# ---- design 1 ----
Fig. 1: design 1, clock wiring as the flow saved it
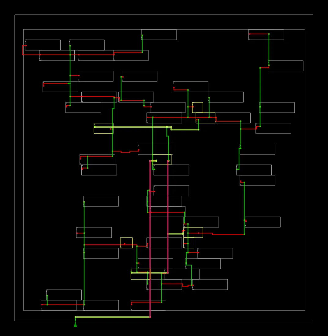
File: config.mk
export PLATFORM = sky130hd
export DESIGN_NAME = mash_ddsm_param
export DESIGN_NICKNAME = d
export VERILOG_FILES = /design/src/rtl/mash_ddsm_param.sv
export SDC_FILE = /design/constraint.sdc
export NUM_CORES = 1
export LEC_CHECK = 0
export ABC_AREA = 1
export CAP_MARGIN = 20
export CORE_AREA = 2 2 76 78
export DETAILED_ROUTE_END_ITERATION = 12
export DIE_AREA = 0 0 78 80
export GPL_TIMING_DRIVEN = 1
export PLACE_DENSITY = 0.8
export SLEW_MARGIN = 20
export SYNTH_ARGS = -nofsm -noshare
export SYNTH_HDL_FRONTEND = slang
export SYNTH_SLANG_ARGS = --single-unit
File: constraint.sdc
create_clock -name i_clk -period 2.75 [get_ports i_clk]
set_input_delay 0.55 -clock i_clk [delete_from_list [all_inputs] [get_ports i_clk]]
set_output_delay 0.55 -clock i_clk [all_outputs]
set_load 0.03 [all_outputs]
File: src/rtl/mash_ddsm_param.sv
`default_nettype none
// +----------------------------------------------------------------------------+
// | mash_ddsm_param                                                            |
// | N-stage MASH delta-sigma modulator with staggered release, seed load and   |
// | registered signed cancellation output. MASH_SPMASH_EN selects SP-MASH.     |
// | Rev 1.0                                                                    |
// +----------------------------------------------------------------------------+
module mash_ddsm_param #(
  parameter  int P_DATA_WIDTH  = 8,
  parameter  int P_STAGES      = 3,
  parameter  int P_RST_STAGGER = 2,
  localparam int P_OUT_W       = P_STAGES + 1
) (
  input  logic                      i_clk,
  input  logic                      i_rst_n,
  input  logic                      i_en,
  input  logic [P_DATA_WIDTH-1:0]   i_frac,
  input  logic [P_DATA_WIDTH-1:0]   i_seed,
  output logic [P_STAGES-1:0]       o_carry,
  output logic signed [P_OUT_W-1:0] o_y,
  output logic                      o_valid
);

  localparam int c_L   = P_RST_STAGGER * (P_STAGES - 1) + 1;
  localparam int c_HD  = (P_STAGES > 1) ? P_STAGES - 1 : 1;
  localparam int c_VCW = $clog2(P_STAGES) + 1;

  logic [c_L-1:0]          r_tree;
  logic [c_L-1:0]          w_tree_nxt;
  logic                    r_seeded;
  logic [P_DATA_WIDTH-1:0] r_acc [P_STAGES];
  logic [P_STAGES-1:0]     r_c;
  logic [P_STAGES-1:0]     r_hist [c_HD];
  logic [c_VCW-1:0]        r_vcnt;
  logic                    r_valid;
  logic signed [P_OUT_W-1:0] r_y;

  logic [P_STAGES-1:0]     w_run;
  logic [P_DATA_WIDTH-1:0] w_add [P_STAGES];
  logic                    w_cin [P_STAGES];
  logic [P_DATA_WIDTH:0]   w_sum [P_STAGES];
  logic [P_STAGES-1:0]     w_tap [P_STAGES];
  int                      w_ysum;

  function automatic int binom(input int n, input int r);
    int v;
    v = 1;
    for (int t = 0; t < r; t++) v = v * (n - t) / (t + 1);
    return v;
  endfunction

  if (c_L == 1) begin : g_tree_single
    assign w_tree_nxt = 1'b1;
  end else begin : g_tree_multi
    assign w_tree_nxt = {r_tree[c_L-2:0], 1'b1};
  end

  for (genvar gi = 0; gi < P_STAGES; gi++) begin : g_stage
    assign w_run[gi] = r_tree[P_RST_STAGGER*(P_STAGES-1-gi)];
    if (gi == 0) begin : g_in_frac
      assign w_add[gi] = i_frac;
    end else begin : g_in_acc
      assign w_add[gi] = r_acc[gi-1];
    end
`ifdef MASH_SPMASH_EN
    // Last stage also absorbs stage-1 carry delayed one cycle.
    if (gi == P_STAGES - 1 && gi > 0) begin : g_sp_cin
      assign w_cin[gi] = r_hist[0][0];
    end else begin : g_no_cin
      assign w_cin[gi] = 1'b0;
    end
`else
    assign w_cin[gi] = 1'b0;
`endif
    assign w_sum[gi] = {1'b0, r_acc[gi]} + {1'b0, w_add[gi]}
                     + {{P_DATA_WIDTH{1'b0}}, w_cin[gi]};
  end

  // w_tap[d] holds every stage's carry delayed by d enabled cycles.
  assign w_tap[0] = r_c;
  for (genvar gd = 1; gd < P_STAGES; gd++) begin : g_tap
    assign w_tap[gd] = r_hist[gd-1];
  end

  // Stage k+1 contributes D^k of its carry aligned by P_STAGES-1-k cycles.
  always_comb begin
    w_ysum = 0;
    for (int k = 0; k < P_STAGES; k++) begin
      for (int j = 0; j <= k; j++) begin
        if (w_tap[P_STAGES-1-k+j][k]) begin
          if (j % 2 == 1) w_ysum = w_ysum - binom(k, j);
          else            w_ysum = w_ysum + binom(k, j);
        end
      end
    end
  end

  always_ff @(posedge i_clk or negedge i_rst_n) begin
    if (!i_rst_n) begin
      r_tree   <= '0;
      r_seeded <= 1'b0;
      r_c      <= '0;
      for (int i = 0; i < P_STAGES; i++) r_acc[i] <= '0;
      for (int d = 0; d < c_HD; d++) r_hist[d] <= '0;
      r_vcnt   <= '0;
      r_valid  <= 1'b0;
      r_y      <= '0;
    end else if (i_en) begin
      r_tree <= w_tree_nxt;
      for (int i = 0; i < P_STAGES; i++) begin
        if (!w_run[i]) begin
          r_acc[i] <= '0;
          r_c[i]   <= 1'b0;
        end else if (i == 0 && !r_seeded) begin
          r_acc[i] <= i_seed;
          r_c[i]   <= 1'b0;
        end else begin
          r_acc[i] <= w_sum[i][P_DATA_WIDTH-1:0];
          r_c[i]   <= w_sum[i][P_DATA_WIDTH];
        end
      end
      if (w_run[0]) r_seeded <= 1'b1;
      r_hist[0] <= r_c;
      for (int d = 1; d < c_HD; d++) r_hist[d] <= r_hist[d-1];
      if (r_seeded && !r_valid) begin
        if (r_vcnt == c_VCW'(P_STAGES - 1)) r_valid <= 1'b1;
        else                                r_vcnt  <= r_vcnt + 1'b1;
      end
      r_y <= w_ysum[P_OUT_W-1:0];
    end
  end

  assign o_carry = r_c;
  assign o_y     = r_y;
  assign o_valid = r_valid;

endmodule
`default_nettype wire

==> changes_impl.md <==
### Changed

- Status: completed
- Floorplan net count: 441
- Largest registers: r_acc (24), r_hist (6), r_tree (5)
- Setup Crit Path Kind: flop to flop
- Starting DRT DRC Count: 87
- Post-cts repair resize count: 0
- Vias in the first global route: approximately 2500
- GR Overflow Total: 0
- Distinct cells, synth: 30
- Placed inst area: 3390 um^2
- DR top layer: met4
- Cts bufs inserted: 5
- Clock Path Buffers: 2
- Seq/total area: 33.8%
- Post-CTS Setup Inserts: 0
- Total track usage: approximately a fifth
- Worst rel slew slack: 70.9%
- DP Wirelength: 4480 um
- Post-route DRC: 0
- Crit path DRT: between 2 and 3 ns
- Psw: 0.887 mW
- Crit path launch: r_hist[0]
- Number of fillers in the final layout: 481
- Core ar.: 5410 um^2
- Crit path DAT: about 2.7 ns
- First-pass GRT wire length: 10400 um
- Final Skew: 0.00973 ns
- Post-DRT Antenna Nets: 0
- Top cell area share: 38.5%
About Fig. 1:
clock-net power: 0.429 mW
Num Clock Sinks: 47


# ---- design 2 ----
Fig. 2: design 2, placement by cell class
The bar under the picture is 100 um long. Fill, decap, tap and diode cells in gray.
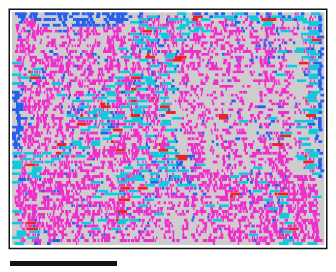
Fig. 3: design 2, cells by drive strength
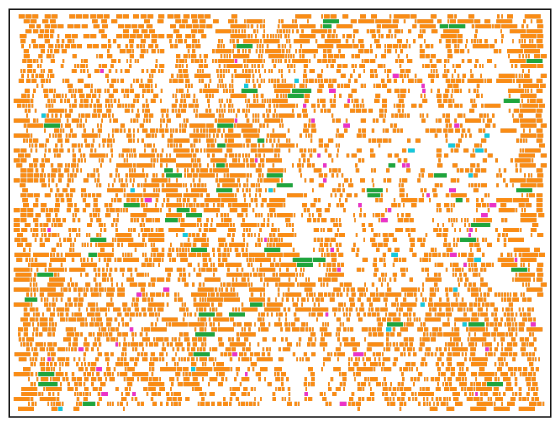
==> src/rtl/muldiv_unit_pkg.sv <==
// Shared op codes, state encoding and small decode helpers
// for the iterative multiply/divide execute unit.
package muldiv_unit_pkg;

    localparam logic [2:0] MD_MUL   = 3'd0;
    localparam logic [2:0] MD_SMULH = 3'd1;
    localparam logic [2:0] MD_UMULH = 3'd2;
    localparam logic [2:0] MD_SDIV  = 3'd3;
    localparam logic [2:0] MD_UDIV  = 3'd4;

    typedef enum logic [1:0] {
        MD_ST_IDLE = 2'd0,
        MD_ST_RUN  = 2'd1,
        MD_ST_FIX  = 2'd2,
        MD_ST_DONE = 2'd3
    } md_state_e;

    function automatic logic md_op_valid(input logic [2:0] op);
        return op <= MD_UDIV;
    endfunction

    function automatic logic md_is_div(input logic [2:0] op);
        return (op == MD_SDIV) || (op == MD_UDIV);
    endfunction

    function automatic logic md_is_signed(input logic [2:0] op);
        return (op == MD_SMULH) || (op == MD_SDIV);
    endfunction

endpackage

==> src/rtl/muldiv_core.sv <==
// One radix-2 step: shift-add multiply or restoring divide
// over a 2*WIDTH accumulator.
module muldiv_core #(
    parameter int WIDTH = 64
) (
    input  logic [2*WIDTH-1:0] acc,
    input  logic [WIDTH-1:0]   opnd,
    input  logic               div,
    output logic [2*WIDTH-1:0] acc_nxt
);

    logic [WIDTH:0] sum;
    logic [WIDTH:0] trial;

    // mult: {partial, multiplier}; div: {remainder, dividend/quotient}
    always_comb begin
        sum   = {1'b0, acc[2*WIDTH-1:WIDTH]}
              + (acc[0] ? {1'b0, opnd} : {(WIDTH+1){1'b0}});
        trial = acc[2*WIDTH-1:WIDTH-1] - {1'b0, opnd};
        if (div) begin
            if (trial[WIDTH])
                acc_nxt = {acc[2*WIDTH-2:0], 1'b0};
            else
                acc_nxt = {trial[WIDTH-1:0], acc[WIDTH-2:0], 1'b1};
        end else begin
            acc_nxt = {sum, acc[WIDTH-1:1]};
        end
    end

endmodule

==> src/rtl/muldiv_unit.sv <==
// Iterative multiply/divide unit: start/done handshake, flush abort,
// divide-by-zero and illegal-op early-out.
module muldiv_unit
    import muldiv_unit_pkg::*;
#(
    parameter int WIDTH = 64
) (
    input  logic             clk,
    input  logic             rst,
    input  logic             start,
    input  logic [2:0]       op,
    input  logic [WIDTH-1:0] a,
    input  logic [WIDTH-1:0] b,
    input  logic             flush,
    output logic             busy,
    output logic             done,
    output logic [WIDTH-1:0] result,
    output logic             div_by_zero
);

    localparam int CW = $clog2(WIDTH) + 1;
    localparam logic [CW-1:0] LAST = CW'(WIDTH - 1);

    md_state_e          state_q, state_d;
    logic [CW-1:0]      cnt_q, cnt_d;
    logic [2:0]         op_q, op_d;
    logic               neg_q, neg_d;
    logic [2*WIDTH-1:0] acc_q, acc_d;
    logic [WIDTH-1:0]   opnd_q, opnd_d;
    logic [WIDTH-1:0]   res_q, res_d;
    logic               dbz_q, dbz_d;

    logic               a_neg, b_neg;
    logic [WIDTH-1:0]   a_mag, b_mag;
    logic [2*WIDTH-1:0] acc_step;
    logic [2*WIDTH-1:0] prod_s;
    logic [WIDTH-1:0]   quot_s;

    muldiv_core #(.WIDTH(WIDTH)) u_core (
        .acc     (acc_q),
        .opnd    (opnd_q),
        .div     (md_is_div(op_q)),
        .acc_nxt (acc_step)
    );

    always_comb begin
        a_neg  = md_is_signed(op) & a[WIDTH-1];
        b_neg  = md_is_signed(op) & b[WIDTH-1];
        a_mag  = a_neg ? -a : a;
        b_mag  = b_neg ? -b : b;
        prod_s = neg_q ? -acc_q : acc_q;
        quot_s = neg_q ? -acc_q[WIDTH-1:0] : acc_q[WIDTH-1:0];

        state_d = state_q;
        cnt_d   = cnt_q;
        op_d    = op_q;
        neg_d   = neg_q;
        acc_d   = acc_q;
        opnd_d  = opnd_q;
        res_d   = res_q;
        dbz_d   = dbz_q;

        unique case (state_q)
            MD_ST_IDLE, MD_ST_DONE: begin
                state_d = MD_ST_IDLE;
                if (start) begin
                    op_d   = op;
                    neg_d  = a_neg ^ b_neg;
                    cnt_d  = '0;
                    dbz_d  = 1'b0;
                    acc_d  = {{WIDTH{1'b0}}, md_is_div(op) ? a_mag : b_mag};
                    opnd_d = md_is_div(op) ? b_mag : a_mag;
                    if (!md_op_valid(op)) begin
                        res_d   = '0;
                        state_d = MD_ST_DONE;
                    end else if (md_is_div(op) && (b == '0)) begin
                        res_d   = '0;
                        dbz_d   = 1'b1;
                        state_d = MD_ST_DONE;
                    end else begin
                        state_d = MD_ST_RUN;
                    end
                end
            end
            MD_ST_RUN: begin
                acc_d = acc_step;
                cnt_d = cnt_q + 1'b1;
                if (cnt_q == LAST)
                    state_d = MD_ST_FIX;
            end
            MD_ST_FIX: begin
                state_d = MD_ST_DONE;
                case (op_q)
                    MD_MUL:   res_d = acc_q[WIDTH-1:0];
                    MD_SMULH: res_d = prod_s[2*WIDTH-1:WIDTH];
                    MD_UMULH: res_d = acc_q[2*WIDTH-1:WIDTH];
                    MD_SDIV:  res_d = quot_s;
                    default:  res_d = acc_q[WIDTH-1:0];
                endcase
            end
            default: state_d = MD_ST_IDLE;
        endcase

        // abort wins over everything, including a same-cycle start
        if (flush) begin
            state_d = MD_ST_IDLE;
            res_d   = res_q;
            dbz_d   = dbz_q;
        end
    end

    always_ff @(posedge clk or posedge rst) begin
        if (rst) begin
            state_q <= MD_ST_IDLE;
            cnt_q   <= '0;
            op_q    <= '0;
            neg_q   <= 1'b0;
            acc_q   <= '0;
            opnd_q  <= '0;
            res_q   <= '0;
            dbz_q   <= 1'b0;
        end else begin
            state_q <= state_d;
            cnt_q   <= cnt_d;
            op_q    <= op_d;
            neg_q   <= neg_d;
            acc_q   <= acc_d;
            opnd_q  <= opnd_d;
            res_q   <= res_d;
            dbz_q   <= dbz_d;
        end
    end

    assign busy        = (state_q == MD_ST_RUN) || (state_q == MD_ST_FIX);
    assign done        = (state_q == MD_ST_DONE);
    assign result      = res_q;
    assign div_by_zero = dbz_q;

endmodule

==> config.mk <==
export PLATFORM = sky130hd
export DESIGN_NAME = muldiv_unit
export DESIGN_NICKNAME = d
export VERILOG_FILES = /design/src/rtl/muldiv_unit_pkg.sv /design/src/rtl/muldiv_core.sv /design/src/rtl/muldiv_unit.sv
export SDC_FILE = /design/constraint.sdc
export NUM_CORES = 2
export LEC_CHECK = 0
export CAP_MARGIN = 25
export CORE_ASPECT_RATIO = 0.75
export CORE_MARGIN = 1.5
export CORE_UTILIZATION = 45
export DETAILED_ROUTE_END_ITERATION = 8
export GPL_TIMING_DRIVEN = 0
export PLACE_DENSITY = 0.64
export SETUP_SLACK_MARGIN = 0.2
export SYNTH_ARGS = -nofsm -noshare
export SYNTH_HDL_FRONTEND = slang
export SYNTH_SLANG_ARGS = --single-unit
==> constraint.sdc <==
create_clock -name clk -period 8.15 [get_ports clk]
set_clock_uncertainty 0.15 [all_clocks]
set_input_delay 0.815 -clock clk [delete_from_list [all_inputs] [get_ports clk]]
set_output_delay 0.815 -clock clk [all_outputs]
set_load 0.05 [all_outputs]
==> changes_impl.md <==
### Changed

- Final nets: 4611
- Routed wl met2: ~61000 um
- Status: completed
- Met1 WL: 67600 um
- Hold Path Stages: 2
- Late-Pin Clk Latency: between 0.6 and 0.7 ns
- Distinct cells, synth: 80
- Root buffer cell: clkbuf_16
- Non-clock buffering overhead: between 10 and 15%
- Floorplan net count: between 4000 and 5000
- Cell-internal power: around 5.6 mW
- Top class by area: logic gates
- VDD IR-drop max: ~0.33 mV
- CP max-delay cell: clkbuf_1
- Post-DRT Antenna Nets: 0
- CTS tree: yes
- Met3 wire len: 28100 um
- Area fraction in mux cells: 1.59%
- P_leak: 13.8 nW
- Post-cts repair resize count: 0
Notes on Fig. 2 above:
clock drivers and dummy loads: drawn in red, cells 55, share of their area 3.4%. all other logic: drawn in magenta, cells 3507, share of their area 65%. other buffers and delay cells: drawn in blue, cells 529, share of their area 11%. flip-flops: drawn in cyan, cells 270, share of their area 21%.

Notes on Fig. 3 above:
drive 2: drawn in magenta, cells 53, most used or2_2. drive 3 to 4: drawn in cyan, cells 19, most used clkinvlp_4. drive 6 and up: drawn in green, cells 53, most used clkbuf_16. drive 1 or less: drawn in orange, cells 4236, most used nand2_1.


# ---- design 3 ----
[config.mk]
export PLATFORM = sky130hd
export DESIGN_NAME = dmem_arbiter_flat
export DESIGN_NICKNAME = d
export VERILOG_FILES = /design/src/rtl/dmem_arbiter_if.sv /design/src/rtl/dmem_arbiter.sv /design/src/flat_wrapper.sv
export SDC_FILE = /design/constraint.sdc
export NUM_CORES = 1
export LEC_CHECK = 0
export ABC_CLOCK_PERIOD_IN_PS = 4350
export CAP_MARGIN = 20
export CORE_MARGIN = 4
export CORE_UTILIZATION = 36
export DETAILED_ROUTE_END_ITERATION = 10
export PLACE_DENSITY_LB_ADDON = 0.12
export SLEW_MARGIN = 20
export SYNTH_ARGS = -nofsm -noshare
export SYNTH_HDL_FRONTEND = slang
export SYNTH_SLANG_ARGS = --single-unit
[constraint.sdc]
create_clock -name clk -period 4.35 [get_ports clk]
set_input_delay 0.87 -clock clk [delete_from_list [all_inputs] [get_ports clk]]
set_output_delay 0.87 -clock clk [all_outputs]
set_load 0.01 [all_outputs]
[src/rtl/dmem_arbiter_if.sv]
// ============================================================================
//  Module      : dmem_arbiter_if
//  Description : Requester, memory-side and status signals of the two-port
//                data-memory arbiter, with arbiter (slave) and driver (master)
//                views.
//  Revision    : 1.0  initial release
// ============================================================================
`default_nettype none

interface dmem_arbiter_if;
   logic        req0;
   logic        req1;
   logic        we0;
   logic        we1;
   logic [31:0] addr0;
   logic [31:0] addr1;
   logic [31:0] wdata0;
   logic [31:0] wdata1;
   logic [3:0]  mask0;
   logic [3:0]  mask1;
   logic        ack0;
   logic        ack1;
   logic [31:0] rdata0;
   logic [31:0] rdata1;

   logic [31:0] mem_addr;
   logic [31:0] mem_write_data;
   logic [3:0]  mem_sign_mask;
   logic        mem_memread;
   logic        mem_memwrite;
   logic [31:0] mem_read_data;
   logic        mem_stall;

   logic        busy;
   logic        grant_id;

   modport slave (
      input  req0, req1, we0, we1, addr0, addr1, wdata0, wdata1, mask0, mask1,
      output ack0, ack1, rdata0, rdata1,
      output mem_addr, mem_write_data, mem_sign_mask, mem_memread, mem_memwrite,
      input  mem_read_data, mem_stall,
      output busy, grant_id
   );

   modport master (
      output req0, req1, we0, we1, addr0, addr1, wdata0, wdata1, mask0, mask1,
      input  ack0, ack1, rdata0, rdata1,
      input  mem_addr, mem_write_data, mem_sign_mask, mem_memread, mem_memwrite,
      output mem_read_data, mem_stall,
      input  busy, grant_id
   );
endinterface

`default_nettype wire

[src/rtl/dmem_arbiter.sv]
// ============================================================================
//  Module      : dmem_arbiter
//  Description : Shares one data-memory port between two masters, one access
//                at a time. Define DMEM_ARB_RR_EN for round-robin ties,
//                otherwise port 0 has fixed priority.
//  Revision    : 1.0  initial release
// ============================================================================
`default_nettype none

module dmem_arbiter #(
   parameter int MIN_LAT = 3
) (
   input  wire logic     clk,
   input  wire logic     reset_n,
   dmem_arbiter_if.slave bus
);

   typedef enum logic [1:0] {
      S_IDLE  = 2'd0,
      S_ISSUE = 2'd1,
      S_WAIT  = 2'd2,
      S_DONE  = 2'd3
   } state_t;

   localparam logic [3:0] c_EXIT_CNT = 4'(MIN_LAT - 1);

   state_t      r_state,    w_state_nxt;
   logic [3:0]  r_cnt,      w_cnt_nxt;
   logic        r_grant,    w_grant_nxt;
   logic        r_last,     w_last_nxt;
   logic        r_we,       w_we_nxt;
   logic [31:0] r_addr,     w_addr_nxt;
   logic [31:0] r_wdata,    w_wdata_nxt;
   logic [3:0]  r_mask,     w_mask_nxt;
   logic        r_memread,  w_memread_nxt;
   logic        r_memwrite, w_memwrite_nxt;
   logic        r_ack0,     w_ack0_nxt;
   logic        r_ack1,     w_ack1_nxt;
   logic [31:0] r_rdata0,   w_rdata0_nxt;
   logic [31:0] r_rdata1,   w_rdata1_nxt;
   logic        r_busy,     w_busy_nxt;

   logic        w_win;
   logic        w_sel_we;
   logic [31:0] w_sel_addr;
   logic [31:0] w_sel_wdata;
   logic [3:0]  w_sel_mask;

`ifdef DMEM_ARB_RR_EN
   assign w_win = (bus.req0 && bus.req1) ? ~r_last : bus.req1;
`else
   assign w_win = ~bus.req0 & bus.req1;
`endif

   assign w_sel_we    = w_win ? bus.we1    : bus.we0;
   assign w_sel_addr  = w_win ? bus.addr1  : bus.addr0;
   assign w_sel_wdata = w_win ? bus.wdata1 : bus.wdata0;
   assign w_sel_mask  = w_win ? bus.mask1  : bus.mask0;

   always_comb begin
      w_state_nxt    = r_state;
      w_cnt_nxt      = r_cnt;
      w_grant_nxt    = r_grant;
      w_last_nxt     = r_last;
      w_we_nxt       = r_we;
      w_addr_nxt     = r_addr;
      w_wdata_nxt    = r_wdata;
      w_mask_nxt     = r_mask;
      w_rdata0_nxt   = r_rdata0;
      w_rdata1_nxt   = r_rdata1;
      w_memread_nxt  = 1'b0;
      w_memwrite_nxt = 1'b0;
      w_ack0_nxt     = 1'b0;
      w_ack1_nxt     = 1'b0;

      case (r_state)
         S_IDLE: begin
            if (bus.req0 || bus.req1) begin
               w_state_nxt    = S_ISSUE;
               w_grant_nxt    = w_win;
               w_we_nxt       = w_sel_we;
               w_addr_nxt     = w_sel_addr;
               w_wdata_nxt    = w_sel_wdata;
               w_mask_nxt     = w_sel_mask;
               w_memread_nxt  = ~w_sel_we;
               w_memwrite_nxt = w_sel_we;
            end
         end
         S_ISSUE: begin
            w_state_nxt = S_WAIT;
            w_cnt_nxt   = 4'd0;
         end
         S_WAIT: begin
            // Stall is only looked at once the minimum latency has elapsed
            if ((r_cnt >= c_EXIT_CNT) && !bus.mem_stall) begin
               w_state_nxt = S_DONE;
               if (!r_we) begin
                  if (r_grant) w_rdata1_nxt = bus.mem_read_data;
                  else         w_rdata0_nxt = bus.mem_read_data;
               end
               w_ack0_nxt = ~r_grant;
               w_ack1_nxt = r_grant;
            end else if (r_cnt != 4'hF) begin
               w_cnt_nxt = r_cnt + 4'd1;
            end
         end
         S_DONE: begin
            // Requests are ignored here so a req dropping with the ack never re-issues
            w_state_nxt = S_IDLE;
            w_last_nxt  = r_grant;
         end
         default: w_state_nxt = S_IDLE;
      endcase

      w_busy_nxt = (w_state_nxt != S_IDLE);
   end

   always_ff @(posedge clk or negedge reset_n) begin
      if (!reset_n) begin
         r_state    <= S_IDLE;
         r_cnt      <= 4'd0;
         r_grant    <= 1'b0;
         r_last     <= 1'b1;
         r_we       <= 1'b0;
         r_addr     <= 32'd0;
         r_wdata    <= 32'd0;
         r_mask     <= 4'd0;
         r_memread  <= 1'b0;
         r_memwrite <= 1'b0;
         r_ack0     <= 1'b0;
         r_ack1     <= 1'b0;
         r_rdata0   <= 32'd0;
         r_rdata1   <= 32'd0;
         r_busy     <= 1'b0;
      end else begin
         r_state    <= w_state_nxt;
         r_cnt      <= w_cnt_nxt;
         r_grant    <= w_grant_nxt;
         r_last     <= w_last_nxt;
         r_we       <= w_we_nxt;
         r_addr     <= w_addr_nxt;
         r_wdata    <= w_wdata_nxt;
         r_mask     <= w_mask_nxt;
         r_memread  <= w_memread_nxt;
         r_memwrite <= w_memwrite_nxt;
         r_ack0     <= w_ack0_nxt;
         r_ack1     <= w_ack1_nxt;
         r_rdata0   <= w_rdata0_nxt;
         r_rdata1   <= w_rdata1_nxt;
         r_busy     <= w_busy_nxt;
      end
   end

   assign bus.ack0           = r_ack0;
   assign bus.ack1           = r_ack1;
   assign bus.rdata0         = r_rdata0;
   assign bus.rdata1         = r_rdata1;
   assign bus.mem_addr       = r_addr;
   assign bus.mem_write_data = r_wdata;
   assign bus.mem_sign_mask  = r_mask;
   assign bus.mem_memread    = r_memread;
   assign bus.mem_memwrite   = r_memwrite;
   assign bus.busy           = r_busy;
   assign bus.grant_id       = r_grant;

endmodule

`default_nettype wire

[src/flat_wrapper.sv]
// flat-port wrapper written by rule: the top's interface ports become plain ports
module dmem_arbiter_flat 
#(
   parameter int MIN_LAT = 3
)
  (clk, reset_n, bus_req0, bus_req1, bus_we0, bus_we1, bus_addr0, bus_addr1, bus_wdata0, bus_wdata1, bus_mask0, bus_mask1, bus_ack0, bus_ack1, bus_rdata0, bus_rdata1, bus_mem_addr, bus_mem_write_data, bus_mem_sign_mask, bus_mem_memread, bus_mem_memwrite, bus_mem_read_data, bus_mem_stall, bus_busy, bus_grant_id);
  dmem_arbiter_if bus_i ();
  input  wire logic clk;
  input  wire logic reset_n;
  input wire logic [$bits(bus_i.req0)-1:0] bus_req0;
  input wire logic [$bits(bus_i.req1)-1:0] bus_req1;
  input wire logic [$bits(bus_i.we0)-1:0] bus_we0;
  input wire logic [$bits(bus_i.we1)-1:0] bus_we1;
  input wire logic [$bits(bus_i.addr0)-1:0] bus_addr0;
  input wire logic [$bits(bus_i.addr1)-1:0] bus_addr1;
  input wire logic [$bits(bus_i.wdata0)-1:0] bus_wdata0;
  input wire logic [$bits(bus_i.wdata1)-1:0] bus_wdata1;
  input wire logic [$bits(bus_i.mask0)-1:0] bus_mask0;
  input wire logic [$bits(bus_i.mask1)-1:0] bus_mask1;
  output wire logic [$bits(bus_i.ack0)-1:0] bus_ack0;
  output wire logic [$bits(bus_i.ack1)-1:0] bus_ack1;
  output wire logic [$bits(bus_i.rdata0)-1:0] bus_rdata0;
  output wire logic [$bits(bus_i.rdata1)-1:0] bus_rdata1;
  output wire logic [$bits(bus_i.mem_addr)-1:0] bus_mem_addr;
  output wire logic [$bits(bus_i.mem_write_data)-1:0] bus_mem_write_data;
  output wire logic [$bits(bus_i.mem_sign_mask)-1:0] bus_mem_sign_mask;
  output wire logic [$bits(bus_i.mem_memread)-1:0] bus_mem_memread;
  output wire logic [$bits(bus_i.mem_memwrite)-1:0] bus_mem_memwrite;
  input wire logic [$bits(bus_i.mem_read_data)-1:0] bus_mem_read_data;
  input wire logic [$bits(bus_i.mem_stall)-1:0] bus_mem_stall;
  output wire logic [$bits(bus_i.busy)-1:0] bus_busy;
  output wire logic [$bits(bus_i.grant_id)-1:0] bus_grant_id;
  assign bus_i.req0 = bus_req0;
  assign bus_i.req1 = bus_req1;
  assign bus_i.we0 = bus_we0;
  assign bus_i.we1 = bus_we1;
  assign bus_i.addr0 = bus_addr0;
  assign bus_i.addr1 = bus_addr1;
  assign bus_i.wdata0 = bus_wdata0;
  assign bus_i.wdata1 = bus_wdata1;
  assign bus_i.mask0 = bus_mask0;
  assign bus_i.mask1 = bus_mask1;
  assign bus_ack0 = bus_i.ack0;
  assign bus_ack1 = bus_i.ack1;
  assign bus_rdata0 = bus_i.rdata0;
  assign bus_rdata1 = bus_i.rdata1;
  assign bus_mem_addr = bus_i.mem_addr;
  assign bus_mem_write_data = bus_i.mem_write_data;
  assign bus_mem_sign_mask = bus_i.mem_sign_mask;
  assign bus_mem_memread = bus_i.mem_memread;
  assign bus_mem_memwrite = bus_i.mem_memwrite;
  assign bus_i.mem_read_data = bus_mem_read_data;
  assign bus_i.mem_stall = bus_mem_stall;
  assign bus_busy = bus_i.busy;
  assign bus_grant_id = bus_i.grant_id;
  dmem_arbiter #(.MIN_LAT(MIN_LAT)) u_core (.clk(clk), .reset_n(reset_n), .bus(bus_i));
endmodule
Fig. 4: design 3, placement by cell class
The bar under the picture is 50 um long. Fill, decap, tap and diode cells in gray.
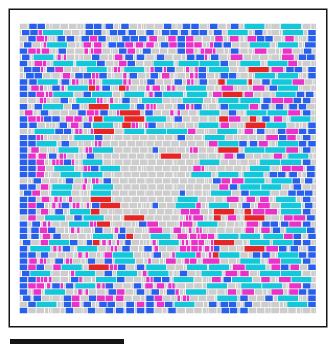
all other logic: drawn in magenta, cells 312, share of their area 25%. other buffers and delay cells: drawn in blue, cells 319, share of their area 32%. clock drivers and dummy loads: drawn in red, cells 32, share of their area 5.8%. flip-flops: drawn in cyan, cells 145, share of their area 37%.
design area: 10100 um^2
Seq/total area: 35.9%
Core ar.: 16700 um^2

Fig. 5: design 3, cells by drive strength
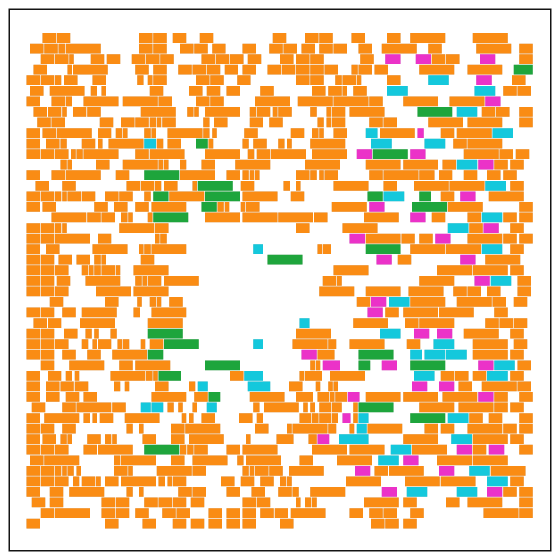
drive 1 or less: drawn in orange, cells 697, most used clkdlybuf4s50_1. drive 2: drawn in magenta, cells 39, most used mux2_2. drive 6 and up: drawn in green, cells 27, most used clkbuf_16. drive 3 to 4: drawn in cyan, cells 45, most used mux2_4.
PnR worst setup slack: 1.48 ns
bufs w/o clock: 319
Area Growth Syn to Fin: 63.0%

==> changes_impl.md <==
### Changed

- Status: completed
- VDD IR-drop max: 0.281 mV
- Non-clock buffering overhead: between 30% and 40%
- Top cells by count: 145 x dfrtp_1, 71 x mux2i_1, 71 x nand2_1
- Layer with the highest usage: met2
- Tmin final: between 2 and 3 ns
- Post-cts repair resize count: 0
- # Cells Yosys: 487
- Tapcell Cnt: 220
- Largest net degree at the start of global routing: 114
- Met1 WL: between 7000 and 8000 um
- RR Startpoint: u_core.r_cnt[0]
- Top cell area share: 58.6%
- Cts bufs inserted: 17
- Post-synth area from yosys stat: 6190 um^2
- Crit path max-delay family: simple AND/OR/NAND/NOR gates
- Sw Share: 33.0%
- Placed Cells: 996
- Crit path depth: 4
- Port Buffers: 312
- Worst rel slew slack: between 20% and 30%
- Post-DRT Antenna Nets: 0
- P_leak: 4.51 nW
- Post-place setup slack: between 1 and 1.5 ns
- Period utilization: 66.1%
- DR top layer: met4
- Netlist Area Pre-Place: 6190 um^2
- First-pass GRT wire length: 27700 um
- CP Launch Type: input port
- Share of flip-flops with an asynchronous set or reset: 100%
- Basic Gates by Area: under 10%
- Number of fillers in the final layout: 1355
- Post-CTS Setup Inserts: 0
- Placed inst area: 9520 um^2
- Ao+oa area frac: under 10%
- Worst R2R End: u_core.bus.rdata0[1]
- Worst Hold End: u_core.bus.mem_write_data[25]
- Hold_sp: u_core.bus.mem_write_data[25]

# ---- design 4 ----
## config.mk

```make
export PLATFORM = sky130hd
export DESIGN_NAME = write_buffer
export DESIGN_NICKNAME = d
export VERILOG_FILES = /design/src/rtl/write_buffer.sv
export SDC_FILE = /design/constraint.sdc
export NUM_CORES = 1
export LEC_CHECK = 0
export ABC_AREA = 1
export CAP_MARGIN = 40
export CORE_ASPECT_RATIO = 1.4
export CORE_UTILIZATION = 50
export DETAILED_ROUTE_END_ITERATION = 8
export HOLD_SLACK_MARGIN = 0.15
export PLACE_DENSITY = 0.73
export SLEW_MARGIN = 40
export SYNTH_ARGS = -nofsm -noshare
export SYNTH_HDL_FRONTEND = slang
export SYNTH_SLANG_ARGS = --single-unit
```

## constraint.sdc

```tcl
create_clock -name clk -period 5.2 [get_ports clk]
set_clock_uncertainty 0.15 [all_clocks]
set_input_delay 1.04 -clock clk [delete_from_list [all_inputs] [get_ports clk]]
set_output_delay 1.04 -clock clk [all_outputs]
set_load 0.01 [all_outputs]
```

## src/rtl/write_buffer.sv

```systemverilog
// Posted-store write buffer with coalescing, load forwarding and one outstanding memory transaction.
// Latency: a store is buffered on acceptance; a load hit responds the next cycle; a load miss responds the cycle after mem_ack.
// Backpressure: req_ready drops for a non-coalescing store when the buffer is full, and for any load while a read is pending.
module write_buffer #(
    parameter int DEPTH = 4
) (
    input  logic                     clk,
    input  logic                     reset,
    input  logic                     req_valid,
    input  logic                     req_we,
    input  logic [31:0]              req_addr,
    input  logic [31:0]              req_wdata,
    output logic                     req_ready,
    output logic                     rsp_valid,
    output logic [31:0]              rsp_rdata,
    output logic                     mem_req,
    output logic                     mem_we,
    output logic [31:0]              mem_addr,
    output logic [31:0]              mem_wdata,
    input  logic                     mem_ack,
    input  logic [31:0]              mem_rdata,
    output logic                     wb_empty,
    output logic [$clog2(DEPTH):0]   wb_count
);
    localparam int AW = $clog2(DEPTH);

    typedef enum logic [1:0] {IDLE, DRAIN, READ} state_t;

    state_t          r_state;
    logic [29:0]     r_ent_addr [DEPTH];
    logic [31:0]     r_ent_data [DEPTH];
    logic [AW-1:0]   r_head;
    logic [AW-1:0]   r_tail;
    logic [AW:0]     r_count;
    logic            r_rd_pend;
    logic [29:0]     r_rd_addr;

    logic            w_coal_hit;
    logic [AW-1:0]   w_coal_idx;
    logic            w_ld_hit;
    logic [31:0]     w_ld_data;
    logic            w_acc;
    logic            w_push;
    logic            w_coal;
    logic            w_ld;
    logic            w_pop;
    logic [31:0]     w_head_data;
    logic            w_unused_addr_lsb;

    assign w_unused_addr_lsb = ^req_addr[1:0];

    // Scan oldest to youngest so the last match seen is the youngest; the head is excluded from coalescing while it is in flight.
    always_comb begin
        w_coal_hit = 1'b0;
        w_coal_idx = r_head;
        w_ld_hit   = 1'b0;
        w_ld_data  = 32'h0;
        for (int i = 0; i < DEPTH; i++) begin
            if ((AW+1)'(i) < r_count &&
                r_ent_addr[r_head + AW'(i)] == req_addr[31:2]) begin
                w_ld_hit  = 1'b1;
                w_ld_data = r_ent_data[r_head + AW'(i)];
                if (!(i == 0 && r_state == DRAIN)) begin
                    w_coal_hit = 1'b1;
                    w_coal_idx = r_head + AW'(i);
                end
            end
        end
    end

    // Request acceptance and the resulting buffer operations.
    always_comb begin
        if (req_we) begin
            req_ready = (r_count < (AW+1)'(DEPTH)) | w_coal_hit;
        end else begin
            req_ready = ~r_rd_pend;
        end
        w_acc  = req_valid & req_ready;
        w_push = w_acc & req_we & ~w_coal_hit;
        w_coal = w_acc & req_we & w_coal_hit;
        w_ld   = w_acc & ~req_we;
        w_pop  = (r_state == DRAIN) & mem_ack;
        // A store coalescing into the head in the same cycle the head is launched must reach memory.
        if (w_coal && w_coal_idx == r_head) begin
            w_head_data = req_wdata;
        end else begin
            w_head_data = r_ent_data[r_head];
        end
    end

    // Entry storage: occupancy is tracked by the pointers, so the payload itself needs no reset.
    always_ff @(posedge clk) begin
        if (w_push) begin
            r_ent_addr[r_tail] <= req_addr[31:2];
            r_ent_data[r_tail] <= req_wdata;
        end else if (w_coal) begin
            r_ent_data[w_coal_idx] <= req_wdata;
        end
    end

    // FIFO pointers and occupancy; push and pop in the same cycle leave the count unchanged.
    always_ff @(posedge clk or negedge reset) begin
        if (!reset) begin
            r_head  <= '0;
            r_tail  <= '0;
            r_count <= '0;
        end else begin
            if (w_push) begin
                r_tail <= r_tail + 1'b1;
            end
            if (w_pop) begin
                r_head <= r_head + 1'b1;
            end
            if (w_push && !w_pop) begin
                r_count <= r_count + 1'b1;
            end else if (!w_push && w_pop) begin
                r_count <= r_count - 1'b1;
            end
        end
    end

    // Memory-side FSM with registered transaction outputs, plus load response and pending-read tracking.
    always_ff @(posedge clk or negedge reset) begin
        if (!reset) begin
            r_state   <= IDLE;
            r_rd_pend <= 1'b0;
            r_rd_addr <= '0;
            mem_req   <= 1'b0;
            mem_we    <= 1'b0;
            mem_addr  <= 32'h0;
            mem_wdata <= 32'h0;
            rsp_valid <= 1'b0;
            rsp_rdata <= 32'h0;
        end else begin
            rsp_valid <= 1'b0;
            if (w_ld) begin
                if (w_ld_hit) begin
                    rsp_valid <= 1'b1;
                    rsp_rdata <= w_ld_data;
                end else begin
                    r_rd_pend <= 1'b1;
                    r_rd_addr <= req_addr[31:2];
                end
            end
            case (r_state)
                IDLE: begin
                    if (r_rd_pend) begin
                        r_state   <= READ;
                        mem_req   <= 1'b1;
                        mem_we    <= 1'b0;
                        mem_addr  <= {r_rd_addr, 2'b00};
                        mem_wdata <= 32'h0;
                    end else if (r_count != '0) begin
                        r_state   <= DRAIN;
                        mem_req   <= 1'b1;
                        mem_we    <= 1'b1;
                        mem_addr  <= {r_ent_addr[r_head], 2'b00};
                        mem_wdata <= w_head_data;
                    end
                end
                DRAIN: begin
                    if (mem_ack) begin
                        r_state <= IDLE;
                        mem_req <= 1'b0;
                    end
                end
                READ: begin
                    if (mem_ack) begin
                        r_state   <= IDLE;
                        mem_req   <= 1'b0;
                        rsp_valid <= 1'b1;
                        rsp_rdata <= mem_rdata;
                        r_rd_pend <= 1'b0;
                    end
                end
                default: begin
                    r_state <= IDLE;
                    mem_req <= 1'b0;
                end
            endcase
        end
    end

    assign wb_count = r_count;
    assign wb_empty = (r_count == '0) && (r_state == IDLE) && !r_rd_pend;

endmodule

```

Fig. 6: design 4, placement by cell class
The bar under the picture is 50 um long. Fill, decap, tap and diode cells in gray.
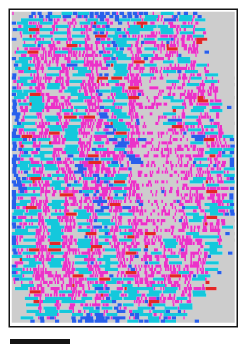
flip-flops: drawn in cyan, cells 385, share of their area 38%. all other logic: drawn in magenta, cells 3051, share of their area 46%. clock drivers and dummy loads: drawn in red, cells 75, share of their area 4.7%. other buffers and delay cells: drawn in blue, cells 285, share of their area 11%.
design area: 29100 um^2
Core ar.: 48900 um^2
Seq/total area: 37.4%
final core utilization: 59.5%
# rows: 96

==> changes_impl.md <==
### Changed

- Status: completed
- Worst-path cell chain: inv_8 -> nand2_1 -> nand2_4 -> buf_12 -> nand2_1 -> nand3_1 -> nand2_1 -> nor2_1 -> nand2_1 -> nor2_1 -> nand2_1 -> nor2_1 -> nor2_1 -> nand4_2 -> nand2_1 -> inv_1 -> clkdlybuf4s50_1
- Tool Warnings: 39
- Top cells by count: 1598 x nand2_1, 389 x nand3_1, 319 x inv_1
- Setup Crit Path Kind: flop to primary output
- Largest registers: r_ent_data (128), r_ent_addr (120)
- Avg Inst Size Synth: a little under 7 um^2
- Largest net degree at the start of global routing: ~170
- Routed vias: 24500
- DR top layer: met5
- WHS: between 0.3 and 0.4 ns
- Crit path depth: 17
- Core utilization at floorplan: 50.6%
- Clock-net power: 2.95 mW
- Sequential Area: 10900 um^2
- Layer with the highest usage: met2
- Pins Over Slew Limit: 0
- Buffers plus inverters on the worst setup path: 4
- Placed inst area: 27500 um^2
- Clock Path Buffers: 3
- Total track usage: 34.0%
- Max reg flops: around 130
- Synth logic family: simple AND/OR/NAND/NOR gates
- Psw: 8.17 mW
- DP Wirelength: between 50000 and 60000 um
Fig. 7: design 4, the metal 2 layer
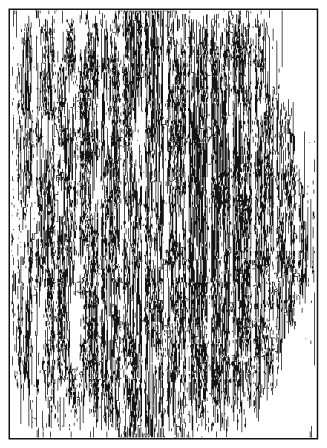
The layer carries 42.1 mm of wire. The wires run mostly vertical. 2869 nets have wire on it.


# ---- design 5 ----
Fig. 8: design 5, the metal 2 layer
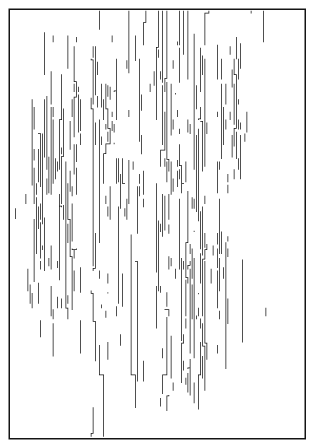
Fig. 9: design 5, logic cells by family
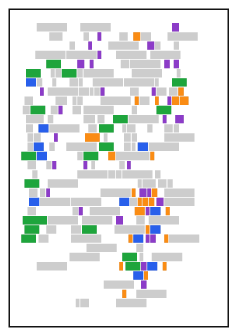
[src/rtl/pd_sample_sequencer.sv]
// Samples the asynchronous TDL phase detector in the fpga_clk domain, averages
// 2**LOG2_AVG error samples and offers each average to the loop filter.
module pd_sample_sequencer #(
   parameter int WIDTH       = 5,
   parameter int LOG2_AVG    = 2,
   parameter int SETTLE_CYC  = 3,
   parameter int TIMEOUT_CYC = 1023,
   parameter int LOCK_THRESH = 1,
   parameter int LOCK_COUNT  = 4
) (
   input  logic             fpga_clk_i,
   input  logic             reset_i,
   input  logic             enable_i,
   input  logic             pd_done_i,
   input  logic [WIDTH-1:0] pd_error_i,
   output logic [WIDTH-1:0] err_o,
   output logic             err_valid_o,
   input  logic             err_ready_i,
   output logic             locked_o,
   output logic             overrun_o,
   output logic             timeout_o
);

   localparam int ACC_W  = WIDTH + LOG2_AVG;
   localparam int N_W    = LOG2_AVG + 1;
   localparam int TMAX   = (TIMEOUT_CYC > SETTLE_CYC) ? TIMEOUT_CYC : SETTLE_CYC;
   localparam int TMR_W  = $clog2(TMAX + 1);
   localparam int LCNT_W = $clog2(LOCK_COUNT + 1);
   localparam logic [N_W-1:0] N_LAST = N_W'((1 << LOG2_AVG) - 1);

   typedef enum logic [1:0] {
      ST_IDLE    = 2'd0,
      ST_ARMED   = 2'd1,
      ST_SETTLE  = 2'd2,
      ST_CAPTURE = 2'd3
   } state_t;

   state_t                  state_q, state_d;
   logic [2:0]              sync_q, sync_d;
   logic [TMR_W-1:0]        timer_q, timer_d;
   logic signed [ACC_W-1:0] acc_q, acc_d;
   logic [N_W-1:0]          n_q, n_d;
   logic                    emit_q, emit_d;
   logic [WIDTH-1:0]        err_q, err_d;
   logic                    valid_q, valid_d;
   logic                    locked_q, locked_d;
   logic                    overrun_q, overrun_d;
   logic                    timeout_q, timeout_d;
   logic [LCNT_W-1:0]       lcnt_q, lcnt_d;

   logic                    edge_s;
   logic signed [ACC_W-1:0] sample_s;
   logic [WIDTH-1:0]        avg_s;
   logic [WIDTH:0]          avg_ext_s;
   logic [WIDTH:0]          avg_abs_s;
   logic                    in_lock_s;
   logic [LCNT_W-1:0]       lcnt_inc_s;

   assign edge_s     = sync_q[1] & ~sync_q[2];
   assign sample_s   = ACC_W'($signed(pd_error_i));
   assign avg_s      = WIDTH'(acc_q >>> LOG2_AVG);
   // One extra bit so the magnitude of the most negative average is representable.
   assign avg_ext_s  = {avg_s[WIDTH-1], avg_s};
   assign avg_abs_s  = avg_ext_s[WIDTH] ? (~avg_ext_s + (WIDTH+1)'(1)) : avg_ext_s;
   assign in_lock_s  = (avg_abs_s <= (WIDTH+1)'(LOCK_THRESH));
   assign lcnt_inc_s = (lcnt_q == LCNT_W'(LOCK_COUNT)) ? lcnt_q : lcnt_q + LCNT_W'(1);

   // Next-state logic for the sequencer, the averager and the output handshake.
   always_comb begin
      sync_d    = {sync_q[1:0], pd_done_i};
      state_d   = state_q;
      timer_d   = timer_q;
      acc_d     = acc_q;
      n_d       = n_q;
      emit_d    = 1'b0;
      err_d     = err_q;
      valid_d   = valid_q;
      locked_d  = locked_q;
      lcnt_d    = lcnt_q;
      overrun_d = overrun_q;
      timeout_d = timeout_q;

      if (!enable_i) begin
         state_d  = ST_IDLE;
         timer_d  = {TMR_W{1'b0}};
         acc_d    = {ACC_W{1'b0}};
         n_d      = {N_W{1'b0}};
         valid_d  = 1'b0;
         locked_d = 1'b0;
         lcnt_d   = {LCNT_W{1'b0}};
      end else begin
         // The average completed by last cycle's capture is presented here.
         if (emit_q) begin
            err_d   = avg_s;
            valid_d = 1'b1;
            acc_d   = {ACC_W{1'b0}};
            n_d     = {N_W{1'b0}};
            if (valid_q && !err_ready_i) begin
               overrun_d = 1'b1;
            end else begin
               overrun_d = overrun_q;
            end
            if (in_lock_s) begin
               lcnt_d   = lcnt_inc_s;
               locked_d = (lcnt_inc_s == LCNT_W'(LOCK_COUNT));
            end else begin
               lcnt_d   = {LCNT_W{1'b0}};
               locked_d = 1'b0;
            end
         end else if (valid_q && err_ready_i) begin
            valid_d = 1'b0;
         end else begin
            valid_d = valid_q;
         end

         case (state_q)
            ST_IDLE: begin
               state_d = ST_ARMED;
               timer_d = {TMR_W{1'b0}};
               acc_d   = {ACC_W{1'b0}};
               n_d     = {N_W{1'b0}};
            end
            ST_ARMED: begin
               if (edge_s) begin
                  state_d = ST_SETTLE;
                  timer_d = {TMR_W{1'b0}};
               end else if (timer_q == TMR_W'(TIMEOUT_CYC - 1)) begin
                  timeout_d = 1'b1;
                  locked_d  = 1'b0;
                  lcnt_d    = {LCNT_W{1'b0}};
                  timer_d   = {TMR_W{1'b0}};
               end else begin
                  timer_d = timer_q + TMR_W'(1);
               end
            end
            ST_SETTLE: begin
               if (timer_q == TMR_W'(SETTLE_CYC - 1)) begin
                  state_d = ST_CAPTURE;
                  timer_d = {TMR_W{1'b0}};
               end else begin
                  timer_d = timer_q + TMR_W'(1);
               end
            end
            ST_CAPTURE: begin
               acc_d   = acc_q + sample_s;
               n_d     = n_q + N_W'(1);
               emit_d  = (n_q == N_LAST);
               state_d = ST_ARMED;
               timer_d = {TMR_W{1'b0}};
            end
            default: begin
               state_d = ST_IDLE;
            end
         endcase
      end
   end

   // State and output registers.
   always_ff @(posedge fpga_clk_i or posedge reset_i) begin
      if (reset_i) begin
         state_q   <= ST_IDLE;
         sync_q    <= 3'b000;
         timer_q   <= {TMR_W{1'b0}};
         acc_q     <= {ACC_W{1'b0}};
         n_q       <= {N_W{1'b0}};
         emit_q    <= 1'b0;
         err_q     <= {WIDTH{1'b0}};
         valid_q   <= 1'b0;
         locked_q  <= 1'b0;
         lcnt_q    <= {LCNT_W{1'b0}};
         overrun_q <= 1'b0;
         timeout_q <= 1'b0;
      end else begin
         state_q   <= state_d;
         sync_q    <= sync_d;
         timer_q   <= timer_d;
         acc_q     <= acc_d;
         n_q       <= n_d;
         emit_q    <= emit_d;
         err_q     <= err_d;
         valid_q   <= valid_d;
         locked_q  <= locked_d;
         lcnt_q    <= lcnt_d;
         overrun_q <= overrun_d;
         timeout_q <= timeout_d;
      end
   end

   assign err_o       = err_q;
   assign err_valid_o = valid_q;
   assign locked_o    = locked_q;
   assign overrun_o   = overrun_q;
   assign timeout_o   = timeout_q;

endmodule

[config.mk]
export PLATFORM = sky130hd
export DESIGN_NAME = pd_sample_sequencer
export DESIGN_NICKNAME = d
export VERILOG_FILES = /design/src/rtl/pd_sample_sequencer.sv
export SDC_FILE = /design/constraint.sdc
export NUM_CORES = 1
export LEC_CHECK = 0
export CAP_MARGIN = 20
export CORE_ASPECT_RATIO = 1.5
export CORE_MARGIN = 3
export CORE_UTILIZATION = 40
export CTS_BUF_LIST = sky130_fd_sc_hd__clkbuf_16
export DETAILED_ROUTE_END_ITERATION = 8
export DONT_BUFFER_PORTS = 1
export SYNTH_ARGS = -nofsm -noshare
export SYNTH_HDL_FRONTEND = slang
export SYNTH_SLANG_ARGS = --single-unit
[constraint.sdc]
create_clock -name fpga_clk_i -period 5.6 [get_ports fpga_clk_i]
set_input_delay 0.84 -clock fpga_clk_i [delete_from_list [all_inputs] [get_ports fpga_clk_i]]
set_output_delay 0.84 -clock fpga_clk_i [all_outputs]
set_load 0.01 [all_outputs]
==> changes_impl.md <==
### Changed

- Ao+oa area frac: 16.7%
- Ports: 19
- Share of flip-flops with an asynchronous set or reset: 100%
- N_diodes: 0
- Multi-input gates: 146
- Met3 global-route usage: 2.76%
- Setup Viol. Count Final: 0
- Met2 Usage GRT: 24.2%
- Starting DRT DRC Count: 29
- Post-DRT Antenna Nets: 0
- Netlist Area Pre-Place: ~2000 um^2
- Cts bufs inserted: 5
- Slowest stage delay, CP: 0.40 ns
- EDFF count, synth: 0
- Distinct cells, synth: 46
- Number of fillers in the final layout: approximately 480
- CP max-delay cell: fa_1
- Setup tns final: 0 ns
- Vias/cell: 5.21
- DR pass1 iterations: 4
- Status: completed
- Core ar.: 4890 um^2
- Count leader, synth: dfrtp_1
- Largest Register: timer_q
- Worst Reg-to-Reg Cells: 7
- Clkbuf count: 5
- Flip-flops: 38
- Dominant Register Cell: dfrtp_1
- Crit path DAT: 2.44 ns
- Routing usage on met1: 15.8%
- Final std cells w/o fill: ~270
- R2r setup slk: 3.53 ns
- Final core utilization: 46.4%
- Number of H-tree levels: 2
- Critical path endpoint category: flop
- Design area: 2270 um^2
- GR Overflow Total: 0
- Bufs w/o clock: 1
- PnR worst setup slack: 3.36 ns
- Top cells by area: dfrtp_1 47%, ha_1 10%, o21ai_0 4.2%
- Total track usage: between 10% and 20%
- Chip Area: 6020 um^2
- CTS tree: yes
Notes on Fig. 8 above:
The layer holds 54% of the routed length. The layer carries 1970 um of wire. The longest straight run is 34.3 um.

Notes on Fig. 9 above:
adder and majority cells: drawn in green, cells 18, most used ha_1. NAND gates: drawn in purple, cells 31, most used nand2_1. NOR gates: drawn in orange, cells 23, most used nor2_1. XOR/XNOR gates: drawn in blue, cells 12.


# ---- design 6 ----
Fig. 10: design 6, cells by drive strength
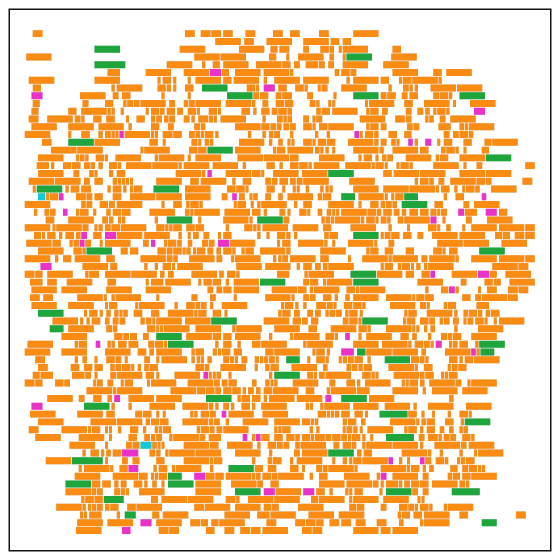
Fig. 11: design 6, the metal 2 layer
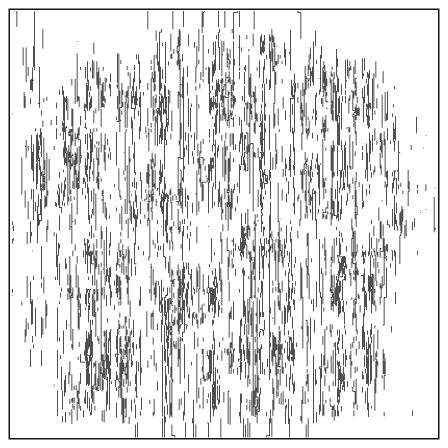
Fig. 12: design 6, logic cells by family
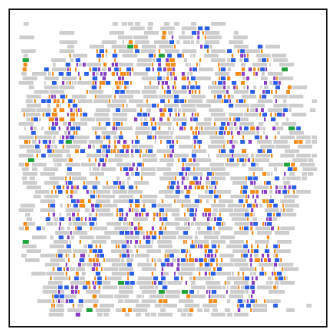
`src/rtl/input_debounce.sv`:
```
// Two-flop synchroniser plus per-bit stability counter for board switches/keys.
// Emits a clean level and registered one-cycle rise/fall pulses per bit.
module input_debounce #(
    parameter int               WIDTH         = 14,
    parameter int               STABLE_CYCLES = 1000000,
    parameter logic [WIDTH-1:0] RESET_VALUE   = '0
) (
    input  logic             CLOCK_50,
    input  logic             RESET_N,
    input  logic [WIDTH-1:0] raw_in,
    output logic [WIDTH-1:0] level,
    output logic [WIDTH-1:0] rise,
    output logic [WIDTH-1:0] fall,
    output logic             any_event
);

    localparam int CNT_W = $clog2(STABLE_CYCLES);
    localparam logic [CNT_W-1:0] CNT_MAX = CNT_W'(STABLE_CYCLES - 1);

    logic [WIDTH-1:0] sync1_q;
    logic [WIDTH-1:0] sync2_q;
    logic [WIDTH-1:0] level_q;
    logic [WIDTH-1:0] level_d;
    logic [WIDTH-1:0] rise_q;
    logic [WIDTH-1:0] rise_d;
    logic [WIDTH-1:0] fall_q;
    logic [WIDTH-1:0] fall_d;
    logic             any_q;
    logic             any_d;
    logic [CNT_W-1:0] cnt_q [WIDTH];
    logic [CNT_W-1:0] cnt_d [WIDTH];

    // A mismatch must survive STABLE_CYCLES edges; any agreement restarts it.
    always_comb begin
        level_d = level_q;
        rise_d  = '0;
        fall_d  = '0;
        for (int i = 0; i < WIDTH; i++) begin
            cnt_d[i] = '0;
            if (sync2_q[i] != level_q[i]) begin
                if (cnt_q[i] == CNT_MAX) begin
                    level_d[i] = sync2_q[i];
                    rise_d[i]  = sync2_q[i];
                    fall_d[i]  = ~sync2_q[i];
                end else begin
                    cnt_d[i] = cnt_q[i] + CNT_W'(1);
                end
            end
        end
        any_d = |(rise_d | fall_d);
    end

    always_ff @(posedge CLOCK_50 or negedge RESET_N) begin
        if (!RESET_N) begin
            sync1_q <= RESET_VALUE;
            sync2_q <= RESET_VALUE;
            level_q <= RESET_VALUE;
            rise_q  <= '0;
            fall_q  <= '0;
            any_q   <= 1'b0;
            for (int i = 0; i < WIDTH; i++) begin
                cnt_q[i] <= '0;
            end
        end else begin
            sync1_q <= raw_in;
            sync2_q <= sync1_q;
            level_q <= level_d;
            rise_q  <= rise_d;
            fall_q  <= fall_d;
            any_q   <= any_d;
            for (int i = 0; i < WIDTH; i++) begin
                cnt_q[i] <= cnt_d[i];
            end
        end
    end

    assign level     = level_q;
    assign rise      = rise_q;
    assign fall      = fall_q;
    assign any_event = any_q;

endmodule
```
`config.mk`:
```
export PLATFORM = sky130hd
export DESIGN_NAME = input_debounce
export DESIGN_NICKNAME = d
export VERILOG_FILES = /design/src/rtl/input_debounce.sv
export SDC_FILE = /design/constraint.sdc
export NUM_CORES = 1
export LEC_CHECK = 0
export CAP_MARGIN = 30
export CORE_MARGIN = 5
export CORE_UTILIZATION = 50
export DETAILED_ROUTE_END_ITERATION = 6
export GPL_TIMING_DRIVEN = 0
export HOLD_SLACK_MARGIN = 0.02
export MAX_ROUTING_LAYER = met4
export PLACE_DENSITY = 0.68
export SETUP_SLACK_MARGIN = 0.1
export SYNTH_ARGS = -nofsm -noshare
export SYNTH_HDL_FRONTEND = slang
export SYNTH_SLANG_ARGS = --single-unit
```
`constraint.sdc`:
```
create_clock -name CLOCK_50 -period 2.5 [get_ports CLOCK_50]
set_input_delay 0.25 -clock CLOCK_50 [delete_from_list [all_inputs] [get_ports CLOCK_50]]
set_output_delay 0.25 -clock CLOCK_50 [all_outputs]
set_load 0.1 [all_outputs]
```
==> changes_impl.md <==
### Changed

- Multi-input gates: about 1100
- Chip Area: 35800 um^2
- Overall Power: 11.6 mW
- DR pass1 iterations: 5
- Clock-net power: 5.40 mW
- VDD IR-drop max: 0.570 mV
- Max reg flops: 280
- Period utilization: approximately 93%
- Setup Crit Path Kind: flop to primary output
- Starting DRT DRC Count: 551
- Root buffer cell: clkbuf_16
- DP Wirelength: just under 20000 um
- Seq/total area: 47.6%
- Comb pwr share: 3.0%
- Sw Share: 21.2%
- Sequential Area: 8780 um^2
- Crit path DRT: 2.25 ns
- Area Growth Syn to Fin: 14.9%
- Ao+oa area frac: 0.390%
- # rows: 65
- Worst-path cell chain: clkdlybuf4s50_1
- Distinct cells, synth: 40
- Largest Register: cnt_q
- PnR worst setup slack: 0.167 ns
- Tmin final: roughly 2.3 ns
- Status: completed
- Cell-internal power: 9.12 mW
- Hold crit path type: input port to flop
- Share of cells above drive strength 1: 6.15%
- EDFF count, synth: 0
- Clock power frac: a little under half
- Multi-input combinational area share: 38.0%
- Crit path max fanout: 5
- P_leak: 7.90 nW
- Dominant Register Cell: dfrtp_1
- Ys Warns: 0
- Die Ht: 189 um
- Total track usage: roughly 17%
- Met3 wire len: ~1000 um
- Buffers plus inverters on the worst setup path: 1
Notes on Fig. 10 above:
drive 6 and up: drawn in green, cells 54, most used clkbuf_16. drive 3 to 4: drawn in cyan, cells 2. drive 1 or less: drawn in orange, cells 1573, most used dfrtp_1. drive 2: drawn in magenta, cells 47.

Notes on Fig. 11 above:
The layer carries 13700 um of wire. The wires run mostly vertical. 1391 nets have wire on it. The longest straight run is 72.8 um. The layer holds 47% of the routed length.
routed vias: 11100
met2 Usage GRT: 26.9%

Notes on Fig. 12 above:
XOR/XNOR gates: drawn in blue, cells 267, most used xnor2_1, where spread over the die. multiplexers: drawn in green, cells 13, most used mux2_2, where spread over the die. NOR gates: drawn in orange, cells 438, most used nor2_1, where spread over the die. NAND gates: drawn in purple, cells 266, most used nand3_1, where spread over the die.


# ---- design 7 ----
Fig. 13: design 7, the metal 2 layer
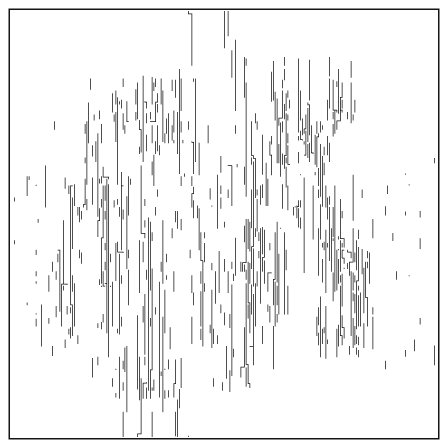
Fig. 14: design 7, logic cells by family
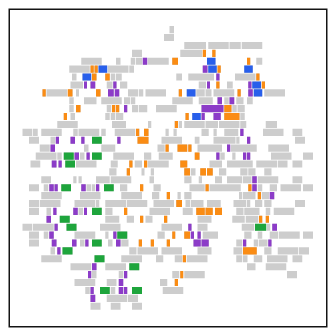
[src/rtl/seg7_scan_driver.sv]
// seg7_scan_driver: time-multiplexed hexadecimal seven-segment driver for an
// N-digit common-segment display. A load strobe captures the value into a
// shadow register, and the shadow becomes active only at a frame boundary, so
// a scan frame never mixes old and new digits. The driver also supports
// leading-zero blanking and a frame-counted blink.
//
// Ports:
//   i_clk        system clock, rising edge
//   i_rst_n      synchronous active-low reset
//   i_load       single-cycle strobe that captures i_value
//   i_value      NUM_DIGITS hex nibbles; digit 0 is bits [3:0]
//   i_blank_lz   enable leading-zero blanking
//   i_blink_en   enable blinking
//   o_seg_n      active-low segments {g,f,e,d,c,b,a}, registered
//   o_dig_sel_n  active-low one-hot digit enable, registered
//   o_pending    a loaded value is waiting for the frame boundary
//   o_frame_tick high on the last cycle of each scan frame
module seg7_scan_driver #(
    parameter int unsigned NUM_DIGITS   = 4,
    parameter int unsigned SCAN_DIV     = 1000,
    parameter int unsigned BLINK_FRAMES = 250
) (
    input  logic                    i_clk,
    input  logic                    i_rst_n,
    input  logic                    i_load,
    input  logic [4*NUM_DIGITS-1:0] i_value,
    input  logic                    i_blank_lz,
    input  logic                    i_blink_en,
    output logic [6:0]              o_seg_n,
    output logic [NUM_DIGITS-1:0]   o_dig_sel_n,
    output logic                    o_pending,
    output logic                    o_frame_tick
);

    localparam int unsigned SCAN_W  = (SCAN_DIV > 1) ? $clog2(SCAN_DIV) : 1;
    localparam int unsigned DIG_W   = (NUM_DIGITS > 1) ? $clog2(NUM_DIGITS) : 1;
    localparam int unsigned BLINK_W = (BLINK_FRAMES > 1) ? $clog2(BLINK_FRAMES) : 1;

    localparam logic [SCAN_W-1:0]  SCAN_LAST  = SCAN_W'(SCAN_DIV - 1);
    localparam logic [DIG_W-1:0]   DIG_LAST   = DIG_W'(NUM_DIGITS - 1);
    localparam logic [BLINK_W-1:0] BLINK_LAST = BLINK_W'(BLINK_FRAMES - 1);

    function automatic logic [6:0] seg_code(input logic [3:0] nib);
        logic [6:0] code;
        case (nib)
            4'h0: code = 7'h40;
            4'h1: code = 7'h79;
            4'h2: code = 7'h24;
            4'h3: code = 7'h30;
            4'h4: code = 7'h19;
            4'h5: code = 7'h12;
            4'h6: code = 7'h02;
            4'h7: code = 7'h78;
            4'h8: code = 7'h00;
            4'h9: code = 7'h10;
            4'hA: code = 7'h08;
            4'hB: code = 7'h03;
            4'hC: code = 7'h46;
            4'hD: code = 7'h21;
            4'hE: code = 7'h06;
            default: code = 7'h0E;
        endcase
        return code;
    endfunction

    logic [SCAN_W-1:0]       r_scan_cnt,  w_scan_next;
    logic [DIG_W-1:0]        r_digit_idx, w_digit_next;
    logic [BLINK_W-1:0]      r_blink_cnt, w_blink_next;
    logic                    r_phase,     w_phase_next;
    logic [4*NUM_DIGITS-1:0] r_active,    w_active_next;
    logic [4*NUM_DIGITS-1:0] r_shadow,    w_shadow_next;
    logic                    r_pending,   w_pending_next;
    logic [6:0]              r_seg_n,     w_seg_next;
    logic [NUM_DIGITS-1:0]   r_dig_sel_n, w_dig_sel_next;

    logic                    w_scan_last;
    logic                    w_boundary;
    logic [NUM_DIGITS-1:0]   w_blank;
    logic [3:0]              w_cur_nib;
    logic                    w_cur_blank;

    assign w_scan_last = (r_scan_cnt == SCAN_LAST);
    assign w_boundary  = w_scan_last && (r_digit_idx == DIG_LAST);

    // Scan, blink and load/commit next state.
    always_comb begin
        w_scan_next    = w_scan_last ? '0 : r_scan_cnt + 1'b1;
        w_digit_next   = r_digit_idx;
        w_blink_next   = r_blink_cnt;
        w_phase_next   = r_phase;
        w_active_next  = r_active;
        w_shadow_next  = r_shadow;
        w_pending_next = r_pending;

        if (w_scan_last) begin
            w_digit_next = (r_digit_idx == DIG_LAST) ? '0 : r_digit_idx + 1'b1;
        end

        if (w_boundary) begin
            if (r_blink_cnt == BLINK_LAST) begin
                w_blink_next = '0;
                w_phase_next = ~r_phase;
            end else begin
                w_blink_next = r_blink_cnt + 1'b1;
            end
            // A load landing on the boundary wins over any stale shadow.
            if (i_load) begin
                w_active_next  = i_value;
                w_pending_next = 1'b0;
            end else if (r_pending) begin
                w_active_next  = r_shadow;
                w_pending_next = 1'b0;
            end
        end else if (i_load) begin
            w_shadow_next  = i_value;
            w_pending_next = 1'b1;
        end
    end

    // Leading-zero mask: walk from the most significant digit down while zero.
    always_comb begin
        logic zero_run;
        zero_run = 1'b1;
        w_blank  = '0;
        for (int k = int'(NUM_DIGITS) - 1; k >= 0; k--) begin
            zero_run = zero_run & (r_active[4*k +: 4] == 4'h0);
            if (k != 0) begin
                w_blank[k] = zero_run;
            end
        end
    end

    // Current digit selection and registered output values.
    always_comb begin
        w_cur_nib      = 4'h0;
        w_cur_blank    = 1'b0;
        w_dig_sel_next = '1;
        for (int k = 0; k < int'(NUM_DIGITS); k++) begin
            if (r_digit_idx == DIG_W'(k)) begin
                w_cur_nib         = r_active[4*k +: 4];
                w_cur_blank       = w_blank[k];
                w_dig_sel_next[k] = 1'b0;
            end
        end
        if ((i_blink_en && !r_phase) || (i_blank_lz && w_cur_blank)) begin
            w_seg_next = 7'h7F;
        end else begin
            w_seg_next = seg_code(w_cur_nib);
        end
    end

    always_ff @(posedge i_clk) begin
        if (!i_rst_n) begin
            r_scan_cnt  <= '0;
            r_digit_idx <= '0;
            r_blink_cnt <= '0;
            r_phase     <= 1'b1;
            r_active    <= '0;
            r_shadow    <= '0;
            r_pending   <= 1'b0;
            r_seg_n     <= 7'h7F;
            r_dig_sel_n <= '1;
        end else begin
            r_scan_cnt  <= w_scan_next;
            r_digit_idx <= w_digit_next;
            r_blink_cnt <= w_blink_next;
            r_phase     <= w_phase_next;
            r_active    <= w_active_next;
            r_shadow    <= w_shadow_next;
            r_pending   <= w_pending_next;
            r_seg_n     <= w_seg_next;
            r_dig_sel_n <= w_dig_sel_next;
        end
    end

    assign o_seg_n      = r_seg_n;
    assign o_dig_sel_n  = r_dig_sel_n;
    assign o_pending    = r_pending;
    // Gated so the tick stays low while reset is held.
    assign o_frame_tick = w_boundary & i_rst_n;

endmodule

[config.mk]
export PLATFORM = sky130hd
export DESIGN_NAME = seg7_scan_driver
export DESIGN_NICKNAME = d
export VERILOG_FILES = /design/src/rtl/seg7_scan_driver.sv
export SDC_FILE = /design/constraint.sdc
export NUM_CORES = 1
export LEC_CHECK = 0
export CORE_MARGIN = 4
export CORE_UTILIZATION = 30
export DETAILED_ROUTE_END_ITERATION = 6
export GPL_TIMING_DRIVEN = 0
export PLACE_DENSITY_LB_ADDON = 0.15
export SYNTH_ARGS = -nofsm -noshare
export SYNTH_HDL_FRONTEND = slang
export SYNTH_SLANG_ARGS = --single-unit
[constraint.sdc]
create_clock -name i_clk -period 2.4 [get_ports i_clk]
set_clock_uncertainty 0.15 [all_clocks]
set_input_delay 0.48 -clock i_clk [delete_from_list [all_inputs] [get_ports i_clk]]
set_output_delay 0.48 -clock i_clk [all_outputs]
set_load 0.01 [all_outputs]
==> changes_impl.md <==
### Changed

- Routed vias: 2546
- Crit path max fanout: 3
- RSZ-0062 raised after global routing: no
- Top cells by area: dfxtp_1 43%, ha_1 5.3%, mux2i_1 5.3%
- Pins Over Slew Limit: 0
- Setup Viol. Count Final: 0
- RR Startpoint: r_digit_idx[0]
- Design area: between 3000 and 4000 um^2
- Floorplan net count: 385
- Top power group: sequential cells
- Largest net degree at the start of global routing: 11
- Combinational Area: roughly 1700 um^2
- Tmin final: 2.27 ns
- Bufs w/o clock: 62
- Commonest Layout Cell: dfxtp_1
- Basic Gates by Area: 23.8%
- Core ar.: slightly below 10000 um^2
- Crit path launch: r_scan_cnt[0]
- Critical path endpoint: o_frame_tick
- Overall Power: 2.18 mW
- P_leak: 1.41 nW
- Status: completed
- Setup Crit Path Kind: flop to primary output
- # Cells Yosys: 351
- PnR worst setup slack: roughly 0.13 ns
- Worst-path cell chain: ha_4 -> and2_4 -> nand3b_1 -> nor4b_2 -> and3_1 -> buf_6
- Critical path endpoint category: primary output
- CP max-delay cell: dfxtp_2
- Placed Cells: 515
- Crit path max-delay family: simple AND/OR/NAND/NOR gates
- Num Clock Sinks: 65
- Non-clk invs: 10
- Initial antenna violation count: 0
- Clock Path Buffers: 2
- Drt wl/cell: 13.1 um
- Post-CTS Setup Inserts: 3
- Ports: 34
About Fig. 13:
326 nets have wire on it. The longest straight run is 43.9 um. The layer holds 43% of the routed length. The wires run mostly vertical.

About Fig. 14:
NAND gates: drawn in purple, cells 67, most used nand2_1. XOR/XNOR gates: drawn in blue, cells 9, most used xnor2_1. NOR gates: drawn in orange, cells 62, most used nor2_1. multiplexers: drawn in green, cells 17, most used mux2i_1.
multi-input combinational area share: 43.1%
final std cells w/o fill: 541


# ---- design 8 ----
Fig. 15: design 8, placement by cell class
The bar under the picture is 20 um long. Fill, decap, tap and diode cells in gray.
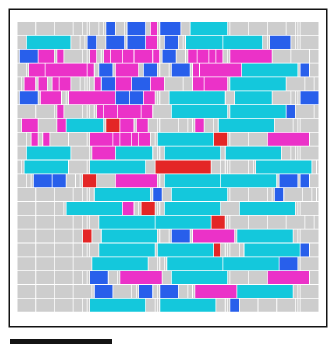
Fig. 16: design 8, cells by drive strength
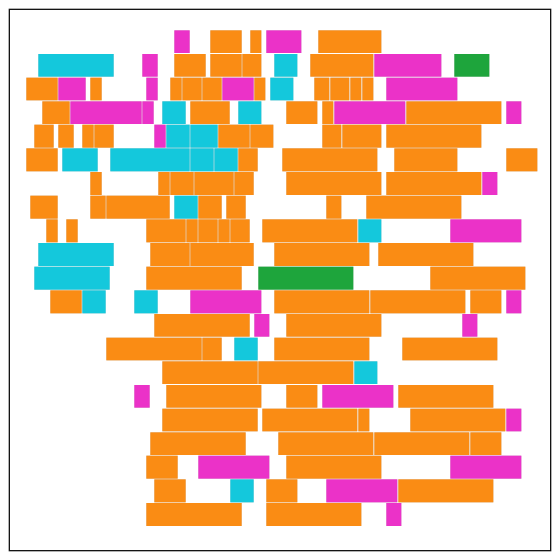
Fig. 17: design 8, logic cells by family
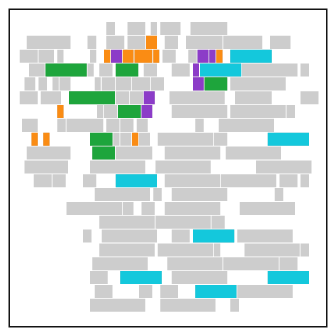
--- config.mk ---
export PLATFORM = sky130hd
export DESIGN_NAME = pipeline_fifo_buf
export DESIGN_NICKNAME = d
export VERILOG_FILES = /design/src/rtl/pipeline_pkg.sv /design/src/rtl/pipeline_fifo_mem.sv /design/src/rtl/pipeline_fifo_buf.sv
export SDC_FILE = /design/constraint.sdc
export NUM_CORES = 1
export LEC_CHECK = 0
export CORE_MARGIN = 1
export CORE_UTILIZATION = 46
export DETAILED_ROUTE_END_ITERATION = 6
export PLACE_DENSITY = 0.74
export SETUP_SLACK_MARGIN = 0.3
export SLEW_MARGIN = 10
export SYNTH_ARGS = -nofsm -noshare
export SYNTH_HDL_FRONTEND = slang
export SYNTH_SLANG_ARGS = --single-unit
--- constraint.sdc ---
create_clock -name clk -period 2.18 [get_ports clk]
set_input_delay 0.218 -clock clk [delete_from_list [all_inputs] [get_ports clk]]
set_output_delay 0.218 -clock clk [all_outputs]
set_load 0.03 [all_outputs]
--- src/rtl/pipeline_pkg.sv ---
// Shared helpers for the elastic pipeline buffer: pointer wrap, count width
// and the messages raised when occupancy leaves its legal range.
package pipeline_pkg;

    localparam string MSG_OVERFLOW  = "occupancy overflow: push while full";
    localparam string MSG_UNDERFLOW = "occupancy underflow: pop while empty";
    localparam string MSG_RANGE     = "occupancy exceeds Depth";

    function automatic int cnt_width(int depth);
        return $clog2(depth + 1);
    endfunction

    // Wrap by compare so non-power-of-2 depths work.
    function automatic int ptr_inc(int ptr, int depth);
        return (ptr >= depth - 1) ? 0 : ptr + 1;
    endfunction

endpackage

--- src/rtl/pipeline_fifo_mem.sv ---
// Token storage: one synchronous write port, one asynchronous read port,
// kept separate so it maps onto distributed RAM.
module pipeline_fifo_mem #(
    parameter int Width = 8,
    parameter int Depth = 4,
    localparam int AW = $clog2(Depth)
) (
    input  logic             clk,
    input  logic             we,
    input  logic [AW-1:0]    waddr,
    input  logic [Width-1:0] wdata,
    input  logic [AW-1:0]    raddr,
    output logic [Width-1:0] rdata
);

    logic [Width-1:0] mem [Depth];

    always_ff @(posedge clk) begin
        if (we) begin
            mem[waddr] <= wdata;
        end
    end

    assign rdata = mem[raddr];

endmodule

--- src/rtl/pipeline_fifo_buf.sv ---
// Depth-slot elastic pipeline buffer with valid/backpressure handshake.
// Define PIPELINE_FIFO_BYPASS_EN for zero-latency pass-through when empty.
module pipeline_fifo_buf
    import pipeline_pkg::*;
#(
    parameter string Name  = "",
    parameter int    Width = 8,
    parameter int    Depth = 4
) (
    input  logic                       clk,
    input  logic                       resetn,
    input  logic [Width-1:0]           d,
    input  logic                       d_valid,
    output logic                       d_bp,
    output logic [Width-1:0]           q,
    output logic                       q_valid,
    input  logic                       q_bp,
    input  logic                       flush,
    output logic [$clog2(Depth+1)-1:0] count,
    output logic                       full,
    output logic                       empty
);

    localparam int CW = cnt_width(Depth);
    localparam int PW = $clog2(Depth);

    logic [PW-1:0]    head_q;
    logic [PW-1:0]    tail_q;
    logic [CW-1:0]    count_q;
    logic [Width-1:0] rdata;
    logic             byp;
    logic             incoming;
    logic             outgoing;
    logic             wr;
    logic             rd;

    assign count = count_q;
    assign full  = (count_q == CW'(Depth));
    assign empty = (count_q == '0);
    assign d_bp  = full | flush;

`ifdef PIPELINE_FIFO_BYPASS_EN
    assign byp = empty & ~flush;
`else
    assign byp = 1'b0;
`endif

    assign q_valid  = byp ? d_valid : (~empty & ~flush);
    assign q        = byp ? d : rdata;
    assign incoming = d_valid & ~d_bp;
    assign outgoing = q_valid & ~q_bp;

    // A bypassed token that leaves this cycle is never stored.
    assign wr = incoming & ~(byp & outgoing);
    assign rd = outgoing & ~byp;

    pipeline_fifo_mem #(
        .Width (Width),
        .Depth (Depth)
    ) u_mem (
        .clk   (clk),
        .we    (wr & ~flush),
        .waddr (tail_q),
        .wdata (d),
        .raddr (head_q),
        .rdata (rdata)
    );

    always_ff @(posedge clk) begin
        if (!resetn) begin
            head_q  <= '0;
            tail_q  <= '0;
            count_q <= '0;
        end else if (flush) begin
            head_q  <= '0;
            tail_q  <= '0;
            count_q <= '0;
        end else begin
            if (wr) begin
                tail_q <= PW'(ptr_inc(int'(tail_q), Depth));
            end
            if (rd) begin
                head_q <= PW'(ptr_inc(int'(head_q), Depth));
            end
            case ({wr, rd})
                2'b10:   count_q <= count_q + CW'(1);
                2'b01:   count_q <= count_q - CW'(1);
                default: count_q <= count_q;
            endcase
        end
    end

    always_ff @(posedge clk) begin
        if (resetn && !flush) begin
            assert (!(wr && !rd && full))
                else $error("%s: %s", Name, MSG_OVERFLOW);
            assert (!(rd && !wr && empty))
                else $error("%s: %s", Name, MSG_UNDERFLOW);
            assert (count_q <= CW'(Depth))
                else $error("%s: %s", Name, MSG_RANGE);
        end
    end

endmodule
==> changes_impl.md <==
### Changed

- Status: completed
- VDD IR-drop max: 0.337 mV
- Aggregate routed wire length: roughly 2900 um
- Post-synthesis cell count: 102
- Adder Area Share: approximately 5.7%
- Hold_sp: head_q[0]
- Crit path max-delay family: simple AND/OR/NAND/NOR gates
- Crit path DRT: 2.45 ns
- Critical path endpoint: count[2]
- Max-cap viol count: 0
- XOR/XNOR Area Share: around 1.1%
- Count leader, synth: edfxtp_1
- RSZ-0062 raised after global routing: yes
- Vias in the first global route: 1050
- Share of cells above drive strength 1: 33.8%
- Top class by area: registers
- Netlist Area Pre-Place: 1660 um^2
- Multi-input combinational area share: 23.9%
- Largest net degree at the start of global routing: 14
- Worst-margin pin slew: roughly 0.43 ns
- P_leak: 0.748 nW
- Avg Inst Size Synth: ~16 um^2
- Number of fillers in the final layout: 253
- Critical path endpoint category: flop
- DR top layer: met4
- CP max-delay cell: or3b_4
- Num Clock Sinks: 41
- Fmax: 471 MHz
- Root buffer cell: clkbuf_4
- Crit path max fanout: 5
- Setup tns final: 0 ns
- Crit path launch: count[2]
- Top cells by area: edfxtp_1 58%, dfxtp_1 11%, mux4_2 11%
- Layer with the highest usage: met2
- Starting DRT DRC Count: 46
- Comb pwr share: 7.9%
- Commonest Layout Cell: edfxtp_1
- Non-clock buffering overhead: 13.5%
- WHS: 0.499 ns
- Chip Area: 3860 um^2
- Floorplan net count: 122
- Tapcell Cnt: approximately 46
- N_diodes: 0
- CP most frequent cell: inv_2
- Setup Viol. Count Final: 0
## Picture notes: Fig. 15
clock drivers and dummy loads: drawn in red, cells 8, share of their area 3.7%. all other logic: drawn in magenta, cells 58, share of their area 26%. flip-flops: drawn in cyan, cells 41, share of their area 56%. other buffers and delay cells: drawn in blue, cells 35, share of their area 14%.
design area: 2110 um^2
# rows: 21
Core ar.: 3390 um^2
final core utilization: 62.2%
Seq/total area: 54.8%

## Picture notes: Fig. 16
drive 3 to 4: drawn in cyan, cells 20, most used buf_4. drive 1 or less: drawn in orange, cells 94, most used edfxtp_1. drive 2: drawn in magenta, cells 26, most used mux4_2. drive 6 and up: drawn in green, cells 2.
Area Growth Syn to Fin: 26.7%
PnR worst setup slack: 0.0549 ns

## Picture notes: Fig. 17
NOR gates: drawn in orange, cells 10, most used nor2_1. multiplexers: drawn in cyan, cells 8, most used mux4_2. adder and majority cells: drawn in green, cells 7, most used ha_1. NAND gates: drawn in purple, cells 7, most used nand4_1, where top middle.


# ---- design 9 ----
Fig. 18: design 9, clock wiring as the flow saved it
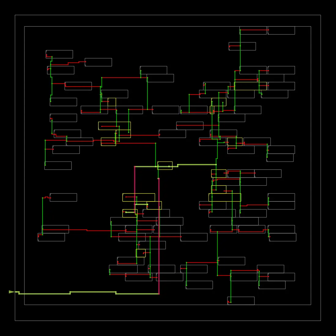
**src/rtl/lut_pkg.sv**
```systemverilog
// Shared types and constants for the trig-LUT arbiter.
// Provides the LUT data widths, the in-flight tag carried alongside each
// lookup, and the op_selector encoding seen by the LUT.
package lut_pkg;

    localparam int unsigned LUT_ANGLE_W  = 32;
    localparam int unsigned LUT_VALUE_W  = 32;
    // Tag ID sized for the largest supported requester count (8).
    localparam int unsigned LUT_ID_W_MAX = 3;

    typedef struct packed {
        logic                    vld;
        logic [LUT_ID_W_MAX-1:0] id;
    } lut_tag_t;

    typedef enum logic {
        LUT_OP_0 = 1'b0,
        LUT_OP_1 = 1'b1
    } lut_op_e;

endpackage : lut_pkg

```
**src/rtl/rr_arbiter.sv**
```systemverilog
// Combinational round-robin arbiter, reusable by any shared unit.
// Ports:
//   req     - per-requester request vector
//   ptr     - index with highest priority this cycle
//   gnt     - one-hot grant (all-zero when no request)
//   gnt_id  - index of the granted requester
//   any_gnt - a grant is issued this cycle
module rr_arbiter #(
    parameter int unsigned NUM_REQ = 4,
    parameter int unsigned ID_W    = $clog2(NUM_REQ)
) (
    input  logic [NUM_REQ-1:0] req,
    input  logic [ID_W-1:0]    ptr,
    output logic [NUM_REQ-1:0] gnt,
    output logic [ID_W-1:0]    gnt_id,
    output logic               any_gnt
);

    // Scan from ptr upward, wrapping modulo NUM_REQ; first request wins.
    always_comb begin
        int unsigned     idx;
        logic [ID_W-1:0] idx_w;
        gnt     = '0;
        gnt_id  = '0;
        any_gnt = 1'b0;
        idx     = 0;
        idx_w   = '0;
        for (int unsigned k = 0; k < NUM_REQ; k++) begin
            idx   = (32'(ptr) + k) % NUM_REQ;
            idx_w = ID_W'(idx);
            if (!any_gnt && req[idx_w]) begin
                gnt[idx_w] = 1'b1;
                gnt_id     = idx_w;
                any_gnt    = 1'b1;
            end
        end
    end

endmodule : rr_arbiter

```
**src/rtl/lut_arbiter.sv**
```systemverilog
// Shares one clocked trig LUT among NUM_REQ requesters.
// Round-robin grant, at most one lookup per cycle; each lookup is tracked
// through the LUT latency and its value returned tagged with the requester.
// Ports:
//   clk, rst_n                 - clock, async active-low reset
//   req_valid/req_op/req_angle - per-requester lookup requests
//   req_ready                  - one-hot grant (combinational)
//   lut_op_selector/lut_angle  - registered LUT inputs
//   lut_value                  - LUT output
//   resp_valid/resp_id/resp_value - tagged lookup result
//   busy                       - any lookup in flight or being returned
// Optional: define LUT_ARBITER_STATS_EN to add saturating grant_cnt and
// conflict_cnt outputs.
module lut_arbiter
    import lut_pkg::*;
#(
    parameter int unsigned NUM_REQ = 4,
    parameter int unsigned LUT_LAT = 1,
    parameter int unsigned ID_W    = 2
) (
    input  logic                            clk,
    input  logic                            rst_n,
    input  logic [NUM_REQ-1:0]              req_valid,
    input  logic [NUM_REQ-1:0]              req_op,
    input  logic [NUM_REQ*LUT_ANGLE_W-1:0]  req_angle,
    output logic [NUM_REQ-1:0]              req_ready,
    output logic                            lut_op_selector,
    output logic [LUT_ANGLE_W-1:0]          lut_angle,
    input  logic [LUT_VALUE_W-1:0]          lut_value,
    output logic                            resp_valid,
    output logic [ID_W-1:0]                 resp_id,
    output logic [LUT_VALUE_W-1:0]          resp_value,
    output logic                            busy
`ifdef LUT_ARBITER_STATS_EN
    ,
    output logic [15:0]                     grant_cnt,
    output logic [15:0]                     conflict_cnt
`endif
);

    // The LUT output settles LUT_LAT edges after its inputs are registered
    // and is captured one edge later, so tags travel LUT_LAT+1 stages.
    localparam int unsigned PIPE_D = LUT_LAT + 1;

    logic [NUM_REQ-1:0]     gnt;
    logic [ID_W-1:0]        gnt_id;
    logic                   any_gnt;
    logic                   sel_op;
    logic [LUT_ANGLE_W-1:0] sel_angle;

    logic [ID_W-1:0]        rr_ptr_q, rr_ptr_d;
    lut_op_e                lut_op_q, lut_op_d;
    logic [LUT_ANGLE_W-1:0] lut_angle_q, lut_angle_d;
    lut_tag_t               tag_q [PIPE_D];
    lut_tag_t               tag_d [PIPE_D];
    logic                   resp_valid_q, resp_valid_d;
    logic [ID_W-1:0]        resp_id_q, resp_id_d;
    logic [LUT_VALUE_W-1:0] resp_value_q, resp_value_d;
    logic                   unused_tag_id;

    rr_arbiter #(
        .NUM_REQ (NUM_REQ),
        .ID_W    (ID_W)
    ) u_rr_arbiter (
        .req     (req_valid),
        .ptr     (rr_ptr_q),
        .gnt     (gnt),
        .gnt_id  (gnt_id),
        .any_gnt (any_gnt)
    );

    // One-hot AND-OR mux of the winner's op and angle.
    always_comb begin
        sel_op    = 1'b0;
        sel_angle = '0;
        for (int unsigned i = 0; i < NUM_REQ; i++) begin
            sel_op    = sel_op | (req_op[i] & gnt[i]);
            sel_angle = sel_angle |
                        (req_angle[i*LUT_ANGLE_W +: LUT_ANGLE_W] & {LUT_ANGLE_W{gnt[i]}});
        end
    end

    // Next-state: LUT inputs, round-robin pointer, tag pipeline, response.
    always_comb begin
        rr_ptr_d     = rr_ptr_q;
        lut_op_d     = lut_op_q;
        lut_angle_d  = lut_angle_q;
        resp_valid_d = 1'b0;
        resp_id_d    = resp_id_q;
        resp_value_d = resp_value_q;

        tag_d[0].vld = any_gnt;
        tag_d[0].id  = LUT_ID_W_MAX'(gnt_id);
        for (int unsigned s = 1; s < PIPE_D; s++) begin
            tag_d[s] = tag_q[s-1];
        end

        if (any_gnt) begin
            lut_op_d    = lut_op_e'(sel_op);
            lut_angle_d = sel_angle;
            rr_ptr_d    = (gnt_id == ID_W'(NUM_REQ - 1)) ? '0 : gnt_id + ID_W'(1);
        end

        if (tag_q[PIPE_D-1].vld) begin
            resp_valid_d = 1'b1;
            resp_id_d    = tag_q[PIPE_D-1].id[ID_W-1:0];
            resp_value_d = lut_value;
        end
    end

    // State registers.
    always_ff @(posedge clk or negedge rst_n) begin
        if (!rst_n) begin
            rr_ptr_q     <= '0;
            lut_op_q     <= LUT_OP_0;
            lut_angle_q  <= '0;
            resp_valid_q <= 1'b0;
            resp_id_q    <= '0;
            resp_value_q <= '0;
            for (int unsigned s = 0; s < PIPE_D; s++) begin
                tag_q[s] <= '0;
            end
        end else begin
            rr_ptr_q     <= rr_ptr_d;
            lut_op_q     <= lut_op_d;
            lut_angle_q  <= lut_angle_d;
            resp_valid_q <= resp_valid_d;
            resp_id_q    <= resp_id_d;
            resp_value_q <= resp_value_d;
            for (int unsigned s = 0; s < PIPE_D; s++) begin
                tag_q[s] <= tag_d[s];
            end
        end
    end

    // Busy while any tag is in flight or a response is being presented.
    always_comb begin
        busy = resp_valid_q;
        for (int unsigned s = 0; s < PIPE_D; s++) begin
            busy = busy | tag_q[s].vld;
        end
    end

    // Tag ID is sized for 8 requesters; upper bits may go unread.
    assign unused_tag_id = ^tag_q[PIPE_D-1].id;

    assign req_ready       = gnt;
    assign lut_op_selector = lut_op_q;
    assign lut_angle       = lut_angle_q;
    assign resp_valid      = resp_valid_q;
    assign resp_id         = resp_id_q;
    assign resp_value      = resp_value_q;

`ifdef LUT_ARBITER_STATS_EN
    logic [15:0] grant_cnt_q, grant_cnt_d;
    logic [15:0] conflict_cnt_q, conflict_cnt_d;

    // Saturating handshake and contention counters.
    always_comb begin
        grant_cnt_d    = grant_cnt_q;
        conflict_cnt_d = conflict_cnt_q;
        if (any_gnt && (grant_cnt_q != 16'hFFFF)) begin
            grant_cnt_d = grant_cnt_q + 16'd1;
        end
        if (($countones(req_valid) > 1) && (conflict_cnt_q != 16'hFFFF)) begin
            conflict_cnt_d = conflict_cnt_q + 16'd1;
        end
    end

    always_ff @(posedge clk or negedge rst_n) begin
        if (!rst_n) begin
            grant_cnt_q    <= '0;
            conflict_cnt_q <= '0;
        end else begin
            grant_cnt_q    <= grant_cnt_d;
            conflict_cnt_q <= conflict_cnt_d;
        end
    end

    assign grant_cnt    = grant_cnt_q;
    assign conflict_cnt = conflict_cnt_q;
`endif

endmodule : lut_arbiter
```
**config.mk**
```make
export PLATFORM = sky130hd
export DESIGN_NAME = lut_arbiter
export DESIGN_NICKNAME = d
export VERILOG_FILES = /design/src/rtl/lut_pkg.sv /design/src/rtl/rr_arbiter.sv /design/src/rtl/lut_arbiter.sv
export SDC_FILE = /design/constraint.sdc
export NUM_CORES = 1
export LEC_CHECK = 0
export CAP_MARGIN = 20
export CORE_MARGIN = 3
export CORE_UTILIZATION = 40
export DETAILED_ROUTE_END_ITERATION = 10
export GPL_TIMING_DRIVEN = 0
export PLACE_DENSITY = 0.95
export RECOVER_POWER = 100
export SLEW_MARGIN = 5
export SYNTH_ARGS = -nofsm -noshare
export SYNTH_HDL_FRONTEND = slang
export SYNTH_HIERARCHICAL = 1
export SYNTH_SLANG_ARGS = --single-unit
```
**constraint.sdc**
```tcl
create_clock -name clk -period 4 [get_ports clk]
set_input_delay 0.6 -clock clk [delete_from_list [all_inputs] [get_ports clk]]
set_output_delay 0.6 -clock clk [all_outputs]
set_load 0.02 [all_outputs]
```
==> changes_impl.md <==
### Changed

- WHS: 0.359 ns
- Max-cap viol count: 1
- Slowest stage delay, CP: 0.68 ns
- Final Hold Vio Count: 0
- Buffers plus inverters on the worst setup path: 4
- Status: finished, violations left
- Critical path endpoint: req_ready[1]
- CP most frequent cell: buf_6
- Synth logic family: AND-OR/OR-AND gates
- Pins Over Slew Limit: 39
- Multi-input combinational area share: 24.9%
- Overall Power: 5.22 mW
- Ports: 243
- Distinct cells, synth: 28
- Failing checks: capacitance limit, slew limit
Notes on Fig. 18 above:
Final Skew: 0.00869 ns
Num Clock Sinks: 76
flip-flops: 76
clkbuf count: 10


# ---- design 10 ----
`config.mk`:
```
export PLATFORM = sky130hd
export DESIGN_NAME = motor_step_sequencer
export DESIGN_NICKNAME = d
export VERILOG_FILES = /design/src/rtl/motor_step_sequencer.sv
export SDC_FILE = /design/constraint.sdc
export NUM_CORES = 1
export LEC_CHECK = 0
export CORE_MARGIN = 10
export CORE_UTILIZATION = 57
export DETAILED_ROUTE_END_ITERATION = 8
export PLACE_DENSITY = 0.92
export SYNTH_ARGS = -nofsm -noshare
export SYNTH_HDL_FRONTEND = slang
export SYNTH_SLANG_ARGS = --single-unit
```
`constraint.sdc`:
```
create_clock -name clk -period 8.2 [get_ports clk]
set_input_delay 1.64 -clock clk [delete_from_list [all_inputs] [get_ports clk]]
set_output_delay 1.64 -clock clk [all_outputs]
set_load 0.1 [all_outputs]
```
`src/rtl/motor_step_sequencer.sv`:
```
// Two-phase bipolar stepper sequencer: counts CLK_DIV clocks per step and walks the
// full-step coil pattern forward or backward until the commanded step count is exhausted.
module motor_step_sequencer #(
   parameter int unsigned CLK_DIV = 50000,
   parameter int          CNT_W   = 32
) (
   input  logic             clk,
   input  logic             reset,
   input  logic [CNT_W-1:0] step_count,
   input  logic             dir,
   input  logic             load,
   input  logic             abort,
   input  logic             hold,
   output logic [1:0]       hb_a,
   output logic [1:0]       hb_b,
   output logic [CNT_W-1:0] remaining,
   output logic             dir_out,
   output logic             busy,
   output logic             done
);

   typedef enum logic [1:0] {IDLE, RUN, DONE} state_t;

   localparam logic [31:0] DIV_MAX = 32'(CLK_DIV - 1);

   state_t           state_q, state_d;
   logic [1:0]       phase_q, phase_d;
   logic [31:0]      div_q, div_d;
   logic [CNT_W-1:0] rem_q, rem_d;
   logic             dir_q, dir_d;
   logic             busy_q, busy_d;
   logic             done_q, done_d;
   logic [3:0]       hb_q, hb_d;

   function automatic logic [3:0] phase_pattern(input logic [1:0] p);
      case (p)
         2'd0:    phase_pattern = 4'b10_10;
         2'd1:    phase_pattern = 4'b01_10;
         2'd2:    phase_pattern = 4'b01_01;
         default: phase_pattern = 4'b10_01;
      endcase
   endfunction

   // Abort beats load; load in IDLE starts a move, load in RUN retargets it without touching phase.
   always_comb begin
      state_d = state_q;
      phase_d = phase_q;
      div_d   = div_q;
      rem_d   = rem_q;
      dir_d   = dir_q;

      if (state_q == DONE) begin
         state_d = IDLE;
      end else if (state_q == RUN && abort) begin
         state_d = IDLE;
      end else if (load && !abort) begin
         dir_d = dir;
         div_d = '0;
         if (step_count != '0) begin
            rem_d   = step_count;
            state_d = RUN;
         end else begin
            rem_d   = '0;
            state_d = DONE;
         end
      end else if (state_q == RUN) begin
         if (div_q >= DIV_MAX) begin
            div_d   = '0;
            phase_d = dir_q ? phase_q + 2'd1 : phase_q - 2'd1;
            if (rem_q != '0) begin
               rem_d = rem_q - CNT_W'(1);
            end
            if (rem_q <= CNT_W'(1)) begin
               state_d = DONE;
            end
         end else begin
            div_d = div_q + 32'd1;
         end
      end

      busy_d = (state_d == RUN);
      done_d = (state_d == DONE);
      hb_d   = (busy_d || done_d || hold) ? phase_pattern(phase_d) : 4'b00_00;
   end

   always_ff @(posedge clk or negedge reset) begin
      if (!reset) begin
         state_q <= IDLE;
         phase_q <= 2'd0;
         div_q   <= '0;
         rem_q   <= '0;
         dir_q   <= 1'b0;
         busy_q  <= 1'b0;
         done_q  <= 1'b0;
         hb_q    <= 4'b00_00;
      end else begin
         state_q <= state_d;
         phase_q <= phase_d;
         div_q   <= div_d;
         rem_q   <= rem_d;
         dir_q   <= dir_d;
         busy_q  <= busy_d;
         done_q  <= done_d;
         hb_q    <= hb_d;
      end
   end

   assign hb_a      = hb_q[3:2];
   assign hb_b      = hb_q[1:0];
   assign remaining = rem_q;
   assign dir_out   = dir_q;
   assign busy      = busy_q;
   assign done      = done_q;

endmodule

```
Fig. 19: design 10, the metal 2 layer
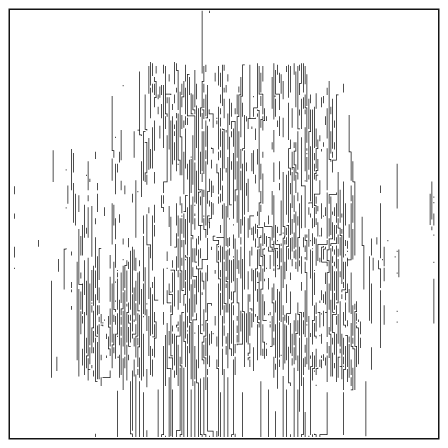
The layer holds 47% of the routed length. The wires run mostly vertical. 514 nets have wire on it. The longest straight run is 26.5 um. The layer carries 6010 um of wire.

Fig. 20: design 10, cells by drive strength
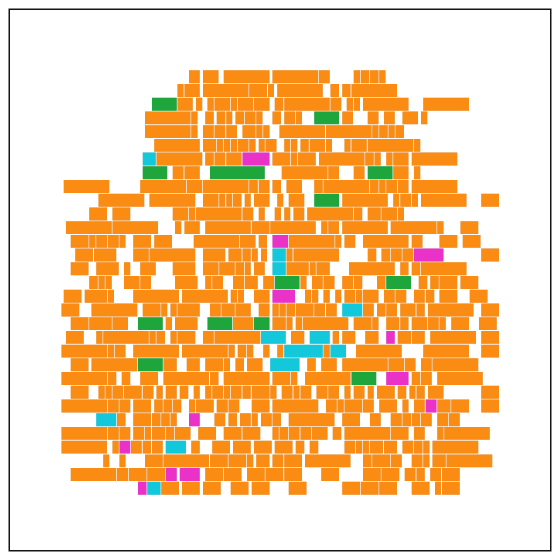
drive 6 and up: drawn in green, cells 13, most used clkbuf_8. drive 3 to 4: drawn in cyan, cells 12. drive 2: drawn in magenta, cells 12, most used or2_2. drive 1 or less: drawn in orange, cells 515.
bufs w/o clock: 79
PnR worst setup slack: 4.25 ns
Area Growth Syn to Fin: 23.2%

Fig. 21: design 10, logic cells by family
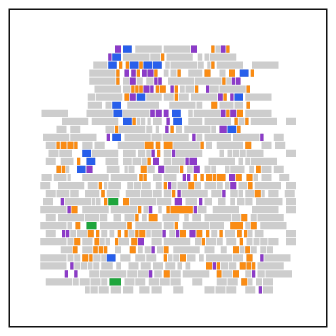
NOR gates: drawn in orange, cells 124, most used nor2_1. multiplexers: drawn in green, cells 3, most used mux2i_1. XOR/XNOR gates: drawn in blue, cells 20. NAND gates: drawn in purple, cells 67, most used nand2_1.
multi-input combinational area share: 43.1%
final std cells w/o fill: 651

==> changes_impl.md <==
### Changed

- Seq/total area: about a third
- Psw: about 0.60 mW
- Post-DRT Antenna Nets: 0
- Register share after synthesis: between 40% and 50%
- Total track usage: 22.0%
- Post-cts repair resize count: 0
- Adder Area Share: 2.90%
- Clock Path Buffers: 2
- Combinational Area: between 2000 and 2500 um^2
- Setup tns final: 0 ns
- CP Launch Type: input port
- Fmax: 253 MHz
- XOR/XNOR Area Share: about 4.1%
- Die width: 107 um
- Multi-input gates: 371
- Most instantiated logic cells after routing: 75 x dfrtp_1, 75 x clkdlybuf4s50_1, 68 x nor2_1
- Worst rel slew slack: roughly 18%
- Status: completed
- RR Startpoint: remaining[4]
- Post-synthesis register bit count: around 75
- VDD IR-drop max: 0.294 mV
- WHS: roughly 0.51 ns
- EDFF count, synth: 0
- Vias/cell: 6.65
- Clk cell area share: 3.97%
- DR top layer: met4
- Top cell area share: 43.4%
- DP Wirelength: 9000 um

# ---- design 11 ----
Fig. 22: design 11, the metal 2 layer
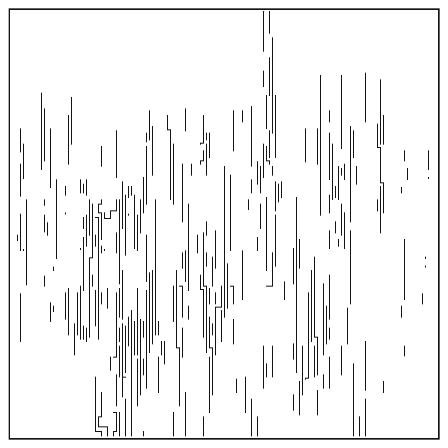
Fig. 23: design 11, cells by drive strength
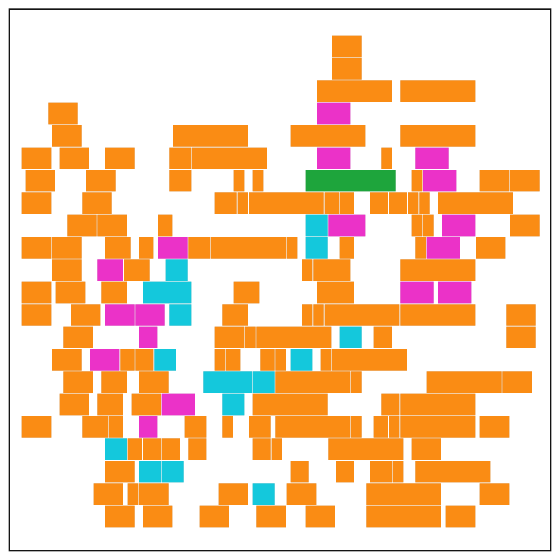
File: src/rtl/sr_flag_pkg.sv
// Shared types for the SR flag scheduler: controller state encoding and
// the {S,R} command codes.
package sr_flag_pkg;

  typedef enum logic [1:0] {
    IDLE  = 2'd0,
    APPLY = 2'd1,
    ACKW  = 2'd2
  } state_e;

  localparam logic [1:0] CMD_HOLD = 2'b00;
  localparam logic [1:0] CMD_CLR  = 2'b01;
  localparam logic [1:0] CMD_SET  = 2'b10;
  localparam logic [1:0] CMD_BOTH = 2'b11;

endpackage

File: src/rtl/rr_arbiter.sv
// Combinational round-robin arbiter: picks the first active request at or
// above ptr, wrapping around, and reports it one-hot and encoded.
module rr_arbiter #(
  parameter int NREQ = 4,
  localparam int PW = (NREQ > 1) ? $clog2(NREQ) : 1
) (
  input  logic [NREQ-1:0] req,
  input  logic [PW-1:0]   ptr,
  output logic [NREQ-1:0] grant,
  output logic [PW-1:0]   idx,
  output logic            valid
);

  logic [NREQ-1:0] rot;
  int              sum;

  // Rotating the doubled vector puts the pointer position at bit 0.
  assign rot = NREQ'({req, req} >> ptr);

  always_comb begin
    valid = 1'b0;
    sum   = 0;
    for (int j = 0; j < NREQ; j++) begin
      if (!valid && rot[j]) begin
        valid = 1'b1;
        sum   = int'(ptr) + j;
      end
    end
    idx   = PW'((sum >= NREQ) ? (sum - NREQ) : sum);
    grant = valid ? (NREQ'(1) << idx) : '0;
  end

endmodule

File: src/rtl/sr_flag_scheduler.sv
// Round-robin scheduler applying set/clear/hold commands to a bank of SR flags.
// Optional macro SR_FLAG_TOGGLE_EN makes command 11 toggle the flag instead of erroring.
module sr_flag_scheduler
  import sr_flag_pkg::*;
#(
  parameter int NREQ  = 4,
  parameter int NFLAG = 8,
  localparam int AW = (NFLAG > 1) ? $clog2(NFLAG) : 1,
  localparam int PW = (NREQ > 1) ? $clog2(NREQ) : 1
) (
  input  logic              CLK,
  input  logic              RST_N,
  input  logic [NREQ-1:0]   REQ,
  input  logic [NREQ-1:0]   CMD_S,
  input  logic [NREQ-1:0]   CMD_R,
  input  logic [NREQ*AW-1:0] ADDR,
  output logic [NREQ-1:0]   ACK,
  output logic              ERR,
  output logic              BUSY,
  output logic [NFLAG-1:0]  Q,
  output logic [1:0]        dbg_state,
  output logic [PW-1:0]     dbg_ptr
);

  // Handshake: a requester holds REQ with a stable command until it sees a
  // one-cycle ACK; it then drops REQ or presents a new command.

  state_e           state_q, state_d;
  logic [PW-1:0]    ptr_q, ptr_d;
  logic [PW-1:0]    win_q, win_d;
  logic [1:0]       cmd_q, cmd_d;
  logic [AW-1:0]    addr_q, addr_d;
  logic [NFLAG-1:0] q_q, q_d;
  logic [NREQ-1:0]  ack_q, ack_d;
  logic             err_q, err_d;

  logic [NREQ-1:0]  gnt_onehot;
  logic [PW-1:0]    gnt_idx;
  logic             gnt_valid;
  int               addr_i;

  rr_arbiter #(.NREQ(NREQ)) u_arb (
    .req   (REQ),
    .ptr   (ptr_q),
    .grant (gnt_onehot),
    .idx   (gnt_idx),
    .valid (gnt_valid)
  );

  always_comb begin
    state_d = state_q;
    ptr_d   = ptr_q;
    win_d   = win_q;
    cmd_d   = cmd_q;
    addr_d  = addr_q;
    q_d     = q_q;
    ack_d   = '0;
    err_d   = 1'b0;
    addr_i  = int'(addr_q);
    unique case (state_q)
      IDLE: begin
        if (gnt_valid && (gnt_onehot != '0)) begin
          win_d   = gnt_idx;
          cmd_d   = {CMD_S[gnt_idx], CMD_R[gnt_idx]};
          addr_d  = ADDR[gnt_idx*AW +: AW];
          ptr_d   = (gnt_idx == PW'(NREQ - 1)) ? '0 : gnt_idx + 1'b1;
          state_d = APPLY;
        end
      end
      APPLY: begin
        ack_d   = NREQ'(1) << win_q;
        state_d = ACKW;
        if (addr_i >= NFLAG) begin
          err_d = 1'b1;
        end else begin
          unique case (cmd_q)
            CMD_HOLD: q_d = q_q;
            CMD_CLR:  q_d[addr_q] = 1'b0;
            CMD_SET:  q_d[addr_q] = 1'b1;
            CMD_BOTH: begin
`ifdef SR_FLAG_TOGGLE_EN
              q_d[addr_q] = ~q_q[addr_q];
`else
              err_d = 1'b1;
`endif
            end
            default:  q_d = q_q;
          endcase
        end
      end
      ACKW: begin
        // No arbitration here, so the just-acknowledged REQ is not re-granted.
        state_d = IDLE;
      end
      default: state_d = IDLE;
    endcase
  end

  always_ff @(posedge CLK or negedge RST_N) begin
    if (!RST_N) begin
      state_q <= IDLE;
      ptr_q   <= '0;
      win_q   <= '0;
      cmd_q   <= CMD_HOLD;
      addr_q  <= '0;
      q_q     <= '0;
      ack_q   <= '0;
      err_q   <= 1'b0;
    end else begin
      state_q <= state_d;
      ptr_q   <= ptr_d;
      win_q   <= win_d;
      cmd_q   <= cmd_d;
      addr_q  <= addr_d;
      q_q     <= q_d;
      ack_q   <= ack_d;
      err_q   <= err_d;
    end
  end

  assign ACK       = ack_q;
  assign ERR       = err_q;
  assign BUSY      = (state_q != IDLE);
  assign Q         = q_q;
  assign dbg_state = state_q;
  assign dbg_ptr   = ptr_q;

endmodule

File: config.mk
export PLATFORM = sky130hd
export DESIGN_NAME = sr_flag_scheduler
export DESIGN_NICKNAME = d
export VERILOG_FILES = /design/src/rtl/sr_flag_pkg.sv /design/src/rtl/rr_arbiter.sv /design/src/rtl/sr_flag_scheduler.sv
export SDC_FILE = /design/constraint.sdc
export NUM_CORES = 1
export LEC_CHECK = 0
export CAP_MARGIN = 20
export CORE_UTILIZATION = 31
export CTS_BUF_LIST = sky130_fd_sc_hd__clkbuf_4
export CTS_CLUSTER_DIAMETER = 50
export CTS_CLUSTER_SIZE = 28
export DETAILED_ROUTE_END_ITERATION = 8
export PLACE_DENSITY = 0.64
export SLEW_MARGIN = 20
export SYNTH_ARGS = -nofsm -noshare
export SYNTH_HDL_FRONTEND = slang
export SYNTH_SLANG_ARGS = --single-unit
File: constraint.sdc
create_clock -name CLK -period 2.41 [get_ports CLK]
set_clock_uncertainty 0.2 [all_clocks]
set_input_delay 0.6025 -clock CLK [delete_from_list [all_inputs] [get_ports CLK]]
set_output_delay 0.6025 -clock CLK [all_outputs]
set_load 0.01 [all_outputs]
==> changes_impl.md <==
### Changed

- Count leader, synth: dfrtp_1
- Core utilization at floorplan: 33.3%
- Largest net degree at the start of global routing: 25
- CTS tree: yes
- Setup Viol. Count Final: 0
- Netlist Area Pre-Place: 1250 um^2
- Flip-flops: 24
- Period utilization: 93.2%
- Pins Over Slew Limit: 0
- Final std cells w/o fill: 218
- Hold-fix buffers at CTS: 0
- Chip Area: 4310 um^2
- Met1 WL: between 1000 and 1500 um
- Layer with the highest usage: met2
- First-pass GRT wire length: between 4000 and 5000 um
- Cell-internal power: 1.24 mW
- RSZ-0062 raised after global routing: no
- Total track usage: approximately 14%
- Status: completed
About Fig. 22:
The layer holds 50% of the routed length. 167 nets have wire on it. The wires run mostly vertical.
met2 Usage GRT: 25.3%
routed vias: 1065
aggregate routed wire length: 2700 um

About Fig. 23:
drive 6 and up: drawn in green, cells 1, most used bufinv_16. drive 2: drawn in magenta, cells 17, most used mux2_2. drive 1 or less: drawn in orange, cells 137, most used clkdlybuf4s50_1. drive 3 to 4: drawn in cyan, cells 15, most used buf_4.


# ---- design 12 ----
Fig. 24: design 12, logic cells by family
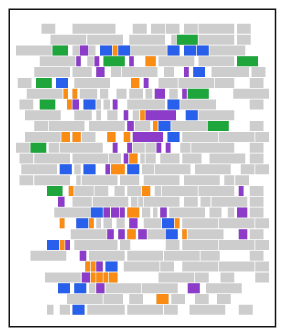
Fig. 25: design 12, placement by cell class
The bar under the picture is 20 um long. Fill, decap, tap and diode cells in gray.
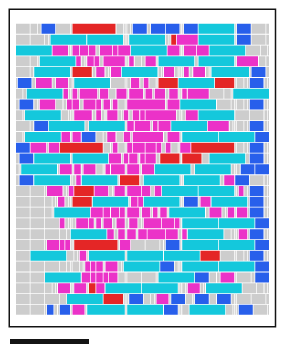
## src/rtl/video_timing_gen.sv

```systemverilog
// Raster timing generator for the DVI output path: sync/enable decodes, pixel coordinates,
// and a one-line-ahead fetch handshake toward the SDRAM line-buffer filler.
module video_timing_gen #(
    parameter int   H_ACTIVE = 640,
    parameter int   H_FP     = 16,
    parameter int   H_SYNC   = 96,
    parameter int   H_BP     = 48,
    parameter int   V_ACTIVE = 480,
    parameter int   V_FP     = 10,
    parameter int   V_SYNC   = 2,
    parameter int   V_BP     = 33,
    parameter logic HS_POL   = 1'b0,
    parameter logic VS_POL   = 1'b0
) (
    input  logic        PixelClk,
    input  logic        nReset,
    output logic        HSync,
    output logic        VSync,
    output logic        VideoEnable,
    output logic [11:0] PixelX,
    output logic [11:0] PixelY,
    output logic        FrameStart,
    output logic        LineReq,
    output logic [11:0] LineNum,
    input  logic        LineAck,
    output logic        Underrun
);

    localparam int H_TOTAL = H_ACTIVE + H_FP + H_SYNC + H_BP;
    localparam int V_TOTAL = V_ACTIVE + V_FP + V_SYNC + V_BP;

    localparam logic [11:0] H_LAST   = 12'(H_TOTAL - 1);
    localparam logic [11:0] V_LAST   = 12'(V_TOTAL - 1);
    localparam logic [11:0] REQ_H    = 12'(H_ACTIVE);
    // 13-bit bounds so a window ending exactly at 4096 still compares correctly
    localparam logic [12:0] H_ACT    = 13'(H_ACTIVE);
    localparam logic [12:0] HS_BEGIN = 13'(H_ACTIVE + H_FP);
    localparam logic [12:0] HS_END   = 13'(H_ACTIVE + H_FP + H_SYNC);
    localparam logic [12:0] V_ACT    = 13'(V_ACTIVE);
    localparam logic [12:0] VS_BEGIN = 13'(V_ACTIVE + V_FP);
    localparam logic [12:0] VS_END   = 13'(V_ACTIVE + V_FP + V_SYNC);

    logic [11:0] hCount_r;
    logic [11:0] vCount_r;
    logic [11:0] hNext_s;
    logic [11:0] vNext_s;
    logic [11:0] nextLine_s;
    logic        videoEn_s;
    logic        hSync_s;
    logic        vSync_s;
    logic        frameStart_s;
    logic        reqStart_s;
    logic        deadline_s;

    // Line that follows the current one, wrapping at the end of the frame
    always_comb begin
        nextLine_s = vCount_r + 12'd1;
        if (vCount_r == V_LAST) begin
            nextLine_s = 12'd0;
        end else begin
            nextLine_s = vCount_r + 12'd1;
        end
    end

    // Next raster position
    always_comb begin
        hNext_s = hCount_r + 12'd1;
        vNext_s = vCount_r;
        if (hCount_r == H_LAST) begin
            hNext_s = 12'd0;
            vNext_s = nextLine_s;
        end else begin
            hNext_s = hCount_r + 12'd1;
            vNext_s = vCount_r;
        end
    end

    // Position decodes that feed the output registers
    always_comb begin
        videoEn_s    = ({1'b0, hCount_r} < H_ACT) && ({1'b0, vCount_r} < V_ACT);
        hSync_s      = (({1'b0, hCount_r} >= HS_BEGIN) && ({1'b0, hCount_r} < HS_END)) ? HS_POL : ~HS_POL;
        vSync_s      = (({1'b0, vCount_r} >= VS_BEGIN) && ({1'b0, vCount_r} < VS_END)) ? VS_POL : ~VS_POL;
        frameStart_s = (hCount_r == 12'd0) && (vCount_r == 12'd0);
        // Fetch for the next line is launched as the current line leaves the active region
        reqStart_s   = (hCount_r == REQ_H) && ({1'b0, nextLine_s} < V_ACT);
        // PixelX shows the last pixel of the line: the final cycle an ack can land
        deadline_s   = (PixelX == H_LAST);
    end

    // Raster position counters
    always_ff @(posedge PixelClk or negedge nReset) begin
        if (!nReset) begin
            hCount_r <= 12'd0;
            vCount_r <= 12'd0;
        end else begin
            hCount_r <= hNext_s;
            vCount_r <= vNext_s;
        end
    end

    // Registered timing outputs, one cycle behind the counters
    always_ff @(posedge PixelClk or negedge nReset) begin
        if (!nReset) begin
            HSync       <= ~HS_POL;
            VSync       <= ~VS_POL;
            VideoEnable <= 1'b0;
            FrameStart  <= 1'b0;
            PixelX      <= 12'd0;
            PixelY      <= 12'd0;
        end else begin
            HSync       <= hSync_s;
            VSync       <= vSync_s;
            VideoEnable <= videoEn_s;
            FrameStart  <= frameStart_s;
            PixelX      <= hCount_r;
            PixelY      <= vCount_r;
        end
    end

    // Fetch request handshake and sticky underrun flag
    always_ff @(posedge PixelClk or negedge nReset) begin
        if (!nReset) begin
            LineReq  <= 1'b0;
            LineNum  <= 12'd0;
            Underrun <= 1'b0;
        end else if (reqStart_s) begin
            LineReq  <= 1'b1;
            LineNum  <= nextLine_s;
            Underrun <= Underrun;
        end else if (LineReq && LineAck) begin
            LineReq  <= 1'b0;
            LineNum  <= LineNum;
            Underrun <= Underrun;
        end else if (LineReq && deadline_s) begin
            LineReq  <= 1'b0;
            LineNum  <= LineNum;
            Underrun <= 1'b1;
        end else begin
            LineReq  <= LineReq;
            LineNum  <= LineNum;
            Underrun <= Underrun;
        end
    end

endmodule

```

## config.mk

```make
export PLATFORM = sky130hd
export DESIGN_NAME = video_timing_gen
export DESIGN_NICKNAME = d
export VERILOG_FILES = /design/src/rtl/video_timing_gen.sv
export SDC_FILE = /design/constraint.sdc
export NUM_CORES = 1
export LEC_CHECK = 0
export CAP_MARGIN = 20
export CORE_ASPECT_RATIO = 1.2
export CORE_UTILIZATION = 57
export CTS_CLUSTER_SIZE = 24
export DETAILED_ROUTE_END_ITERATION = 10
export HOLD_SLACK_MARGIN = 0.1
export PLACE_DENSITY = 0.85
export SYNTH_ARGS = -nofsm -noshare
export SYNTH_HDL_FRONTEND = slang
export SYNTH_SLANG_ARGS = --single-unit
```

## constraint.sdc

```tcl
create_clock -name PixelClk -period 6.05 [get_ports PixelClk]
set_input_delay 1.21 -clock PixelClk [delete_from_list [all_inputs] [get_ports PixelClk]]
set_output_delay 1.21 -clock PixelClk [all_outputs]
set_load 0.005 [all_outputs]
```

==> changes_impl.md <==
### Changed

- Worst-path cell chain: ha_1 -> inv_1 -> or4_4 -> a221oi_4 -> nand4_4 -> mux2_4
- Floorplan net count: 233
- GR Overflow Total: 0
- Aggregate routed wire length: 5480 um
- # Cells Yosys: ~230
- Top power group: clock
- Worst-margin pin slew: 0.793 ns
- CTS tree: yes
- Synth logic family: simple AND/OR/NAND/NOR gates
- Flip-flops: 66
- DR pass1 iterations: 4
- Top cells by area: dfrtp_1 56%, xnor2_1 4.0%, xor2_1 3.4%
- Status: completed
- Setup Crit Path Kind: flop to flop
- Tmin final: 2.58 ns
- Period utilization: 42.6%
- XOR/XNOR Area Share: 7.36%
- Vias in the first global route: 1836
- Register share after synthesis: just under 60%
- Hold_sp: hCount_r[11]
- Final Skew: around 0.0057 ns
- Core utilization at floorplan: 60.8%
- N_diodes: 0
- Worst Hold End: PixelX[11]
- Setup tns final: 0 ns
## Picture notes: Fig. 24
XOR/XNOR gates: drawn in blue, cells 24, most used xnor2_1. NAND gates: drawn in purple, cells 39, most used nand2_1. multiplexers: drawn in green, cells 10. NOR gates: drawn in orange, cells 30, most used nor2_1.

## Picture notes: Fig. 25
other buffers and delay cells: drawn in blue, cells 45, share of their area 13%. flip-flops: drawn in cyan, cells 66, share of their area 48%. all other logic: drawn in magenta, cells 151, share of their area 31%. clock drivers and dummy loads: drawn in red, cells 16, share of their area 7.7%.
Core ar.: 4700 um^2
final core utilization: 74.9%
design area: 3520 um^2
# rows: 27


# ---- design 13 ----
==> src/rtl/router_pkg.sv <==
`default_nettype none
// +-----------------------------------------------------------------------+
// | router_pkg : shared codes for the ring router transmit path           |
// | Revision   : 1.0                                                      |
// +-----------------------------------------------------------------------+
package router_pkg;

   typedef enum logic [1:0] {
      ST_IDLE      = 2'd0,
      ST_LAUNCH    = 2'd1,
      ST_WAIT_BUSY = 2'd2,
      ST_WAIT_DONE = 2'd3
   } tx_state_e;

   localparam logic [2:0] tx_ACK     = 3'd0;
   localparam logic [2:0] tx_NACK    = 3'd1;
   localparam logic [2:0] tx_FORWARD = 3'd2;
   localparam logic [2:0] tx_TOKEN   = 3'd3;
   localparam logic [2:0] tx_NEW     = 3'd4;

   localparam logic [2:0] PKT_TOKEN  = 3'b111;
   localparam logic [2:0] PKT_ACK    = 3'b000;
   localparam logic [2:0] PKT_NACK   = 3'b011;
   localparam logic [2:0] PKT_DATA_C = 3'b010;
   localparam logic [2:0] PKT_DATA_3 = 3'b001;

   // Grant bit order is {token,new,fwd,nack,ack}; note NEW and TOKEN codes are swapped vs bit order.
   function automatic logic [2:0] grant_to_sel(input logic [4:0] g);
      logic [2:0] sel;
      case (g)
         5'b00001: sel = tx_ACK;
         5'b00010: sel = tx_NACK;
         5'b00100: sel = tx_FORWARD;
         5'b01000: sel = tx_NEW;
         5'b10000: sel = tx_TOKEN;
         default:  sel = tx_ACK;
      endcase
      return sel;
   endfunction

endpackage
`default_nettype wire

==> src/rtl/tx_prio_enc.sv <==
`default_nettype none
// +-----------------------------------------------------------------------+
// | tx_prio_enc : one-hot winner select, ACK > NACK > {FWD,NEW} > TOKEN  |
// | Revision    : 1.0                                                     |
// +-----------------------------------------------------------------------+
module tx_prio_enc (
   input  logic [4:0] req_i,
   input  logic       rr_ptr_i,
   output logic [4:0] gnt_o
);

   // rr_ptr_i high lets NEW beat FORWARD when both are pending.
   always_comb begin
      gnt_o = 5'b00000;
      if (req_i[0])
         gnt_o = 5'b00001;
      else if (req_i[1])
         gnt_o = 5'b00010;
      else if (req_i[2] && (!rr_ptr_i || !req_i[3]))
         gnt_o = 5'b00100;
      else if (req_i[3])
         gnt_o = 5'b01000;
      else if (req_i[4])
         gnt_o = 5'b10000;
   end

endmodule
`default_nettype wire

==> src/rtl/tx_sched.sv <==
`default_nettype none
// +-----------------------------------------------------------------------+
// | tx_sched : arbitrates transmit requests and sequences one transfer    |
// |            with a wait-state timeout. TX_SCHED_RR_EN enables FWD/NEW  |
// |            round-robin sharing.                                       |
// | Revision : 1.0                                                        |
// +-----------------------------------------------------------------------+
module tx_sched
   import router_pkg::*;
#(
   parameter int TX_TIMEOUT = 255
) (
   input  logic       Clk_R,
   input  logic       Rst_n,
   input  logic       ack_req,
   input  logic       nack_req,
   input  logic       fwd_req,
   input  logic       new_req,
   input  logic       token_req,
   input  logic       tx_ready,
   output logic       tx_start,
   output logic [2:0] tx_data_select,
   output logic [4:0] grant,
   output logic       tx_err
);

   localparam logic [7:0] c_limit = 8'(TX_TIMEOUT - 1);

   tx_state_e  state_q;
   logic [7:0] cnt_q;
   logic       start_q;
   logic [4:0] grant_q;
   logic [2:0] sel_q;
   logic       err_q;

   logic [4:0] w_req;
   logic [4:0] w_win;
   logic       w_rr_ptr;
   logic       w_launch;

   assign w_req    = {token_req, new_req, fwd_req, nack_req, ack_req};
   assign w_launch = (state_q == ST_IDLE) && tx_ready && (|w_req);

   tx_prio_enc u_prio (
      .req_i    (w_req),
      .rr_ptr_i (w_rr_ptr),
      .gnt_o    (w_win)
   );

`ifdef TX_SCHED_RR_EN
   logic rr_q;

   always_ff @(posedge Clk_R or negedge Rst_n) begin
      if (!Rst_n)
         rr_q <= 1'b0;
      else if (w_launch && (w_win[2] || w_win[3]))
         rr_q <= ~rr_q;
   end

   assign w_rr_ptr = rr_q;
`else
   assign w_rr_ptr = 1'b0;
`endif

   always_ff @(posedge Clk_R or negedge Rst_n) begin
      if (!Rst_n) begin
         state_q <= ST_IDLE;
         cnt_q   <= 8'd0;
         start_q <= 1'b0;
         grant_q <= 5'b00000;
         sel_q   <= tx_ACK;
         err_q   <= 1'b0;
      end else begin
         start_q <= 1'b0;
         grant_q <= 5'b00000;
         err_q   <= 1'b0;
         case (state_q)
            ST_IDLE: begin
               if (w_launch) begin
                  state_q <= ST_LAUNCH;
                  start_q <= 1'b1;
                  grant_q <= w_win;
                  sel_q   <= grant_to_sel(w_win);
               end else begin
                  sel_q   <= tx_ACK;
               end
            end
            ST_LAUNCH: begin
               state_q <= ST_WAIT_BUSY;
               cnt_q   <= 8'd0;
            end
            ST_WAIT_BUSY: begin
               // Timeout is checked first so it wins over a coincident tx_ready edge.
               if (cnt_q == c_limit) begin
                  state_q <= ST_IDLE;
                  err_q   <= 1'b1;
                  sel_q   <= tx_ACK;
                  cnt_q   <= 8'd0;
               end else if (!tx_ready) begin
                  state_q <= ST_WAIT_DONE;
                  cnt_q   <= 8'd0;
               end else begin
                  cnt_q   <= cnt_q + 8'd1;
               end
            end
            ST_WAIT_DONE: begin
               if (cnt_q == c_limit) begin
                  state_q <= ST_IDLE;
                  err_q   <= 1'b1;
                  sel_q   <= tx_ACK;
                  cnt_q   <= 8'd0;
               end else if (tx_ready) begin
                  state_q <= ST_IDLE;
                  sel_q   <= tx_ACK;
                  cnt_q   <= 8'd0;
               end else begin
                  cnt_q   <= cnt_q + 8'd1;
               end
            end
            default: begin
               state_q <= ST_IDLE;
               cnt_q   <= 8'd0;
               sel_q   <= tx_ACK;
            end
         endcase
      end
   end

   assign tx_start       = start_q;
   assign grant          = grant_q;
   assign tx_data_select = sel_q;
   assign tx_err         = err_q;

endmodule
`default_nettype wire

==> config.mk <==
export PLATFORM = sky130hd
export DESIGN_NAME = tx_sched
export DESIGN_NICKNAME = d
export VERILOG_FILES = /design/src/rtl/router_pkg.sv /design/src/rtl/tx_prio_enc.sv /design/src/rtl/tx_sched.sv
export SDC_FILE = /design/constraint.sdc
export NUM_CORES = 1
export LEC_CHECK = 0
export CAP_MARGIN = 10
export CORE_MARGIN = 4
export CORE_UTILIZATION = 45
export CTS_CLUSTER_SIZE = 30
export DETAILED_ROUTE_END_ITERATION = 10
export GPL_TIMING_DRIVEN = 0
export HOLD_SLACK_MARGIN = 0.08
export PLACE_DENSITY = 0.78
export SLEW_MARGIN = 0
export SYNTH_ARGS = -nofsm -noshare
export SYNTH_HDL_FRONTEND = slang
export SYNTH_SLANG_ARGS = --single-unit
==> constraint.sdc <==
create_clock -name Clk_R -period 2.2 [get_ports Clk_R]
set_input_delay 0.22 -clock Clk_R [delete_from_list [all_inputs] [get_ports Clk_R]]
set_output_delay 0.22 -clock Clk_R [all_outputs]
set_load 0.05 [all_outputs]
Fig. 26: design 13, the metal 2 layer
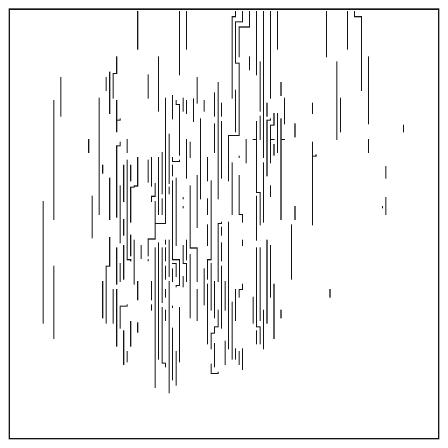
The layer carries 985 um of wire. The layer holds 48% of the routed length.
aggregate routed wire length: 2050 um
routed vias: 812

==> changes_impl.md <==
### Changed

- Initial antenna violation count: 0
- Die width: 56.3 um
- Post-cts repair resize count: 0
- Worst-path cell chain: inv_1 -> ha_1 -> mux2_2 -> o21ai_4 -> nor3_1 -> mux2_2
- Power share of the sequential group: a little under two fifths
- Clock power frac: 17.2%
- GR Overflow Total: 0
- RSZ-0062 raised after global routing: no
- Status: completed
- Slowest stage delay, CP: 0.40 ns
- Synth logic family: simple AND/OR/NAND/NOR gates
- Crit path max-delay family: multiplexers
- Core ar.: 2210 um^2
- Hold crit path type: input port to asynchronous set/reset pin
- WHS: 0.386 ns

# ---- design 14 ----
Fig. 27: design 14, logic cells by family
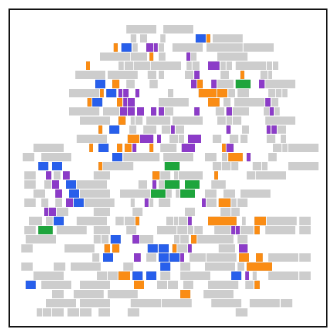
Fig. 28: design 14, clock wiring as the flow saved it
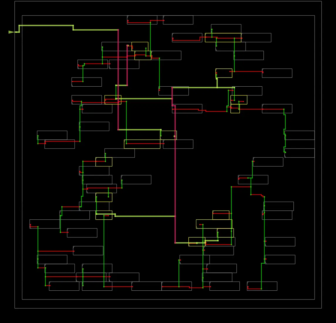
Fig. 29: design 14, placement by cell class
The bar under the picture is 20 um long. Fill, decap, tap and diode cells in gray.
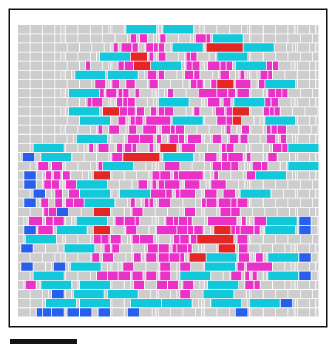
`config.mk`:
```
export PLATFORM = sky130hd
export DESIGN_NAME = key_hop_filter
export DESIGN_NICKNAME = d
export VERILOG_FILES = /design/src/rtl/frogger_pkg.sv /design/src/rtl/key_timer.sv /design/src/rtl/key_hop_filter.sv
export SDC_FILE = /design/constraint.sdc
export NUM_CORES = 1
export LEC_CHECK = 0
export ABC_CLOCK_PERIOD_IN_PS = 5600
export CAP_MARGIN = 10
export CORE_MARGIN = 2
export CORE_UTILIZATION = 40
export DETAILED_ROUTE_END_ITERATION = 16
export PLACE_DENSITY = 0.59
export SETUP_SLACK_MARGIN = 0.02
export SYNTH_ARGS = -nofsm -noshare
export SYNTH_HDL_FRONTEND = slang
export SYNTH_SLANG_ARGS = --single-unit
```
`constraint.sdc`:
```
create_clock -name Clk -period 5.6 [get_ports Clk]
set_input_delay 1.68 -clock Clk [delete_from_list [all_inputs] [get_ports Clk]]
set_output_delay 1.68 -clock Clk [all_outputs]
set_load 0.01 [all_outputs]
```
`src/rtl/frogger_pkg.sv`:
```
// Keycode constants, filter state encoding and keycode classification helpers.
// Pure declarations; no timing. No flow control.
package frogger_pkg;

    localparam logic [7:0] KC_W   = 8'h1A;
    localparam logic [7:0] KC_S   = 8'h16;
    localparam logic [7:0] KC_A   = 8'h04;
    localparam logic [7:0] KC_D   = 8'h07;
    localparam logic [7:0] KC_ESC = 8'h29;
    localparam logic [7:0] KC_H   = 8'h0B;

    typedef enum logic [1:0] {
        IDLE,
        QUAL,
        HELD,
        REPEAT
    } kf_state_t;

    function automatic logic is_mapped(input logic [7:0] kc);
        return (kc == KC_W) || (kc == KC_S) || (kc == KC_A) ||
               (kc == KC_D) || (kc == KC_ESC) || (kc == KC_H);
    endfunction

    // Direction keys are the only ones that move the frog and count as hops.
    function automatic logic is_dir(input logic [7:0] kc);
        return (kc == KC_W) || (kc == KC_S) || (kc == KC_A) || (kc == KC_D);
    endfunction

endpackage

```
`src/rtl/key_timer.sv`:
```
// Loadable up-counter with clear and an equality flag against a compare value.
// Count updates one cycle after clr/load/inc; eq is combinational from the count.
// No flow control.
module key_timer #(
    parameter int CNT_W = 25
) (
    input  logic             clk,
    input  logic             rst_n,
    input  logic             clr,
    input  logic             load,
    input  logic             inc,
    input  logic [CNT_W-1:0] load_val,
    input  logic [CNT_W-1:0] cmp_val,
    output logic             eq
);

    logic [CNT_W-1:0] cnt_q;
    logic [CNT_W-1:0] cnt_d;

    always_comb begin
        cnt_d = cnt_q;
        if (clr) begin
            cnt_d = '0;
        end else if (load) begin
            cnt_d = load_val;
        end else if (inc) begin
            cnt_d = cnt_q + CNT_W'(1);
        end
    end

    always_ff @(posedge clk or negedge rst_n) begin
        if (!rst_n) begin
            cnt_q <= '0;
        end else begin
            cnt_q <= cnt_d;
        end
    end

    assign eq = (cnt_q == cmp_val);

endmodule

```
`src/rtl/key_hop_filter.sv`:
```
// Debounces a level-held keycode into one-cycle hop/restart pulses, a show-high level
// and a hop counter; pulse lands DEBOUNCE_CYCLES+1 cycles after the key appears.
// No backpressure. Auto-repeat of direction keys under KEY_HOP_FILTER_AUTOREPEAT_EN.
module key_hop_filter
    import frogger_pkg::*;
#(
    parameter int DEBOUNCE_CYCLES = 250000,
    parameter int REPEAT_DELAY    = 20000000,
    parameter int REPEAT_PERIOD   = 7500000,
    parameter int CNT_W           = 25
) (
    input  logic       Clk,
    input  logic       Reset_n,
    input  logic [7:0] keycode,
    output logic       hop_up,
    output logic       hop_down,
    output logic       hop_left,
    output logic       hop_right,
    output logic       restart,
    output logic       show_high,
    output logic [7:0] hop_count
);

    kf_state_t  state_q, state_d;
    logic [7:0] kc_q;
    logic [7:0] cand_q, cand_d;
    logic       hop_up_q, hop_up_d;
    logic       hop_down_q, hop_down_d;
    logic       hop_left_q, hop_left_d;
    logic       hop_right_q, hop_right_d;
    logic       restart_q, restart_d;
    logic       show_high_q, show_high_d;
    logic [7:0] hop_count_q, hop_count_d;

    logic             tmr_clr, tmr_load, tmr_inc, tmr_eq;
    logic [CNT_W-1:0] tmr_cmp;
    logic             fire;

    key_timer #(.CNT_W(CNT_W)) u_timer (
        .clk      (Clk),
        .rst_n    (Reset_n),
        .clr      (tmr_clr),
        .load     (tmr_load),
        .inc      (tmr_inc),
        .load_val (CNT_W'(1)),
        .cmp_val  (tmr_cmp),
        .eq       (tmr_eq)
    );

    // One timer serves every phase; only the terminal count changes with state.
    always_comb begin
        tmr_cmp = CNT_W'(DEBOUNCE_CYCLES - 1);
        case (state_q)
            HELD:    tmr_cmp = CNT_W'(REPEAT_DELAY);
            REPEAT:  tmr_cmp = CNT_W'(REPEAT_PERIOD);
            default: tmr_cmp = CNT_W'(DEBOUNCE_CYCLES - 1);
        endcase
    end

    always_comb begin
        state_d  = state_q;
        cand_d   = cand_q;
        tmr_clr  = 1'b0;
        tmr_load = 1'b0;
        tmr_inc  = 1'b0;
        fire     = 1'b0;
        if (state_q != IDLE && kc_q != cand_q) begin
            // A changed code always wins, even on the cycle qualification would finish.
            if (is_mapped(kc_q)) begin
                state_d  = QUAL;
                cand_d   = kc_q;
                tmr_load = 1'b1;
            end else begin
                state_d = IDLE;
                cand_d  = 8'h00;
                tmr_clr = 1'b1;
            end
        end else begin
            unique case (state_q)
                IDLE: begin
                    if (is_mapped(kc_q)) begin
                        state_d  = QUAL;
                        cand_d   = kc_q;
                        tmr_load = 1'b1;
                    end
                end
                QUAL: begin
                    if (tmr_eq) begin
                        state_d  = HELD;
                        fire     = 1'b1;
                        tmr_load = 1'b1;
                    end else begin
                        tmr_inc = 1'b1;
                    end
                end
                HELD: begin
`ifdef KEY_HOP_FILTER_AUTOREPEAT_EN
                    if (is_dir(cand_q)) begin
                        if (tmr_eq) begin
                            state_d  = REPEAT;
                            fire     = 1'b1;
                            tmr_load = 1'b1;
                        end else begin
                            tmr_inc = 1'b1;
                        end
                    end
`endif
                end
                REPEAT: begin
`ifdef KEY_HOP_FILTER_AUTOREPEAT_EN
                    if (tmr_eq) begin
                        fire     = 1'b1;
                        tmr_load = 1'b1;
                    end else begin
                        tmr_inc = 1'b1;
                    end
`else
                    state_d = IDLE;
                    cand_d  = 8'h00;
                    tmr_clr = 1'b1;
`endif
                end
            endcase
        end
    end

    always_comb begin
        hop_up_d    = fire && (cand_q == KC_W);
        hop_down_d  = fire && (cand_q == KC_S);
        hop_left_d  = fire && (cand_q == KC_A);
        hop_right_d = fire && (cand_q == KC_D);
        restart_d   = fire && (cand_q == KC_ESC);
        show_high_d = ((state_d == HELD) || (state_d == REPEAT)) && (cand_d == KC_H);
        hop_count_d = hop_count_q;
        if (fire && is_dir(cand_q)) begin
            hop_count_d = hop_count_q + 8'd1;
        end
    end

    always_ff @(posedge Clk or negedge Reset_n) begin
        if (!Reset_n) begin
            state_q     <= IDLE;
            kc_q        <= 8'h00;
            cand_q      <= 8'h00;
            hop_up_q    <= 1'b0;
            hop_down_q  <= 1'b0;
            hop_left_q  <= 1'b0;
            hop_right_q <= 1'b0;
            restart_q   <= 1'b0;
            show_high_q <= 1'b0;
            hop_count_q <= 8'h00;
        end else begin
            state_q     <= state_d;
            kc_q        <= keycode;
            cand_q      <= cand_d;
            hop_up_q    <= hop_up_d;
            hop_down_q  <= hop_down_d;
            hop_left_q  <= hop_left_d;
            hop_right_q <= hop_right_d;
            restart_q   <= restart_d;
            show_high_q <= show_high_d;
            hop_count_q <= hop_count_d;
        end
    end

    assign hop_up    = hop_up_q;
    assign hop_down  = hop_down_q;
    assign hop_left  = hop_left_q;
    assign hop_right = hop_right_q;
    assign restart   = restart_q;
    assign show_high = show_high_q;
    assign hop_count = hop_count_q;

endmodule

```
==> changes_impl.md <==
### Changed

- Fmax: 333 MHz
- Post-cts repair resize count: 0
- Max reg flops: 25
- Number of H-tree levels: 3
- Status: completed
- Commonest Layout Cell: dfrtp_1
- Setup Crit Path Kind: flop to primary output
- Post-synth area from yosys stat: 3250 um^2
- Crit path DRT: 3.92 ns
- Met3 global-route usage: approximately 4.4%
- Critical path endpoint: hop_count[2]
- Vias/cell: 5.72
- Top cells by area: dfrtp_1 44%, xnor2_1 5.7%, a21oi_1 2.9%
- Hold crit path type: flop to flop
- Worst Hold End: hop_count[7]
- Setup tns final: 0 ns
- Crit path max fanout: 5
- P_leak: 1.46 nW
- Comb power: 0.214 mW
- Late-Pin Clk Latency: 0.34 ns
- Period utilization: 53.6%
- Max-cap viol count: 0
- Post-DRT Antenna Nets: 0
- Avg Inst Size Synth: 10.3 um^2
- # Cells Yosys: 315
- Met1 WL: about 3700 um
- Dominant Register Cell: dfrtp_1
- Hold_sp: hop_count[7]
- Post-synthesis cell count: 315
- Total track usage: 18.6%
- Aggregate routed wire length: 7420 um
- Netlist Area Pre-Place: approximately 3200 um^2
- Crit path max-delay family: buffers and inverters
- Buffers plus inverters on the worst setup path: 1
- Synth logic family: simple AND/OR/NAND/NOR gates
- Non-clk invs: 9
Notes on Fig. 27 above:
NAND gates: drawn in purple, cells 52, most used nand2_1. XOR/XNOR gates: drawn in blue, cells 25, most used xnor2_1. NOR gates: drawn in orange, cells 41, most used nor2_1. adder and majority cells: drawn in green, cells 7, most used ha_1, where middle.

Notes on Fig. 28 above:
clkbuf count: 12
Final Skew: 0.0117 ns
clock-net power: 0.499 mW

Notes on Fig. 29 above:
clock drivers and dummy loads: drawn in red, cells 16, share of their area 7.2%. other buffers and delay cells: drawn in blue, cells 24, share of their area 6.4%. flip-flops: drawn in cyan, cells 57, share of their area 39%. all other logic: drawn in magenta, cells 247, share of their area 48%.
final core utilization: 48.6%
design area: 3790 um^2
Seq/total area: 37.6%
# rows: 32
Core ar.: 7810 um^2


# ---- design 15 ----
Fig. 30: design 15, clock wiring as the flow saved it
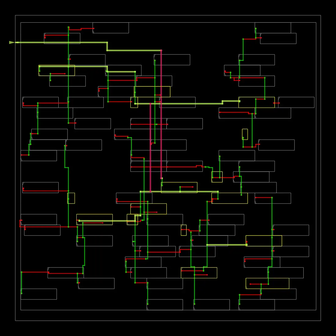
Fig. 31: design 15, cells by drive strength
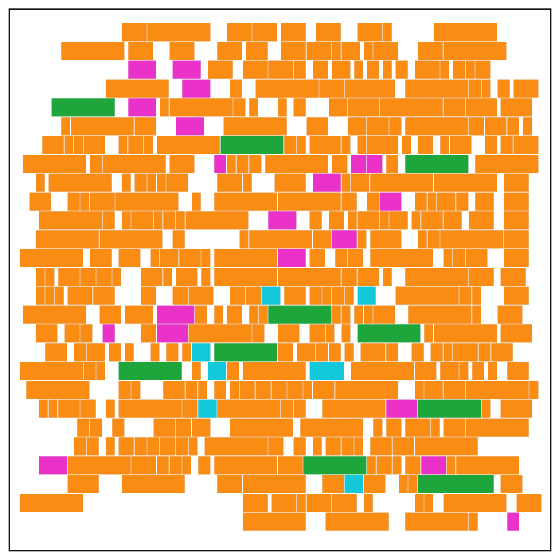
## src/rtl/frame_uart_sched.sv

```systemverilog
// Frame drain sequencer: pulls one frame of 16-bit words from the sample FIFO,
// serialises each word MSB-first to the UART and optionally appends an 8-bit sum.
module frame_uart_sched #(
  parameter int FRAME_WORDS = 721,
  parameter int TIMEOUT_CYC = 2000000,
  parameter bit CHK_EN      = 1'b1
) (
  input  logic        Clk,
  input  logic        Rst_n,
  input  logic        start_send,
  input  logic        fifo_rdempty,
  input  logic [15:0] fifo_q,
  output logic        fifo_rdreq,
  output logic [7:0]  tx_data,
  output logic        tx_valid,
  input  logic        tx_ready,
  output logic        busy,
  output logic        frame_done,
  output logic        err_underrun,
  output logic        err_overlap
);

  localparam int WCW = $clog2(FRAME_WORDS + 1);
  localparam int TCW = $clog2(TIMEOUT_CYC + 1);
  localparam logic [WCW-1:0] LAST_WORD = WCW'(FRAME_WORDS - 1);
  localparam logic [TCW-1:0] TMO_LAST  = TCW'(TIMEOUT_CYC - 1);

  typedef enum logic [2:0] {
    IDLE,
    RD_REQ,
    RD_WAIT,
    LATCH,
    SEND_HI,
    SEND_LO,
    SEND_CHK,
    DONE
  } state_t;

  state_t         state_reg;
  logic [WCW-1:0] word_cnt_reg;
  logic [TCW-1:0] tmo_cnt_reg;
  logic [7:0]     chk_reg;
  logic [7:0]     word_lo_reg;

  always_ff @(posedge Clk or negedge Rst_n) begin
    if (!Rst_n) begin
      state_reg    <= IDLE;
      word_cnt_reg <= '0;
      tmo_cnt_reg  <= '0;
      chk_reg      <= '0;
      word_lo_reg  <= '0;
      fifo_rdreq   <= 1'b0;
      tx_data      <= '0;
      tx_valid     <= 1'b0;
      busy         <= 1'b0;
      frame_done   <= 1'b0;
      err_underrun <= 1'b0;
      err_overlap  <= 1'b0;
    end else begin
      fifo_rdreq   <= 1'b0;
      frame_done   <= 1'b0;
      err_underrun <= 1'b0;

      // A start arriving while busy, or in the cycle the abort pulse is out, is rejected
      if (start_send && (busy || err_underrun))
        err_overlap <= 1'b1;

      case (state_reg)
        IDLE: begin
          if (start_send && !err_underrun) begin
            state_reg    <= RD_REQ;
            busy         <= 1'b1;
            word_cnt_reg <= '0;
            chk_reg      <= '0;
            tmo_cnt_reg  <= '0;
            err_overlap  <= 1'b0;
          end
        end

        RD_REQ: begin
          if (!fifo_rdempty) begin
            fifo_rdreq  <= 1'b1;
            tmo_cnt_reg <= '0;
            state_reg   <= RD_WAIT;
          end else if (tmo_cnt_reg == TMO_LAST) begin
            err_underrun <= 1'b1;
            busy         <= 1'b0;
            tmo_cnt_reg  <= '0;
            state_reg    <= IDLE;
          end else begin
            tmo_cnt_reg <= tmo_cnt_reg + TCW'(1);
          end
        end

        // fifo_rdreq is high during this cycle; read data lands after the next edge
        RD_WAIT: state_reg <= LATCH;

        LATCH: begin
          word_lo_reg <= fifo_q[7:0];
          tx_data     <= fifo_q[15:8];
          tx_valid    <= 1'b1;
          state_reg   <= SEND_HI;
        end

        SEND_HI: begin
          if (tx_ready) begin
            chk_reg   <= chk_reg + tx_data;
            tx_data   <= word_lo_reg;
            state_reg <= SEND_LO;
          end
        end

        SEND_LO: begin
          if (tx_ready) begin
            chk_reg      <= chk_reg + tx_data;
            word_cnt_reg <= word_cnt_reg + WCW'(1);
            if (word_cnt_reg == LAST_WORD) begin
              if (CHK_EN) begin
                tx_data   <= chk_reg + tx_data;
                state_reg <= SEND_CHK;
              end else begin
                tx_valid   <= 1'b0;
                frame_done <= 1'b1;
                state_reg  <= DONE;
              end
            end else begin
              tx_valid  <= 1'b0;
              state_reg <= RD_REQ;
            end
          end
        end

        SEND_CHK: begin
          if (tx_ready) begin
            tx_valid   <= 1'b0;
            frame_done <= 1'b1;
            state_reg  <= DONE;
          end
        end

        DONE: begin
          busy      <= 1'b0;
          state_reg <= IDLE;
        end

        default: state_reg <= IDLE;
      endcase
    end
  end

endmodule

```

## config.mk

```make
export PLATFORM = sky130hd
export DESIGN_NAME = frame_uart_sched
export DESIGN_NICKNAME = d
export VERILOG_FILES = /design/src/rtl/frame_uart_sched.sv
export SDC_FILE = /design/constraint.sdc
export NUM_CORES = 1
export LEC_CHECK = 0
export CORE_UTILIZATION = 62
export CTS_BUF_LIST = sky130_fd_sc_hd__clkbuf_16
export DETAILED_ROUTE_END_ITERATION = 8
export PLACE_DENSITY = 0.86
export SLEW_MARGIN = 20
export SYNTH_ARGS = -nofsm -noshare
export SYNTH_HDL_FRONTEND = slang
export SYNTH_SLANG_ARGS = --single-unit
```

## constraint.sdc

```tcl
create_clock -name Clk -period 3.65 [get_ports Clk]
set_clock_uncertainty 0.2 [all_clocks]
set_input_delay 0.5475 -clock Clk [delete_from_list [all_inputs] [get_ports Clk]]
set_output_delay 0.5475 -clock Clk [all_outputs]
set_load 0.01 [all_outputs]
```

==> changes_impl.md <==
### Changed

- Combinational Area: 1850 um^2
- Share of flip-flops with an asynchronous set or reset: 100%
- Seq/total area: 37.6%
- Synth logic family: simple AND/OR/NAND/NOR gates
- Final nets: 450
- XOR/XNOR Area Share: just over 6%
- WHS: around 0.29 ns
- Layer with the highest usage: met2
- Final Hold Vio Count: 0
- Crit path DRT: 3.65 ns
- Power share of the sequential group: 33.6%
- Largest net degree at the start of global routing: 46
- Drt wl/cell: 16.6 um
- Non-clock buffering overhead: under 10%
- Routing usage on met1: 39.1%
- Core utilization at floorplan: 64.6%
- Root buffer cell: clkbuf_16
- Top class by area: logic gates
- Non-clk invs: 14
- Area fraction in mux cells: 4.51%
- Setup Crit Path Kind: flop to flop
- Routed wl met2: 4020 um
- Final core utilization: 76.9%
- Status: completed
- Post-DRT Antenna Nets: 0
## Picture notes: Fig. 30
cts bufs inserted: 9
clkbuf count: 9
clock-net power: 0.820 mW
Num Clock Sinks: 64

## Picture notes: Fig. 31
drive 2: drawn in magenta, cells 20, most used mux2_2. drive 1 or less: drawn in orange, cells 386, most used dfrtp_1. drive 3 to 4: drawn in cyan, cells 7, most used buf_4. drive 6 and up: drawn in green, cells 10, most used clkbuf_16.
Area Growth Syn to Fin: 18.9%
PnR worst setup slack: 1.03 ns
bufs w/o clock: 39


# ---- design 16 ----
## config.mk

```make
export PLATFORM = sky130hd
export DESIGN_NAME = alu_pipe
export DESIGN_NICKNAME = d
export VERILOG_FILES = /design/src/rtl/alu_pkg.sv /design/src/rtl/alu_mul_seq.sv /design/src/rtl/alu_pipe.sv
export SDC_FILE = /design/constraint.sdc
export NUM_CORES = 1
export LEC_CHECK = 0
export CAP_MARGIN = 20
export CELL_PAD_IN_SITES_DETAIL_PLACEMENT = 1
export CELL_PAD_IN_SITES_GLOBAL_PLACEMENT = 1
export CORE_MARGIN = 2
export CORE_UTILIZATION = 40
export CTS_CLUSTER_SIZE = 24
export DETAILED_ROUTE_END_ITERATION = 10
export MAX_ROUTING_LAYER = met4
export PLACE_DENSITY_LB_ADDON = 0.1
export SKIP_CTS_REPAIR_TIMING = 1
export SLEW_MARGIN = 40
export SYNTH_ARGS = -nofsm -noshare
export SYNTH_HDL_FRONTEND = slang
export SYNTH_SLANG_ARGS = --single-unit
```

## constraint.sdc

```tcl
create_clock -name clk -period 3.75 [get_ports clk]
set_input_delay 0.75 -clock clk [delete_from_list [all_inputs] [get_ports clk]]
set_output_delay 0.75 -clock clk [all_outputs]
set_load 0.02 [all_outputs]
```

## src/rtl/alu_pkg.sv

```systemverilog
// rtl/alu_pkg.sv - shared opcodes, state encoding and opcode check for alu_pipe
//
// Purpose: common definitions used by alu_pipe and its testbench.
// Contents: OP_* opcode constants (1..12), state_t (IDLE/MUL), op_is_valid().
package alu_pkg;

    localparam logic [3:0] OP_ADD       = 4'd1;
    localparam logic [3:0] OP_ADD_CARRY = 4'd2;
    localparam logic [3:0] OP_SUB       = 4'd3;
    localparam logic [3:0] OP_INC       = 4'd4;
    localparam logic [3:0] OP_DEC       = 4'd5;
    localparam logic [3:0] OP_AND       = 4'd6;
    localparam logic [3:0] OP_NOT       = 4'd7;
    localparam logic [3:0] OP_ROL       = 4'd8;
    localparam logic [3:0] OP_ROR       = 4'd9;
    localparam logic [3:0] OP_OR        = 4'd10;
    localparam logic [3:0] OP_XOR       = 4'd11;
    localparam logic [3:0] OP_MUL       = 4'd12;

    typedef enum logic {
        IDLE = 1'b0,
        MUL  = 1'b1
    } state_t;

    function automatic logic op_is_valid(input logic [3:0] op);
        return (op >= OP_ADD) && (op <= OP_MUL);
    endfunction

endpackage

```

## src/rtl/alu_mul_seq.sv

```systemverilog
// rtl/alu_mul_seq.sv - sequential shift-add multiplier, one partial product per cycle
//
// Ports:
//   clk, rst_n      clock, synchronous active-low reset
//   start           load operands a/b and begin (ignored-state restart)
//   a, b            BUS_WIDTH-bit operands
//   done            high in the cycle the final step is applied
//   product         2*BUS_WIDTH-bit product; valid while done is high
module alu_mul_seq #(
    parameter int BUS_WIDTH = 8
) (
    input  logic                   clk,
    input  logic                   rst_n,
    input  logic                   start,
    input  logic [BUS_WIDTH-1:0]   a,
    input  logic [BUS_WIDTH-1:0]   b,
    output logic                   done,
    output logic [2*BUS_WIDTH-1:0] product
);

    localparam int CW = $clog2(BUS_WIDTH);
    localparam logic [CW-1:0] LAST = CW'(BUS_WIDTH - 1);

    logic                   busy;
    logic [CW-1:0]          count;
    logic [2*BUS_WIDTH-1:0] acc;
    logic [2*BUS_WIDTH-1:0] mcand;
    logic [BUS_WIDTH-1:0]   mplier;
    logic [2*BUS_WIDTH-1:0] step_acc;

    // Accumulator after this cycle's step; on the last step this is the
    // finished product, so the caller can capture it at the same edge.
    assign step_acc = mplier[0] ? (acc + mcand) : acc;
    assign product  = step_acc;
    assign done     = busy && (count == LAST);

    always_ff @(posedge clk) begin
        if (!rst_n) begin
            busy   <= 1'b0;
            count  <= '0;
            acc    <= '0;
            mcand  <= '0;
            mplier <= '0;
        end else if (start) begin
            busy   <= 1'b1;
            count  <= '0;
            acc    <= '0;
            mcand  <= {{BUS_WIDTH{1'b0}}, a};
            mplier <= b;
        end else if (busy) begin
            acc    <= step_acc;
            mcand  <= mcand << 1;
            mplier <= mplier >> 1;
            count  <= count + CW'(1);
            if (done) begin
                busy <= 1'b0;
            end
        end
    end

endmodule

```

## src/rtl/alu_pipe.sv

```systemverilog
// rtl/alu_pipe.sv - registered valid/ready ALU with stored carry and sequential multiply
//
// Ports:
//   clk, rst_n                 clock, synchronous active-low reset
//   in_valid, in_ready         operation handshake (a, b, opcode)
//   out_valid, out_ready       result handshake (y and flags)
//   y                          BUS_WIDTH-bit result
//   carry_out, borrow, zero,
//   parity, invalid_op         result flags, registered with y
//   carry_flag                 stored carry consumed by ADD_CARRY
module alu_pipe
    import alu_pkg::*;
#(
    parameter int BUS_WIDTH = 8
) (
    input  logic                 clk,
    input  logic                 rst_n,
    input  logic                 in_valid,
    output logic                 in_ready,
    input  logic [BUS_WIDTH-1:0] a,
    input  logic [BUS_WIDTH-1:0] b,
    input  logic [3:0]           opcode,
    output logic                 out_valid,
    input  logic                 out_ready,
    output logic [BUS_WIDTH-1:0] y,
    output logic                 carry_out,
    output logic                 borrow,
    output logic                 zero,
    output logic                 parity,
    output logic                 invalid_op,
    output logic                 carry_flag
);

    state_t state, state_next;

    logic                   accept;
    logic                   mul_start;
    logic                   mul_done;
    logic [2*BUS_WIDTH-1:0] mul_product;
    logic                   load;

    logic [BUS_WIDTH-1:0]   res_y;
    logic                   res_c, res_b, res_inv;
    logic [BUS_WIDTH-1:0]   ld_y;
    logic                   ld_c, ld_b, ld_inv, ld_cf;

    assign in_ready  = (state == IDLE) && (!out_valid || out_ready);
    assign accept    = in_valid && in_ready;
    assign mul_start = accept && (opcode == OP_MUL);
    assign load      = (accept && (opcode != OP_MUL)) || ((state == MUL) && mul_done);

    alu_mul_seq #(.BUS_WIDTH(BUS_WIDTH)) u_mul (
        .clk     (clk),
        .rst_n   (rst_n),
        .start   (mul_start),
        .a       (a),
        .b       (b),
        .done    (mul_done),
        .product (mul_product)
    );

    // Single-cycle datapath. MUL falls to default here but is never loaded
    // from this path; it is steered from the multiplier below.
    always_comb begin
        res_y   = '0;
        res_c   = 1'b0;
        res_b   = 1'b0;
        res_inv = 1'b0;
        case (opcode)
            OP_ADD:       {res_c, res_y} = {1'b0, a} + {1'b0, b};
            OP_ADD_CARRY: {res_c, res_y} = {1'b0, a} + {1'b0, b} + {{BUS_WIDTH{1'b0}}, carry_flag};
            OP_SUB:       {res_b, res_y} = {1'b0, a} - {1'b0, b};
            OP_INC:       {res_c, res_y} = {1'b0, a} + (BUS_WIDTH+1)'(1);
            OP_DEC:       {res_b, res_y} = {1'b0, a} - (BUS_WIDTH+1)'(1);
            OP_AND:       res_y = a & b;
            OP_NOT:       res_y = ~a;
            OP_ROL:       res_y = {a[BUS_WIDTH-2:0], a[BUS_WIDTH-1]};
            OP_ROR:       res_y = {a[0], a[BUS_WIDTH-1:1]};
            OP_OR:        res_y = a | b;
            OP_XOR:       res_y = a ^ b;
            default:      res_inv = !op_is_valid(opcode);
        endcase
    end

    // Select what gets loaded into the result registers and the new stored carry.
    always_comb begin
        ld_y   = res_y;
        ld_c   = res_c;
        ld_b   = res_b;
        ld_inv = res_inv;
        ld_cf  = carry_flag;
        if (state == MUL) begin
            ld_y   = mul_product[BUS_WIDTH-1:0];
            ld_c   = |mul_product[2*BUS_WIDTH-1:BUS_WIDTH];
            ld_b   = 1'b0;
            ld_inv = 1'b0;
            ld_cf  = ld_c;
        end else begin
            case (opcode)
                OP_ADD, OP_ADD_CARRY, OP_INC: ld_cf = res_c;
                OP_SUB, OP_DEC:               ld_cf = res_b;
                default:                      ld_cf = carry_flag;
            endcase
        end
    end

    always_comb begin
        state_next = state;
        case (state)
            IDLE:    if (mul_start) state_next = MUL;
            MUL:     if (mul_done)  state_next = IDLE;
            default: state_next = IDLE;
        endcase
    end

    always_ff @(posedge clk) begin
        if (!rst_n) begin
            state <= IDLE;
        end else begin
            state <= state_next;
        end
    end

    // zero/parity are computed from the value being loaded so they always
    // describe the y register they sit beside.
    always_ff @(posedge clk) begin
        if (!rst_n) begin
            out_valid  <= 1'b0;
            y          <= '0;
            carry_out  <= 1'b0;
            borrow     <= 1'b0;
            zero       <= 1'b0;
            parity     <= 1'b0;
            invalid_op <= 1'b0;
            carry_flag <= 1'b0;
        end else if (load) begin
            out_valid  <= 1'b1;
            y          <= ld_y;
            carry_out  <= ld_c;
            borrow     <= ld_b;
            zero       <= (ld_y == '0);
            parity     <= ^ld_y;
            invalid_op <= ld_inv;
            carry_flag <= ld_cf;
        end else if (out_ready) begin
            out_valid  <= 1'b0;
        end
    end

endmodule

```

Fig. 32: design 16, logic cells by family
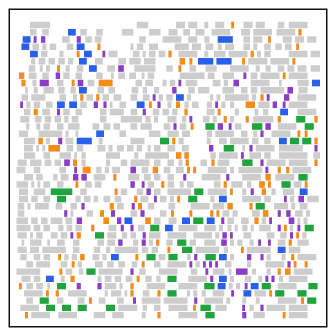
NAND gates: drawn in purple, cells 101, most used nand2_1, where spread over the die. multiplexers: drawn in green, cells 42, most used mux2i_1. XOR/XNOR gates: drawn in blue, cells 35, most used xnor2_1, where spread over the die. NOR gates: drawn in orange, cells 111, most used nor2_1, where spread over the die.
Commonest Layout Cell: buf_4
final std cells w/o fill: 1017
multi-input combinational area share: 54.6%

==> changes_impl.md <==
### Changed

- Final nets: 916
- Top cell area share: 22.9%
- Bufs w/o clock: 179
- CP most frequent cell: buf_4
- Core utilization at floorplan: around 41%
- GR Overflow Total: 0
- Psw: 0.689 mW
- Largest net degree at the start of global routing: 35
- Status: completed
- Adder Area Share: between 10% and 20%
- Register share after synthesis: roughly 23%
- Worst Hold End: u_mul.acc[5]
- Critical path endpoint: parity
- Tapcell Cnt: 172
- Crit path depth: 15
- Post-route DRC: 0
- Floorplan net count: between 700 and 800
- Die width: 119 um
- Number of H-tree levels: 3
- P per Cell Area: approximately 300 nW/um^2
- Layer with the highest usage: met2
- Setup Viol. Count Final: 0
- CTS clk-pin slew, worst paths: 0.06 ns
- DR top layer: met4
- Met1 WL: 8700 um
- Tool Warnings: 43
- Post-place setup slack: -0.790 ns
- Buffers plus inverters on the worst setup path: 4
- Area fraction in mux cells: under 10%
- Ys Warns: 0
- Largest registers: u_mul.acc (16), u_mul.mcand (16)
Fig. 33: design 16, clock wiring as the flow saved it
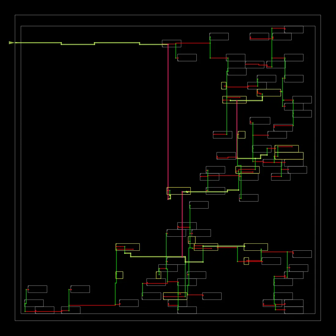
flip-flops: 60
clkbuf count: 9
Final Skew: 0.00695 ns
Num Clock Sinks: 60
clock-net power: 0.820 mW


# ---- design 17 ----
Fig. 34: design 17, the metal 2 layer
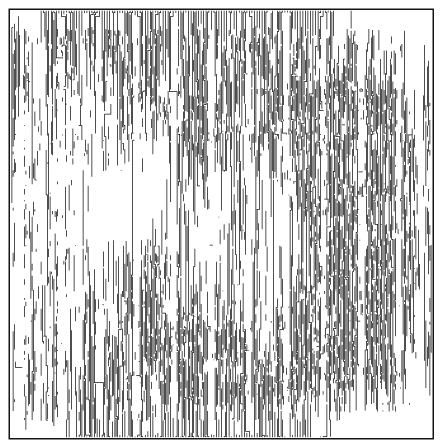
Fig. 35: design 17, clock wiring as the flow saved it
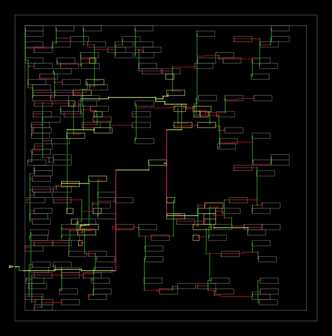
Fig. 36: design 17, placement by cell class
The bar under the picture is 50 um long. Fill, decap, tap and diode cells in gray.
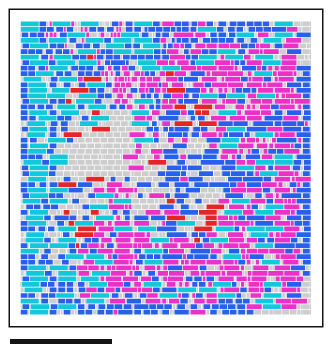
[src/rtl/rv32i_pkg.sv]
// rv32i_pkg: shared widths, control-bundle bit positions and the forwarding match helper
package rv32i_pkg;
    localparam int XLEN           = 32;
    localparam int CTRLW          = 12;
    localparam int CTRL_REGWR     = 0;
    localparam int CTRL_MEMRD     = 1;
    localparam int CTRL_MEMWR     = 2;
    localparam int CTRL_ALUSRC    = 3;
    localparam int CTRL_RESSRC_LO = 4;
    localparam int CTRL_RESSRC_HI = 5;
    localparam int CTRL_BRANCH    = 6;
    localparam int CTRL_JUMP      = 7;
    localparam int CTRL_ALUOP_LO  = 8;
    localparam int CTRL_ALUOP_HI  = 11;

    // x0 is never a forwarding target
    function automatic logic fwd_hit(input logic we, input logic [4:0] rd, input logic [4:0] src);
        return we && rd != 5'd0 && rd == src;
    endfunction
endpackage

[src/rtl/id_ex_stage_fwd_mux.sv]
// fwd_mux: EX-stage operand select, EX/MEM result over writeback result over captured value
module fwd_mux
    import rv32i_pkg::*;
#(
    parameter int XLEN = rv32i_pkg::XLEN
) (
    input  logic [4:0]      src,
    input  logic [XLEN-1:0] captured,
    input  logic [4:0]      exm_rd,
    input  logic            exm_we,
    input  logic [XLEN-1:0] exm_res,
    input  logic [4:0]      wb_rd,
    input  logic            wb_we,
    input  logic [XLEN-1:0] wb_res,
    output logic [XLEN-1:0] operand
);
    always_comb operand = fwd_hit(exm_we, exm_rd, src) ? exm_res :
                          fwd_hit(wb_we, wb_rd, src)   ? wb_res  : captured;
endmodule

[src/rtl/id_ex_stage.sv]
// id_ex_stage: ID/EX pipeline register with writeback bypass on capture,
// EX-side operand forwarding and load-use stall/bubble generation.
module id_ex_stage
    import rv32i_pkg::*;
#(
    parameter int XLEN  = rv32i_pkg::XLEN,
    parameter int CTRLW = rv32i_pkg::CTRLW
) (
    input  logic             clk,
    input  logic             rst_n,
    input  logic             id_valid,
    input  logic [XLEN-1:0]  id_pc,
    input  logic [4:0]       id_rs1,
    input  logic [4:0]       id_rs2,
    input  logic [4:0]       id_rd,
    input  logic [XLEN-1:0]  id_imm,
    input  logic [CTRLW-1:0] id_ctrl,
    input  logic [XLEN-1:0]  rd1,
    input  logic [XLEN-1:0]  rd2,
    input  logic [4:0]       exm_rd,
    input  logic             exm_we,
    input  logic [XLEN-1:0]  exm_res,
    input  logic [4:0]       wb_rd,
    input  logic             wb_we,
    input  logic [XLEN-1:0]  wb_res,
    input  logic             flush,
    output logic             stall_id,
    output logic             ex_valid,
    output logic [XLEN-1:0]  ex_pc,
    output logic [XLEN-1:0]  ex_imm,
    output logic [4:0]       ex_rs1,
    output logic [4:0]       ex_rs2,
    output logic [4:0]       ex_rd,
    output logic [CTRLW-1:0] ex_ctrl,
    output logic [XLEN-1:0]  ex_op1,
    output logic [XLEN-1:0]  ex_op2
);
    logic [XLEN-1:0] op1_q, op2_q;
    logic            kill;

    always_comb begin
        stall_id = !flush && ex_valid && ex_ctrl[CTRL_MEMRD] && ex_rd != 5'd0 && id_valid &&
                   (ex_rd == id_rs1 || ex_rd == id_rs2);
        kill     = flush || stall_id || !id_valid;
    end

    // Only valid/ctrl are squashed on a bubble; the remaining fields are don't-care then
    always_ff @(posedge clk or negedge rst_n) begin
        if (!rst_n) begin
            ex_valid <= 1'b0;
            ex_ctrl  <= '0;
            ex_pc    <= '0;
            ex_imm   <= '0;
            ex_rs1   <= '0;
            ex_rs2   <= '0;
            ex_rd    <= '0;
            op1_q    <= '0;
            op2_q    <= '0;
        end else begin
            ex_valid <= !kill;
            ex_ctrl  <= kill ? '0 : id_ctrl;
            ex_pc    <= id_pc;
            ex_imm   <= id_imm;
            ex_rs1   <= id_rs1;
            ex_rs2   <= id_rs2;
            ex_rd    <= id_rd;
            op1_q    <= fwd_hit(wb_we, wb_rd, id_rs1) ? wb_res : rd1;
            op2_q    <= fwd_hit(wb_we, wb_rd, id_rs2) ? wb_res : rd2;
        end
    end

    fwd_mux #(.XLEN(XLEN)) u_fwd1 (
        .src(ex_rs1), .captured(op1_q),
        .exm_rd(exm_rd), .exm_we(exm_we), .exm_res(exm_res),
        .wb_rd(wb_rd), .wb_we(wb_we), .wb_res(wb_res),
        .operand(ex_op1)
    );

    fwd_mux #(.XLEN(XLEN)) u_fwd2 (
        .src(ex_rs2), .captured(op2_q),
        .exm_rd(exm_rd), .exm_we(exm_we), .exm_res(exm_res),
        .wb_rd(wb_rd), .wb_we(wb_we), .wb_res(wb_res),
        .operand(ex_op2)
    );
endmodule
[config.mk]
export PLATFORM = sky130hd
export DESIGN_NAME = id_ex_stage
export DESIGN_NICKNAME = d
export VERILOG_FILES = /design/src/rtl/rv32i_pkg.sv /design/src/rtl/id_ex_stage_fwd_mux.sv /design/src/rtl/id_ex_stage.sv
export SDC_FILE = /design/constraint.sdc
export NUM_CORES = 1
export LEC_CHECK = 0
export CAP_MARGIN = 20
export CORE_AREA = 5 5 148 150
export CTS_CLUSTER_DIAMETER = 80
export CTS_CLUSTER_SIZE = 28
export DETAILED_ROUTE_END_ITERATION = 10
export DIE_AREA = 0 0 153 155
export PLACE_DENSITY = 0.83
export SLEW_MARGIN = 30
export SYNTH_ARGS = -nofsm -noshare
export SYNTH_HDL_FRONTEND = slang
export SYNTH_SLANG_ARGS = --single-unit
[constraint.sdc]
create_clock -name clk -period 2.5 [get_ports clk]
set_input_delay 0.375 -clock clk [delete_from_list [all_inputs] [get_ports clk]]
set_output_delay 0.375 -clock clk [all_outputs]
set_load 0.05 [all_outputs]
==> changes_impl.md <==
### Changed

- Power share of the sequential group: 33.0%
- Tool Warnings: 29
- Failing checks: setup timing
- Dominant Register Cell: dfrtp_1
- Met1 WL: 13100 um
- Starting DRT DRC Count: 550
- Met3 wire len: 3450 um
- Overall Power: ~8.3 mW
- Final core utilization: 78.9%
- Worst-margin pin slew: 0.610 ns
- Comb power: between 3 and 4 mW
- Multi-input combinational area share: between 30% and 40%
- CTS clk-pin slew, worst paths: 0.07 ns
- Sequential Area: 3910 um^2
- Routed wl met2: 20100 um
- Post-cts repair resize count: 213
- WHS: 0.381 ns
- PnR worst setup slack: -0.254 ns
- Avg Inst Size Synth: 11.6 um^2
- Ports: 392
- Fmax: 363 MHz
- Max-cap viol count: 0
- Post-DRT Antenna Nets: 0
- Ys Warns: 0
- N_diodes: 6
- DP Wirelength: 24300 um
- Worst rel slew slack: 59.2%
- Psw: between 2 and 3 mW
- Root buffer cell: clkbuf_16
- Post-synth area from yosys stat: ~7600 um^2
- Commonest Layout Cell: clkdlybuf4s50_1
- Setup Viol. Count Final: 64
- Crit path max-delay family: buffers and inverters
- Hold Path Stages: 1
- RR Startpoint: ex_rd[4]
- Status: finished, violations left
- Clock-net power: around 2.6 mW
- Share of flip-flops with an asynchronous set or reset: 100%
- Post-synthesis cell count: 650
Notes on Fig. 34 above:
The layer holds 51% of the routed length. The layer carries 20.1 mm of wire. The wires run mostly vertical.

Notes on Fig. 35 above:
Num Clock Sinks: 156
Final Skew: 0.00826 ns
clkbuf count: 17
Late-Pin Clk Latency: 0.42 ns
flip-flops: 156

Notes on Fig. 36 above:
all other logic: drawn in magenta, cells 418, share of their area 33%. clock drivers and dummy loads: drawn in red, cells 32, share of their area 3.7%. flip-flops: drawn in cyan, cells 156, share of their area 25%. other buffers and delay cells: drawn in blue, cells 523, share of their area 39%.


# ---- design 18 ----
[src/rtl/video_cap_pkg.sv]
// Shared types and default geometry for the video capture stage.
package video_cap_pkg;

  localparam int COLOR_W_DEF = 8;
  localparam int NUM_CH_DEF  = 3;
  localparam int H_W_DEF     = 12;
  localparam int V_W_DEF     = 11;

  // Measurement FSM: wait for a frame start, measure one frame, then track.
  typedef enum logic [1:0] {
    WAIT_VS = 2'd0,
    MEASURE = 2'd1,
    LOCKED  = 2'd2
  } cap_state_e;

endpackage

[src/rtl/video_cap_meas.sv]
// Sync edge detection, raster counters, line/frame totals, interlace flag and lock FSM.
// Inputs are the already-registered, normalized stage-1 syncs; hcnt/vcnt align with stage 2.
module video_cap_meas
  import video_cap_pkg::*;
#(
  parameter int H_W = H_W_DEF,
  parameter int V_W = V_W_DEF
) (
  input  logic           ISL_PCLK_i,
  input  logic           sys_reset_n,
  input  logic           hs_i,
  input  logic           vs_i,
  output logic [H_W-1:0] hcnt_o,
  output logic [V_W-1:0] vcnt_o,
  output logic [H_W-1:0] htotal_o,
  output logic [V_W-1:0] vtotal_o,
  output logic           interlace_o,
  output logic           frame_change_o,
  output logic           locked_o
);

  localparam logic [H_W-1:0] H_MAX = '1;
  localparam logic [V_W-1:0] V_MAX = '1;
  localparam logic [H_W-1:0] H_ONE = H_W'(1);
  localparam logic [V_W-1:0] V_ONE = V_W'(1);

  cap_state_e     state, state_n;
  logic           hs_d, vs_samp;
  logic           hs_rise, frame_start, sync_loss;
  logic           lat_v, clr, fc_n;
  logic [H_W-1:0] h_new, h_fs;
  logic [V_W-1:0] v_new, v_diff;

  assign hs_rise     = hs_i & ~hs_d;
  assign frame_start = hs_rise & vs_i & ~vs_samp;
  // A saturated line counter means HS has gone missing.
  assign sync_loss   = (hcnt_o == H_MAX);
  assign h_new       = sync_loss ? htotal_o : hcnt_o + H_ONE;
  assign v_new       = vcnt_o + V_ONE;
  assign v_diff      = (v_new >= vtotal_o) ? v_new - vtotal_o : vtotal_o - v_new;
  assign locked_o    = (state == LOCKED);

  // Previous HS sample for edge detect; VS sampled once per line at the HS edge.
  always_ff @(posedge ISL_PCLK_i or negedge sys_reset_n) begin
    if (!sys_reset_n) begin
      hs_d    <= 1'b0;
      vs_samp <= 1'b0;
    end else begin
      hs_d <= hs_i;
      if (hs_rise) vs_samp <= vs_i;
    end
  end

  // Raster counters, both saturating.
  always_ff @(posedge ISL_PCLK_i or negedge sys_reset_n) begin
    if (!sys_reset_n) begin
      hcnt_o <= '0;
      vcnt_o <= '0;
    end else begin
      if (hs_rise)         hcnt_o <= '0;
      else if (!sync_loss) hcnt_o <= hcnt_o + H_ONE;
      if (frame_start)                       vcnt_o <= '0;
      else if (hs_rise && vcnt_o != V_MAX)   vcnt_o <= vcnt_o + V_ONE;
    end
  end

  // FSM state register and registered change pulse.
  always_ff @(posedge ISL_PCLK_i or negedge sys_reset_n) begin
    if (!sys_reset_n) begin
      state          <= WAIT_VS;
      frame_change_o <= 1'b0;
    end else begin
      state          <= state_n;
      frame_change_o <= fc_n;
    end
  end

  // FSM next state; sync loss wins over a coincident frame start.
  always_comb begin
    state_n = state;
    fc_n    = 1'b0;
    lat_v   = 1'b0;
    clr     = 1'b0;
    if (sync_loss) begin
      state_n = WAIT_VS;
      clr     = 1'b1;
      fc_n    = (state == LOCKED);
    end else if (frame_start) begin
      case (state)
        WAIT_VS: state_n = MEASURE;
        MEASURE: begin
          state_n = LOCKED;
          lat_v   = 1'b1;
          fc_n    = 1'b1;
        end
        LOCKED: begin
          lat_v = 1'b1;
          fc_n  = (v_diff > V_ONE) || (h_new != h_fs);
        end
        default: state_n = WAIT_VS;
      endcase
    end
  end

  // Totals, htotal snapshot at frame start, and interlace tracking.
  always_ff @(posedge ISL_PCLK_i or negedge sys_reset_n) begin
    if (!sys_reset_n) begin
      htotal_o    <= '0;
      vtotal_o    <= '0;
      h_fs        <= '0;
      interlace_o <= 1'b0;
    end else if (clr) begin
      htotal_o    <= '0;
      vtotal_o    <= '0;
      h_fs        <= '0;
      interlace_o <= 1'b0;
    end else begin
      if (hs_rise) htotal_o <= h_new;
      if (lat_v) begin
        vtotal_o <= v_new;
        h_fs     <= h_new;
        // Only compare against a vtotal that was itself measured.
        if (state == LOCKED) begin
          if (v_diff == V_ONE)   interlace_o <= 1'b1;
          else if (v_diff == '0) interlace_o <= 1'b0;
        end
      end
    end
  end

endmodule

[src/rtl/video_capture_stage.sv]
// Video capture front end: 3-stage data pipeline, timing measurement, DE window.
// Stage 1 registers pins and normalizes syncs, stage 2 aligns with the counters,
// stage 3 registers all video outputs.
module video_capture_stage
  import video_cap_pkg::*;
#(
  parameter int COLOR_W = COLOR_W_DEF,
  parameter int NUM_CH  = NUM_CH_DEF,
  parameter int H_W     = H_W_DEF,
  parameter int V_W     = V_W_DEF
) (
  input  logic                      ISL_PCLK_i,
  input  logic                      sys_reset_n,
  input  logic [NUM_CH*COLOR_W-1:0] pix_i,
  input  logic                      hsync_i,
  input  logic                      vsync_i,
  input  logic                      hs_pol_i,
  input  logic                      vs_pol_i,
  input  logic [H_W-1:0]            h_start_i,
  input  logic [H_W-1:0]            h_active_i,
  input  logic [V_W-1:0]            v_start_i,
  input  logic [V_W-1:0]            v_active_i,
  output logic [NUM_CH*COLOR_W-1:0] pix_o,
  output logic                      hsync_o,
  output logic                      vsync_o,
  output logic                      de_o,
  output logic [H_W-1:0]            xpos_o,
  output logic [V_W-1:0]            ypos_o,
  output logic [H_W-1:0]            htotal_o,
  output logic [V_W-1:0]            vtotal_o,
  output logic                      interlace_o,
  output logic                      frame_change_o,
  output logic                      locked_o
);

  localparam int PW = NUM_CH * COLOR_W;

  logic [PW-1:0]  pix1, pix2;
  logic           hs1, vs1, hs2, vs2;
  logic [H_W-1:0] hcnt;
  logic [V_W-1:0] vcnt;
  logic [H_W:0]   h_end;
  logic [V_W:0]   v_end;
  logic           h_in, v_in, de;

  // Stages 1 and 2: capture pins with sync normalization, then align with counters.
  always_ff @(posedge ISL_PCLK_i or negedge sys_reset_n) begin
    if (!sys_reset_n) begin
      pix1 <= '0;
      hs1  <= 1'b0;
      vs1  <= 1'b0;
      pix2 <= '0;
      hs2  <= 1'b0;
      vs2  <= 1'b0;
    end else begin
      pix1 <= pix_i;
      hs1  <= hs_pol_i ? hsync_i : ~hsync_i;
      vs1  <= vs_pol_i ? vsync_i : ~vsync_i;
      pix2 <= pix1;
      hs2  <= hs1;
      vs2  <= vs1;
    end
  end

  video_cap_meas #(.H_W(H_W), .V_W(V_W)) u_meas (
    .ISL_PCLK_i     (ISL_PCLK_i),
    .sys_reset_n    (sys_reset_n),
    .hs_i           (hs1),
    .vs_i           (vs1),
    .hcnt_o         (hcnt),
    .vcnt_o         (vcnt),
    .htotal_o       (htotal_o),
    .vtotal_o       (vtotal_o),
    .interlace_o    (interlace_o),
    .frame_change_o (frame_change_o),
    .locked_o       (locked_o)
  );

  // Window ends are one bit wider so start+active never wraps; active=0 gives an empty window.
  assign h_end = {1'b0, h_start_i} + {1'b0, h_active_i};
  assign v_end = {1'b0, v_start_i} + {1'b0, v_active_i};
  assign h_in  = (hcnt >= h_start_i) && ({1'b0, hcnt} < h_end);
  assign v_in  = (vcnt >= v_start_i) && ({1'b0, vcnt} < v_end);
  assign de    = h_in && v_in;

  // Stage 3: registered video outputs with active coordinates.
  always_ff @(posedge ISL_PCLK_i or negedge sys_reset_n) begin
    if (!sys_reset_n) begin
      pix_o   <= '0;
      hsync_o <= 1'b0;
      vsync_o <= 1'b0;
      de_o    <= 1'b0;
      xpos_o  <= '0;
      ypos_o  <= '0;
    end else begin
      pix_o   <= pix2;
      hsync_o <= hs2;
      vsync_o <= vs2;
      de_o    <= de;
      xpos_o  <= de ? hcnt - h_start_i : '0;
      ypos_o  <= de ? vcnt - v_start_i : '0;
    end
  end

endmodule

[config.mk]
export PLATFORM = sky130hd
export DESIGN_NAME = video_capture_stage
export DESIGN_NICKNAME = d
export VERILOG_FILES = /design/src/rtl/video_cap_pkg.sv /design/src/rtl/video_cap_meas.sv /design/src/rtl/video_capture_stage.sv
export SDC_FILE = /design/constraint.sdc
export NUM_CORES = 1
export LEC_CHECK = 0
export CAP_MARGIN = 25
export CORE_MARGIN = 10
export CORE_UTILIZATION = 55
export DETAILED_ROUTE_END_ITERATION = 10
export PLACE_DENSITY = 0.79
export SYNTH_ARGS = -nofsm -noshare
export SYNTH_HDL_FRONTEND = slang
export SYNTH_HIERARCHICAL = 1
export SYNTH_SLANG_ARGS = --single-unit
export TNS_END_PERCENT = 20
[constraint.sdc]
create_clock -name ISL_PCLK_i -period 4.45 [get_ports ISL_PCLK_i]
set_input_delay 0.6675 -clock ISL_PCLK_i [delete_from_list [all_inputs] [get_ports ISL_PCLK_i]]
set_output_delay 0.6675 -clock ISL_PCLK_i [all_outputs]
set_load 0.005 [all_outputs]
==> changes_impl.md <==
### Changed

- Routing usage on met1: between 20% and 30%
- P per Cell Area: roughly 500 nW/um^2
- Core ar.: roughly 17000 um^2
- Hold crit path type: input port to asynchronous set/reset pin
- Crit path max-delay family: simple AND/OR/NAND/NOR gates
- Avg Inst Size Synth: 9.91 um^2
- Crit path launch: u_meas/vcnt_o[1]
- Worst rel slew slack: between 20% and 30%
- WHS: 0.338 ns
- Period utilization: 92.8%
- Placed Cells: 1317
- Status: completed
- Top power group: combinational logic
- CP max-delay cell: or4_1
- Area Growth Syn to Fin: 26.2%
- Final nets: 1292
- Top class by area: logic gates
- Non-clk invs: 66
- Crit path DRT: about 4.8 ns
- Root buffer cell: clkbuf_16
- Comb power: 2.62 mW
- Final Hold Vio Count: 0
- Late-Pin Clk Latency: 0.44 ns
- RSZ-0062 raised after global routing: no
- Setup Crit Path Kind: flop to flop
Fig. 37: design 18, logic cells by family
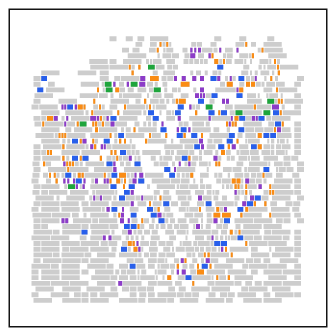
multiplexers: drawn in green, cells 11, most used mux2i_1. XOR/XNOR gates: drawn in blue, cells 73, most used xnor2_1. NOR gates: drawn in orange, cells 149, most used nor2_1. NAND gates: drawn in purple, cells 108, most used nand2_1.

Fig. 38: design 18, placement by cell class
The bar under the picture is 50 um long. Fill, decap, tap and diode cells in gray.
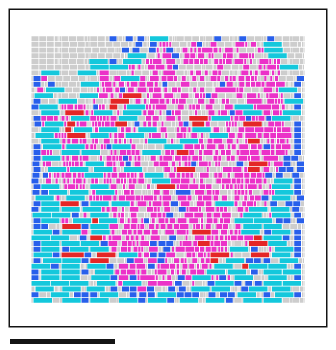
all other logic: drawn in magenta, cells 762, share of their area 44%. clock drivers and dummy loads: drawn in red, cells 32, share of their area 5.5%. flip-flops: drawn in cyan, cells 166, share of their area 36%. other buffers and delay cells: drawn in blue, cells 171, share of their area 14%.
final core utilization: 71.4%
# rows: 47

Fig. 39: design 18, clock wiring as the flow saved it
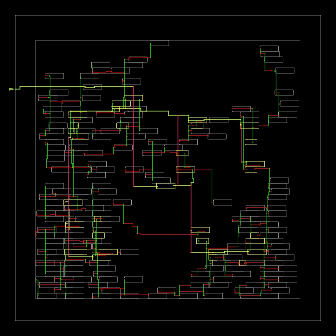
Num Clock Sinks: 166
Final Skew: 0.0152 ns
flip-flops: 166
cts bufs inserted: 17


# ---- design 19 ----
Fig. 40: design 19, cells by drive strength
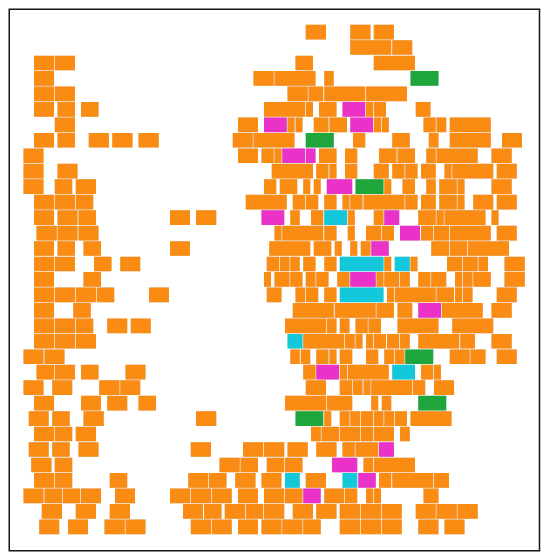
Fig. 41: design 19, logic cells by family
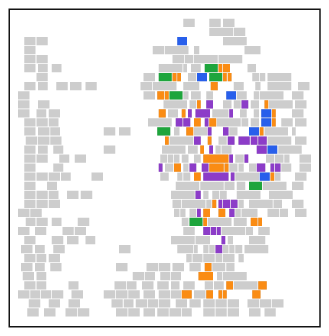
`config.mk`:
```
export PLATFORM = sky130hd
export DESIGN_NAME = sram_read_arbiter_flat
export DESIGN_NICKNAME = d
export VERILOG_FILES = /design/src/rtl/sram_arb_pkg.sv /design/src/rtl/sram_read_arbiter_if.sv /design/src/rtl/sram_arb_grant.sv /design/src/rtl/sram_read_arbiter.sv /design/src/flat_wrapper.sv
export SDC_FILE = /design/constraint.sdc
export NUM_CORES = 1
export LEC_CHECK = 0
export CORE_AREA = 2 2 91 93
export DETAILED_ROUTE_END_ITERATION = 7
export DIE_AREA = 0 0 93 95
export PLACE_DENSITY = 0.95
export SETUP_SLACK_MARGIN = 0.2
export SYNTH_ARGS = -nofsm -noshare
export SYNTH_HDL_FRONTEND = slang
export SYNTH_SLANG_ARGS = --single-unit
```
`constraint.sdc`:
```
create_clock -name clk -period 5.7 [get_ports clk]
set_input_delay 0.855 -clock clk [delete_from_list [all_inputs] [get_ports clk]]
set_output_delay 0.855 -clock clk [all_outputs]
set_load 0.02 [all_outputs]
```
`src/rtl/sram_arb_pkg.sv`:
```
// Shared types and constants for the SRAM read-port arbiter.
package sram_arb_pkg;

  typedef enum logic [1:0] {
    OWNER_NONE   = 2'd0,
    OWNER_IFETCH = 2'd1,
    OWNER_DMEM   = 2'd2
  } owner_e;

  localparam int STALL_CNT_W = 32;

endpackage

```
`src/rtl/sram_read_arbiter_if.sv`:
```
// Synchronous SRAM read port: enable/address issued in cycle N, data valid in N+1.
interface MemoryInterface #(
    parameter int WIDTH = 32
);
    logic             enable;
    logic [WIDTH-1:0] address;
    logic [WIDTH-1:0] data;

    modport read_out (output enable, output address, input data);
    modport read_in  (input enable, input address, output data);
endinterface

```
`src/rtl/sram_arb_grant.sv`:
```
// Two-requester one-hot grant generator. Round-robin when SRAM_ARB_RR_EN is
// defined, otherwise fixed dmem-over-ifetch priority.
module sram_arb_grant
    import sram_arb_pkg::*;
(
    input  logic clk,
    input  logic rst,
    input  logic req_ifetch,
    input  logic req_dmem,
    output logic gnt_ifetch,
    output logic gnt_dmem
);

`ifdef SRAM_ARB_RR_EN
    owner_e last_grant;

    // Reset to IFETCH so dmem wins the first contention, matching fixed mode.
    always_ff @(posedge clk) begin
        if (rst) begin
            last_grant <= OWNER_IFETCH;
        end else if (gnt_ifetch) begin
            last_grant <= OWNER_IFETCH;
        end else if (gnt_dmem) begin
            last_grant <= OWNER_DMEM;
        end
    end

    always_comb begin
        gnt_ifetch = 1'b0;
        gnt_dmem   = 1'b0;
        if (!rst) begin
            if (req_ifetch && req_dmem) begin
                if (last_grant == OWNER_DMEM) begin
                    gnt_ifetch = 1'b1;
                end else begin
                    gnt_dmem = 1'b1;
                end
            end else begin
                gnt_ifetch = req_ifetch;
                gnt_dmem   = req_dmem;
            end
        end
    end
`else
    logic unused_clk;
    assign unused_clk = clk;

    always_comb begin
        gnt_ifetch = 1'b0;
        gnt_dmem   = 1'b0;
        if (!rst) begin
            gnt_dmem   = req_dmem;
            gnt_ifetch = req_ifetch && !req_dmem;
        end
    end
`endif

endmodule

```
`src/rtl/sram_read_arbiter.sv`:
```
// Shares one synchronous SRAM read port between fetch and load paths.
// Optional feature macro: SRAM_ARB_RR_EN (round-robin instead of dmem priority).
module sram_read_arbiter
    import sram_arb_pkg::*;
#(
    parameter int WIDTH = 32,
    parameter int DEPTH = 1024
) (
    input  logic                   clk,
    input  logic                   rst,

    input  logic                   ifetch_req_valid,
    input  logic [WIDTH-1:0]       ifetch_req_addr,
    output logic                   ifetch_req_ready,
    input  logic                   ifetch_flush,
    output logic                   ifetch_rsp_valid,
    output logic [WIDTH-1:0]       ifetch_rsp_data,

    input  logic                   dmem_req_valid,
    input  logic [WIDTH-1:0]       dmem_req_addr,
    output logic                   dmem_req_ready,
    output logic                   dmem_rsp_valid,
    output logic [WIDTH-1:0]       dmem_rsp_data,

    MemoryInterface.read_out       sramport,

    output logic [STALL_CNT_W-1:0] ifetch_stall_cycles
);

    // Handshake: a request transfers when valid && ready in the same cycle;
    // ready is the combinational grant and never waits on ready->valid.
    // Responses have no backpressure and appear exactly one cycle later.

    if (DEPTH < 2) begin : g_depth_check
        $error("sram_read_arbiter: DEPTH must be at least 2");
    end

    logic   gnt_ifetch;
    logic   gnt_dmem;
    owner_e owner;
    owner_e owner_next;

    sram_arb_grant u_grant (
        .clk        (clk),
        .rst        (rst),
        .req_ifetch (ifetch_req_valid),
        .req_dmem   (dmem_req_valid),
        .gnt_ifetch (gnt_ifetch),
        .gnt_dmem   (gnt_dmem)
    );

    assign ifetch_req_ready = gnt_ifetch;
    assign dmem_req_ready   = gnt_dmem;

    always_comb begin
        sramport.enable  = gnt_ifetch | gnt_dmem;
        sramport.address = '0;
        if (gnt_ifetch) begin
            sramport.address = ifetch_req_addr;
        end else if (gnt_dmem) begin
            sramport.address = dmem_req_addr;
        end
    end

    // A flushed fetch still reads the SRAM; only its response is dropped.
    always_comb begin
        owner_next = OWNER_NONE;
        if (gnt_ifetch && !ifetch_flush) begin
            owner_next = OWNER_IFETCH;
        end else if (gnt_dmem) begin
            owner_next = OWNER_DMEM;
        end
    end

    always_ff @(posedge clk) begin
        if (rst) begin
            owner <= OWNER_NONE;
        end else begin
            owner <= owner_next;
        end
    end

    // Gating with rst kills the response of a read granted just before reset.
    assign ifetch_rsp_valid = (owner == OWNER_IFETCH) && !rst;
    assign dmem_rsp_valid   = (owner == OWNER_DMEM) && !rst;
    assign ifetch_rsp_data  = sramport.data;
    assign dmem_rsp_data    = sramport.data;

    always_ff @(posedge clk) begin
        if (rst) begin
            ifetch_stall_cycles <= '0;
        end else if (ifetch_req_valid && !ifetch_req_ready &&
                     (ifetch_stall_cycles != {STALL_CNT_W{1'b1}})) begin
            ifetch_stall_cycles <= ifetch_stall_cycles + 1'b1;
        end
    end

endmodule

```
`src/flat_wrapper.sv`:
```
// flat-port wrapper written by rule: the top's interface ports become plain ports
module sram_read_arbiter_flat import sram_arb_pkg::*;
#(
    parameter int WIDTH = 32,
    parameter int DEPTH = 1024
)
  (clk, rst, ifetch_req_valid, ifetch_req_addr, ifetch_req_ready, ifetch_flush, ifetch_rsp_valid, ifetch_rsp_data, dmem_req_valid, dmem_req_addr, dmem_req_ready, dmem_rsp_valid, dmem_rsp_data, ifetch_stall_cycles, sramport_enable, sramport_address, sramport_data);
  MemoryInterface #(.WIDTH(WIDTH)) sramport_i ();
  input  logic clk;
  input  logic rst;
  input  logic ifetch_req_valid;
  input  logic [WIDTH-1:0] ifetch_req_addr;
  output logic ifetch_req_ready;
  input  logic ifetch_flush;
  output logic ifetch_rsp_valid;
  output logic [WIDTH-1:0] ifetch_rsp_data;
  input  logic dmem_req_valid;
  input  logic [WIDTH-1:0] dmem_req_addr;
  output logic dmem_req_ready;
  output logic dmem_rsp_valid;
  output logic [WIDTH-1:0] dmem_rsp_data;
  output logic [STALL_CNT_W-1:0] ifetch_stall_cycles;
  output wire logic [$bits(sramport_i.enable)-1:0] sramport_enable;
  output wire logic [$bits(sramport_i.address)-1:0] sramport_address;
  input wire logic [$bits(sramport_i.data)-1:0] sramport_data;
  assign sramport_enable = sramport_i.enable;
  assign sramport_address = sramport_i.address;
  assign sramport_i.data = sramport_data;
  sram_read_arbiter #(.WIDTH(WIDTH), .DEPTH(DEPTH)) u_core (.clk(clk), .rst(rst), .ifetch_req_valid(ifetch_req_valid), .ifetch_req_addr(ifetch_req_addr), .ifetch_req_ready(ifetch_req_ready), .ifetch_flush(ifetch_flush), .ifetch_rsp_valid(ifetch_rsp_valid), .ifetch_rsp_data(ifetch_rsp_data), .dmem_req_valid(dmem_req_valid), .dmem_req_addr(dmem_req_addr), .dmem_req_ready(dmem_req_ready), .dmem_rsp_valid(dmem_rsp_valid), .dmem_rsp_data(dmem_rsp_data), .sramport(sramport_i), .ifetch_stall_cycles(ifetch_stall_cycles));
endmodule
```
==> changes_impl.md <==
### Changed

- CTS tree: yes
- Period utilization: 77.1%
- Worst R2R End: u_core.ifetch_stall_cycles[7]
- Met3 global-route usage: 5.99%
- Combinational Area: 1430 um^2
- Netlist Area Pre-Place: 2700 um^2
- Worst-path cell chain: clkdlybuf4s50_1 -> nor2b_2 -> a22o_1 -> clkdlybuf4s50_1
- Crit path launch: dmem_req_valid
- Hold-fix buffers at CTS: 0
- Largest net degree at the start of global routing: about 49
- Hold_sp: u_core.ifetch_stall_cycles[27]
- Total track usage: 19.8%
- Status: completed
- Worst Hold End: u_core.ifetch_stall_cycles[27]
- Setup Crit Path Kind: input port to primary output
- Met2 Usage GRT: 38.6%
- Crit path depth: 4
- DP Wirelength: 7120 um
- CP most frequent cell: clkdlybuf4s50_1
- Post-route DRC: 0
- Final Hold Vio Count: 0
- P_leak: 1.27 nW
- Multi-input gates: between 200 and 250
- VDD IR-drop max: 0.0652 mV
- Non-clk invs: 3
- Layer with the highest usage: met2
Notes on Fig. 40 above:
drive 3 to 4: drawn in cyan, cells 8, most used buf_4. drive 1 or less: drawn in orange, cells 360, most used clkdlybuf4s50_1. drive 6 and up: drawn in green, cells 6, most used clkbuf_8. drive 2: drawn in magenta, cells 17, most used mux2_2.
Area Growth Syn to Fin: 38.7%
bufs w/o clock: 140
PnR worst setup slack: 1.31 ns
design area: 3740 um^2

Notes on Fig. 41 above:
multiplexers: drawn in green, cells 7, most used mux2_2. NAND gates: drawn in purple, cells 38, most used nand2_1. NOR gates: drawn in orange, cells 43, most used nor2_1. XOR/XNOR gates: drawn in blue, cells 8, most used xor2_1.
final std cells w/o fill: 496
Commonest Layout Cell: clkdlybuf4s50_1
multi-input combinational area share: 38.1%


# ---- design 20 ----
--- config.mk ---
export PLATFORM = sky130hd
export DESIGN_NAME = cnn_layer_sequencer
export DESIGN_NICKNAME = d
export VERILOG_FILES = /design/src/rtl/cnn_layer_sequencer.sv
export SDC_FILE = /design/constraint.sdc
export NUM_CORES = 1
export LEC_CHECK = 0
export CORE_AREA = 4 4 72 80
export CTS_BUF_LIST = sky130_fd_sc_hd__clkbuf_8
export DETAILED_ROUTE_END_ITERATION = 10
export DIE_AREA = 0 0 76 84
export GPL_ROUTABILITY_DRIVEN = 0
export SYNTH_ARGS = -nofsm -noshare
export SYNTH_HDL_FRONTEND = slang
export SYNTH_SLANG_ARGS = --single-unit
export TNS_END_PERCENT = 100
--- constraint.sdc ---
create_clock -name ap_clk -period 4.6 [get_ports ap_clk]
set_clock_uncertainty 0.15 [all_clocks]
set_input_delay 1.38 -clock ap_clk [delete_from_list [all_inputs] [get_ports ap_clk]]
set_output_delay 1.38 -clock ap_clk [all_outputs]
set_load 0.02 [all_outputs]
--- src/rtl/cnn_layer_sequencer.sv ---
// cnn_layer_sequencer: control FSM for one convolution layer.
// Each output-channel fold loads the weight buffer (optionally preceded by a
// bias beat when BIAS_LOAD_EN is defined), then streams NPIX pixels of WFOLD
// beats each through the MAC array. ap_done pulses once when the layer ends.
//
// Handshake rule for every stream (w_*, a_*, b_*): a beat transfers on a
// clock edge where valid && ready are both high. Ready is combinational from
// state/counters only (never from the same stream's valid). A source holds its
// beat until it transfers.
module cnn_layer_sequencer #(
  parameter int PE   = 16,
  parameter int SIMD = 8,
  parameter int IC   = 64,
  parameter int OC   = 128,
  parameter int KH   = 3,
  parameter int KW   = 3,
  parameter int OH   = 30,
  parameter int OW   = 30,
  localparam int NF    = OC / PE,
  localparam int WFOLD = KH * KW * IC / SIMD,
  localparam int NPIX  = OH * OW,
  localparam int WAW   = ($clog2(WFOLD) > 1) ? $clog2(WFOLD) : 1,
  localparam int PXW   = ($clog2(NPIX) > 1) ? $clog2(NPIX) : 1,
  localparam int FW    = $clog2(NF) + 1
) (
  input  logic           ap_clk,
  input  logic           ap_rst_n,
  input  logic           ap_start,
  output logic           ap_idle,
  output logic           ap_done,
  input  logic           w_valid,
  output logic           w_ready,
  output logic           w_wr_en,
  output logic [WAW-1:0] w_wr_addr,
  input  logic           a_valid,
  output logic           a_ready,
  output logic           mac_en,
  output logic [WAW-1:0] mac_rd_addr,
  output logic           acc_clr,
  output logic           acc_last,
  input  logic           out_ready,
  output logic           out_tlast,
  output logic [FW-1:0]  fold_idx,
  input  logic           b_valid,
  output logic           b_ready,
  output logic           b_wr_en,
  output logic [2:0]     state_dbg
);

  // Reject configurations whose folds do not tile the channel counts.
  if (OC % PE != 0) begin : g_bad_oc
    $error("cnn_layer_sequencer: OC must be a multiple of PE");
  end
  if (IC % SIMD != 0) begin : g_bad_ic
    $error("cnn_layer_sequencer: IC must be a multiple of SIMD");
  end

  typedef enum logic [2:0] {
    S_IDLE    = 3'd0,
    S_LOAD_B  = 3'd1,
    S_LOAD_W  = 3'd2,
    S_COMPUTE = 3'd3,
    S_DONE    = 3'd4
  } state_t;

  localparam logic [WAW-1:0] W_LAST = WAW'(WFOLD - 1);
  localparam logic [PXW-1:0] P_LAST = PXW'(NPIX - 1);
  localparam logic [FW-1:0]  F_LAST = FW'(NF - 1);

`ifdef BIAS_LOAD_EN
  localparam state_t FOLD_ENTRY = S_LOAD_B;
`else
  localparam state_t FOLD_ENTRY = S_LOAD_W;
`endif

  state_t         state;
  logic [WAW-1:0] wcnt;
  logic [WAW-1:0] beat;
  logic [PXW-1:0] pix;
  logic [FW-1:0]  fold;

  // Stream handshakes and MAC strobes decoded from state and counters.
  assign ap_idle     = (state == S_IDLE);
  assign ap_done     = (state == S_DONE);
  assign w_ready     = (state == S_LOAD_W);
  assign w_wr_en     = w_valid && w_ready;
  assign w_wr_addr   = wcnt;
  assign a_ready     = (state == S_COMPUTE) && !((beat == W_LAST) && !out_ready);
  assign mac_en      = a_valid && a_ready;
  assign mac_rd_addr = beat;
  assign acc_clr     = mac_en && (beat == '0);
  assign acc_last    = mac_en && (beat == W_LAST);
  assign out_tlast   = acc_last && (pix == P_LAST) && (fold == F_LAST);
  assign fold_idx    = fold;
  assign state_dbg   = state;

`ifdef BIAS_LOAD_EN
  assign b_ready = (state == S_LOAD_B);
  assign b_wr_en = b_valid && b_ready;
`else
  logic b_valid_unused;
  assign b_valid_unused = b_valid;
  assign b_ready = 1'b0;
  assign b_wr_en = 1'b0;
`endif

  // Layer sequencing: fold entry, weight load, pixel/beat iteration, done.
  always_ff @(posedge ap_clk or negedge ap_rst_n) begin
    if (!ap_rst_n) begin
      state <= S_IDLE;
      wcnt  <= '0;
      beat  <= '0;
      pix   <= '0;
      fold  <= '0;
    end else begin
      case (state)
        S_IDLE: begin
          if (ap_start) begin
            fold  <= '0;
            state <= FOLD_ENTRY;
          end
        end
`ifdef BIAS_LOAD_EN
        S_LOAD_B: begin
          if (b_wr_en) state <= S_LOAD_W;
        end
`endif
        S_LOAD_W: begin
          if (w_wr_en) begin
            if (wcnt == W_LAST) begin
              wcnt  <= '0;
              state <= S_COMPUTE;
            end else begin
              wcnt <= wcnt + WAW'(1);
            end
          end
        end
        S_COMPUTE: begin
          if (mac_en) begin
            if (beat == W_LAST) begin
              beat <= '0;
              if (pix == P_LAST) begin
                pix <= '0;
                if (fold == F_LAST) begin
                  state <= S_DONE;
                end else begin
                  fold  <= fold + FW'(1);
                  state <= FOLD_ENTRY;
                end
              end else begin
                pix <= pix + PXW'(1);
              end
            end else begin
              beat <= beat + WAW'(1);
            end
          end
        end
        S_DONE:  state <= S_IDLE;
        default: state <= S_IDLE;
      endcase
    end
  end

endmodule

Fig. 42: design 20, clock wiring as the flow saved it
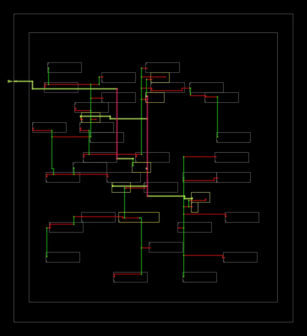
Late-Pin Clk Latency: 0.28 ns
clock-net power: 0.285 mW

==> changes_impl.md <==
### Changed

- P_seq: 0.378 mW
- Met3 global-route usage: 3.89%
- Post-synthesis register bit count: 31
- Fmax: 223 MHz
- Count leader, synth: dfrtp_1
- Sw Share: between 30% and 40%
- Crit path max-delay family: buffers and inverters
- XOR/XNOR Area Share: 6.74%
- Psw: 0.304 mW
- RR Startpoint: mac_rd_addr[3]
- Clock Path Buffers: 2
- Number of H-tree levels: 2
- Status: completed
- DR top layer: met4
- Port Buffers: 35

# ---- design 21 ----
Fig. 43: design 21, cells by drive strength
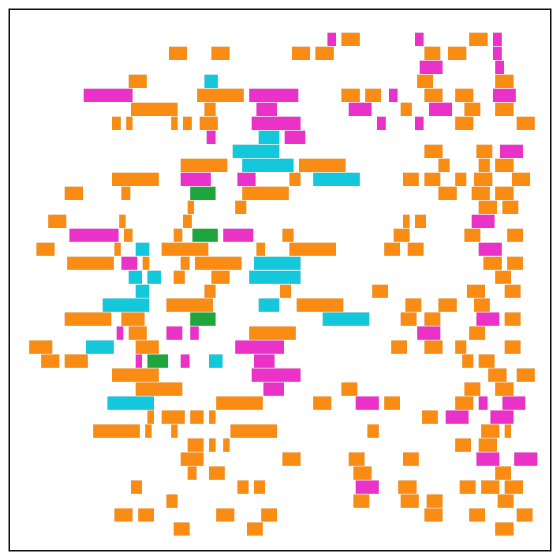
Fig. 44: design 21, clock wiring as the flow saved it
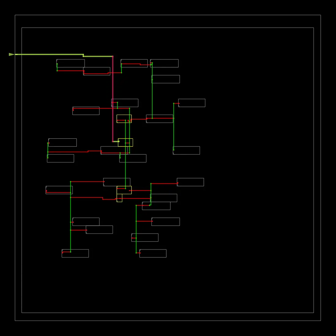
Fig. 45: design 21, placement by cell class
The bar under the picture is 20 um long. Fill, decap, tap and diode cells in gray.
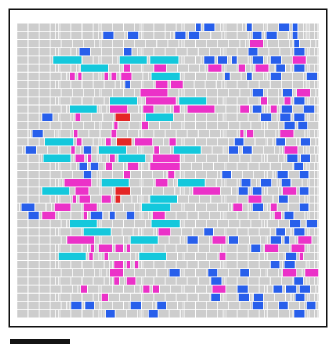
==> src/rtl/piece_counter_pkg.sv <==
// Shared types, default parameters and helpers for the piece counter.
// Latency: n/a (declarations only).
// Backpressure: n/a.
package piece_counter_pkg;

  localparam int DEF_N_PLAYERS = 2;
  localparam int DEF_DEPTH     = 11;
  localparam int DEF_WORD_W    = 64;
  localparam int DEF_FIELD_MSB = 42;
  localparam int DEF_FIELD_W   = 40;

  typedef enum logic [1:0] {
    ST_IDLE  = 2'd0,
    ST_SCAN  = 2'd1,
    ST_DRAIN = 2'd2,
    ST_DONE  = 2'd3
  } state_t;

  // Address width never collapses to zero, even for a single-entry board.
  function automatic int clog2_min1(input int value);
    int r;
    r = $clog2(value);
    return (r < 1) ? 1 : r;
  endfunction

endpackage

==> src/rtl/piece_counter_if.sv <==
// Control, board-memory read bus and result signals of one piece counter.
// Latency: n/a (wiring only).
// Backpressure: none; memory returns data a fixed one cycle after the strobe.
interface piece_counter_if
  import piece_counter_pkg::*;
#(
  parameter int N_PLAYERS = DEF_N_PLAYERS,
  parameter int DEPTH     = DEF_DEPTH,
  parameter int WORD_W    = DEF_WORD_W
);

  localparam int ADDR_W = clog2_min1(DEPTH);
  localparam int CNT_W  = $clog2(DEPTH + 1);

  logic                        start;
  logic [N_PLAYERS*WORD_W-1:0] mem_rdata;
  logic [ADDR_W-1:0]           mem_addr;
  logic                        mem_en;
  logic                        busy;
  logic                        done;
  logic [N_PLAYERS*CNT_W-1:0]  qtd;
  logic [N_PLAYERS-1:0]        all_sunk;

  // Requester / memory side: issues start, supplies read data, observes results.
  modport master (
    output start, mem_rdata,
    input  mem_addr, mem_en, busy, done, qtd, all_sunk
  );

  // Counter side.
  modport slave (
    input  start, mem_rdata,
    output mem_addr, mem_en, busy, done, qtd, all_sunk
  );

endinterface

==> src/rtl/piece_lane.sv <==
// One player's lane: hit-field test, surviving-ship accumulator, result registers.
// Latency: result registers load on the cycle the final word is captured.
// Backpressure: none; a word is counted on every cycle i_cap_vld is high.
module piece_lane
  import piece_counter_pkg::*;
#(
  parameter int DEPTH   = DEF_DEPTH,
  parameter int FIELD_W = DEF_FIELD_W,
  parameter int CNT_W   = $clog2(DEF_DEPTH + 1)
) (
  input  logic               clk,
  input  logic               rst_n,
  input  logic               i_clr,
  input  logic               i_cap_vld,
  input  logic [FIELD_W-1:0] i_field,
  input  logic               i_load,
  output logic [CNT_W-1:0]   o_qtd,
  output logic               o_all_sunk
);

  logic [CNT_W-1:0] r_acc;
  logic [CNT_W-1:0] r_qtd;
  logic             r_all_sunk;
  logic             w_hit;
  logic [CNT_W-1:0] w_acc_nxt;

  // A ship survives while any bit of its hit-status field is still set.
  assign w_hit     = i_cap_vld && (|i_field);
  assign w_acc_nxt = r_acc + CNT_W'(w_hit);

  // Accumulator: cleared when a scan is accepted, bumped by one per surviving ship.
  // CNT_W holds DEPTH, and at most DEPTH words are captured, so no wrap.
  always_ff @(posedge clk or negedge rst_n) begin
    if (!rst_n) begin
      r_acc <= '0;
    end else if (i_clr) begin
      r_acc <= '0;
    end else begin
      r_acc <= w_acc_nxt;
    end
  end

  // Results load on the edge into DONE, folding in the last word captured in DRAIN.
  always_ff @(posedge clk or negedge rst_n) begin
    if (!rst_n) begin
      r_qtd      <= CNT_W'(DEPTH);
      r_all_sunk <= 1'b0;
    end else if (i_load) begin
      r_qtd      <= w_acc_nxt;
      r_all_sunk <= (w_acc_nxt == '0);
    end
  end

  assign o_qtd      = r_qtd;
  assign o_all_sunk = r_all_sunk;

endmodule

==> src/rtl/piece_counter.sv <==
// Scans every player's ship table in parallel and reports ships still afloat.
// Latency: done pulses exactly DEPTH+2 cycles after the start is accepted.
// Backpressure: start is only sampled in IDLE; requests while busy/done are dropped.
module piece_counter
  import piece_counter_pkg::*;
#(
  parameter int N_PLAYERS = DEF_N_PLAYERS,
  parameter int DEPTH     = DEF_DEPTH,
  parameter int WORD_W    = DEF_WORD_W,
  parameter int FIELD_MSB = DEF_FIELD_MSB,
  parameter int FIELD_W   = DEF_FIELD_W
) (
  input  logic           clk,
  input  logic           rst_n,
  piece_counter_if.slave bus
);

  localparam int ADDR_W = clog2_min1(DEPTH);
  localparam int CNT_W  = $clog2(DEPTH + 1);

  state_t            r_state;
  state_t            w_state_nxt;
  logic [ADDR_W-1:0] r_addr;
  logic              r_rd_vld;
  logic              w_accept;
  logic              w_last_addr;
  logic              w_busy;
  logic              w_done;
  logic              w_mem_en;
  logic              w_unused_rdata;

  assign w_accept    = (r_state == ST_IDLE) && bus.start;
  assign w_last_addr = (r_addr == ADDR_W'(DEPTH - 1));

  // State register.
  always_ff @(posedge clk or negedge rst_n) begin
    if (!rst_n) begin
      r_state <= ST_IDLE;
    end else begin
      r_state <= w_state_nxt;
    end
  end

  // Next state and per-state outputs; DONE always returns to IDLE for one cycle.
  always_comb begin
    w_state_nxt = r_state;
    w_busy      = 1'b0;
    w_done      = 1'b0;
    w_mem_en    = 1'b0;
    case (r_state)
      ST_IDLE: begin
        if (bus.start) begin
          w_state_nxt = ST_SCAN;
        end
      end
      ST_SCAN: begin
        w_busy   = 1'b1;
        w_mem_en = 1'b1;
        if (w_last_addr) begin
          w_state_nxt = ST_DRAIN;
        end
      end
      ST_DRAIN: begin
        w_busy      = 1'b1;
        w_state_nxt = ST_DONE;
      end
      ST_DONE: begin
        w_done      = 1'b1;
        w_state_nxt = ST_IDLE;
      end
      default: begin
        w_state_nxt = ST_IDLE;
      end
    endcase
  end

  // Read address walks 0..DEPTH-1 during SCAN and rests at zero everywhere else.
  always_ff @(posedge clk or negedge rst_n) begin
    if (!rst_n) begin
      r_addr <= '0;
    end else if ((r_state == ST_SCAN) && !w_last_addr) begin
      r_addr <= r_addr + ADDR_W'(1);
    end else begin
      r_addr <= '0;
    end
  end

  // Read data is valid exactly one cycle after the strobe; this marks those cycles.
  always_ff @(posedge clk or negedge rst_n) begin
    if (!rst_n) begin
      r_rd_vld <= 1'b0;
    end else begin
      r_rd_vld <= w_mem_en;
    end
  end

  assign bus.mem_en   = w_mem_en;
  assign bus.mem_addr = w_mem_en ? r_addr : '0;
  assign bus.busy     = w_busy;
  assign bus.done     = w_done;

  // Bits outside the hit-status field carry nothing this block needs.
  assign w_unused_rdata = ^bus.mem_rdata;

  for (genvar p = 0; p < N_PLAYERS; p++) begin : g_lane
    piece_lane #(
      .DEPTH   (DEPTH),
      .FIELD_W (FIELD_W),
      .CNT_W   (CNT_W)
    ) u_lane (
      .clk        (clk),
      .rst_n      (rst_n),
      .i_clr      (w_accept),
      .i_cap_vld  (r_rd_vld),
      .i_field    (bus.mem_rdata[p*WORD_W + FIELD_MSB -: FIELD_W]),
      .i_load     (r_state == ST_DRAIN),
      .o_qtd      (bus.qtd[p*CNT_W +: CNT_W]),
      .o_all_sunk (bus.all_sunk[p])
    );
  end

endmodule

==> src/flat_wrapper.sv <==
// flat-port wrapper written by rule: the top's interface ports become plain ports
module piece_counter_flat import piece_counter_pkg::*;
#(
  parameter int N_PLAYERS = DEF_N_PLAYERS,
  parameter int DEPTH     = DEF_DEPTH,
  parameter int WORD_W    = DEF_WORD_W,
  parameter int FIELD_MSB = DEF_FIELD_MSB,
  parameter int FIELD_W   = DEF_FIELD_W
)
  (clk, rst_n, bus_start, bus_mem_rdata, bus_mem_addr, bus_mem_en, bus_busy, bus_done, bus_qtd, bus_all_sunk);
  piece_counter_if #(.N_PLAYERS(N_PLAYERS), .DEPTH(DEPTH), .WORD_W(WORD_W)) bus_i ();
  input  logic clk;
  input  logic rst_n;
  input wire logic [$bits(bus_i.start)-1:0] bus_start;
  input wire logic [$bits(bus_i.mem_rdata)-1:0] bus_mem_rdata;
  output wire logic [$bits(bus_i.mem_addr)-1:0] bus_mem_addr;
  output wire logic [$bits(bus_i.mem_en)-1:0] bus_mem_en;
  output wire logic [$bits(bus_i.busy)-1:0] bus_busy;
  output wire logic [$bits(bus_i.done)-1:0] bus_done;
  output wire logic [$bits(bus_i.qtd)-1:0] bus_qtd;
  output wire logic [$bits(bus_i.all_sunk)-1:0] bus_all_sunk;
  assign bus_i.start = bus_start;
  assign bus_i.mem_rdata = bus_mem_rdata;
  assign bus_mem_addr = bus_i.mem_addr;
  assign bus_mem_en = bus_i.mem_en;
  assign bus_busy = bus_i.busy;
  assign bus_done = bus_i.done;
  assign bus_qtd = bus_i.qtd;
  assign bus_all_sunk = bus_i.all_sunk;
  piece_counter #(.N_PLAYERS(N_PLAYERS), .DEPTH(DEPTH), .WORD_W(WORD_W), .FIELD_MSB(FIELD_MSB), .FIELD_W(FIELD_W)) u_core (.clk(clk), .rst_n(rst_n), .bus(bus_i));
endmodule
==> config.mk <==
export PLATFORM = sky130hd
export DESIGN_NAME = piece_counter_flat
export DESIGN_NICKNAME = d
export VERILOG_FILES = /design/src/rtl/piece_counter_pkg.sv /design/src/rtl/piece_counter_if.sv /design/src/rtl/piece_lane.sv /design/src/rtl/piece_counter.sv /design/src/flat_wrapper.sv
export SDC_FILE = /design/constraint.sdc
export NUM_CORES = 1
export LEC_CHECK = 0
export CAP_MARGIN = 10
export CELL_PAD_IN_SITES_DETAIL_PLACEMENT = 1
export CELL_PAD_IN_SITES_GLOBAL_PLACEMENT = 2
export CORE_MARGIN = 2
export CORE_UTILIZATION = 13
export CTS_CLUSTER_SIZE = 16
export DETAILED_ROUTE_END_ITERATION = 7
export GPL_TIMING_DRIVEN = 0
export HOLD_SLACK_MARGIN = 0.03
export PLACE_DENSITY_LB_ADDON = 0.1
export SLEW_MARGIN = 20
export SYNTH_ARGS = -nofsm -noshare
export SYNTH_HDL_FRONTEND = slang
export SYNTH_SLANG_ARGS = --single-unit
==> constraint.sdc <==
create_clock -name clk -period 2 [get_ports clk]
set_clock_uncertainty 0.2 [all_clocks]
set_input_delay 0.3 -clock clk [delete_from_list [all_inputs] [get_ports clk]]
set_output_delay 0.3 -clock clk [all_outputs]
set_load 0.005 [all_outputs]
==> changes_impl.md <==
### Changed

- Post-synth area from yosys stat: 1330 um^2
- Clkbuf count: 3
- Clock Path Buffers: 2
- Top cells by area: dfrtp_1 36%, dfstp_2 12%, ha_1 10%
- VDD IR-drop max: just under 0.5 mV
- Met3 wire len: 491 um
- Layer with the highest usage: met2
- Post-synthesis register bit count: 25
- Placed inst area: roughly 2500 um^2
- Synth logic family: simple AND/OR/NAND/NOR gates
- Met2 Usage GRT: 14.3%
- Slowest stage delay, CP: 0.34 ns
- Status: completed
- CTS clk-pin slew, worst paths: around 0.10 ns
- Ys Warns: 0
- Design area: 2730 um^2
- Crit path DAT: 1.96 ns
- Non-clock buffering overhead: 35.7%
- Late-Pin Clk Latency: 0.27 ns
- Critical path endpoint category: flop
- # rows: 36
- Sequential Area: 633 um^2
- Cell-internal power: 1.89 mW
- Avg Inst Size Synth: between 10 and 15 um^2
- GR Overflow Total: 0
- Worst-path cell chain: clkdlybuf4s15_1 -> nor4_2 -> nand4_1 -> o31a_1 -> ha_4 -> ha_4 -> nor2_4 -> a41o_1
- Share of flip-flops with an asynchronous set or reset: 100%
- Crit path DRT: 1.96 ns
- PnR worst setup slack: 0.00495 ns
- Dominant Register Cell: dfrtp_1
- Most instantiated logic cells after routing: 42 x dlygate4sd2_1, 34 x clkdlybuf4s15_1, 19 x dfrtp_1
- Final Hold Vio Count: 0
- Met3 global-route usage: between 3 and 4%
- Vias in the first global route: 1499
- Setup Viol. Count Final: 0
About Fig. 43:
drive 3 to 4: drawn in cyan, cells 17. drive 1 or less: drawn in orange, cells 165, most used dlygate4sd2_1. drive 2: drawn in magenta, cells 45, most used nor4_2. drive 6 and up: drawn in green, cells 4, most used clkbuf_8.

About Fig. 44:
clock-net power: 0.312 mW
flip-flops: 25

About Fig. 45:
flip-flops: drawn in cyan, cells 25, share of their area 25%. all other logic: drawn in magenta, cells 93, share of their area 35%. other buffers and delay cells: drawn in blue, cells 109, share of their area 38%. clock drivers and dummy loads: drawn in red, cells 4, share of their area 1.8%.
final core utilization: 27.8%
Seq/total area: 23.2%
Core ar.: 9820 um^2


# ---- design 22 ----
### src/rtl/mem_lut_search.sv
`default_nettype none
// ============================================================================
//  Module   : mem_lut_search
//  Purpose  : Small lookup table searched by value. Entries are written by
//             index; a search request supplies a key and the block returns the
//             lowest valid index whose stored value equals that key. The scan
//             examines one entry per clock.
//  Ports    : clk, rst_n                     - clock, async active-low reset
//             wr_en, wr_addr, wr_data        - single-entry table write
//             clr_all                        - invalidate every entry
//             req_valid, req_key, req_ready  - search request handshake
//             rsp_valid, rsp_hit, rsp_index,
//             rsp_ready                      - search response handshake
//  Revision : 1.0 - initial release
// ============================================================================
module mem_lut_search #(
    parameter int ENTRIES = 32,
    parameter int AW      = 5,
    parameter int DW      = 8
) (
    input  logic          clk,
    input  logic          rst_n,
    input  logic          wr_en,
    input  logic [AW-1:0] wr_addr,
    input  logic [DW-1:0] wr_data,
    input  logic          clr_all,
    input  logic          req_valid,
    input  logic [DW-1:0] req_key,
    output logic          req_ready,
    output logic          rsp_valid,
    output logic          rsp_hit,
    output logic [AW-1:0] rsp_index,
    input  logic          rsp_ready
);

    localparam logic [1:0] S_IDLE   = 2'd0;
    localparam logic [1:0] S_SEARCH = 2'd1;
    localparam logic [1:0] S_DONE   = 2'd2;

    localparam logic [AW-1:0] c_last = AW'(ENTRIES - 1);

    logic [DW-1:0]      r_data [ENTRIES];
    logic [ENTRIES-1:0] r_valid;
    logic [1:0]         r_state;
    logic [1:0]         w_state_nxt;
    logic [AW-1:0]      r_cnt;
    logic [DW-1:0]      r_key;
    logic               r_hit;
    logic [AW-1:0]      r_index;
    logic               w_match;
    logic               w_last;

    // Entry contents are deliberately not reset; only the valid bits define
    // whether an entry can match. A clear in the same cycle drops the write.
    always_ff @(posedge clk) begin
        if (wr_en && !clr_all) begin
            r_data[wr_addr] <= wr_data;
        end
    end

    always_ff @(posedge clk or negedge rst_n) begin
        if (!rst_n) begin
            r_valid <= '0;
        end else if (clr_all) begin
            r_valid <= '0;
        end else if (wr_en) begin
            r_valid[wr_addr] <= 1'b1;
        end
    end

    // Compare reads the registered table, so a write landing on the same
    // edge is only seen by later compares. Entries already passed are never
    // revisited, so a late write behind the counter cannot produce a hit.
    assign w_match = r_valid[r_cnt] && (r_data[r_cnt] == r_key);
    assign w_last  = (r_cnt == c_last);

    always_ff @(posedge clk or negedge rst_n) begin
        if (!rst_n) begin
            r_state <= S_IDLE;
        end else begin
            r_state <= w_state_nxt;
        end
    end

    always_comb begin
        w_state_nxt = r_state;
        case (r_state)
            S_IDLE: begin
                if (req_valid) begin
                    w_state_nxt = S_SEARCH;
                end
            end
            S_SEARCH: begin
                if (w_match || w_last) begin
                    w_state_nxt = S_DONE;
                end
            end
            S_DONE: begin
                if (rsp_ready) begin
                    w_state_nxt = S_IDLE;
                end
            end
            default: begin
                w_state_nxt = S_IDLE;
            end
        endcase
    end

    always_ff @(posedge clk or negedge rst_n) begin
        if (!rst_n) begin
            r_cnt   <= '0;
            r_key   <= '0;
            r_hit   <= 1'b0;
            r_index <= '0;
        end else begin
            case (r_state)
                S_IDLE: begin
                    if (req_valid) begin
                        r_key <= req_key;
                        r_cnt <= '0;
                    end
                end
                S_SEARCH: begin
                    if (w_match) begin
                        r_hit   <= 1'b1;
                        r_index <= r_cnt;
                    end else if (w_last) begin
                        r_hit   <= 1'b0;
                        r_index <= '0;
                    end else begin
                        r_cnt <= r_cnt + 1'b1;
                    end
                end
                default: begin
                end
            endcase
        end
    end

    assign req_ready = (r_state == S_IDLE);
    assign rsp_valid = (r_state == S_DONE);
    assign rsp_hit   = r_hit;
    assign rsp_index = r_index;

endmodule
`default_nettype wire
### config.mk
export PLATFORM = sky130hd
export DESIGN_NAME = mem_lut_search
export DESIGN_NICKNAME = d
export VERILOG_FILES = /design/src/rtl/mem_lut_search.sv
export SDC_FILE = /design/constraint.sdc
export NUM_CORES = 1
export LEC_CHECK = 0
export CORE_MARGIN = 3
export CORE_UTILIZATION = 53
export CTS_CLUSTER_SIZE = 8
export DETAILED_ROUTE_END_ITERATION = 8
export DONT_BUFFER_PORTS = 1
export GPL_ROUTABILITY_DRIVEN = 0
export PLACE_DENSITY = 0.68
export SETUP_SLACK_MARGIN = 0.1
export SLEW_MARGIN = 0
export SYNTH_ARGS = -nofsm -noshare
export SYNTH_HDL_FRONTEND = slang
export SYNTH_SLANG_ARGS = --single-unit
### constraint.sdc
create_clock -name clk -period 3 [get_ports clk]
set_input_delay 0.45 -clock clk [delete_from_list [all_inputs] [get_ports clk]]
set_output_delay 0.45 -clock clk [all_outputs]
set_load 0.01 [all_outputs]
Fig. 46: design 22, cells by drive strength
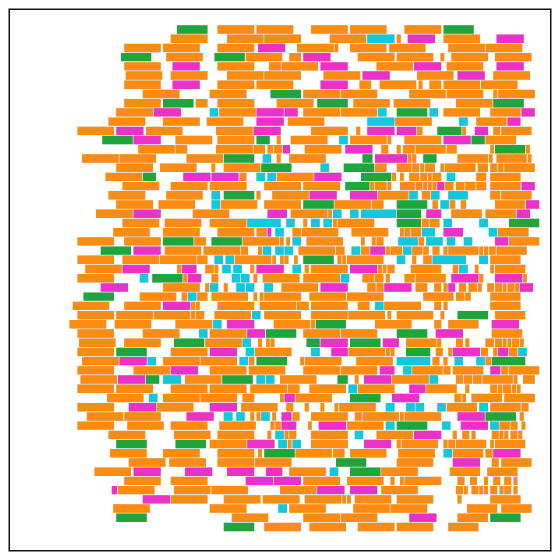
drive 6 and up: drawn in green, cells 59, most used clkbuf_16. drive 2: drawn in magenta, cells 101, most used mux4_2. drive 1 or less: drawn in orange, cells 568, most used edfxtp_1. drive 3 to 4: drawn in cyan, cells 96, most used buf_4.

==> changes_impl.md <==
### Changed

- Status: finished, violations left
- Failing checks: setup timing
- DP Wirelength: 19300 um
- Placed inst area: about 13000 um^2
- Setup tns final: -0.872 ns
- Setup Viol. Count Final: 9
- Final Hold Vio Count: 0
- Overall Power: about 13 mW
- Top class by area: registers
- Area Growth Syn to Fin: 19.5%
- Register share after synthesis: 72.2%
- PnR worst setup slack: -0.139 ns
- Comb pwr share: 30.7%
- Power share of the sequential group: 37.0%
- Crit path DRT: 3.40 ns
- Period utilization: 105%

# ---- design 23 ----
Fig. 47: design 23, placement by cell class
The bar under the picture is 20 um long. Fill, decap, tap and diode cells in gray.
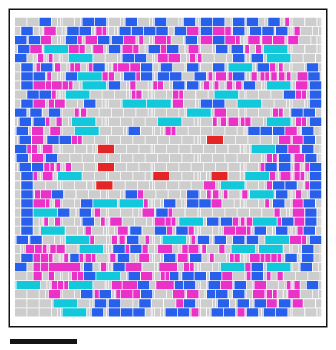
$ cat src/rtl/cdb_arbiter.sv
// Common data bus arbiter: round-robin pick of one writeback result
// per cycle, zero-latency ack, registered one-cycle broadcast.
module cdb_arbiter #(
    parameter int NUM_SRC = 4,
    parameter int TAG_W   = 5,
    parameter int DATA_W  = 32,
    localparam int SRC_W  = (NUM_SRC > 1) ? $clog2(NUM_SRC) : 1
) (
    input  logic                      clock,
    input  logic                      reset,
    input  logic                      flush,
    input  logic                      cdb_hold,
    input  logic [NUM_SRC-1:0]        src_valid,
    input  logic [NUM_SRC*TAG_W-1:0]  src_tag,
    input  logic [NUM_SRC*DATA_W-1:0] src_value,
    output logic [NUM_SRC-1:0]        src_written,
    output logic                      cdb_valid,
    output logic [TAG_W-1:0]          cdb_tag,
    output logic [DATA_W-1:0]         cdb_value,
    output logic [SRC_W-1:0]          cdb_src
);

    logic [SRC_W-1:0]  rr_ptr;
    logic [SRC_W-1:0]  rr_next;
    logic [SRC_W-1:0]  winner;
    logic [SRC_W-1:0]  idx;
    logic              found;
    logic              grant_en;
    logic [TAG_W-1:0]  win_tag;
    logic [DATA_W-1:0] win_value;

    // Reset, squash and back-pressure all block the grant.
    assign grant_en = reset & ~flush & ~cdb_hold & (|src_valid);

    // First valid source at or after rr_ptr, searching upward with wrap.
    always_comb begin
        found  = 1'b0;
        winner = '0;
        idx    = '0;
        for (int k = 0; k < NUM_SRC; k++) begin
            idx = SRC_W'((int'(rr_ptr) + k) % NUM_SRC);
            if (!found && src_valid[idx]) begin
                found  = 1'b1;
                winner = idx;
            end
        end
    end

    // Select the winner's tag and value for the broadcast register.
    always_comb begin
        win_tag   = '0;
        win_value = '0;
        for (int i = 0; i < NUM_SRC; i++) begin
            if (SRC_W'(i) == winner) begin
                win_tag   = src_tag[i*TAG_W +: TAG_W];
                win_value = src_value[i*DATA_W +: DATA_W];
            end
        end
    end

    // One-hot ack in the grant cycle; pointer moves past the winner.
    always_comb begin
        src_written = '0;
        rr_next     = rr_ptr;
        if (grant_en) begin
            src_written = NUM_SRC'(1) << winner;
            if (winner == SRC_W'(NUM_SRC - 1))
                rr_next = '0;
            else
                rr_next = winner + 1'b1;
        end
    end

    // Broadcast register and round-robin pointer.
    always_ff @(posedge clock) begin
        if (!reset) begin
            cdb_valid <= 1'b0;
            cdb_tag   <= '0;
            cdb_value <= '0;
            cdb_src   <= '0;
            rr_ptr    <= '0;
        end else begin
            cdb_valid <= grant_en;
            rr_ptr    <= rr_next;
            if (grant_en) begin
                cdb_tag   <= win_tag;
                cdb_value <= win_value;
                cdb_src   <= winner;
            end
        end
    end

endmodule
$ cat config.mk
export PLATFORM = sky130hd
export DESIGN_NAME = cdb_arbiter
export DESIGN_NICKNAME = d
export VERILOG_FILES = /design/src/rtl/cdb_arbiter.sv
export SDC_FILE = /design/constraint.sdc
export NUM_CORES = 1
export LEC_CHECK = 0
export CAP_MARGIN = 20
export CORE_UTILIZATION = 30
export CTS_CLUSTER_DIAMETER = 150
export DETAILED_ROUTE_END_ITERATION = 6
export PLACE_DENSITY = 0.73
export SYNTH_ARGS = -nofsm -noshare
export SYNTH_HDL_FRONTEND = slang
export SYNTH_SLANG_ARGS = --single-unit
$ cat constraint.sdc
create_clock -name clock -period 6.1 [get_ports clock]
set_input_delay 1.525 -clock clock [delete_from_list [all_inputs] [get_ports clock]]
set_output_delay 1.525 -clock clock [all_outputs]
set_load 0.005 [all_outputs]
==> changes_impl.md <==
### Changed

- Top class by area: buffers
- Routed vias: 3208
- # Cells Yosys: 335
- Avg Inst Size Synth: 7.69 um^2
- Met1 WL: a little over 4000 um
- Drt wl/cell: ~16 um
- Clock power frac: roughly 22%
- Slowest stage delay, CP: 0.56 ns
- P_leak: 1.86 nW
- Root buffer cell: clkbuf_8
- Tapcell Cnt: 105
- Post-synthesis cell count: 335
- Crit path max fanout: 5
- Met2 Usage GRT: 37.6%
- Comb pwr share: 39.6%
- Psw: around 0.22 mW
- Hold crit path type: flop to flop
- Most instantiated logic cells after routing: 199 x clkdlybuf4s50_1, 42 x dfxtp_1, 40 x inv_1
- Top cells by area: dfxtp_1 33%, a221o_1 14%, a221oi_1 13%
- Die width: 94.7 um
- EDFF count, synth: 0
- Post-route DRC: 0
- Worst-path cell chain: clkdlybuf4s50_1 -> nor2b_1 -> a21oi_1 -> o211ai_1 -> inv_1 -> ha_1 -> and2_1 -> clkdlybuf4s50_1
- Floorplan net count: 495
- Top cell area share: 32.6%
- Ports: 200
- Status: completed
- Top power group: combinational logic
- Flip-flops: 42
- Aggregate routed wire length: 9740 um
- VDD IR-drop max: 0.0825 mV
- P_seq: around 0.3 mW
- Top cells by count: 42 x dfxtp_1, 40 x inv_1, 39 x nor2_1
- Clk cell area share: approximately 1.8%
- Bufs w/o clock: slightly above 200
- Gpl congestion: between 0.7 and 0.8
- Seq/total area: 18.0%
- P per Cell Area: 167 nW/um^2
- Starting DRT DRC Count: just under 90
- Met3 global-route usage: about 5%
- Combinational Area: roughly 1400 um^2
About Fig. 47:
other buffers and delay cells: drawn in blue, cells 204, share of their area 45%. all other logic: drawn in magenta, cells 257, share of their area 35%. flip-flops: drawn in cyan, cells 42, share of their area 18%. clock drivers and dummy loads: drawn in red, cells 6, share of their area 1.8%.


# ---- design 24 ----
Fig. 48: design 24, the metal 2 layer
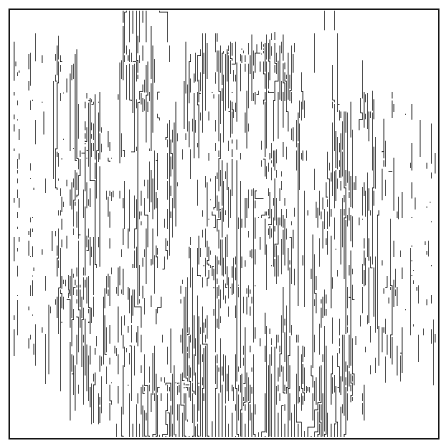
Fig. 49: design 24, cells by drive strength
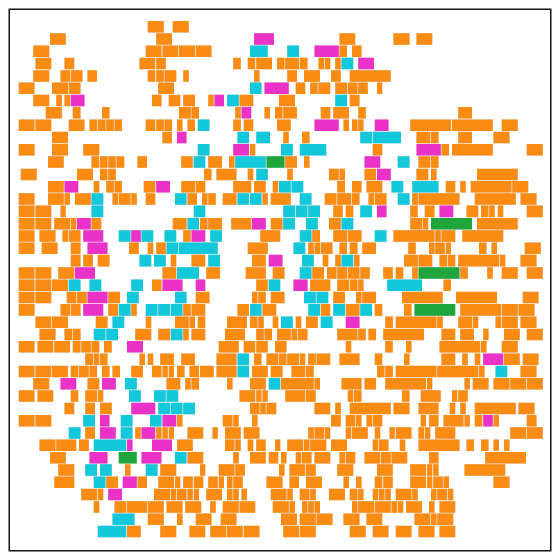
Fig. 50: design 24, clock wiring as the flow saved it
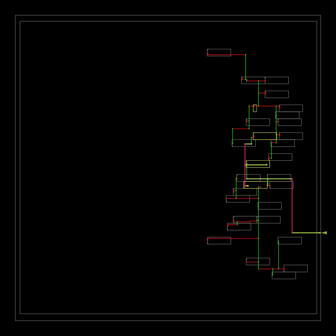
### src/rtl/shared_adder_sched.sv
// Round-robin scheduler that time-shares one signed add/sub datapath among N_REQ
// requesters, returning id-tagged results through a single registered output slot.
module shared_adder_sched #(
  parameter int N_REQ = 4,
  parameter int WIDTH = 16,
  parameter int FRAC  = 14,
  parameter int SAT   = 1,
  localparam int ID_W = $clog2(N_REQ)
) (
  input  logic                     clk,
  input  logic                     rst,
  input  logic [N_REQ-1:0]         req_valid,
  output logic [N_REQ-1:0]         req_ready,
  input  logic [N_REQ*WIDTH-1:0]   req_a,
  input  logic [N_REQ*WIDTH-1:0]   req_b,
  input  logic [N_REQ-1:0]         req_sub,
  output logic                     res_valid,
  input  logic                     res_ready,
  output logic [WIDTH-1:0]         res_q,
  output logic [ID_W-1:0]          res_id,
  output logic                     res_ovf,
  output logic [N_REQ-1:0]         ovf_sticky,
  input  logic                     ovf_clr
);

  // Handshake: a requester transfers on req_valid[i] && req_ready[i]; the result
  // slot is consumed on res_valid && res_ready, and may be refilled on the same edge.

  // FRAC only names the Q format; the add/sub itself is format-agnostic.
  if (FRAC < 0 || FRAC >= WIDTH) begin : g_frac_out_of_range
  end

  logic [ID_W-1:0]   ptr;
  logic [ID_W-1:0]   ptr_next;
  logic [ID_W-1:0]   gnt_idx;
  logic [ID_W-1:0]   cand_id;
  logic [ID_W:0]     cand;
  logic [N_REQ-1:0]  grant;
  logic [N_REQ-1:0]  sticky_next;
  logic              found;
  logic              slot_free;
  logic              xfer;
  logic [WIDTH-1:0]  a_sel;
  logic [WIDTH-1:0]  b_sel;
  logic              sub_sel;
  logic [WIDTH:0]    ext_a;
  logic [WIDTH:0]    ext_b;
  logic [WIDTH:0]    sum;
  logic              ovf;
  logic [WIDTH-1:0]  sat_val;
  logic [WIDTH-1:0]  q_next;

  assign slot_free = !res_valid || res_ready;

  // Scan upward from ptr with wrap; the first valid requester wins.
  always_comb begin
    grant   = '0;
    gnt_idx = '0;
    found   = 1'b0;
    cand    = '0;
    cand_id = '0;
    for (int k = 0; k < N_REQ; k++) begin
      cand = {1'b0, ptr} + (ID_W+1)'(k);
      if (cand >= (ID_W+1)'(N_REQ)) cand = cand - (ID_W+1)'(N_REQ);
      cand_id = cand[ID_W-1:0];
      if (!found && req_valid[cand_id]) begin
        found   = 1'b1;
        gnt_idx = cand_id;
      end
    end
    if (found && slot_free && !rst) grant[gnt_idx] = 1'b1;
  end

  assign req_ready = grant;
  assign xfer      = |grant;
  assign ptr_next  = (gnt_idx == ID_W'(N_REQ-1)) ? '0 : gnt_idx + 1'b1;

  always_comb begin
    a_sel   = req_a[int'(gnt_idx)*WIDTH +: WIDTH];
    b_sel   = req_b[int'(gnt_idx)*WIDTH +: WIDTH];
    sub_sel = req_sub[gnt_idx];
    ext_a   = {a_sel[WIDTH-1], a_sel};
    ext_b   = {b_sel[WIDTH-1], b_sel};
    // One guard bit keeps a - (most negative) exact before the overflow test.
    sum     = sub_sel ? (ext_a - ext_b) : (ext_a + ext_b);
    ovf     = sum[WIDTH] ^ sum[WIDTH-1];
    sat_val = sum[WIDTH] ? {1'b1, {(WIDTH-1){1'b0}}} : {1'b0, {(WIDTH-1){1'b1}}};
    q_next  = ((SAT != 0) && ovf) ? sat_val : sum[WIDTH-1:0];
  end

  // A set from this cycle's transfer takes priority over the clear pulse.
  assign sticky_next = (ovf_clr ? '0 : ovf_sticky) | ((xfer && ovf) ? grant : '0);

  always_ff @(posedge clk or posedge rst) begin
    if (rst) begin
      ptr        <= '0;
      res_valid  <= 1'b0;
      res_q      <= '0;
      res_id     <= '0;
      res_ovf    <= 1'b0;
      ovf_sticky <= '0;
    end else begin
      ovf_sticky <= sticky_next;
      if (xfer) begin
        ptr       <= ptr_next;
        res_valid <= 1'b1;
        res_q     <= q_next;
        res_id    <= gnt_idx;
        res_ovf   <= ovf;
      end else if (res_ready) begin
        res_valid <= 1'b0;
      end
    end
  end

endmodule
### config.mk
export PLATFORM = sky130hd
export DESIGN_NAME = shared_adder_sched
export DESIGN_NICKNAME = d
export VERILOG_FILES = /design/src/rtl/shared_adder_sched.sv
export SDC_FILE = /design/constraint.sdc
export NUM_CORES = 1
export LEC_CHECK = 0
export ABC_CLOCK_PERIOD_IN_PS = 6500
export CORE_MARGIN = 1.5
export CORE_UTILIZATION = 30
export CTS_BUF_LIST = sky130_fd_sc_hd__clkbuf_16
export CTS_CLUSTER_DIAMETER = 100
export DETAILED_ROUTE_END_ITERATION = 8
export GPL_TIMING_DRIVEN = 1
export SYNTH_ARGS = -nofsm -noshare
export SYNTH_HDL_FRONTEND = slang
export SYNTH_SLANG_ARGS = --single-unit
### constraint.sdc
create_clock -name clk -period 6.5 [get_ports clk]
set_clock_uncertainty 0.15 [all_clocks]
set_input_delay 1.3 -clock clk [delete_from_list [all_inputs] [get_ports clk]]
set_output_delay 1.3 -clock clk [all_outputs]
set_load 0.02 [all_outputs]
==> changes_impl.md <==
### Changed

- Status: completed
- DR top layer: met4
- Met2 Usage GRT: 37.4%
- RR Startpoint: ptr[1]
- Area Growth Syn to Fin: 65.4%
- Synth logic family: simple AND/OR/NAND/NOR gates
- Worst rel slew slack: 34.5%
- Slowest stage delay, CP: 0.51 ns
- CTS tree: yes
- Ys Warns: 0
- Tmin final: 6.21 ns
- Root buffer cell: clkbuf_16
- GR Overflow Total: 0
- CP max-delay cell: or4_4
- Non-clock buffering overhead: 35.3%
- Post-CTS Setup Inserts: 2
- Drt wl/cell: 15.5 um
- Post-DRT Antenna Nets: 0
- Clock Path Buffers: 2
- Post-synth area from yosys stat: 4060 um^2
- Final Hold Vio Count: 0
- XOR/XNOR Area Share: 4.97%
- Vias in the first global route: 5133
- PnR worst setup slack: around 0.29 ns
- CTS clk-pin slew, worst paths: 0.06 ns
- R2r setup slk: 1.02 ns
- Multi-input combinational area share: 49.5%
- Post-synthesis cell count: around 590
- Post-synthesis register bit count: 26
- Crit path max-delay family: AND-OR/OR-AND gates
- Adder Area Share: under 10%
About Fig. 48:
The longest straight run is 61.5 um. The layer carries 7340 um of wire.

About Fig. 49:
drive 6 and up: drawn in green, cells 5, most used clkbuf_16. drive 1 or less: drawn in orange, cells 659, most used clkdlybuf4s50_1. drive 3 to 4: drawn in cyan, cells 101, most used buf_4. drive 2: drawn in magenta, cells 48, most used a31o_2.

About Fig. 50:
Late-Pin Clk Latency: 0.26 ns
cts bufs inserted: 3
clkbuf count: 3


# ---- design 25 ----
Fig. 51: design 25, the metal 2 layer
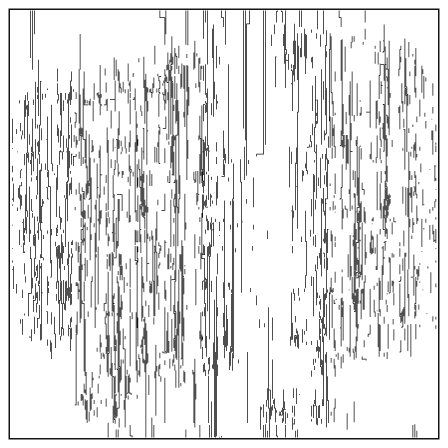
Fig. 52: design 25, cells by drive strength
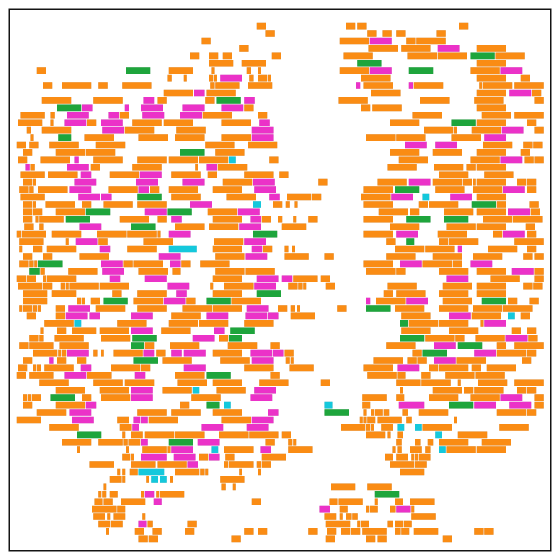
**src/rtl/tile_net_iface.sv**
```systemverilog
// Tile-side network interface: buffers tile flits into the router's local input
// with stop-and-wait req/ack, and captures router-ejected flits into a drop-counting FIFO.
module tile_net_iface #(
  parameter int INJ_DEPTH = 4,
  parameter int EJ_DEPTH  = 4,
  parameter int FLIT_W    = 32
) (
  input  logic              clk,
  input  logic              rst_n,
  input  logic              inj_valid,
  input  logic [FLIT_W-1:0] inj_flit,
  output logic              inj_ready,
  output logic              rtr_req_out,
  output logic [FLIT_W-1:0] rtr_flit_out,
  input  logic              rtr_ack_in,
  input  logic              rtr_req_in,
  input  logic [FLIT_W-1:0] rtr_flit_in,
  output logic              ej_valid,
  output logic [FLIT_W-1:0] ej_flit,
  input  logic              ej_ready,
  output logic [7:0]        drop_cnt
);

  localparam int INJ_AW = $clog2(INJ_DEPTH);
  localparam int INJ_CW = $clog2(INJ_DEPTH + 1);
  localparam int EJ_AW  = $clog2(EJ_DEPTH);
  localparam int EJ_CW  = $clog2(EJ_DEPTH + 1);

  localparam logic [INJ_AW-1:0] INJ_PTR_ONE  = {{(INJ_AW-1){1'b0}}, 1'b1};
  localparam logic [INJ_CW-1:0] INJ_CNT_ONE  = {{(INJ_CW-1){1'b0}}, 1'b1};
  localparam logic [INJ_CW-1:0] INJ_CNT_FULL = INJ_CW'(INJ_DEPTH);
  localparam logic [EJ_AW-1:0]  EJ_PTR_ONE   = {{(EJ_AW-1){1'b0}}, 1'b1};
  localparam logic [EJ_CW-1:0]  EJ_CNT_ONE   = {{(EJ_CW-1){1'b0}}, 1'b1};
  localparam logic [EJ_CW-1:0]  EJ_CNT_FULL  = EJ_CW'(EJ_DEPTH);

  typedef enum logic [1:0] {
    IDLE = 2'd0,
    SEND = 2'd1,
    WAIT = 2'd2
  } inj_state_t;

  // ---------------- inject path ----------------
  logic [FLIT_W-1:0] inj_mem_r [INJ_DEPTH];
  logic [INJ_AW-1:0] inj_rd_ptr_r;
  logic [INJ_AW-1:0] inj_wr_ptr_r;
  logic [INJ_CW-1:0] inj_cnt_r;
  logic [INJ_CW-1:0] inj_cnt_next_s;
  logic              inj_ready_s;
  logic              inj_push_s;
  logic              inj_pop_s;
  inj_state_t        state_r;
  inj_state_t        state_next_s;
  logic [FLIT_W-1:0] head_next_s;
  logic              req_r;
  logic [FLIT_W-1:0] flit_r;

  assign inj_ready_s  = (inj_cnt_r < INJ_CNT_FULL);
  assign inj_push_s   = inj_valid && inj_ready_s;
  assign inj_ready    = inj_ready_s;
  assign rtr_req_out  = req_r;
  assign rtr_flit_out = flit_r;

  // Inject FSM next state, pop decision and the head flit the next SEND will carry
  always_comb begin
    state_next_s = state_r;
    inj_pop_s    = 1'b0;
    head_next_s  = inj_mem_r[inj_rd_ptr_r];
    case (state_r)
      IDLE: begin
        if (inj_cnt_r != '0) begin
          state_next_s = SEND;
        end else begin
          state_next_s = IDLE;
        end
      end
      SEND: begin
        state_next_s = WAIT;
      end
      WAIT: begin
        if (rtr_ack_in) begin
          inj_pop_s = 1'b1;
          // Last entry popped while a new one arrives: forward it straight to the output.
          if (inj_cnt_r == INJ_CNT_ONE) begin
            head_next_s = inj_flit;
          end else begin
            head_next_s = inj_mem_r[inj_rd_ptr_r + INJ_PTR_ONE];
          end
          if ((inj_cnt_r != INJ_CNT_ONE) || inj_push_s) begin
            state_next_s = SEND;
          end else begin
            state_next_s = IDLE;
          end
        end else begin
          state_next_s = SEND;
        end
      end
      default: begin
        state_next_s = IDLE;
      end
    endcase
  end

  // Inject occupancy after this cycle's push/pop
  always_comb begin
    inj_cnt_next_s = inj_cnt_r;
    case ({inj_push_s, inj_pop_s})
      2'b10:   inj_cnt_next_s = inj_cnt_r + INJ_CNT_ONE;
      2'b01:   inj_cnt_next_s = inj_cnt_r - INJ_CNT_ONE;
      default: inj_cnt_next_s = inj_cnt_r;
    endcase
  end

  // Inject storage write port
  always_ff @(posedge clk) begin
    if (inj_push_s) begin
      inj_mem_r[inj_wr_ptr_r] <= inj_flit;
    end
  end

  // Inject control state and registered router-facing outputs
  always_ff @(posedge clk or negedge rst_n) begin
    if (!rst_n) begin
      state_r      <= IDLE;
      inj_cnt_r    <= '0;
      inj_rd_ptr_r <= '0;
      inj_wr_ptr_r <= '0;
      req_r        <= 1'b0;
      flit_r       <= '0;
    end else begin
      state_r   <= state_next_s;
      inj_cnt_r <= inj_cnt_next_s;
      if (inj_push_s) begin
        inj_wr_ptr_r <= inj_wr_ptr_r + INJ_PTR_ONE;
      end
      if (inj_pop_s) begin
        inj_rd_ptr_r <= inj_rd_ptr_r + INJ_PTR_ONE;
      end
      req_r <= (state_next_s == SEND);
      if (state_next_s == SEND) begin
        flit_r <= head_next_s;
      end else begin
        flit_r <= flit_r;
      end
    end
  end

  // ---------------- eject path ----------------
  logic [FLIT_W-1:0] ej_mem_r [EJ_DEPTH];
  logic [EJ_AW-1:0]  ej_rd_ptr_r;
  logic [EJ_AW-1:0]  ej_wr_ptr_r;
  logic [EJ_CW-1:0]  ej_cnt_r;
  logic [EJ_CW-1:0]  ej_cnt_next_s;
  logic              ej_valid_s;
  logic              ej_push_s;
  logic              ej_pop_s;
  logic              ej_drop_s;
  logic [7:0]        drop_r;

  // The router cannot be stalled, so a flit that finds no room is counted and discarded.
  assign ej_valid_s = (ej_cnt_r != '0);
  assign ej_pop_s   = ej_valid_s && ej_ready;
  assign ej_push_s  = rtr_req_in && ((ej_cnt_r < EJ_CNT_FULL) || ej_pop_s);
  assign ej_drop_s  = rtr_req_in && !ej_push_s;
  assign ej_valid   = ej_valid_s;
  assign ej_flit    = ej_mem_r[ej_rd_ptr_r];
  assign drop_cnt   = drop_r;

  // Eject occupancy after this cycle's push/pop
  always_comb begin
    ej_cnt_next_s = ej_cnt_r;
    case ({ej_push_s, ej_pop_s})
      2'b10:   ej_cnt_next_s = ej_cnt_r + EJ_CNT_ONE;
      2'b01:   ej_cnt_next_s = ej_cnt_r - EJ_CNT_ONE;
      default: ej_cnt_next_s = ej_cnt_r;
    endcase
  end

  // Eject storage write port
  always_ff @(posedge clk) begin
    if (ej_push_s) begin
      ej_mem_r[ej_wr_ptr_r] <= rtr_flit_in;
    end
  end

  // Eject pointers, occupancy and saturating drop counter
  always_ff @(posedge clk or negedge rst_n) begin
    if (!rst_n) begin
      ej_cnt_r    <= '0;
      ej_rd_ptr_r <= '0;
      ej_wr_ptr_r <= '0;
      drop_r      <= 8'd0;
    end else begin
      ej_cnt_r <= ej_cnt_next_s;
      if (ej_push_s) begin
        ej_wr_ptr_r <= ej_wr_ptr_r + EJ_PTR_ONE;
      end
      if (ej_pop_s) begin
        ej_rd_ptr_r <= ej_rd_ptr_r + EJ_PTR_ONE;
      end
      if (ej_drop_s && (drop_r != 8'hFF)) begin
        drop_r <= drop_r + 8'd1;
      end
    end
  end

endmodule

```
**config.mk**
```make
export PLATFORM = sky130hd
export DESIGN_NAME = tile_net_iface
export DESIGN_NICKNAME = d
export VERILOG_FILES = /design/src/rtl/tile_net_iface.sv
export SDC_FILE = /design/constraint.sdc
export NUM_CORES = 1
export LEC_CHECK = 0
export CORE_MARGIN = 2
export CORE_UTILIZATION = 35
export DETAILED_ROUTE_END_ITERATION = 16
export MAX_ROUTING_LAYER = met4
export SLEW_MARGIN = 15
export SYNTH_ARGS = -nofsm -noshare
export SYNTH_HDL_FRONTEND = slang
export SYNTH_SLANG_ARGS = --single-unit
```
**constraint.sdc**
```tcl
create_clock -name clk -period 5.02 [get_ports clk]
set_clock_uncertainty 0.2 [all_clocks]
set_input_delay 0.502 -clock clk [delete_from_list [all_inputs] [get_ports clk]]
set_output_delay 0.502 -clock clk [all_outputs]
set_load 0.01 [all_outputs]
```
==> changes_impl.md <==
### Changed

- Crit path DAT: 2.84 ns
- Post-route DRC: 0
- Status: completed
- Critical path endpoint category: primary output
- Crit path max-delay family: flip-flops
- Comb power: around 3.2 mW
- Cts bufs inserted: 36
- Crit path DRT: 4.32 ns
- P_seq: slightly below 4 mW
- Setup Viol. Count Final: 0
- Final nets: ~910
- Ao+oa area frac: roughly 1.6%
- CTS tree: yes
- CTS clk-pin slew, worst paths: around 0.06 ns
- Most instantiated logic cells after routing: 256 x edfxtp_1, 143 x clkdlybuf4s50_1, 96 x mux4_2
- Clock Path Buffers: 3
- Register share after synthesis: 69.4%
- Total track usage: between 10% and 20%
- Ports: 145
- Synth logic family: multiplexers
- Non-clk invs: 17
- Met1 WL: 11900 um
- Worst rel slew slack: between 20% and 30%
- P per Cell Area: around 600 nW/um^2
- Die width: 198 um
- Vias in the first global route: between 6000 and 7000
- Top cell area share: between 50% and 60%
- RR Startpoint: inj_rd_ptr_r[0]
- R2r setup slk: 2.23 ns
- Sw Share: 29.9%
- Final Hold Vio Count: 0
- Comb pwr share: approximately a third
- Hold_sp: rtr_flit_out[5]
- Late-Pin Clk Latency: 0.52 ns
- Top class by area: registers
- Port Buffers: 144
- Share of flip-flops with an asynchronous set or reset: 18.2%
- RSZ-0062 raised after global routing: no
- Post-CTS Setup Inserts: 0
- Clkbuf count: approximately 50
- Crit path depth: 3
About Fig. 51:
The longest straight run is 73.8 um. The layer carries 12800 um of wire. 796 nets have wire on it.

About Fig. 52:
drive 2: drawn in magenta, cells 147, most used mux4_2. drive 6 and up: drawn in green, cells 44, most used clkbuf_16. drive 3 to 4: drawn in cyan, cells 17, most used buf_4. drive 1 or less: drawn in orange, cells 648, most used edfxtp_1.
design area: 16200 um^2
PnR worst setup slack: 1.48 ns
bufs w/o clock: 158
Area Growth Syn to Fin: 23.5%


# ---- design 26 ----
Fig. 53: design 26, cells by drive strength
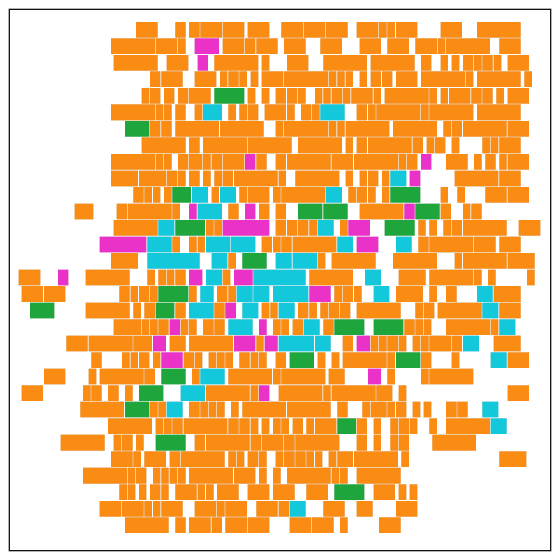
Fig. 54: design 26, placement by cell class
The bar under the picture is 20 um long. Fill, decap, tap and diode cells in gray.
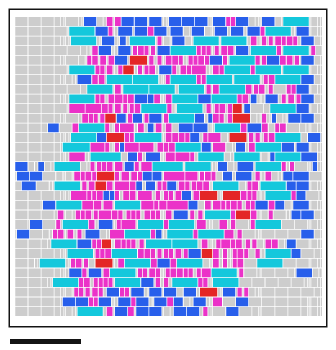
<file path="src/rtl/rgf_cmd_bus_master.sv">
// rgf_cmd_bus_master: byte-stream command parser driving single-cycle register-file bus writes/reads.
// Optional inter-byte timeout in GET_DATA enabled by defining CMD_TIMEOUT_EN.
module rgf_cmd_bus_master #(
  parameter int ADDR_WIDTH     = 4,
  parameter int DATA_WIDTH     = 32,
  parameter int NUM_LEGS       = 4,
  parameter int TIMEOUT_CYCLES = 1000000
) (
  input  logic                  clk,
  input  logic                  rst,
  input  logic [7:0]            rx_data,
  input  logic                  rx_valid,
  output logic                  rx_ready,
  output logic [7:0]            tx_data,
  output logic                  tx_valid,
  input  logic                  tx_ready,
  output logic [ADDR_WIDTH-1:0] addr,
  output logic                  wr_en,
  output logic                  rd_en,
  output logic [DATA_WIDTH-1:0] wdata,
  output logic [NUM_LEGS-1:0]   addr_decoder_leg,
  input  logic [DATA_WIDTH-1:0] rdata,
  output logic                  busy,
  output logic                  cmd_err
);
  localparam int DATA_BYTES = DATA_WIDTH / 8;
  localparam int CW = $clog2(DATA_BYTES + 1);
  typedef enum logic [2:0] {IDLE, GET_DATA, BUS_WR, BUS_RD, SEND} state_t;
  state_t state, state_nx;
  logic [2:0] leg;
  logic [CW-1:0] cnt, tx_left;
  logic [DATA_WIDTH-1:0] tx_sh;
  logic rx_fire, tx_fire, leg_ok, bus_cyc, tmo_hit;
  assign rx_ready = state == IDLE || state == GET_DATA;
  assign tx_valid = state == SEND;
  assign rx_fire = rx_valid & rx_ready;
  assign tx_fire = tx_valid & tx_ready;
  assign busy = state != IDLE;
  assign leg_ok = int'(leg) < NUM_LEGS;
  assign bus_cyc = state == BUS_WR || state == BUS_RD;
  assign wr_en = state == BUS_WR && leg_ok;
  assign rd_en = state == BUS_RD && leg_ok;
  assign addr_decoder_leg = (wr_en || rd_en) ? NUM_LEGS'(1) << leg : '0;
  assign cmd_err = (bus_cyc && !leg_ok) || tmo_hit;
  assign tx_data = tx_sh[DATA_WIDTH-1 -: 8];
`ifdef CMD_TIMEOUT_EN
  localparam int TW = $clog2(TIMEOUT_CYCLES + 1);
  logic [TW-1:0] tmo;
  assign tmo_hit = state == GET_DATA && !rx_fire && tmo == TW'(TIMEOUT_CYCLES - 1);
  always_ff @(posedge clk)
    if (rst || state != GET_DATA || rx_fire) tmo <= '0;
    else tmo <= tmo + TW'(1);
`else
  assign tmo_hit = 1'b0;
`endif
  always_ff @(posedge clk)
    state <= rst ? IDLE : state_nx;
  always_comb begin
    state_nx = state;
    case (state)
      IDLE:     if (rx_fire) state_nx = rx_data[7] ? GET_DATA : BUS_RD;
      GET_DATA: if (rx_fire && cnt == CW'(DATA_BYTES - 1)) state_nx = BUS_WR;
                else if (tmo_hit) state_nx = IDLE;
      BUS_WR,
      BUS_RD:   state_nx = SEND;
      SEND:     if (tx_fire && tx_left == CW'(1)) state_nx = IDLE;
      default:  state_nx = IDLE;
    endcase
  end
  always_ff @(posedge clk) begin
    if (rst) begin
      addr <= '0;
      leg <= '0;
      wdata <= '0;
      cnt <= '0;
      tx_sh <= '0;
      tx_left <= '0;
    end else begin
      if (state == IDLE && rx_fire) begin
        addr <= rx_data[ADDR_WIDTH-1:0];
        leg <= rx_data[6:4];
        cnt <= '0;
      end
      if (state == GET_DATA && rx_fire) begin
        wdata <= (wdata << 8) | DATA_WIDTH'(rx_data);
        cnt <= cnt + CW'(1);
      end
      // Ack/NACK is a single byte parked in the MSB lane; a good read returns all of rdata.
      if (state == BUS_WR || (state == BUS_RD && !leg_ok)) begin
        tx_sh <= DATA_WIDTH'(leg_ok ? 8'hA5 : 8'h5A) << (DATA_WIDTH - 8);
        tx_left <= CW'(1);
      end else if (state == BUS_RD) begin
        tx_sh <= rdata;
        tx_left <= CW'(DATA_BYTES);
      end else if (tx_fire) begin
        tx_sh <= tx_sh << 8;
        tx_left <= tx_left - CW'(1);
      end
    end
  end
endmodule

</file>
<file path="config.mk">
export PLATFORM = sky130hd
export DESIGN_NAME = rgf_cmd_bus_master
export DESIGN_NICKNAME = d
export VERILOG_FILES = /design/src/rtl/rgf_cmd_bus_master.sv
export SDC_FILE = /design/constraint.sdc
export NUM_CORES = 1
export LEC_CHECK = 0
export ABC_AREA = 1
export CAP_MARGIN = 0
export CORE_UTILIZATION = 45
export CTS_BUF_LIST = sky130_fd_sc_hd__clkbuf_8
export CTS_CLUSTER_SIZE = 8
export DETAILED_ROUTE_END_ITERATION = 12
export GPL_TIMING_DRIVEN = 0
export PLACE_DENSITY = 0.88
export RECOVER_POWER = 25
export SYNTH_ARGS = -nofsm -noshare
export SYNTH_HDL_FRONTEND = slang
export SYNTH_SLANG_ARGS = --single-unit
</file>
<file path="constraint.sdc">
create_clock -name clk -period 1.9 [get_ports clk]
set_clock_uncertainty 0.1 [all_clocks]
set_input_delay 0.38 -clock clk [delete_from_list [all_inputs] [get_ports clk]]
set_output_delay 0.38 -clock clk [all_outputs]
set_load 0.02 [all_outputs]
</file>
==> changes_impl.md <==
### Changed

- Status: finished, violations left
- Failing checks: setup timing
- Comb pwr share: 23.8%
- Ports: 98
- Top cells by area: dfxtp_1 47%, nand2_1 16%, a21oi_1 13%
- Met3 global-route usage: ~4.2%
- Post-place setup slack: -0.457 ns
- PnR worst setup slack: -0.0308 ns
- Netlist Area Pre-Place: 3400 um^2
- Hold_sp: rx_valid
- Hold crit path type: input port to flop
- Post-DRT Antenna Nets: 0
- Setup Crit Path Kind: flop to primary output
- RR Startpoint: state[1]
- Setup Viol. Count Final: 3
- Comb power: between 0.9 and 1 mW
- Clock power frac: a little under a third
Notes on Fig. 53 above:
drive 2: drawn in magenta, cells 26, most used buf_2. drive 3 to 4: drawn in cyan, cells 44, most used buf_4. drive 1 or less: drawn in orange, cells 485, most used nand2_1. drive 6 and up: drawn in green, cells 23, most used buf_6.
PnR worst setup slack: -0.0308 ns
design area: 4830 um^2
Area Growth Syn to Fin: 42.0%
bufs w/o clock: 137

Notes on Fig. 54 above:
other buffers and delay cells: drawn in blue, cells 137, share of their area 27%. clock drivers and dummy loads: drawn in red, cells 16, share of their area 3.9%. all other logic: drawn in magenta, cells 345, share of their area 35%. flip-flops: drawn in cyan, cells 80, share of their area 34%.
# rows: 31
final core utilization: 66.2%
Core ar.: 7290 um^2
Seq/total area: 33.4%


# ---- design 27 ----
**config.mk**
```make
export PLATFORM = sky130hd
export DESIGN_NAME = centi_to_calendar
export DESIGN_NICKNAME = d
export VERILOG_FILES = /design/src/rtl/timer_pkg.sv /design/src/rtl/serial_divider.sv /design/src/rtl/centi_to_calendar.sv
export SDC_FILE = /design/constraint.sdc
export NUM_CORES = 1
export LEC_CHECK = 0
export CAP_MARGIN = 10
export CORE_MARGIN = 4
export CORE_UTILIZATION = 60
export CTS_BUF_LIST = sky130_fd_sc_hd__clkbuf_4 sky130_fd_sc_hd__clkbuf_8 sky130_fd_sc_hd__clkbuf_16
export CTS_CLUSTER_SIZE = 28
export DETAILED_ROUTE_END_ITERATION = 10
export GPL_TIMING_DRIVEN = 0
export MAX_ROUTING_LAYER = met4
export PLACE_DENSITY = 0.81
export SLEW_MARGIN = 20
export SYNTH_ARGS = -nofsm -noshare
export SYNTH_HDL_FRONTEND = slang
export SYNTH_HIERARCHICAL = 1
export SYNTH_SLANG_ARGS = --single-unit
```
**constraint.sdc**
```tcl
create_clock -name clockSignal -period 3.6 [get_ports clockSignal]
set_input_delay 0.72 -clock clockSignal [delete_from_list [all_inputs] [get_ports clockSignal]]
set_output_delay 0.72 -clock clockSignal [all_outputs]
set_load 0.05 [all_outputs]
```
**src/rtl/timer_pkg.sv**
```systemverilog
// Shared constants, field widths and FSM encoding for the centisecond calendar converter.
package timer_pkg;

    localparam int unsigned DIV_W = 64;

    localparam int unsigned DAY_W = 41;
    localparam int unsigned HR_W  = 5;
    localparam int unsigned MIN_W = 6;
    localparam int unsigned SEC_W = 6;
    localparam int unsigned CS_W  = 7;

    localparam int unsigned CS_PER_DAY  = 8640000;
    localparam int unsigned CS_PER_HOUR = 360000;
    localparam int unsigned CS_PER_MIN  = 6000;
    localparam int unsigned CS_PER_SEC  = 100;

    typedef enum logic [2:0] {
        IDLE    = 3'd0,
        DIV_DAY = 3'd1,
        DIV_HR  = 3'd2,
        DIV_MIN = 3'd3,
        DIV_SEC = 3'd4,
        DONE    = 3'd5
    } state_e;

endpackage

```
**src/rtl/serial_divider.sv**
```systemverilog
// Restoring unsigned divider: one load cycle on i_start, then one quotient bit per cycle.
// o_done_c marks the cycle whose clock edge completes the last iteration; the
// *_nxt_c outputs carry the values that edge will register.
module serial_divider
    import timer_pkg::*;
#(
    parameter int unsigned W = DIV_W
)
(
    input  logic         i_clk,
    input  logic         i_rst,
    input  logic         i_start,
    input  logic [W-1:0] i_dividend,
    input  logic [W-1:0] i_divisor,
    output logic         o_busy,
    output logic         o_done_c,
    output logic [W-1:0] o_remainder,
    output logic [W-1:0] o_quo_nxt_c,
    output logic [W-1:0] o_rem_nxt_c
);

    localparam int unsigned CNT_W = $clog2(W + 1);

    logic [W-1:0]     r_rem;
    logic [W-1:0]     r_quo;
    logic [W-1:0]     r_div;
    logic [CNT_W-1:0] r_cnt;
    logic             r_busy;

    logic [W:0]       w_shift;
    logic [W:0]       w_div_ext;
    logic             w_ge;

    // One restoring step: shift in the next dividend bit, subtract when it fits.
    always_comb begin
        w_shift     = {r_rem, r_quo[W-1]};
        w_div_ext   = {1'b0, r_div};
        w_ge        = (w_shift >= w_div_ext);
        o_rem_nxt_c = w_ge ? W'(w_shift - w_div_ext) : W'(w_shift);
        o_quo_nxt_c = {r_quo[W-2:0], w_ge};
        o_done_c    = r_busy && (r_cnt == CNT_W'(1));
    end

    // Divider state: load on start, iterate W times while busy.
    always_ff @(posedge i_clk) begin
        if (i_rst) begin
            r_rem  <= '0;
            r_quo  <= '0;
            r_div  <= '0;
            r_cnt  <= '0;
            r_busy <= 1'b0;
        end else if (i_start) begin
            r_rem  <= '0;
            r_quo  <= i_dividend;
            r_div  <= i_divisor;
            r_cnt  <= CNT_W'(W);
            r_busy <= 1'b1;
        end else if (r_busy) begin
            r_rem  <= o_rem_nxt_c;
            r_quo  <= o_quo_nxt_c;
            r_cnt  <= r_cnt - CNT_W'(1);
            r_busy <= (r_cnt != CNT_W'(1));
        end
    end

    assign o_busy      = r_busy;
    assign o_remainder = r_rem;

endmodule

```
**src/rtl/centi_to_calendar.sv**
```systemverilog
// Converts an elapsed centisecond count into days / hh:mm:ss.cc with one shared serial divider.
module centi_to_calendar
    import timer_pkg::*;
#(
    parameter int unsigned COUNT_W = 64
)
(
    input  logic               clockSignal,
    input  logic               reset,
    input  logic [COUNT_W-1:0] countIn,
    input  logic               inValid,
    output logic               inReady,
    output logic [DAY_W-1:0]   dayCount,
    output logic [HR_W-1:0]    hoursOut,
    output logic [MIN_W-1:0]   minutesOut,
    output logic [SEC_W-1:0]   secondsOut,
    output logic [CS_W-1:0]    centisOut,
    output logic               outValid,
    input  logic               outReady
);

    state_e             r_state;
    state_e             w_next_state;

    logic [COUNT_W-1:0] r_count;
    logic [DAY_W-1:0]   r_day;
    logic [HR_W-1:0]    r_hr;
    logic [MIN_W-1:0]   r_min;

    logic               w_start;
    logic               w_busy;
    logic               w_done;
    logic [DIV_W-1:0]   w_dividend;
    logic [DIV_W-1:0]   w_divisor;
    logic [DIV_W-1:0]   w_rem;
    logic [DIV_W-1:0]   w_quo_nxt;
    logic [DIV_W-1:0]   w_rem_nxt;

    serial_divider #(.W(DIV_W)) u_div (
        .i_clk       (clockSignal),
        .i_rst       (reset),
        .i_start     (w_start),
        .i_dividend  (w_dividend),
        .i_divisor   (w_divisor),
        .o_busy      (w_busy),
        .o_done_c    (w_done),
        .o_remainder (w_rem),
        .o_quo_nxt_c (w_quo_nxt),
        .o_rem_nxt_c (w_rem_nxt)
    );

    // Next-state and divider operand selection; each stage starts the divider in its first cycle.
    always_comb begin
        w_next_state = r_state;
        w_start      = 1'b0;
        w_dividend   = w_rem;
        w_divisor    = DIV_W'(CS_PER_DAY);
        unique case (r_state)
            IDLE: begin
                if (inValid && inReady) w_next_state = DIV_DAY;
            end
            DIV_DAY: begin
                w_start    = !w_busy;
                w_dividend = DIV_W'(r_count);
                w_divisor  = DIV_W'(CS_PER_DAY);
                if (w_done) w_next_state = DIV_HR;
            end
            DIV_HR: begin
                w_start   = !w_busy;
                w_divisor = DIV_W'(CS_PER_HOUR);
                if (w_done) w_next_state = DIV_MIN;
            end
            DIV_MIN: begin
                w_start   = !w_busy;
                w_divisor = DIV_W'(CS_PER_MIN);
                if (w_done) w_next_state = DIV_SEC;
            end
            DIV_SEC: begin
                w_start   = !w_busy;
                w_divisor = DIV_W'(CS_PER_SEC);
                if (w_done) w_next_state = DONE;
            end
            DONE: begin
                if (outReady) w_next_state = IDLE;
            end
            default: w_next_state = IDLE;
        endcase
    end

    // State register and registered handshake flags derived from the next state.
    always_ff @(posedge clockSignal) begin
        if (reset) begin
            r_state  <= IDLE;
            inReady  <= 1'b1;
            outValid <= 1'b0;
        end else begin
            r_state  <= w_next_state;
            inReady  <= (w_next_state == IDLE);
            outValid <= (w_next_state == DONE);
        end
    end

    // Capture the accepted count, stage each quotient, publish all fields on DONE entry.
    always_ff @(posedge clockSignal) begin
        if (reset) begin
            r_count    <= '0;
            r_day      <= '0;
            r_hr       <= '0;
            r_min      <= '0;
            dayCount   <= '0;
            hoursOut   <= '0;
            minutesOut <= '0;
            secondsOut <= '0;
            centisOut  <= '0;
        end else begin
            if ((r_state == IDLE) && inValid && inReady) r_count <= countIn;
            if (w_done) begin
                case (r_state)
                    DIV_DAY: r_day <= DAY_W'(w_quo_nxt);
                    DIV_HR:  r_hr  <= HR_W'(w_quo_nxt);
                    DIV_MIN: r_min <= MIN_W'(w_quo_nxt);
                    DIV_SEC: begin
                        dayCount   <= r_day;
                        hoursOut   <= r_hr;
                        minutesOut <= r_min;
                        secondsOut <= SEC_W'(w_quo_nxt);
                        centisOut  <= CS_W'(w_rem_nxt);
                    end
                    default: ;
                endcase
            end
        end
    end

endmodule

```
Fig. 55: design 27, the metal 2 layer
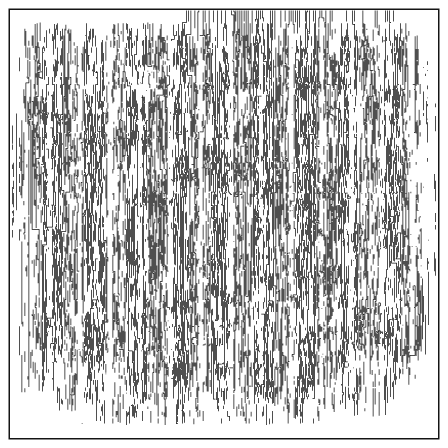
The layer carries 28.6 mm of wire. The wires run mostly vertical.

Fig. 56: design 27, clock wiring as the flow saved it
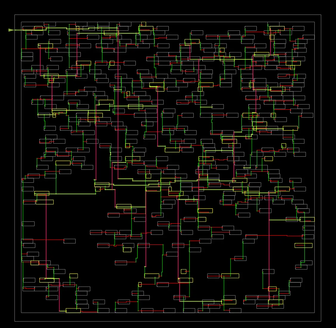
Final Skew: 0.0163 ns
flip-flops: 386
clkbuf count: 63
clock-net power: 4.48 mW

==> changes_impl.md <==
### Changed

- P_leak: 9.71 nW
- Hold Path Stages: 2
- # rows: 67
- Crit path max fanout: 10
- Post-CTS Setup Inserts: 0
- Largest net degree at the start of global routing: 14
- Met1 WL: 26200 um
- Period utilization: 98.4%
- DR pass1 iterations: 6
- Routing usage on met1: 42.9%
- Slowest stage delay, CP: roughly 0.80 ns
- Worst R2R End: u_div/o_remainder[6]
- Setup Crit Path Kind: flop to flop
- Met3 global-route usage: roughly 3.6%
- Final nets: 2921
- VDD IR-drop max: 0.400 mV
- P_seq: about 4.8 mW
- Overall Power: 15.0 mW
- Layer with the highest usage: met2
- Hold crit path type: flop to flop
- Cts bufs inserted: 42
- Sw Share: 36.6%
- Pins Over Slew Limit: 0
- Status: completed
- Psw: 5.49 mW
- PnR worst setup slack: 0.0583 ns
- Non-clk invs: 89
- Crit path DRT: ~4.1 ns
- Crit path depth: 8
- Top power group: combinational logic
- Share of cells above drive strength 1: 10.3%
- Post-route DRC: 0
- Vias in the first global route: between 15000 and 20000
- Commonest Layout Cell: dfxtp_1
- Crit path launch: r_state[1]


==> notes/layouts.md <==
Pictures saved along the way, in no particular order.

Cells by drive strength.
(a)
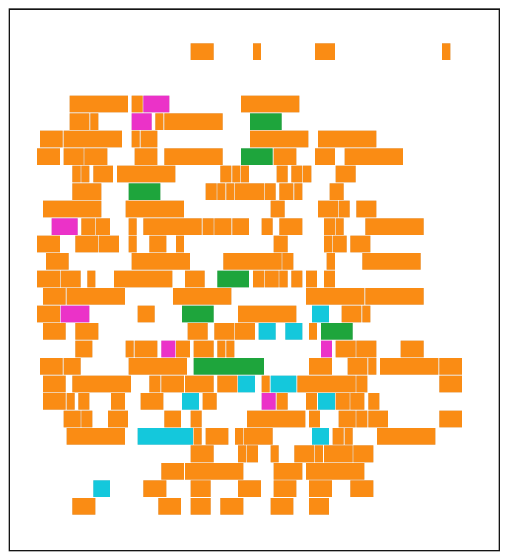
(b)
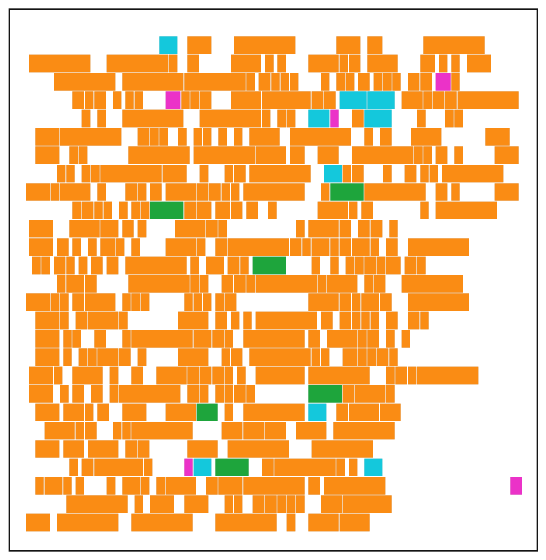
(c)
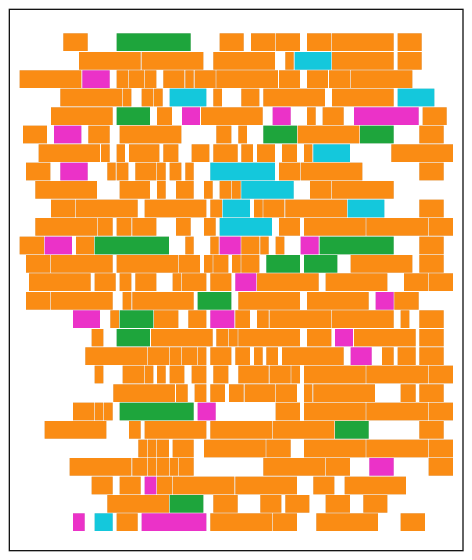
(d)
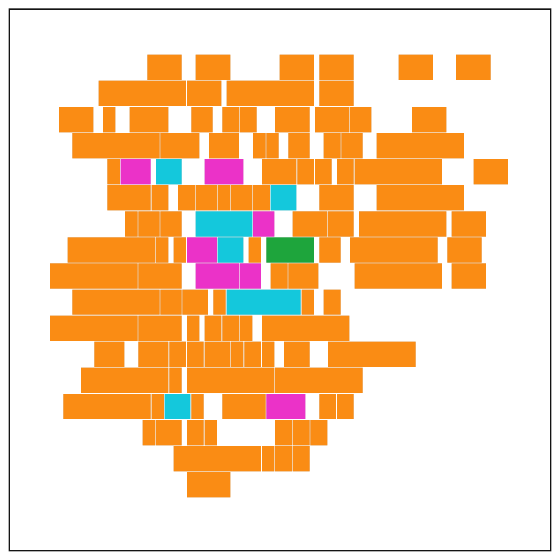
(e)
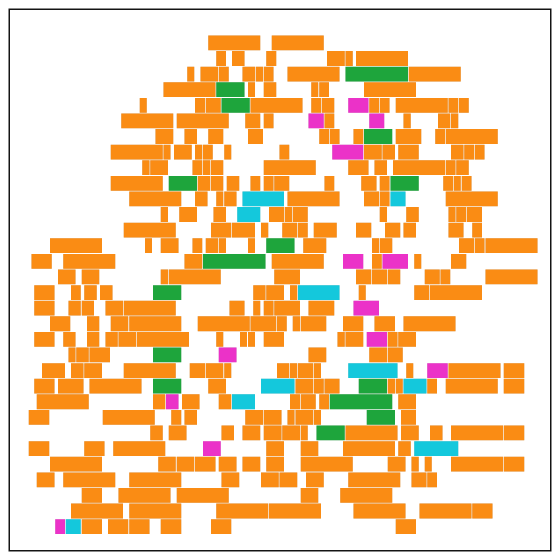
(f)
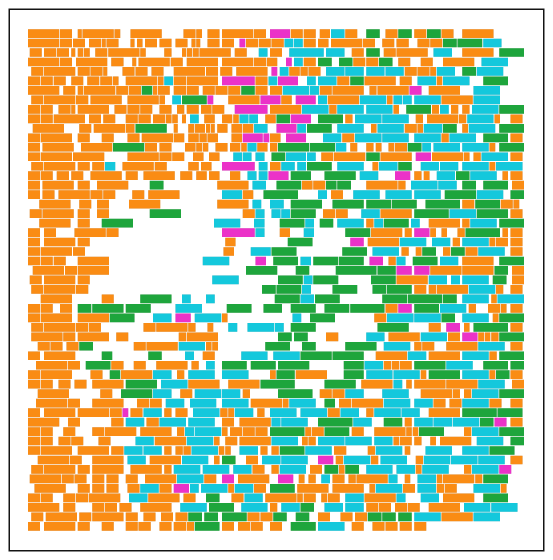
design 1: (b)
design 12: (c)
design 14: (e)
design 13: (d)
design 20: (a)
design 17: (f)
- most cells: (f)
- fewest cells: (d)


==> layout pictures side by side <==
The metal 2 layer.
picture 1
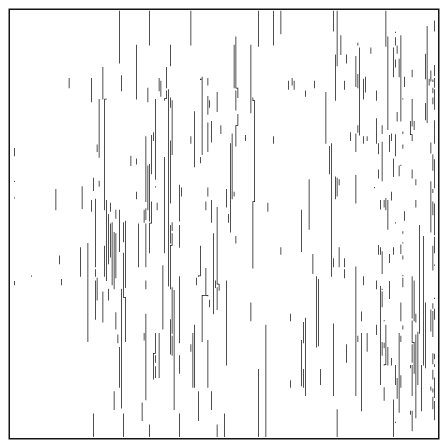
picture 2
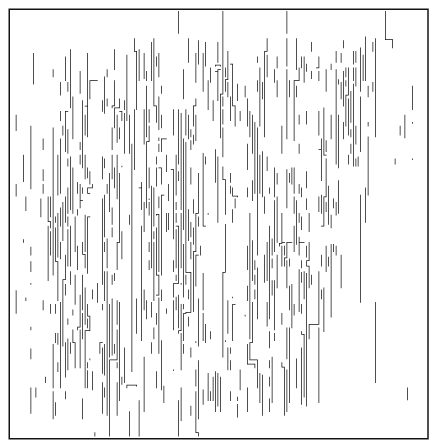
picture 3
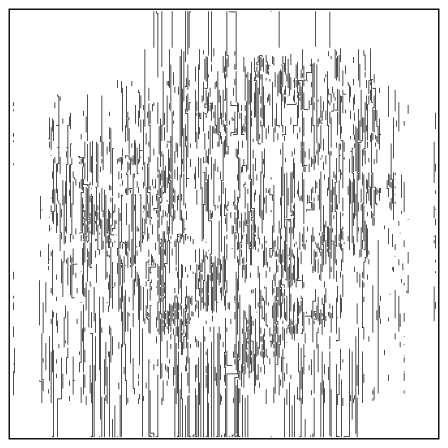
picture 4
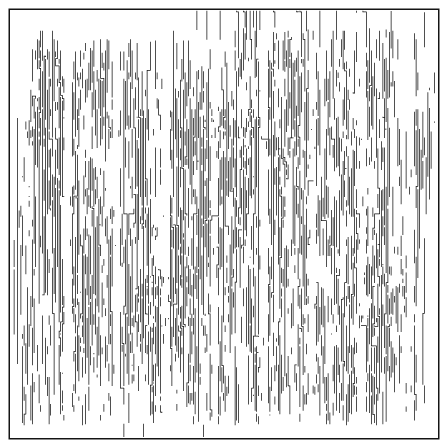
picture 5
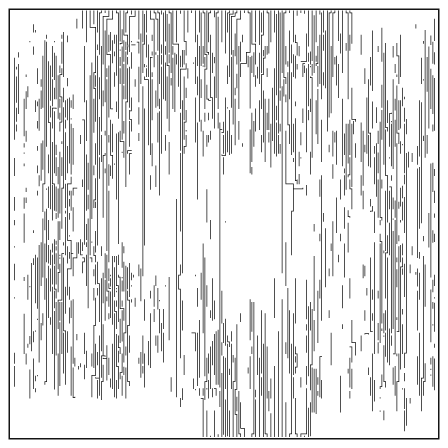
picture 6
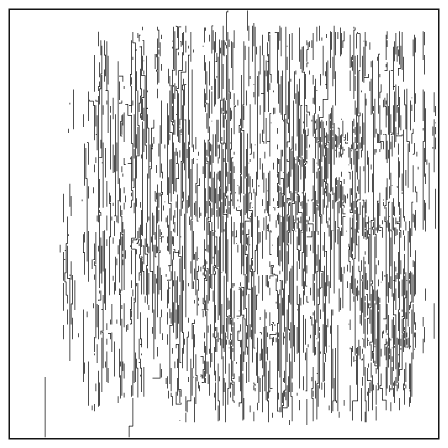
picture 6 -> design 22
picture 4 -> design 16
picture 3 -> design 18
picture 5 -> design 9
picture 1 -> design 21
picture 2 -> design 1

No activity file was given, so power comes from the tool's default toggle rates.
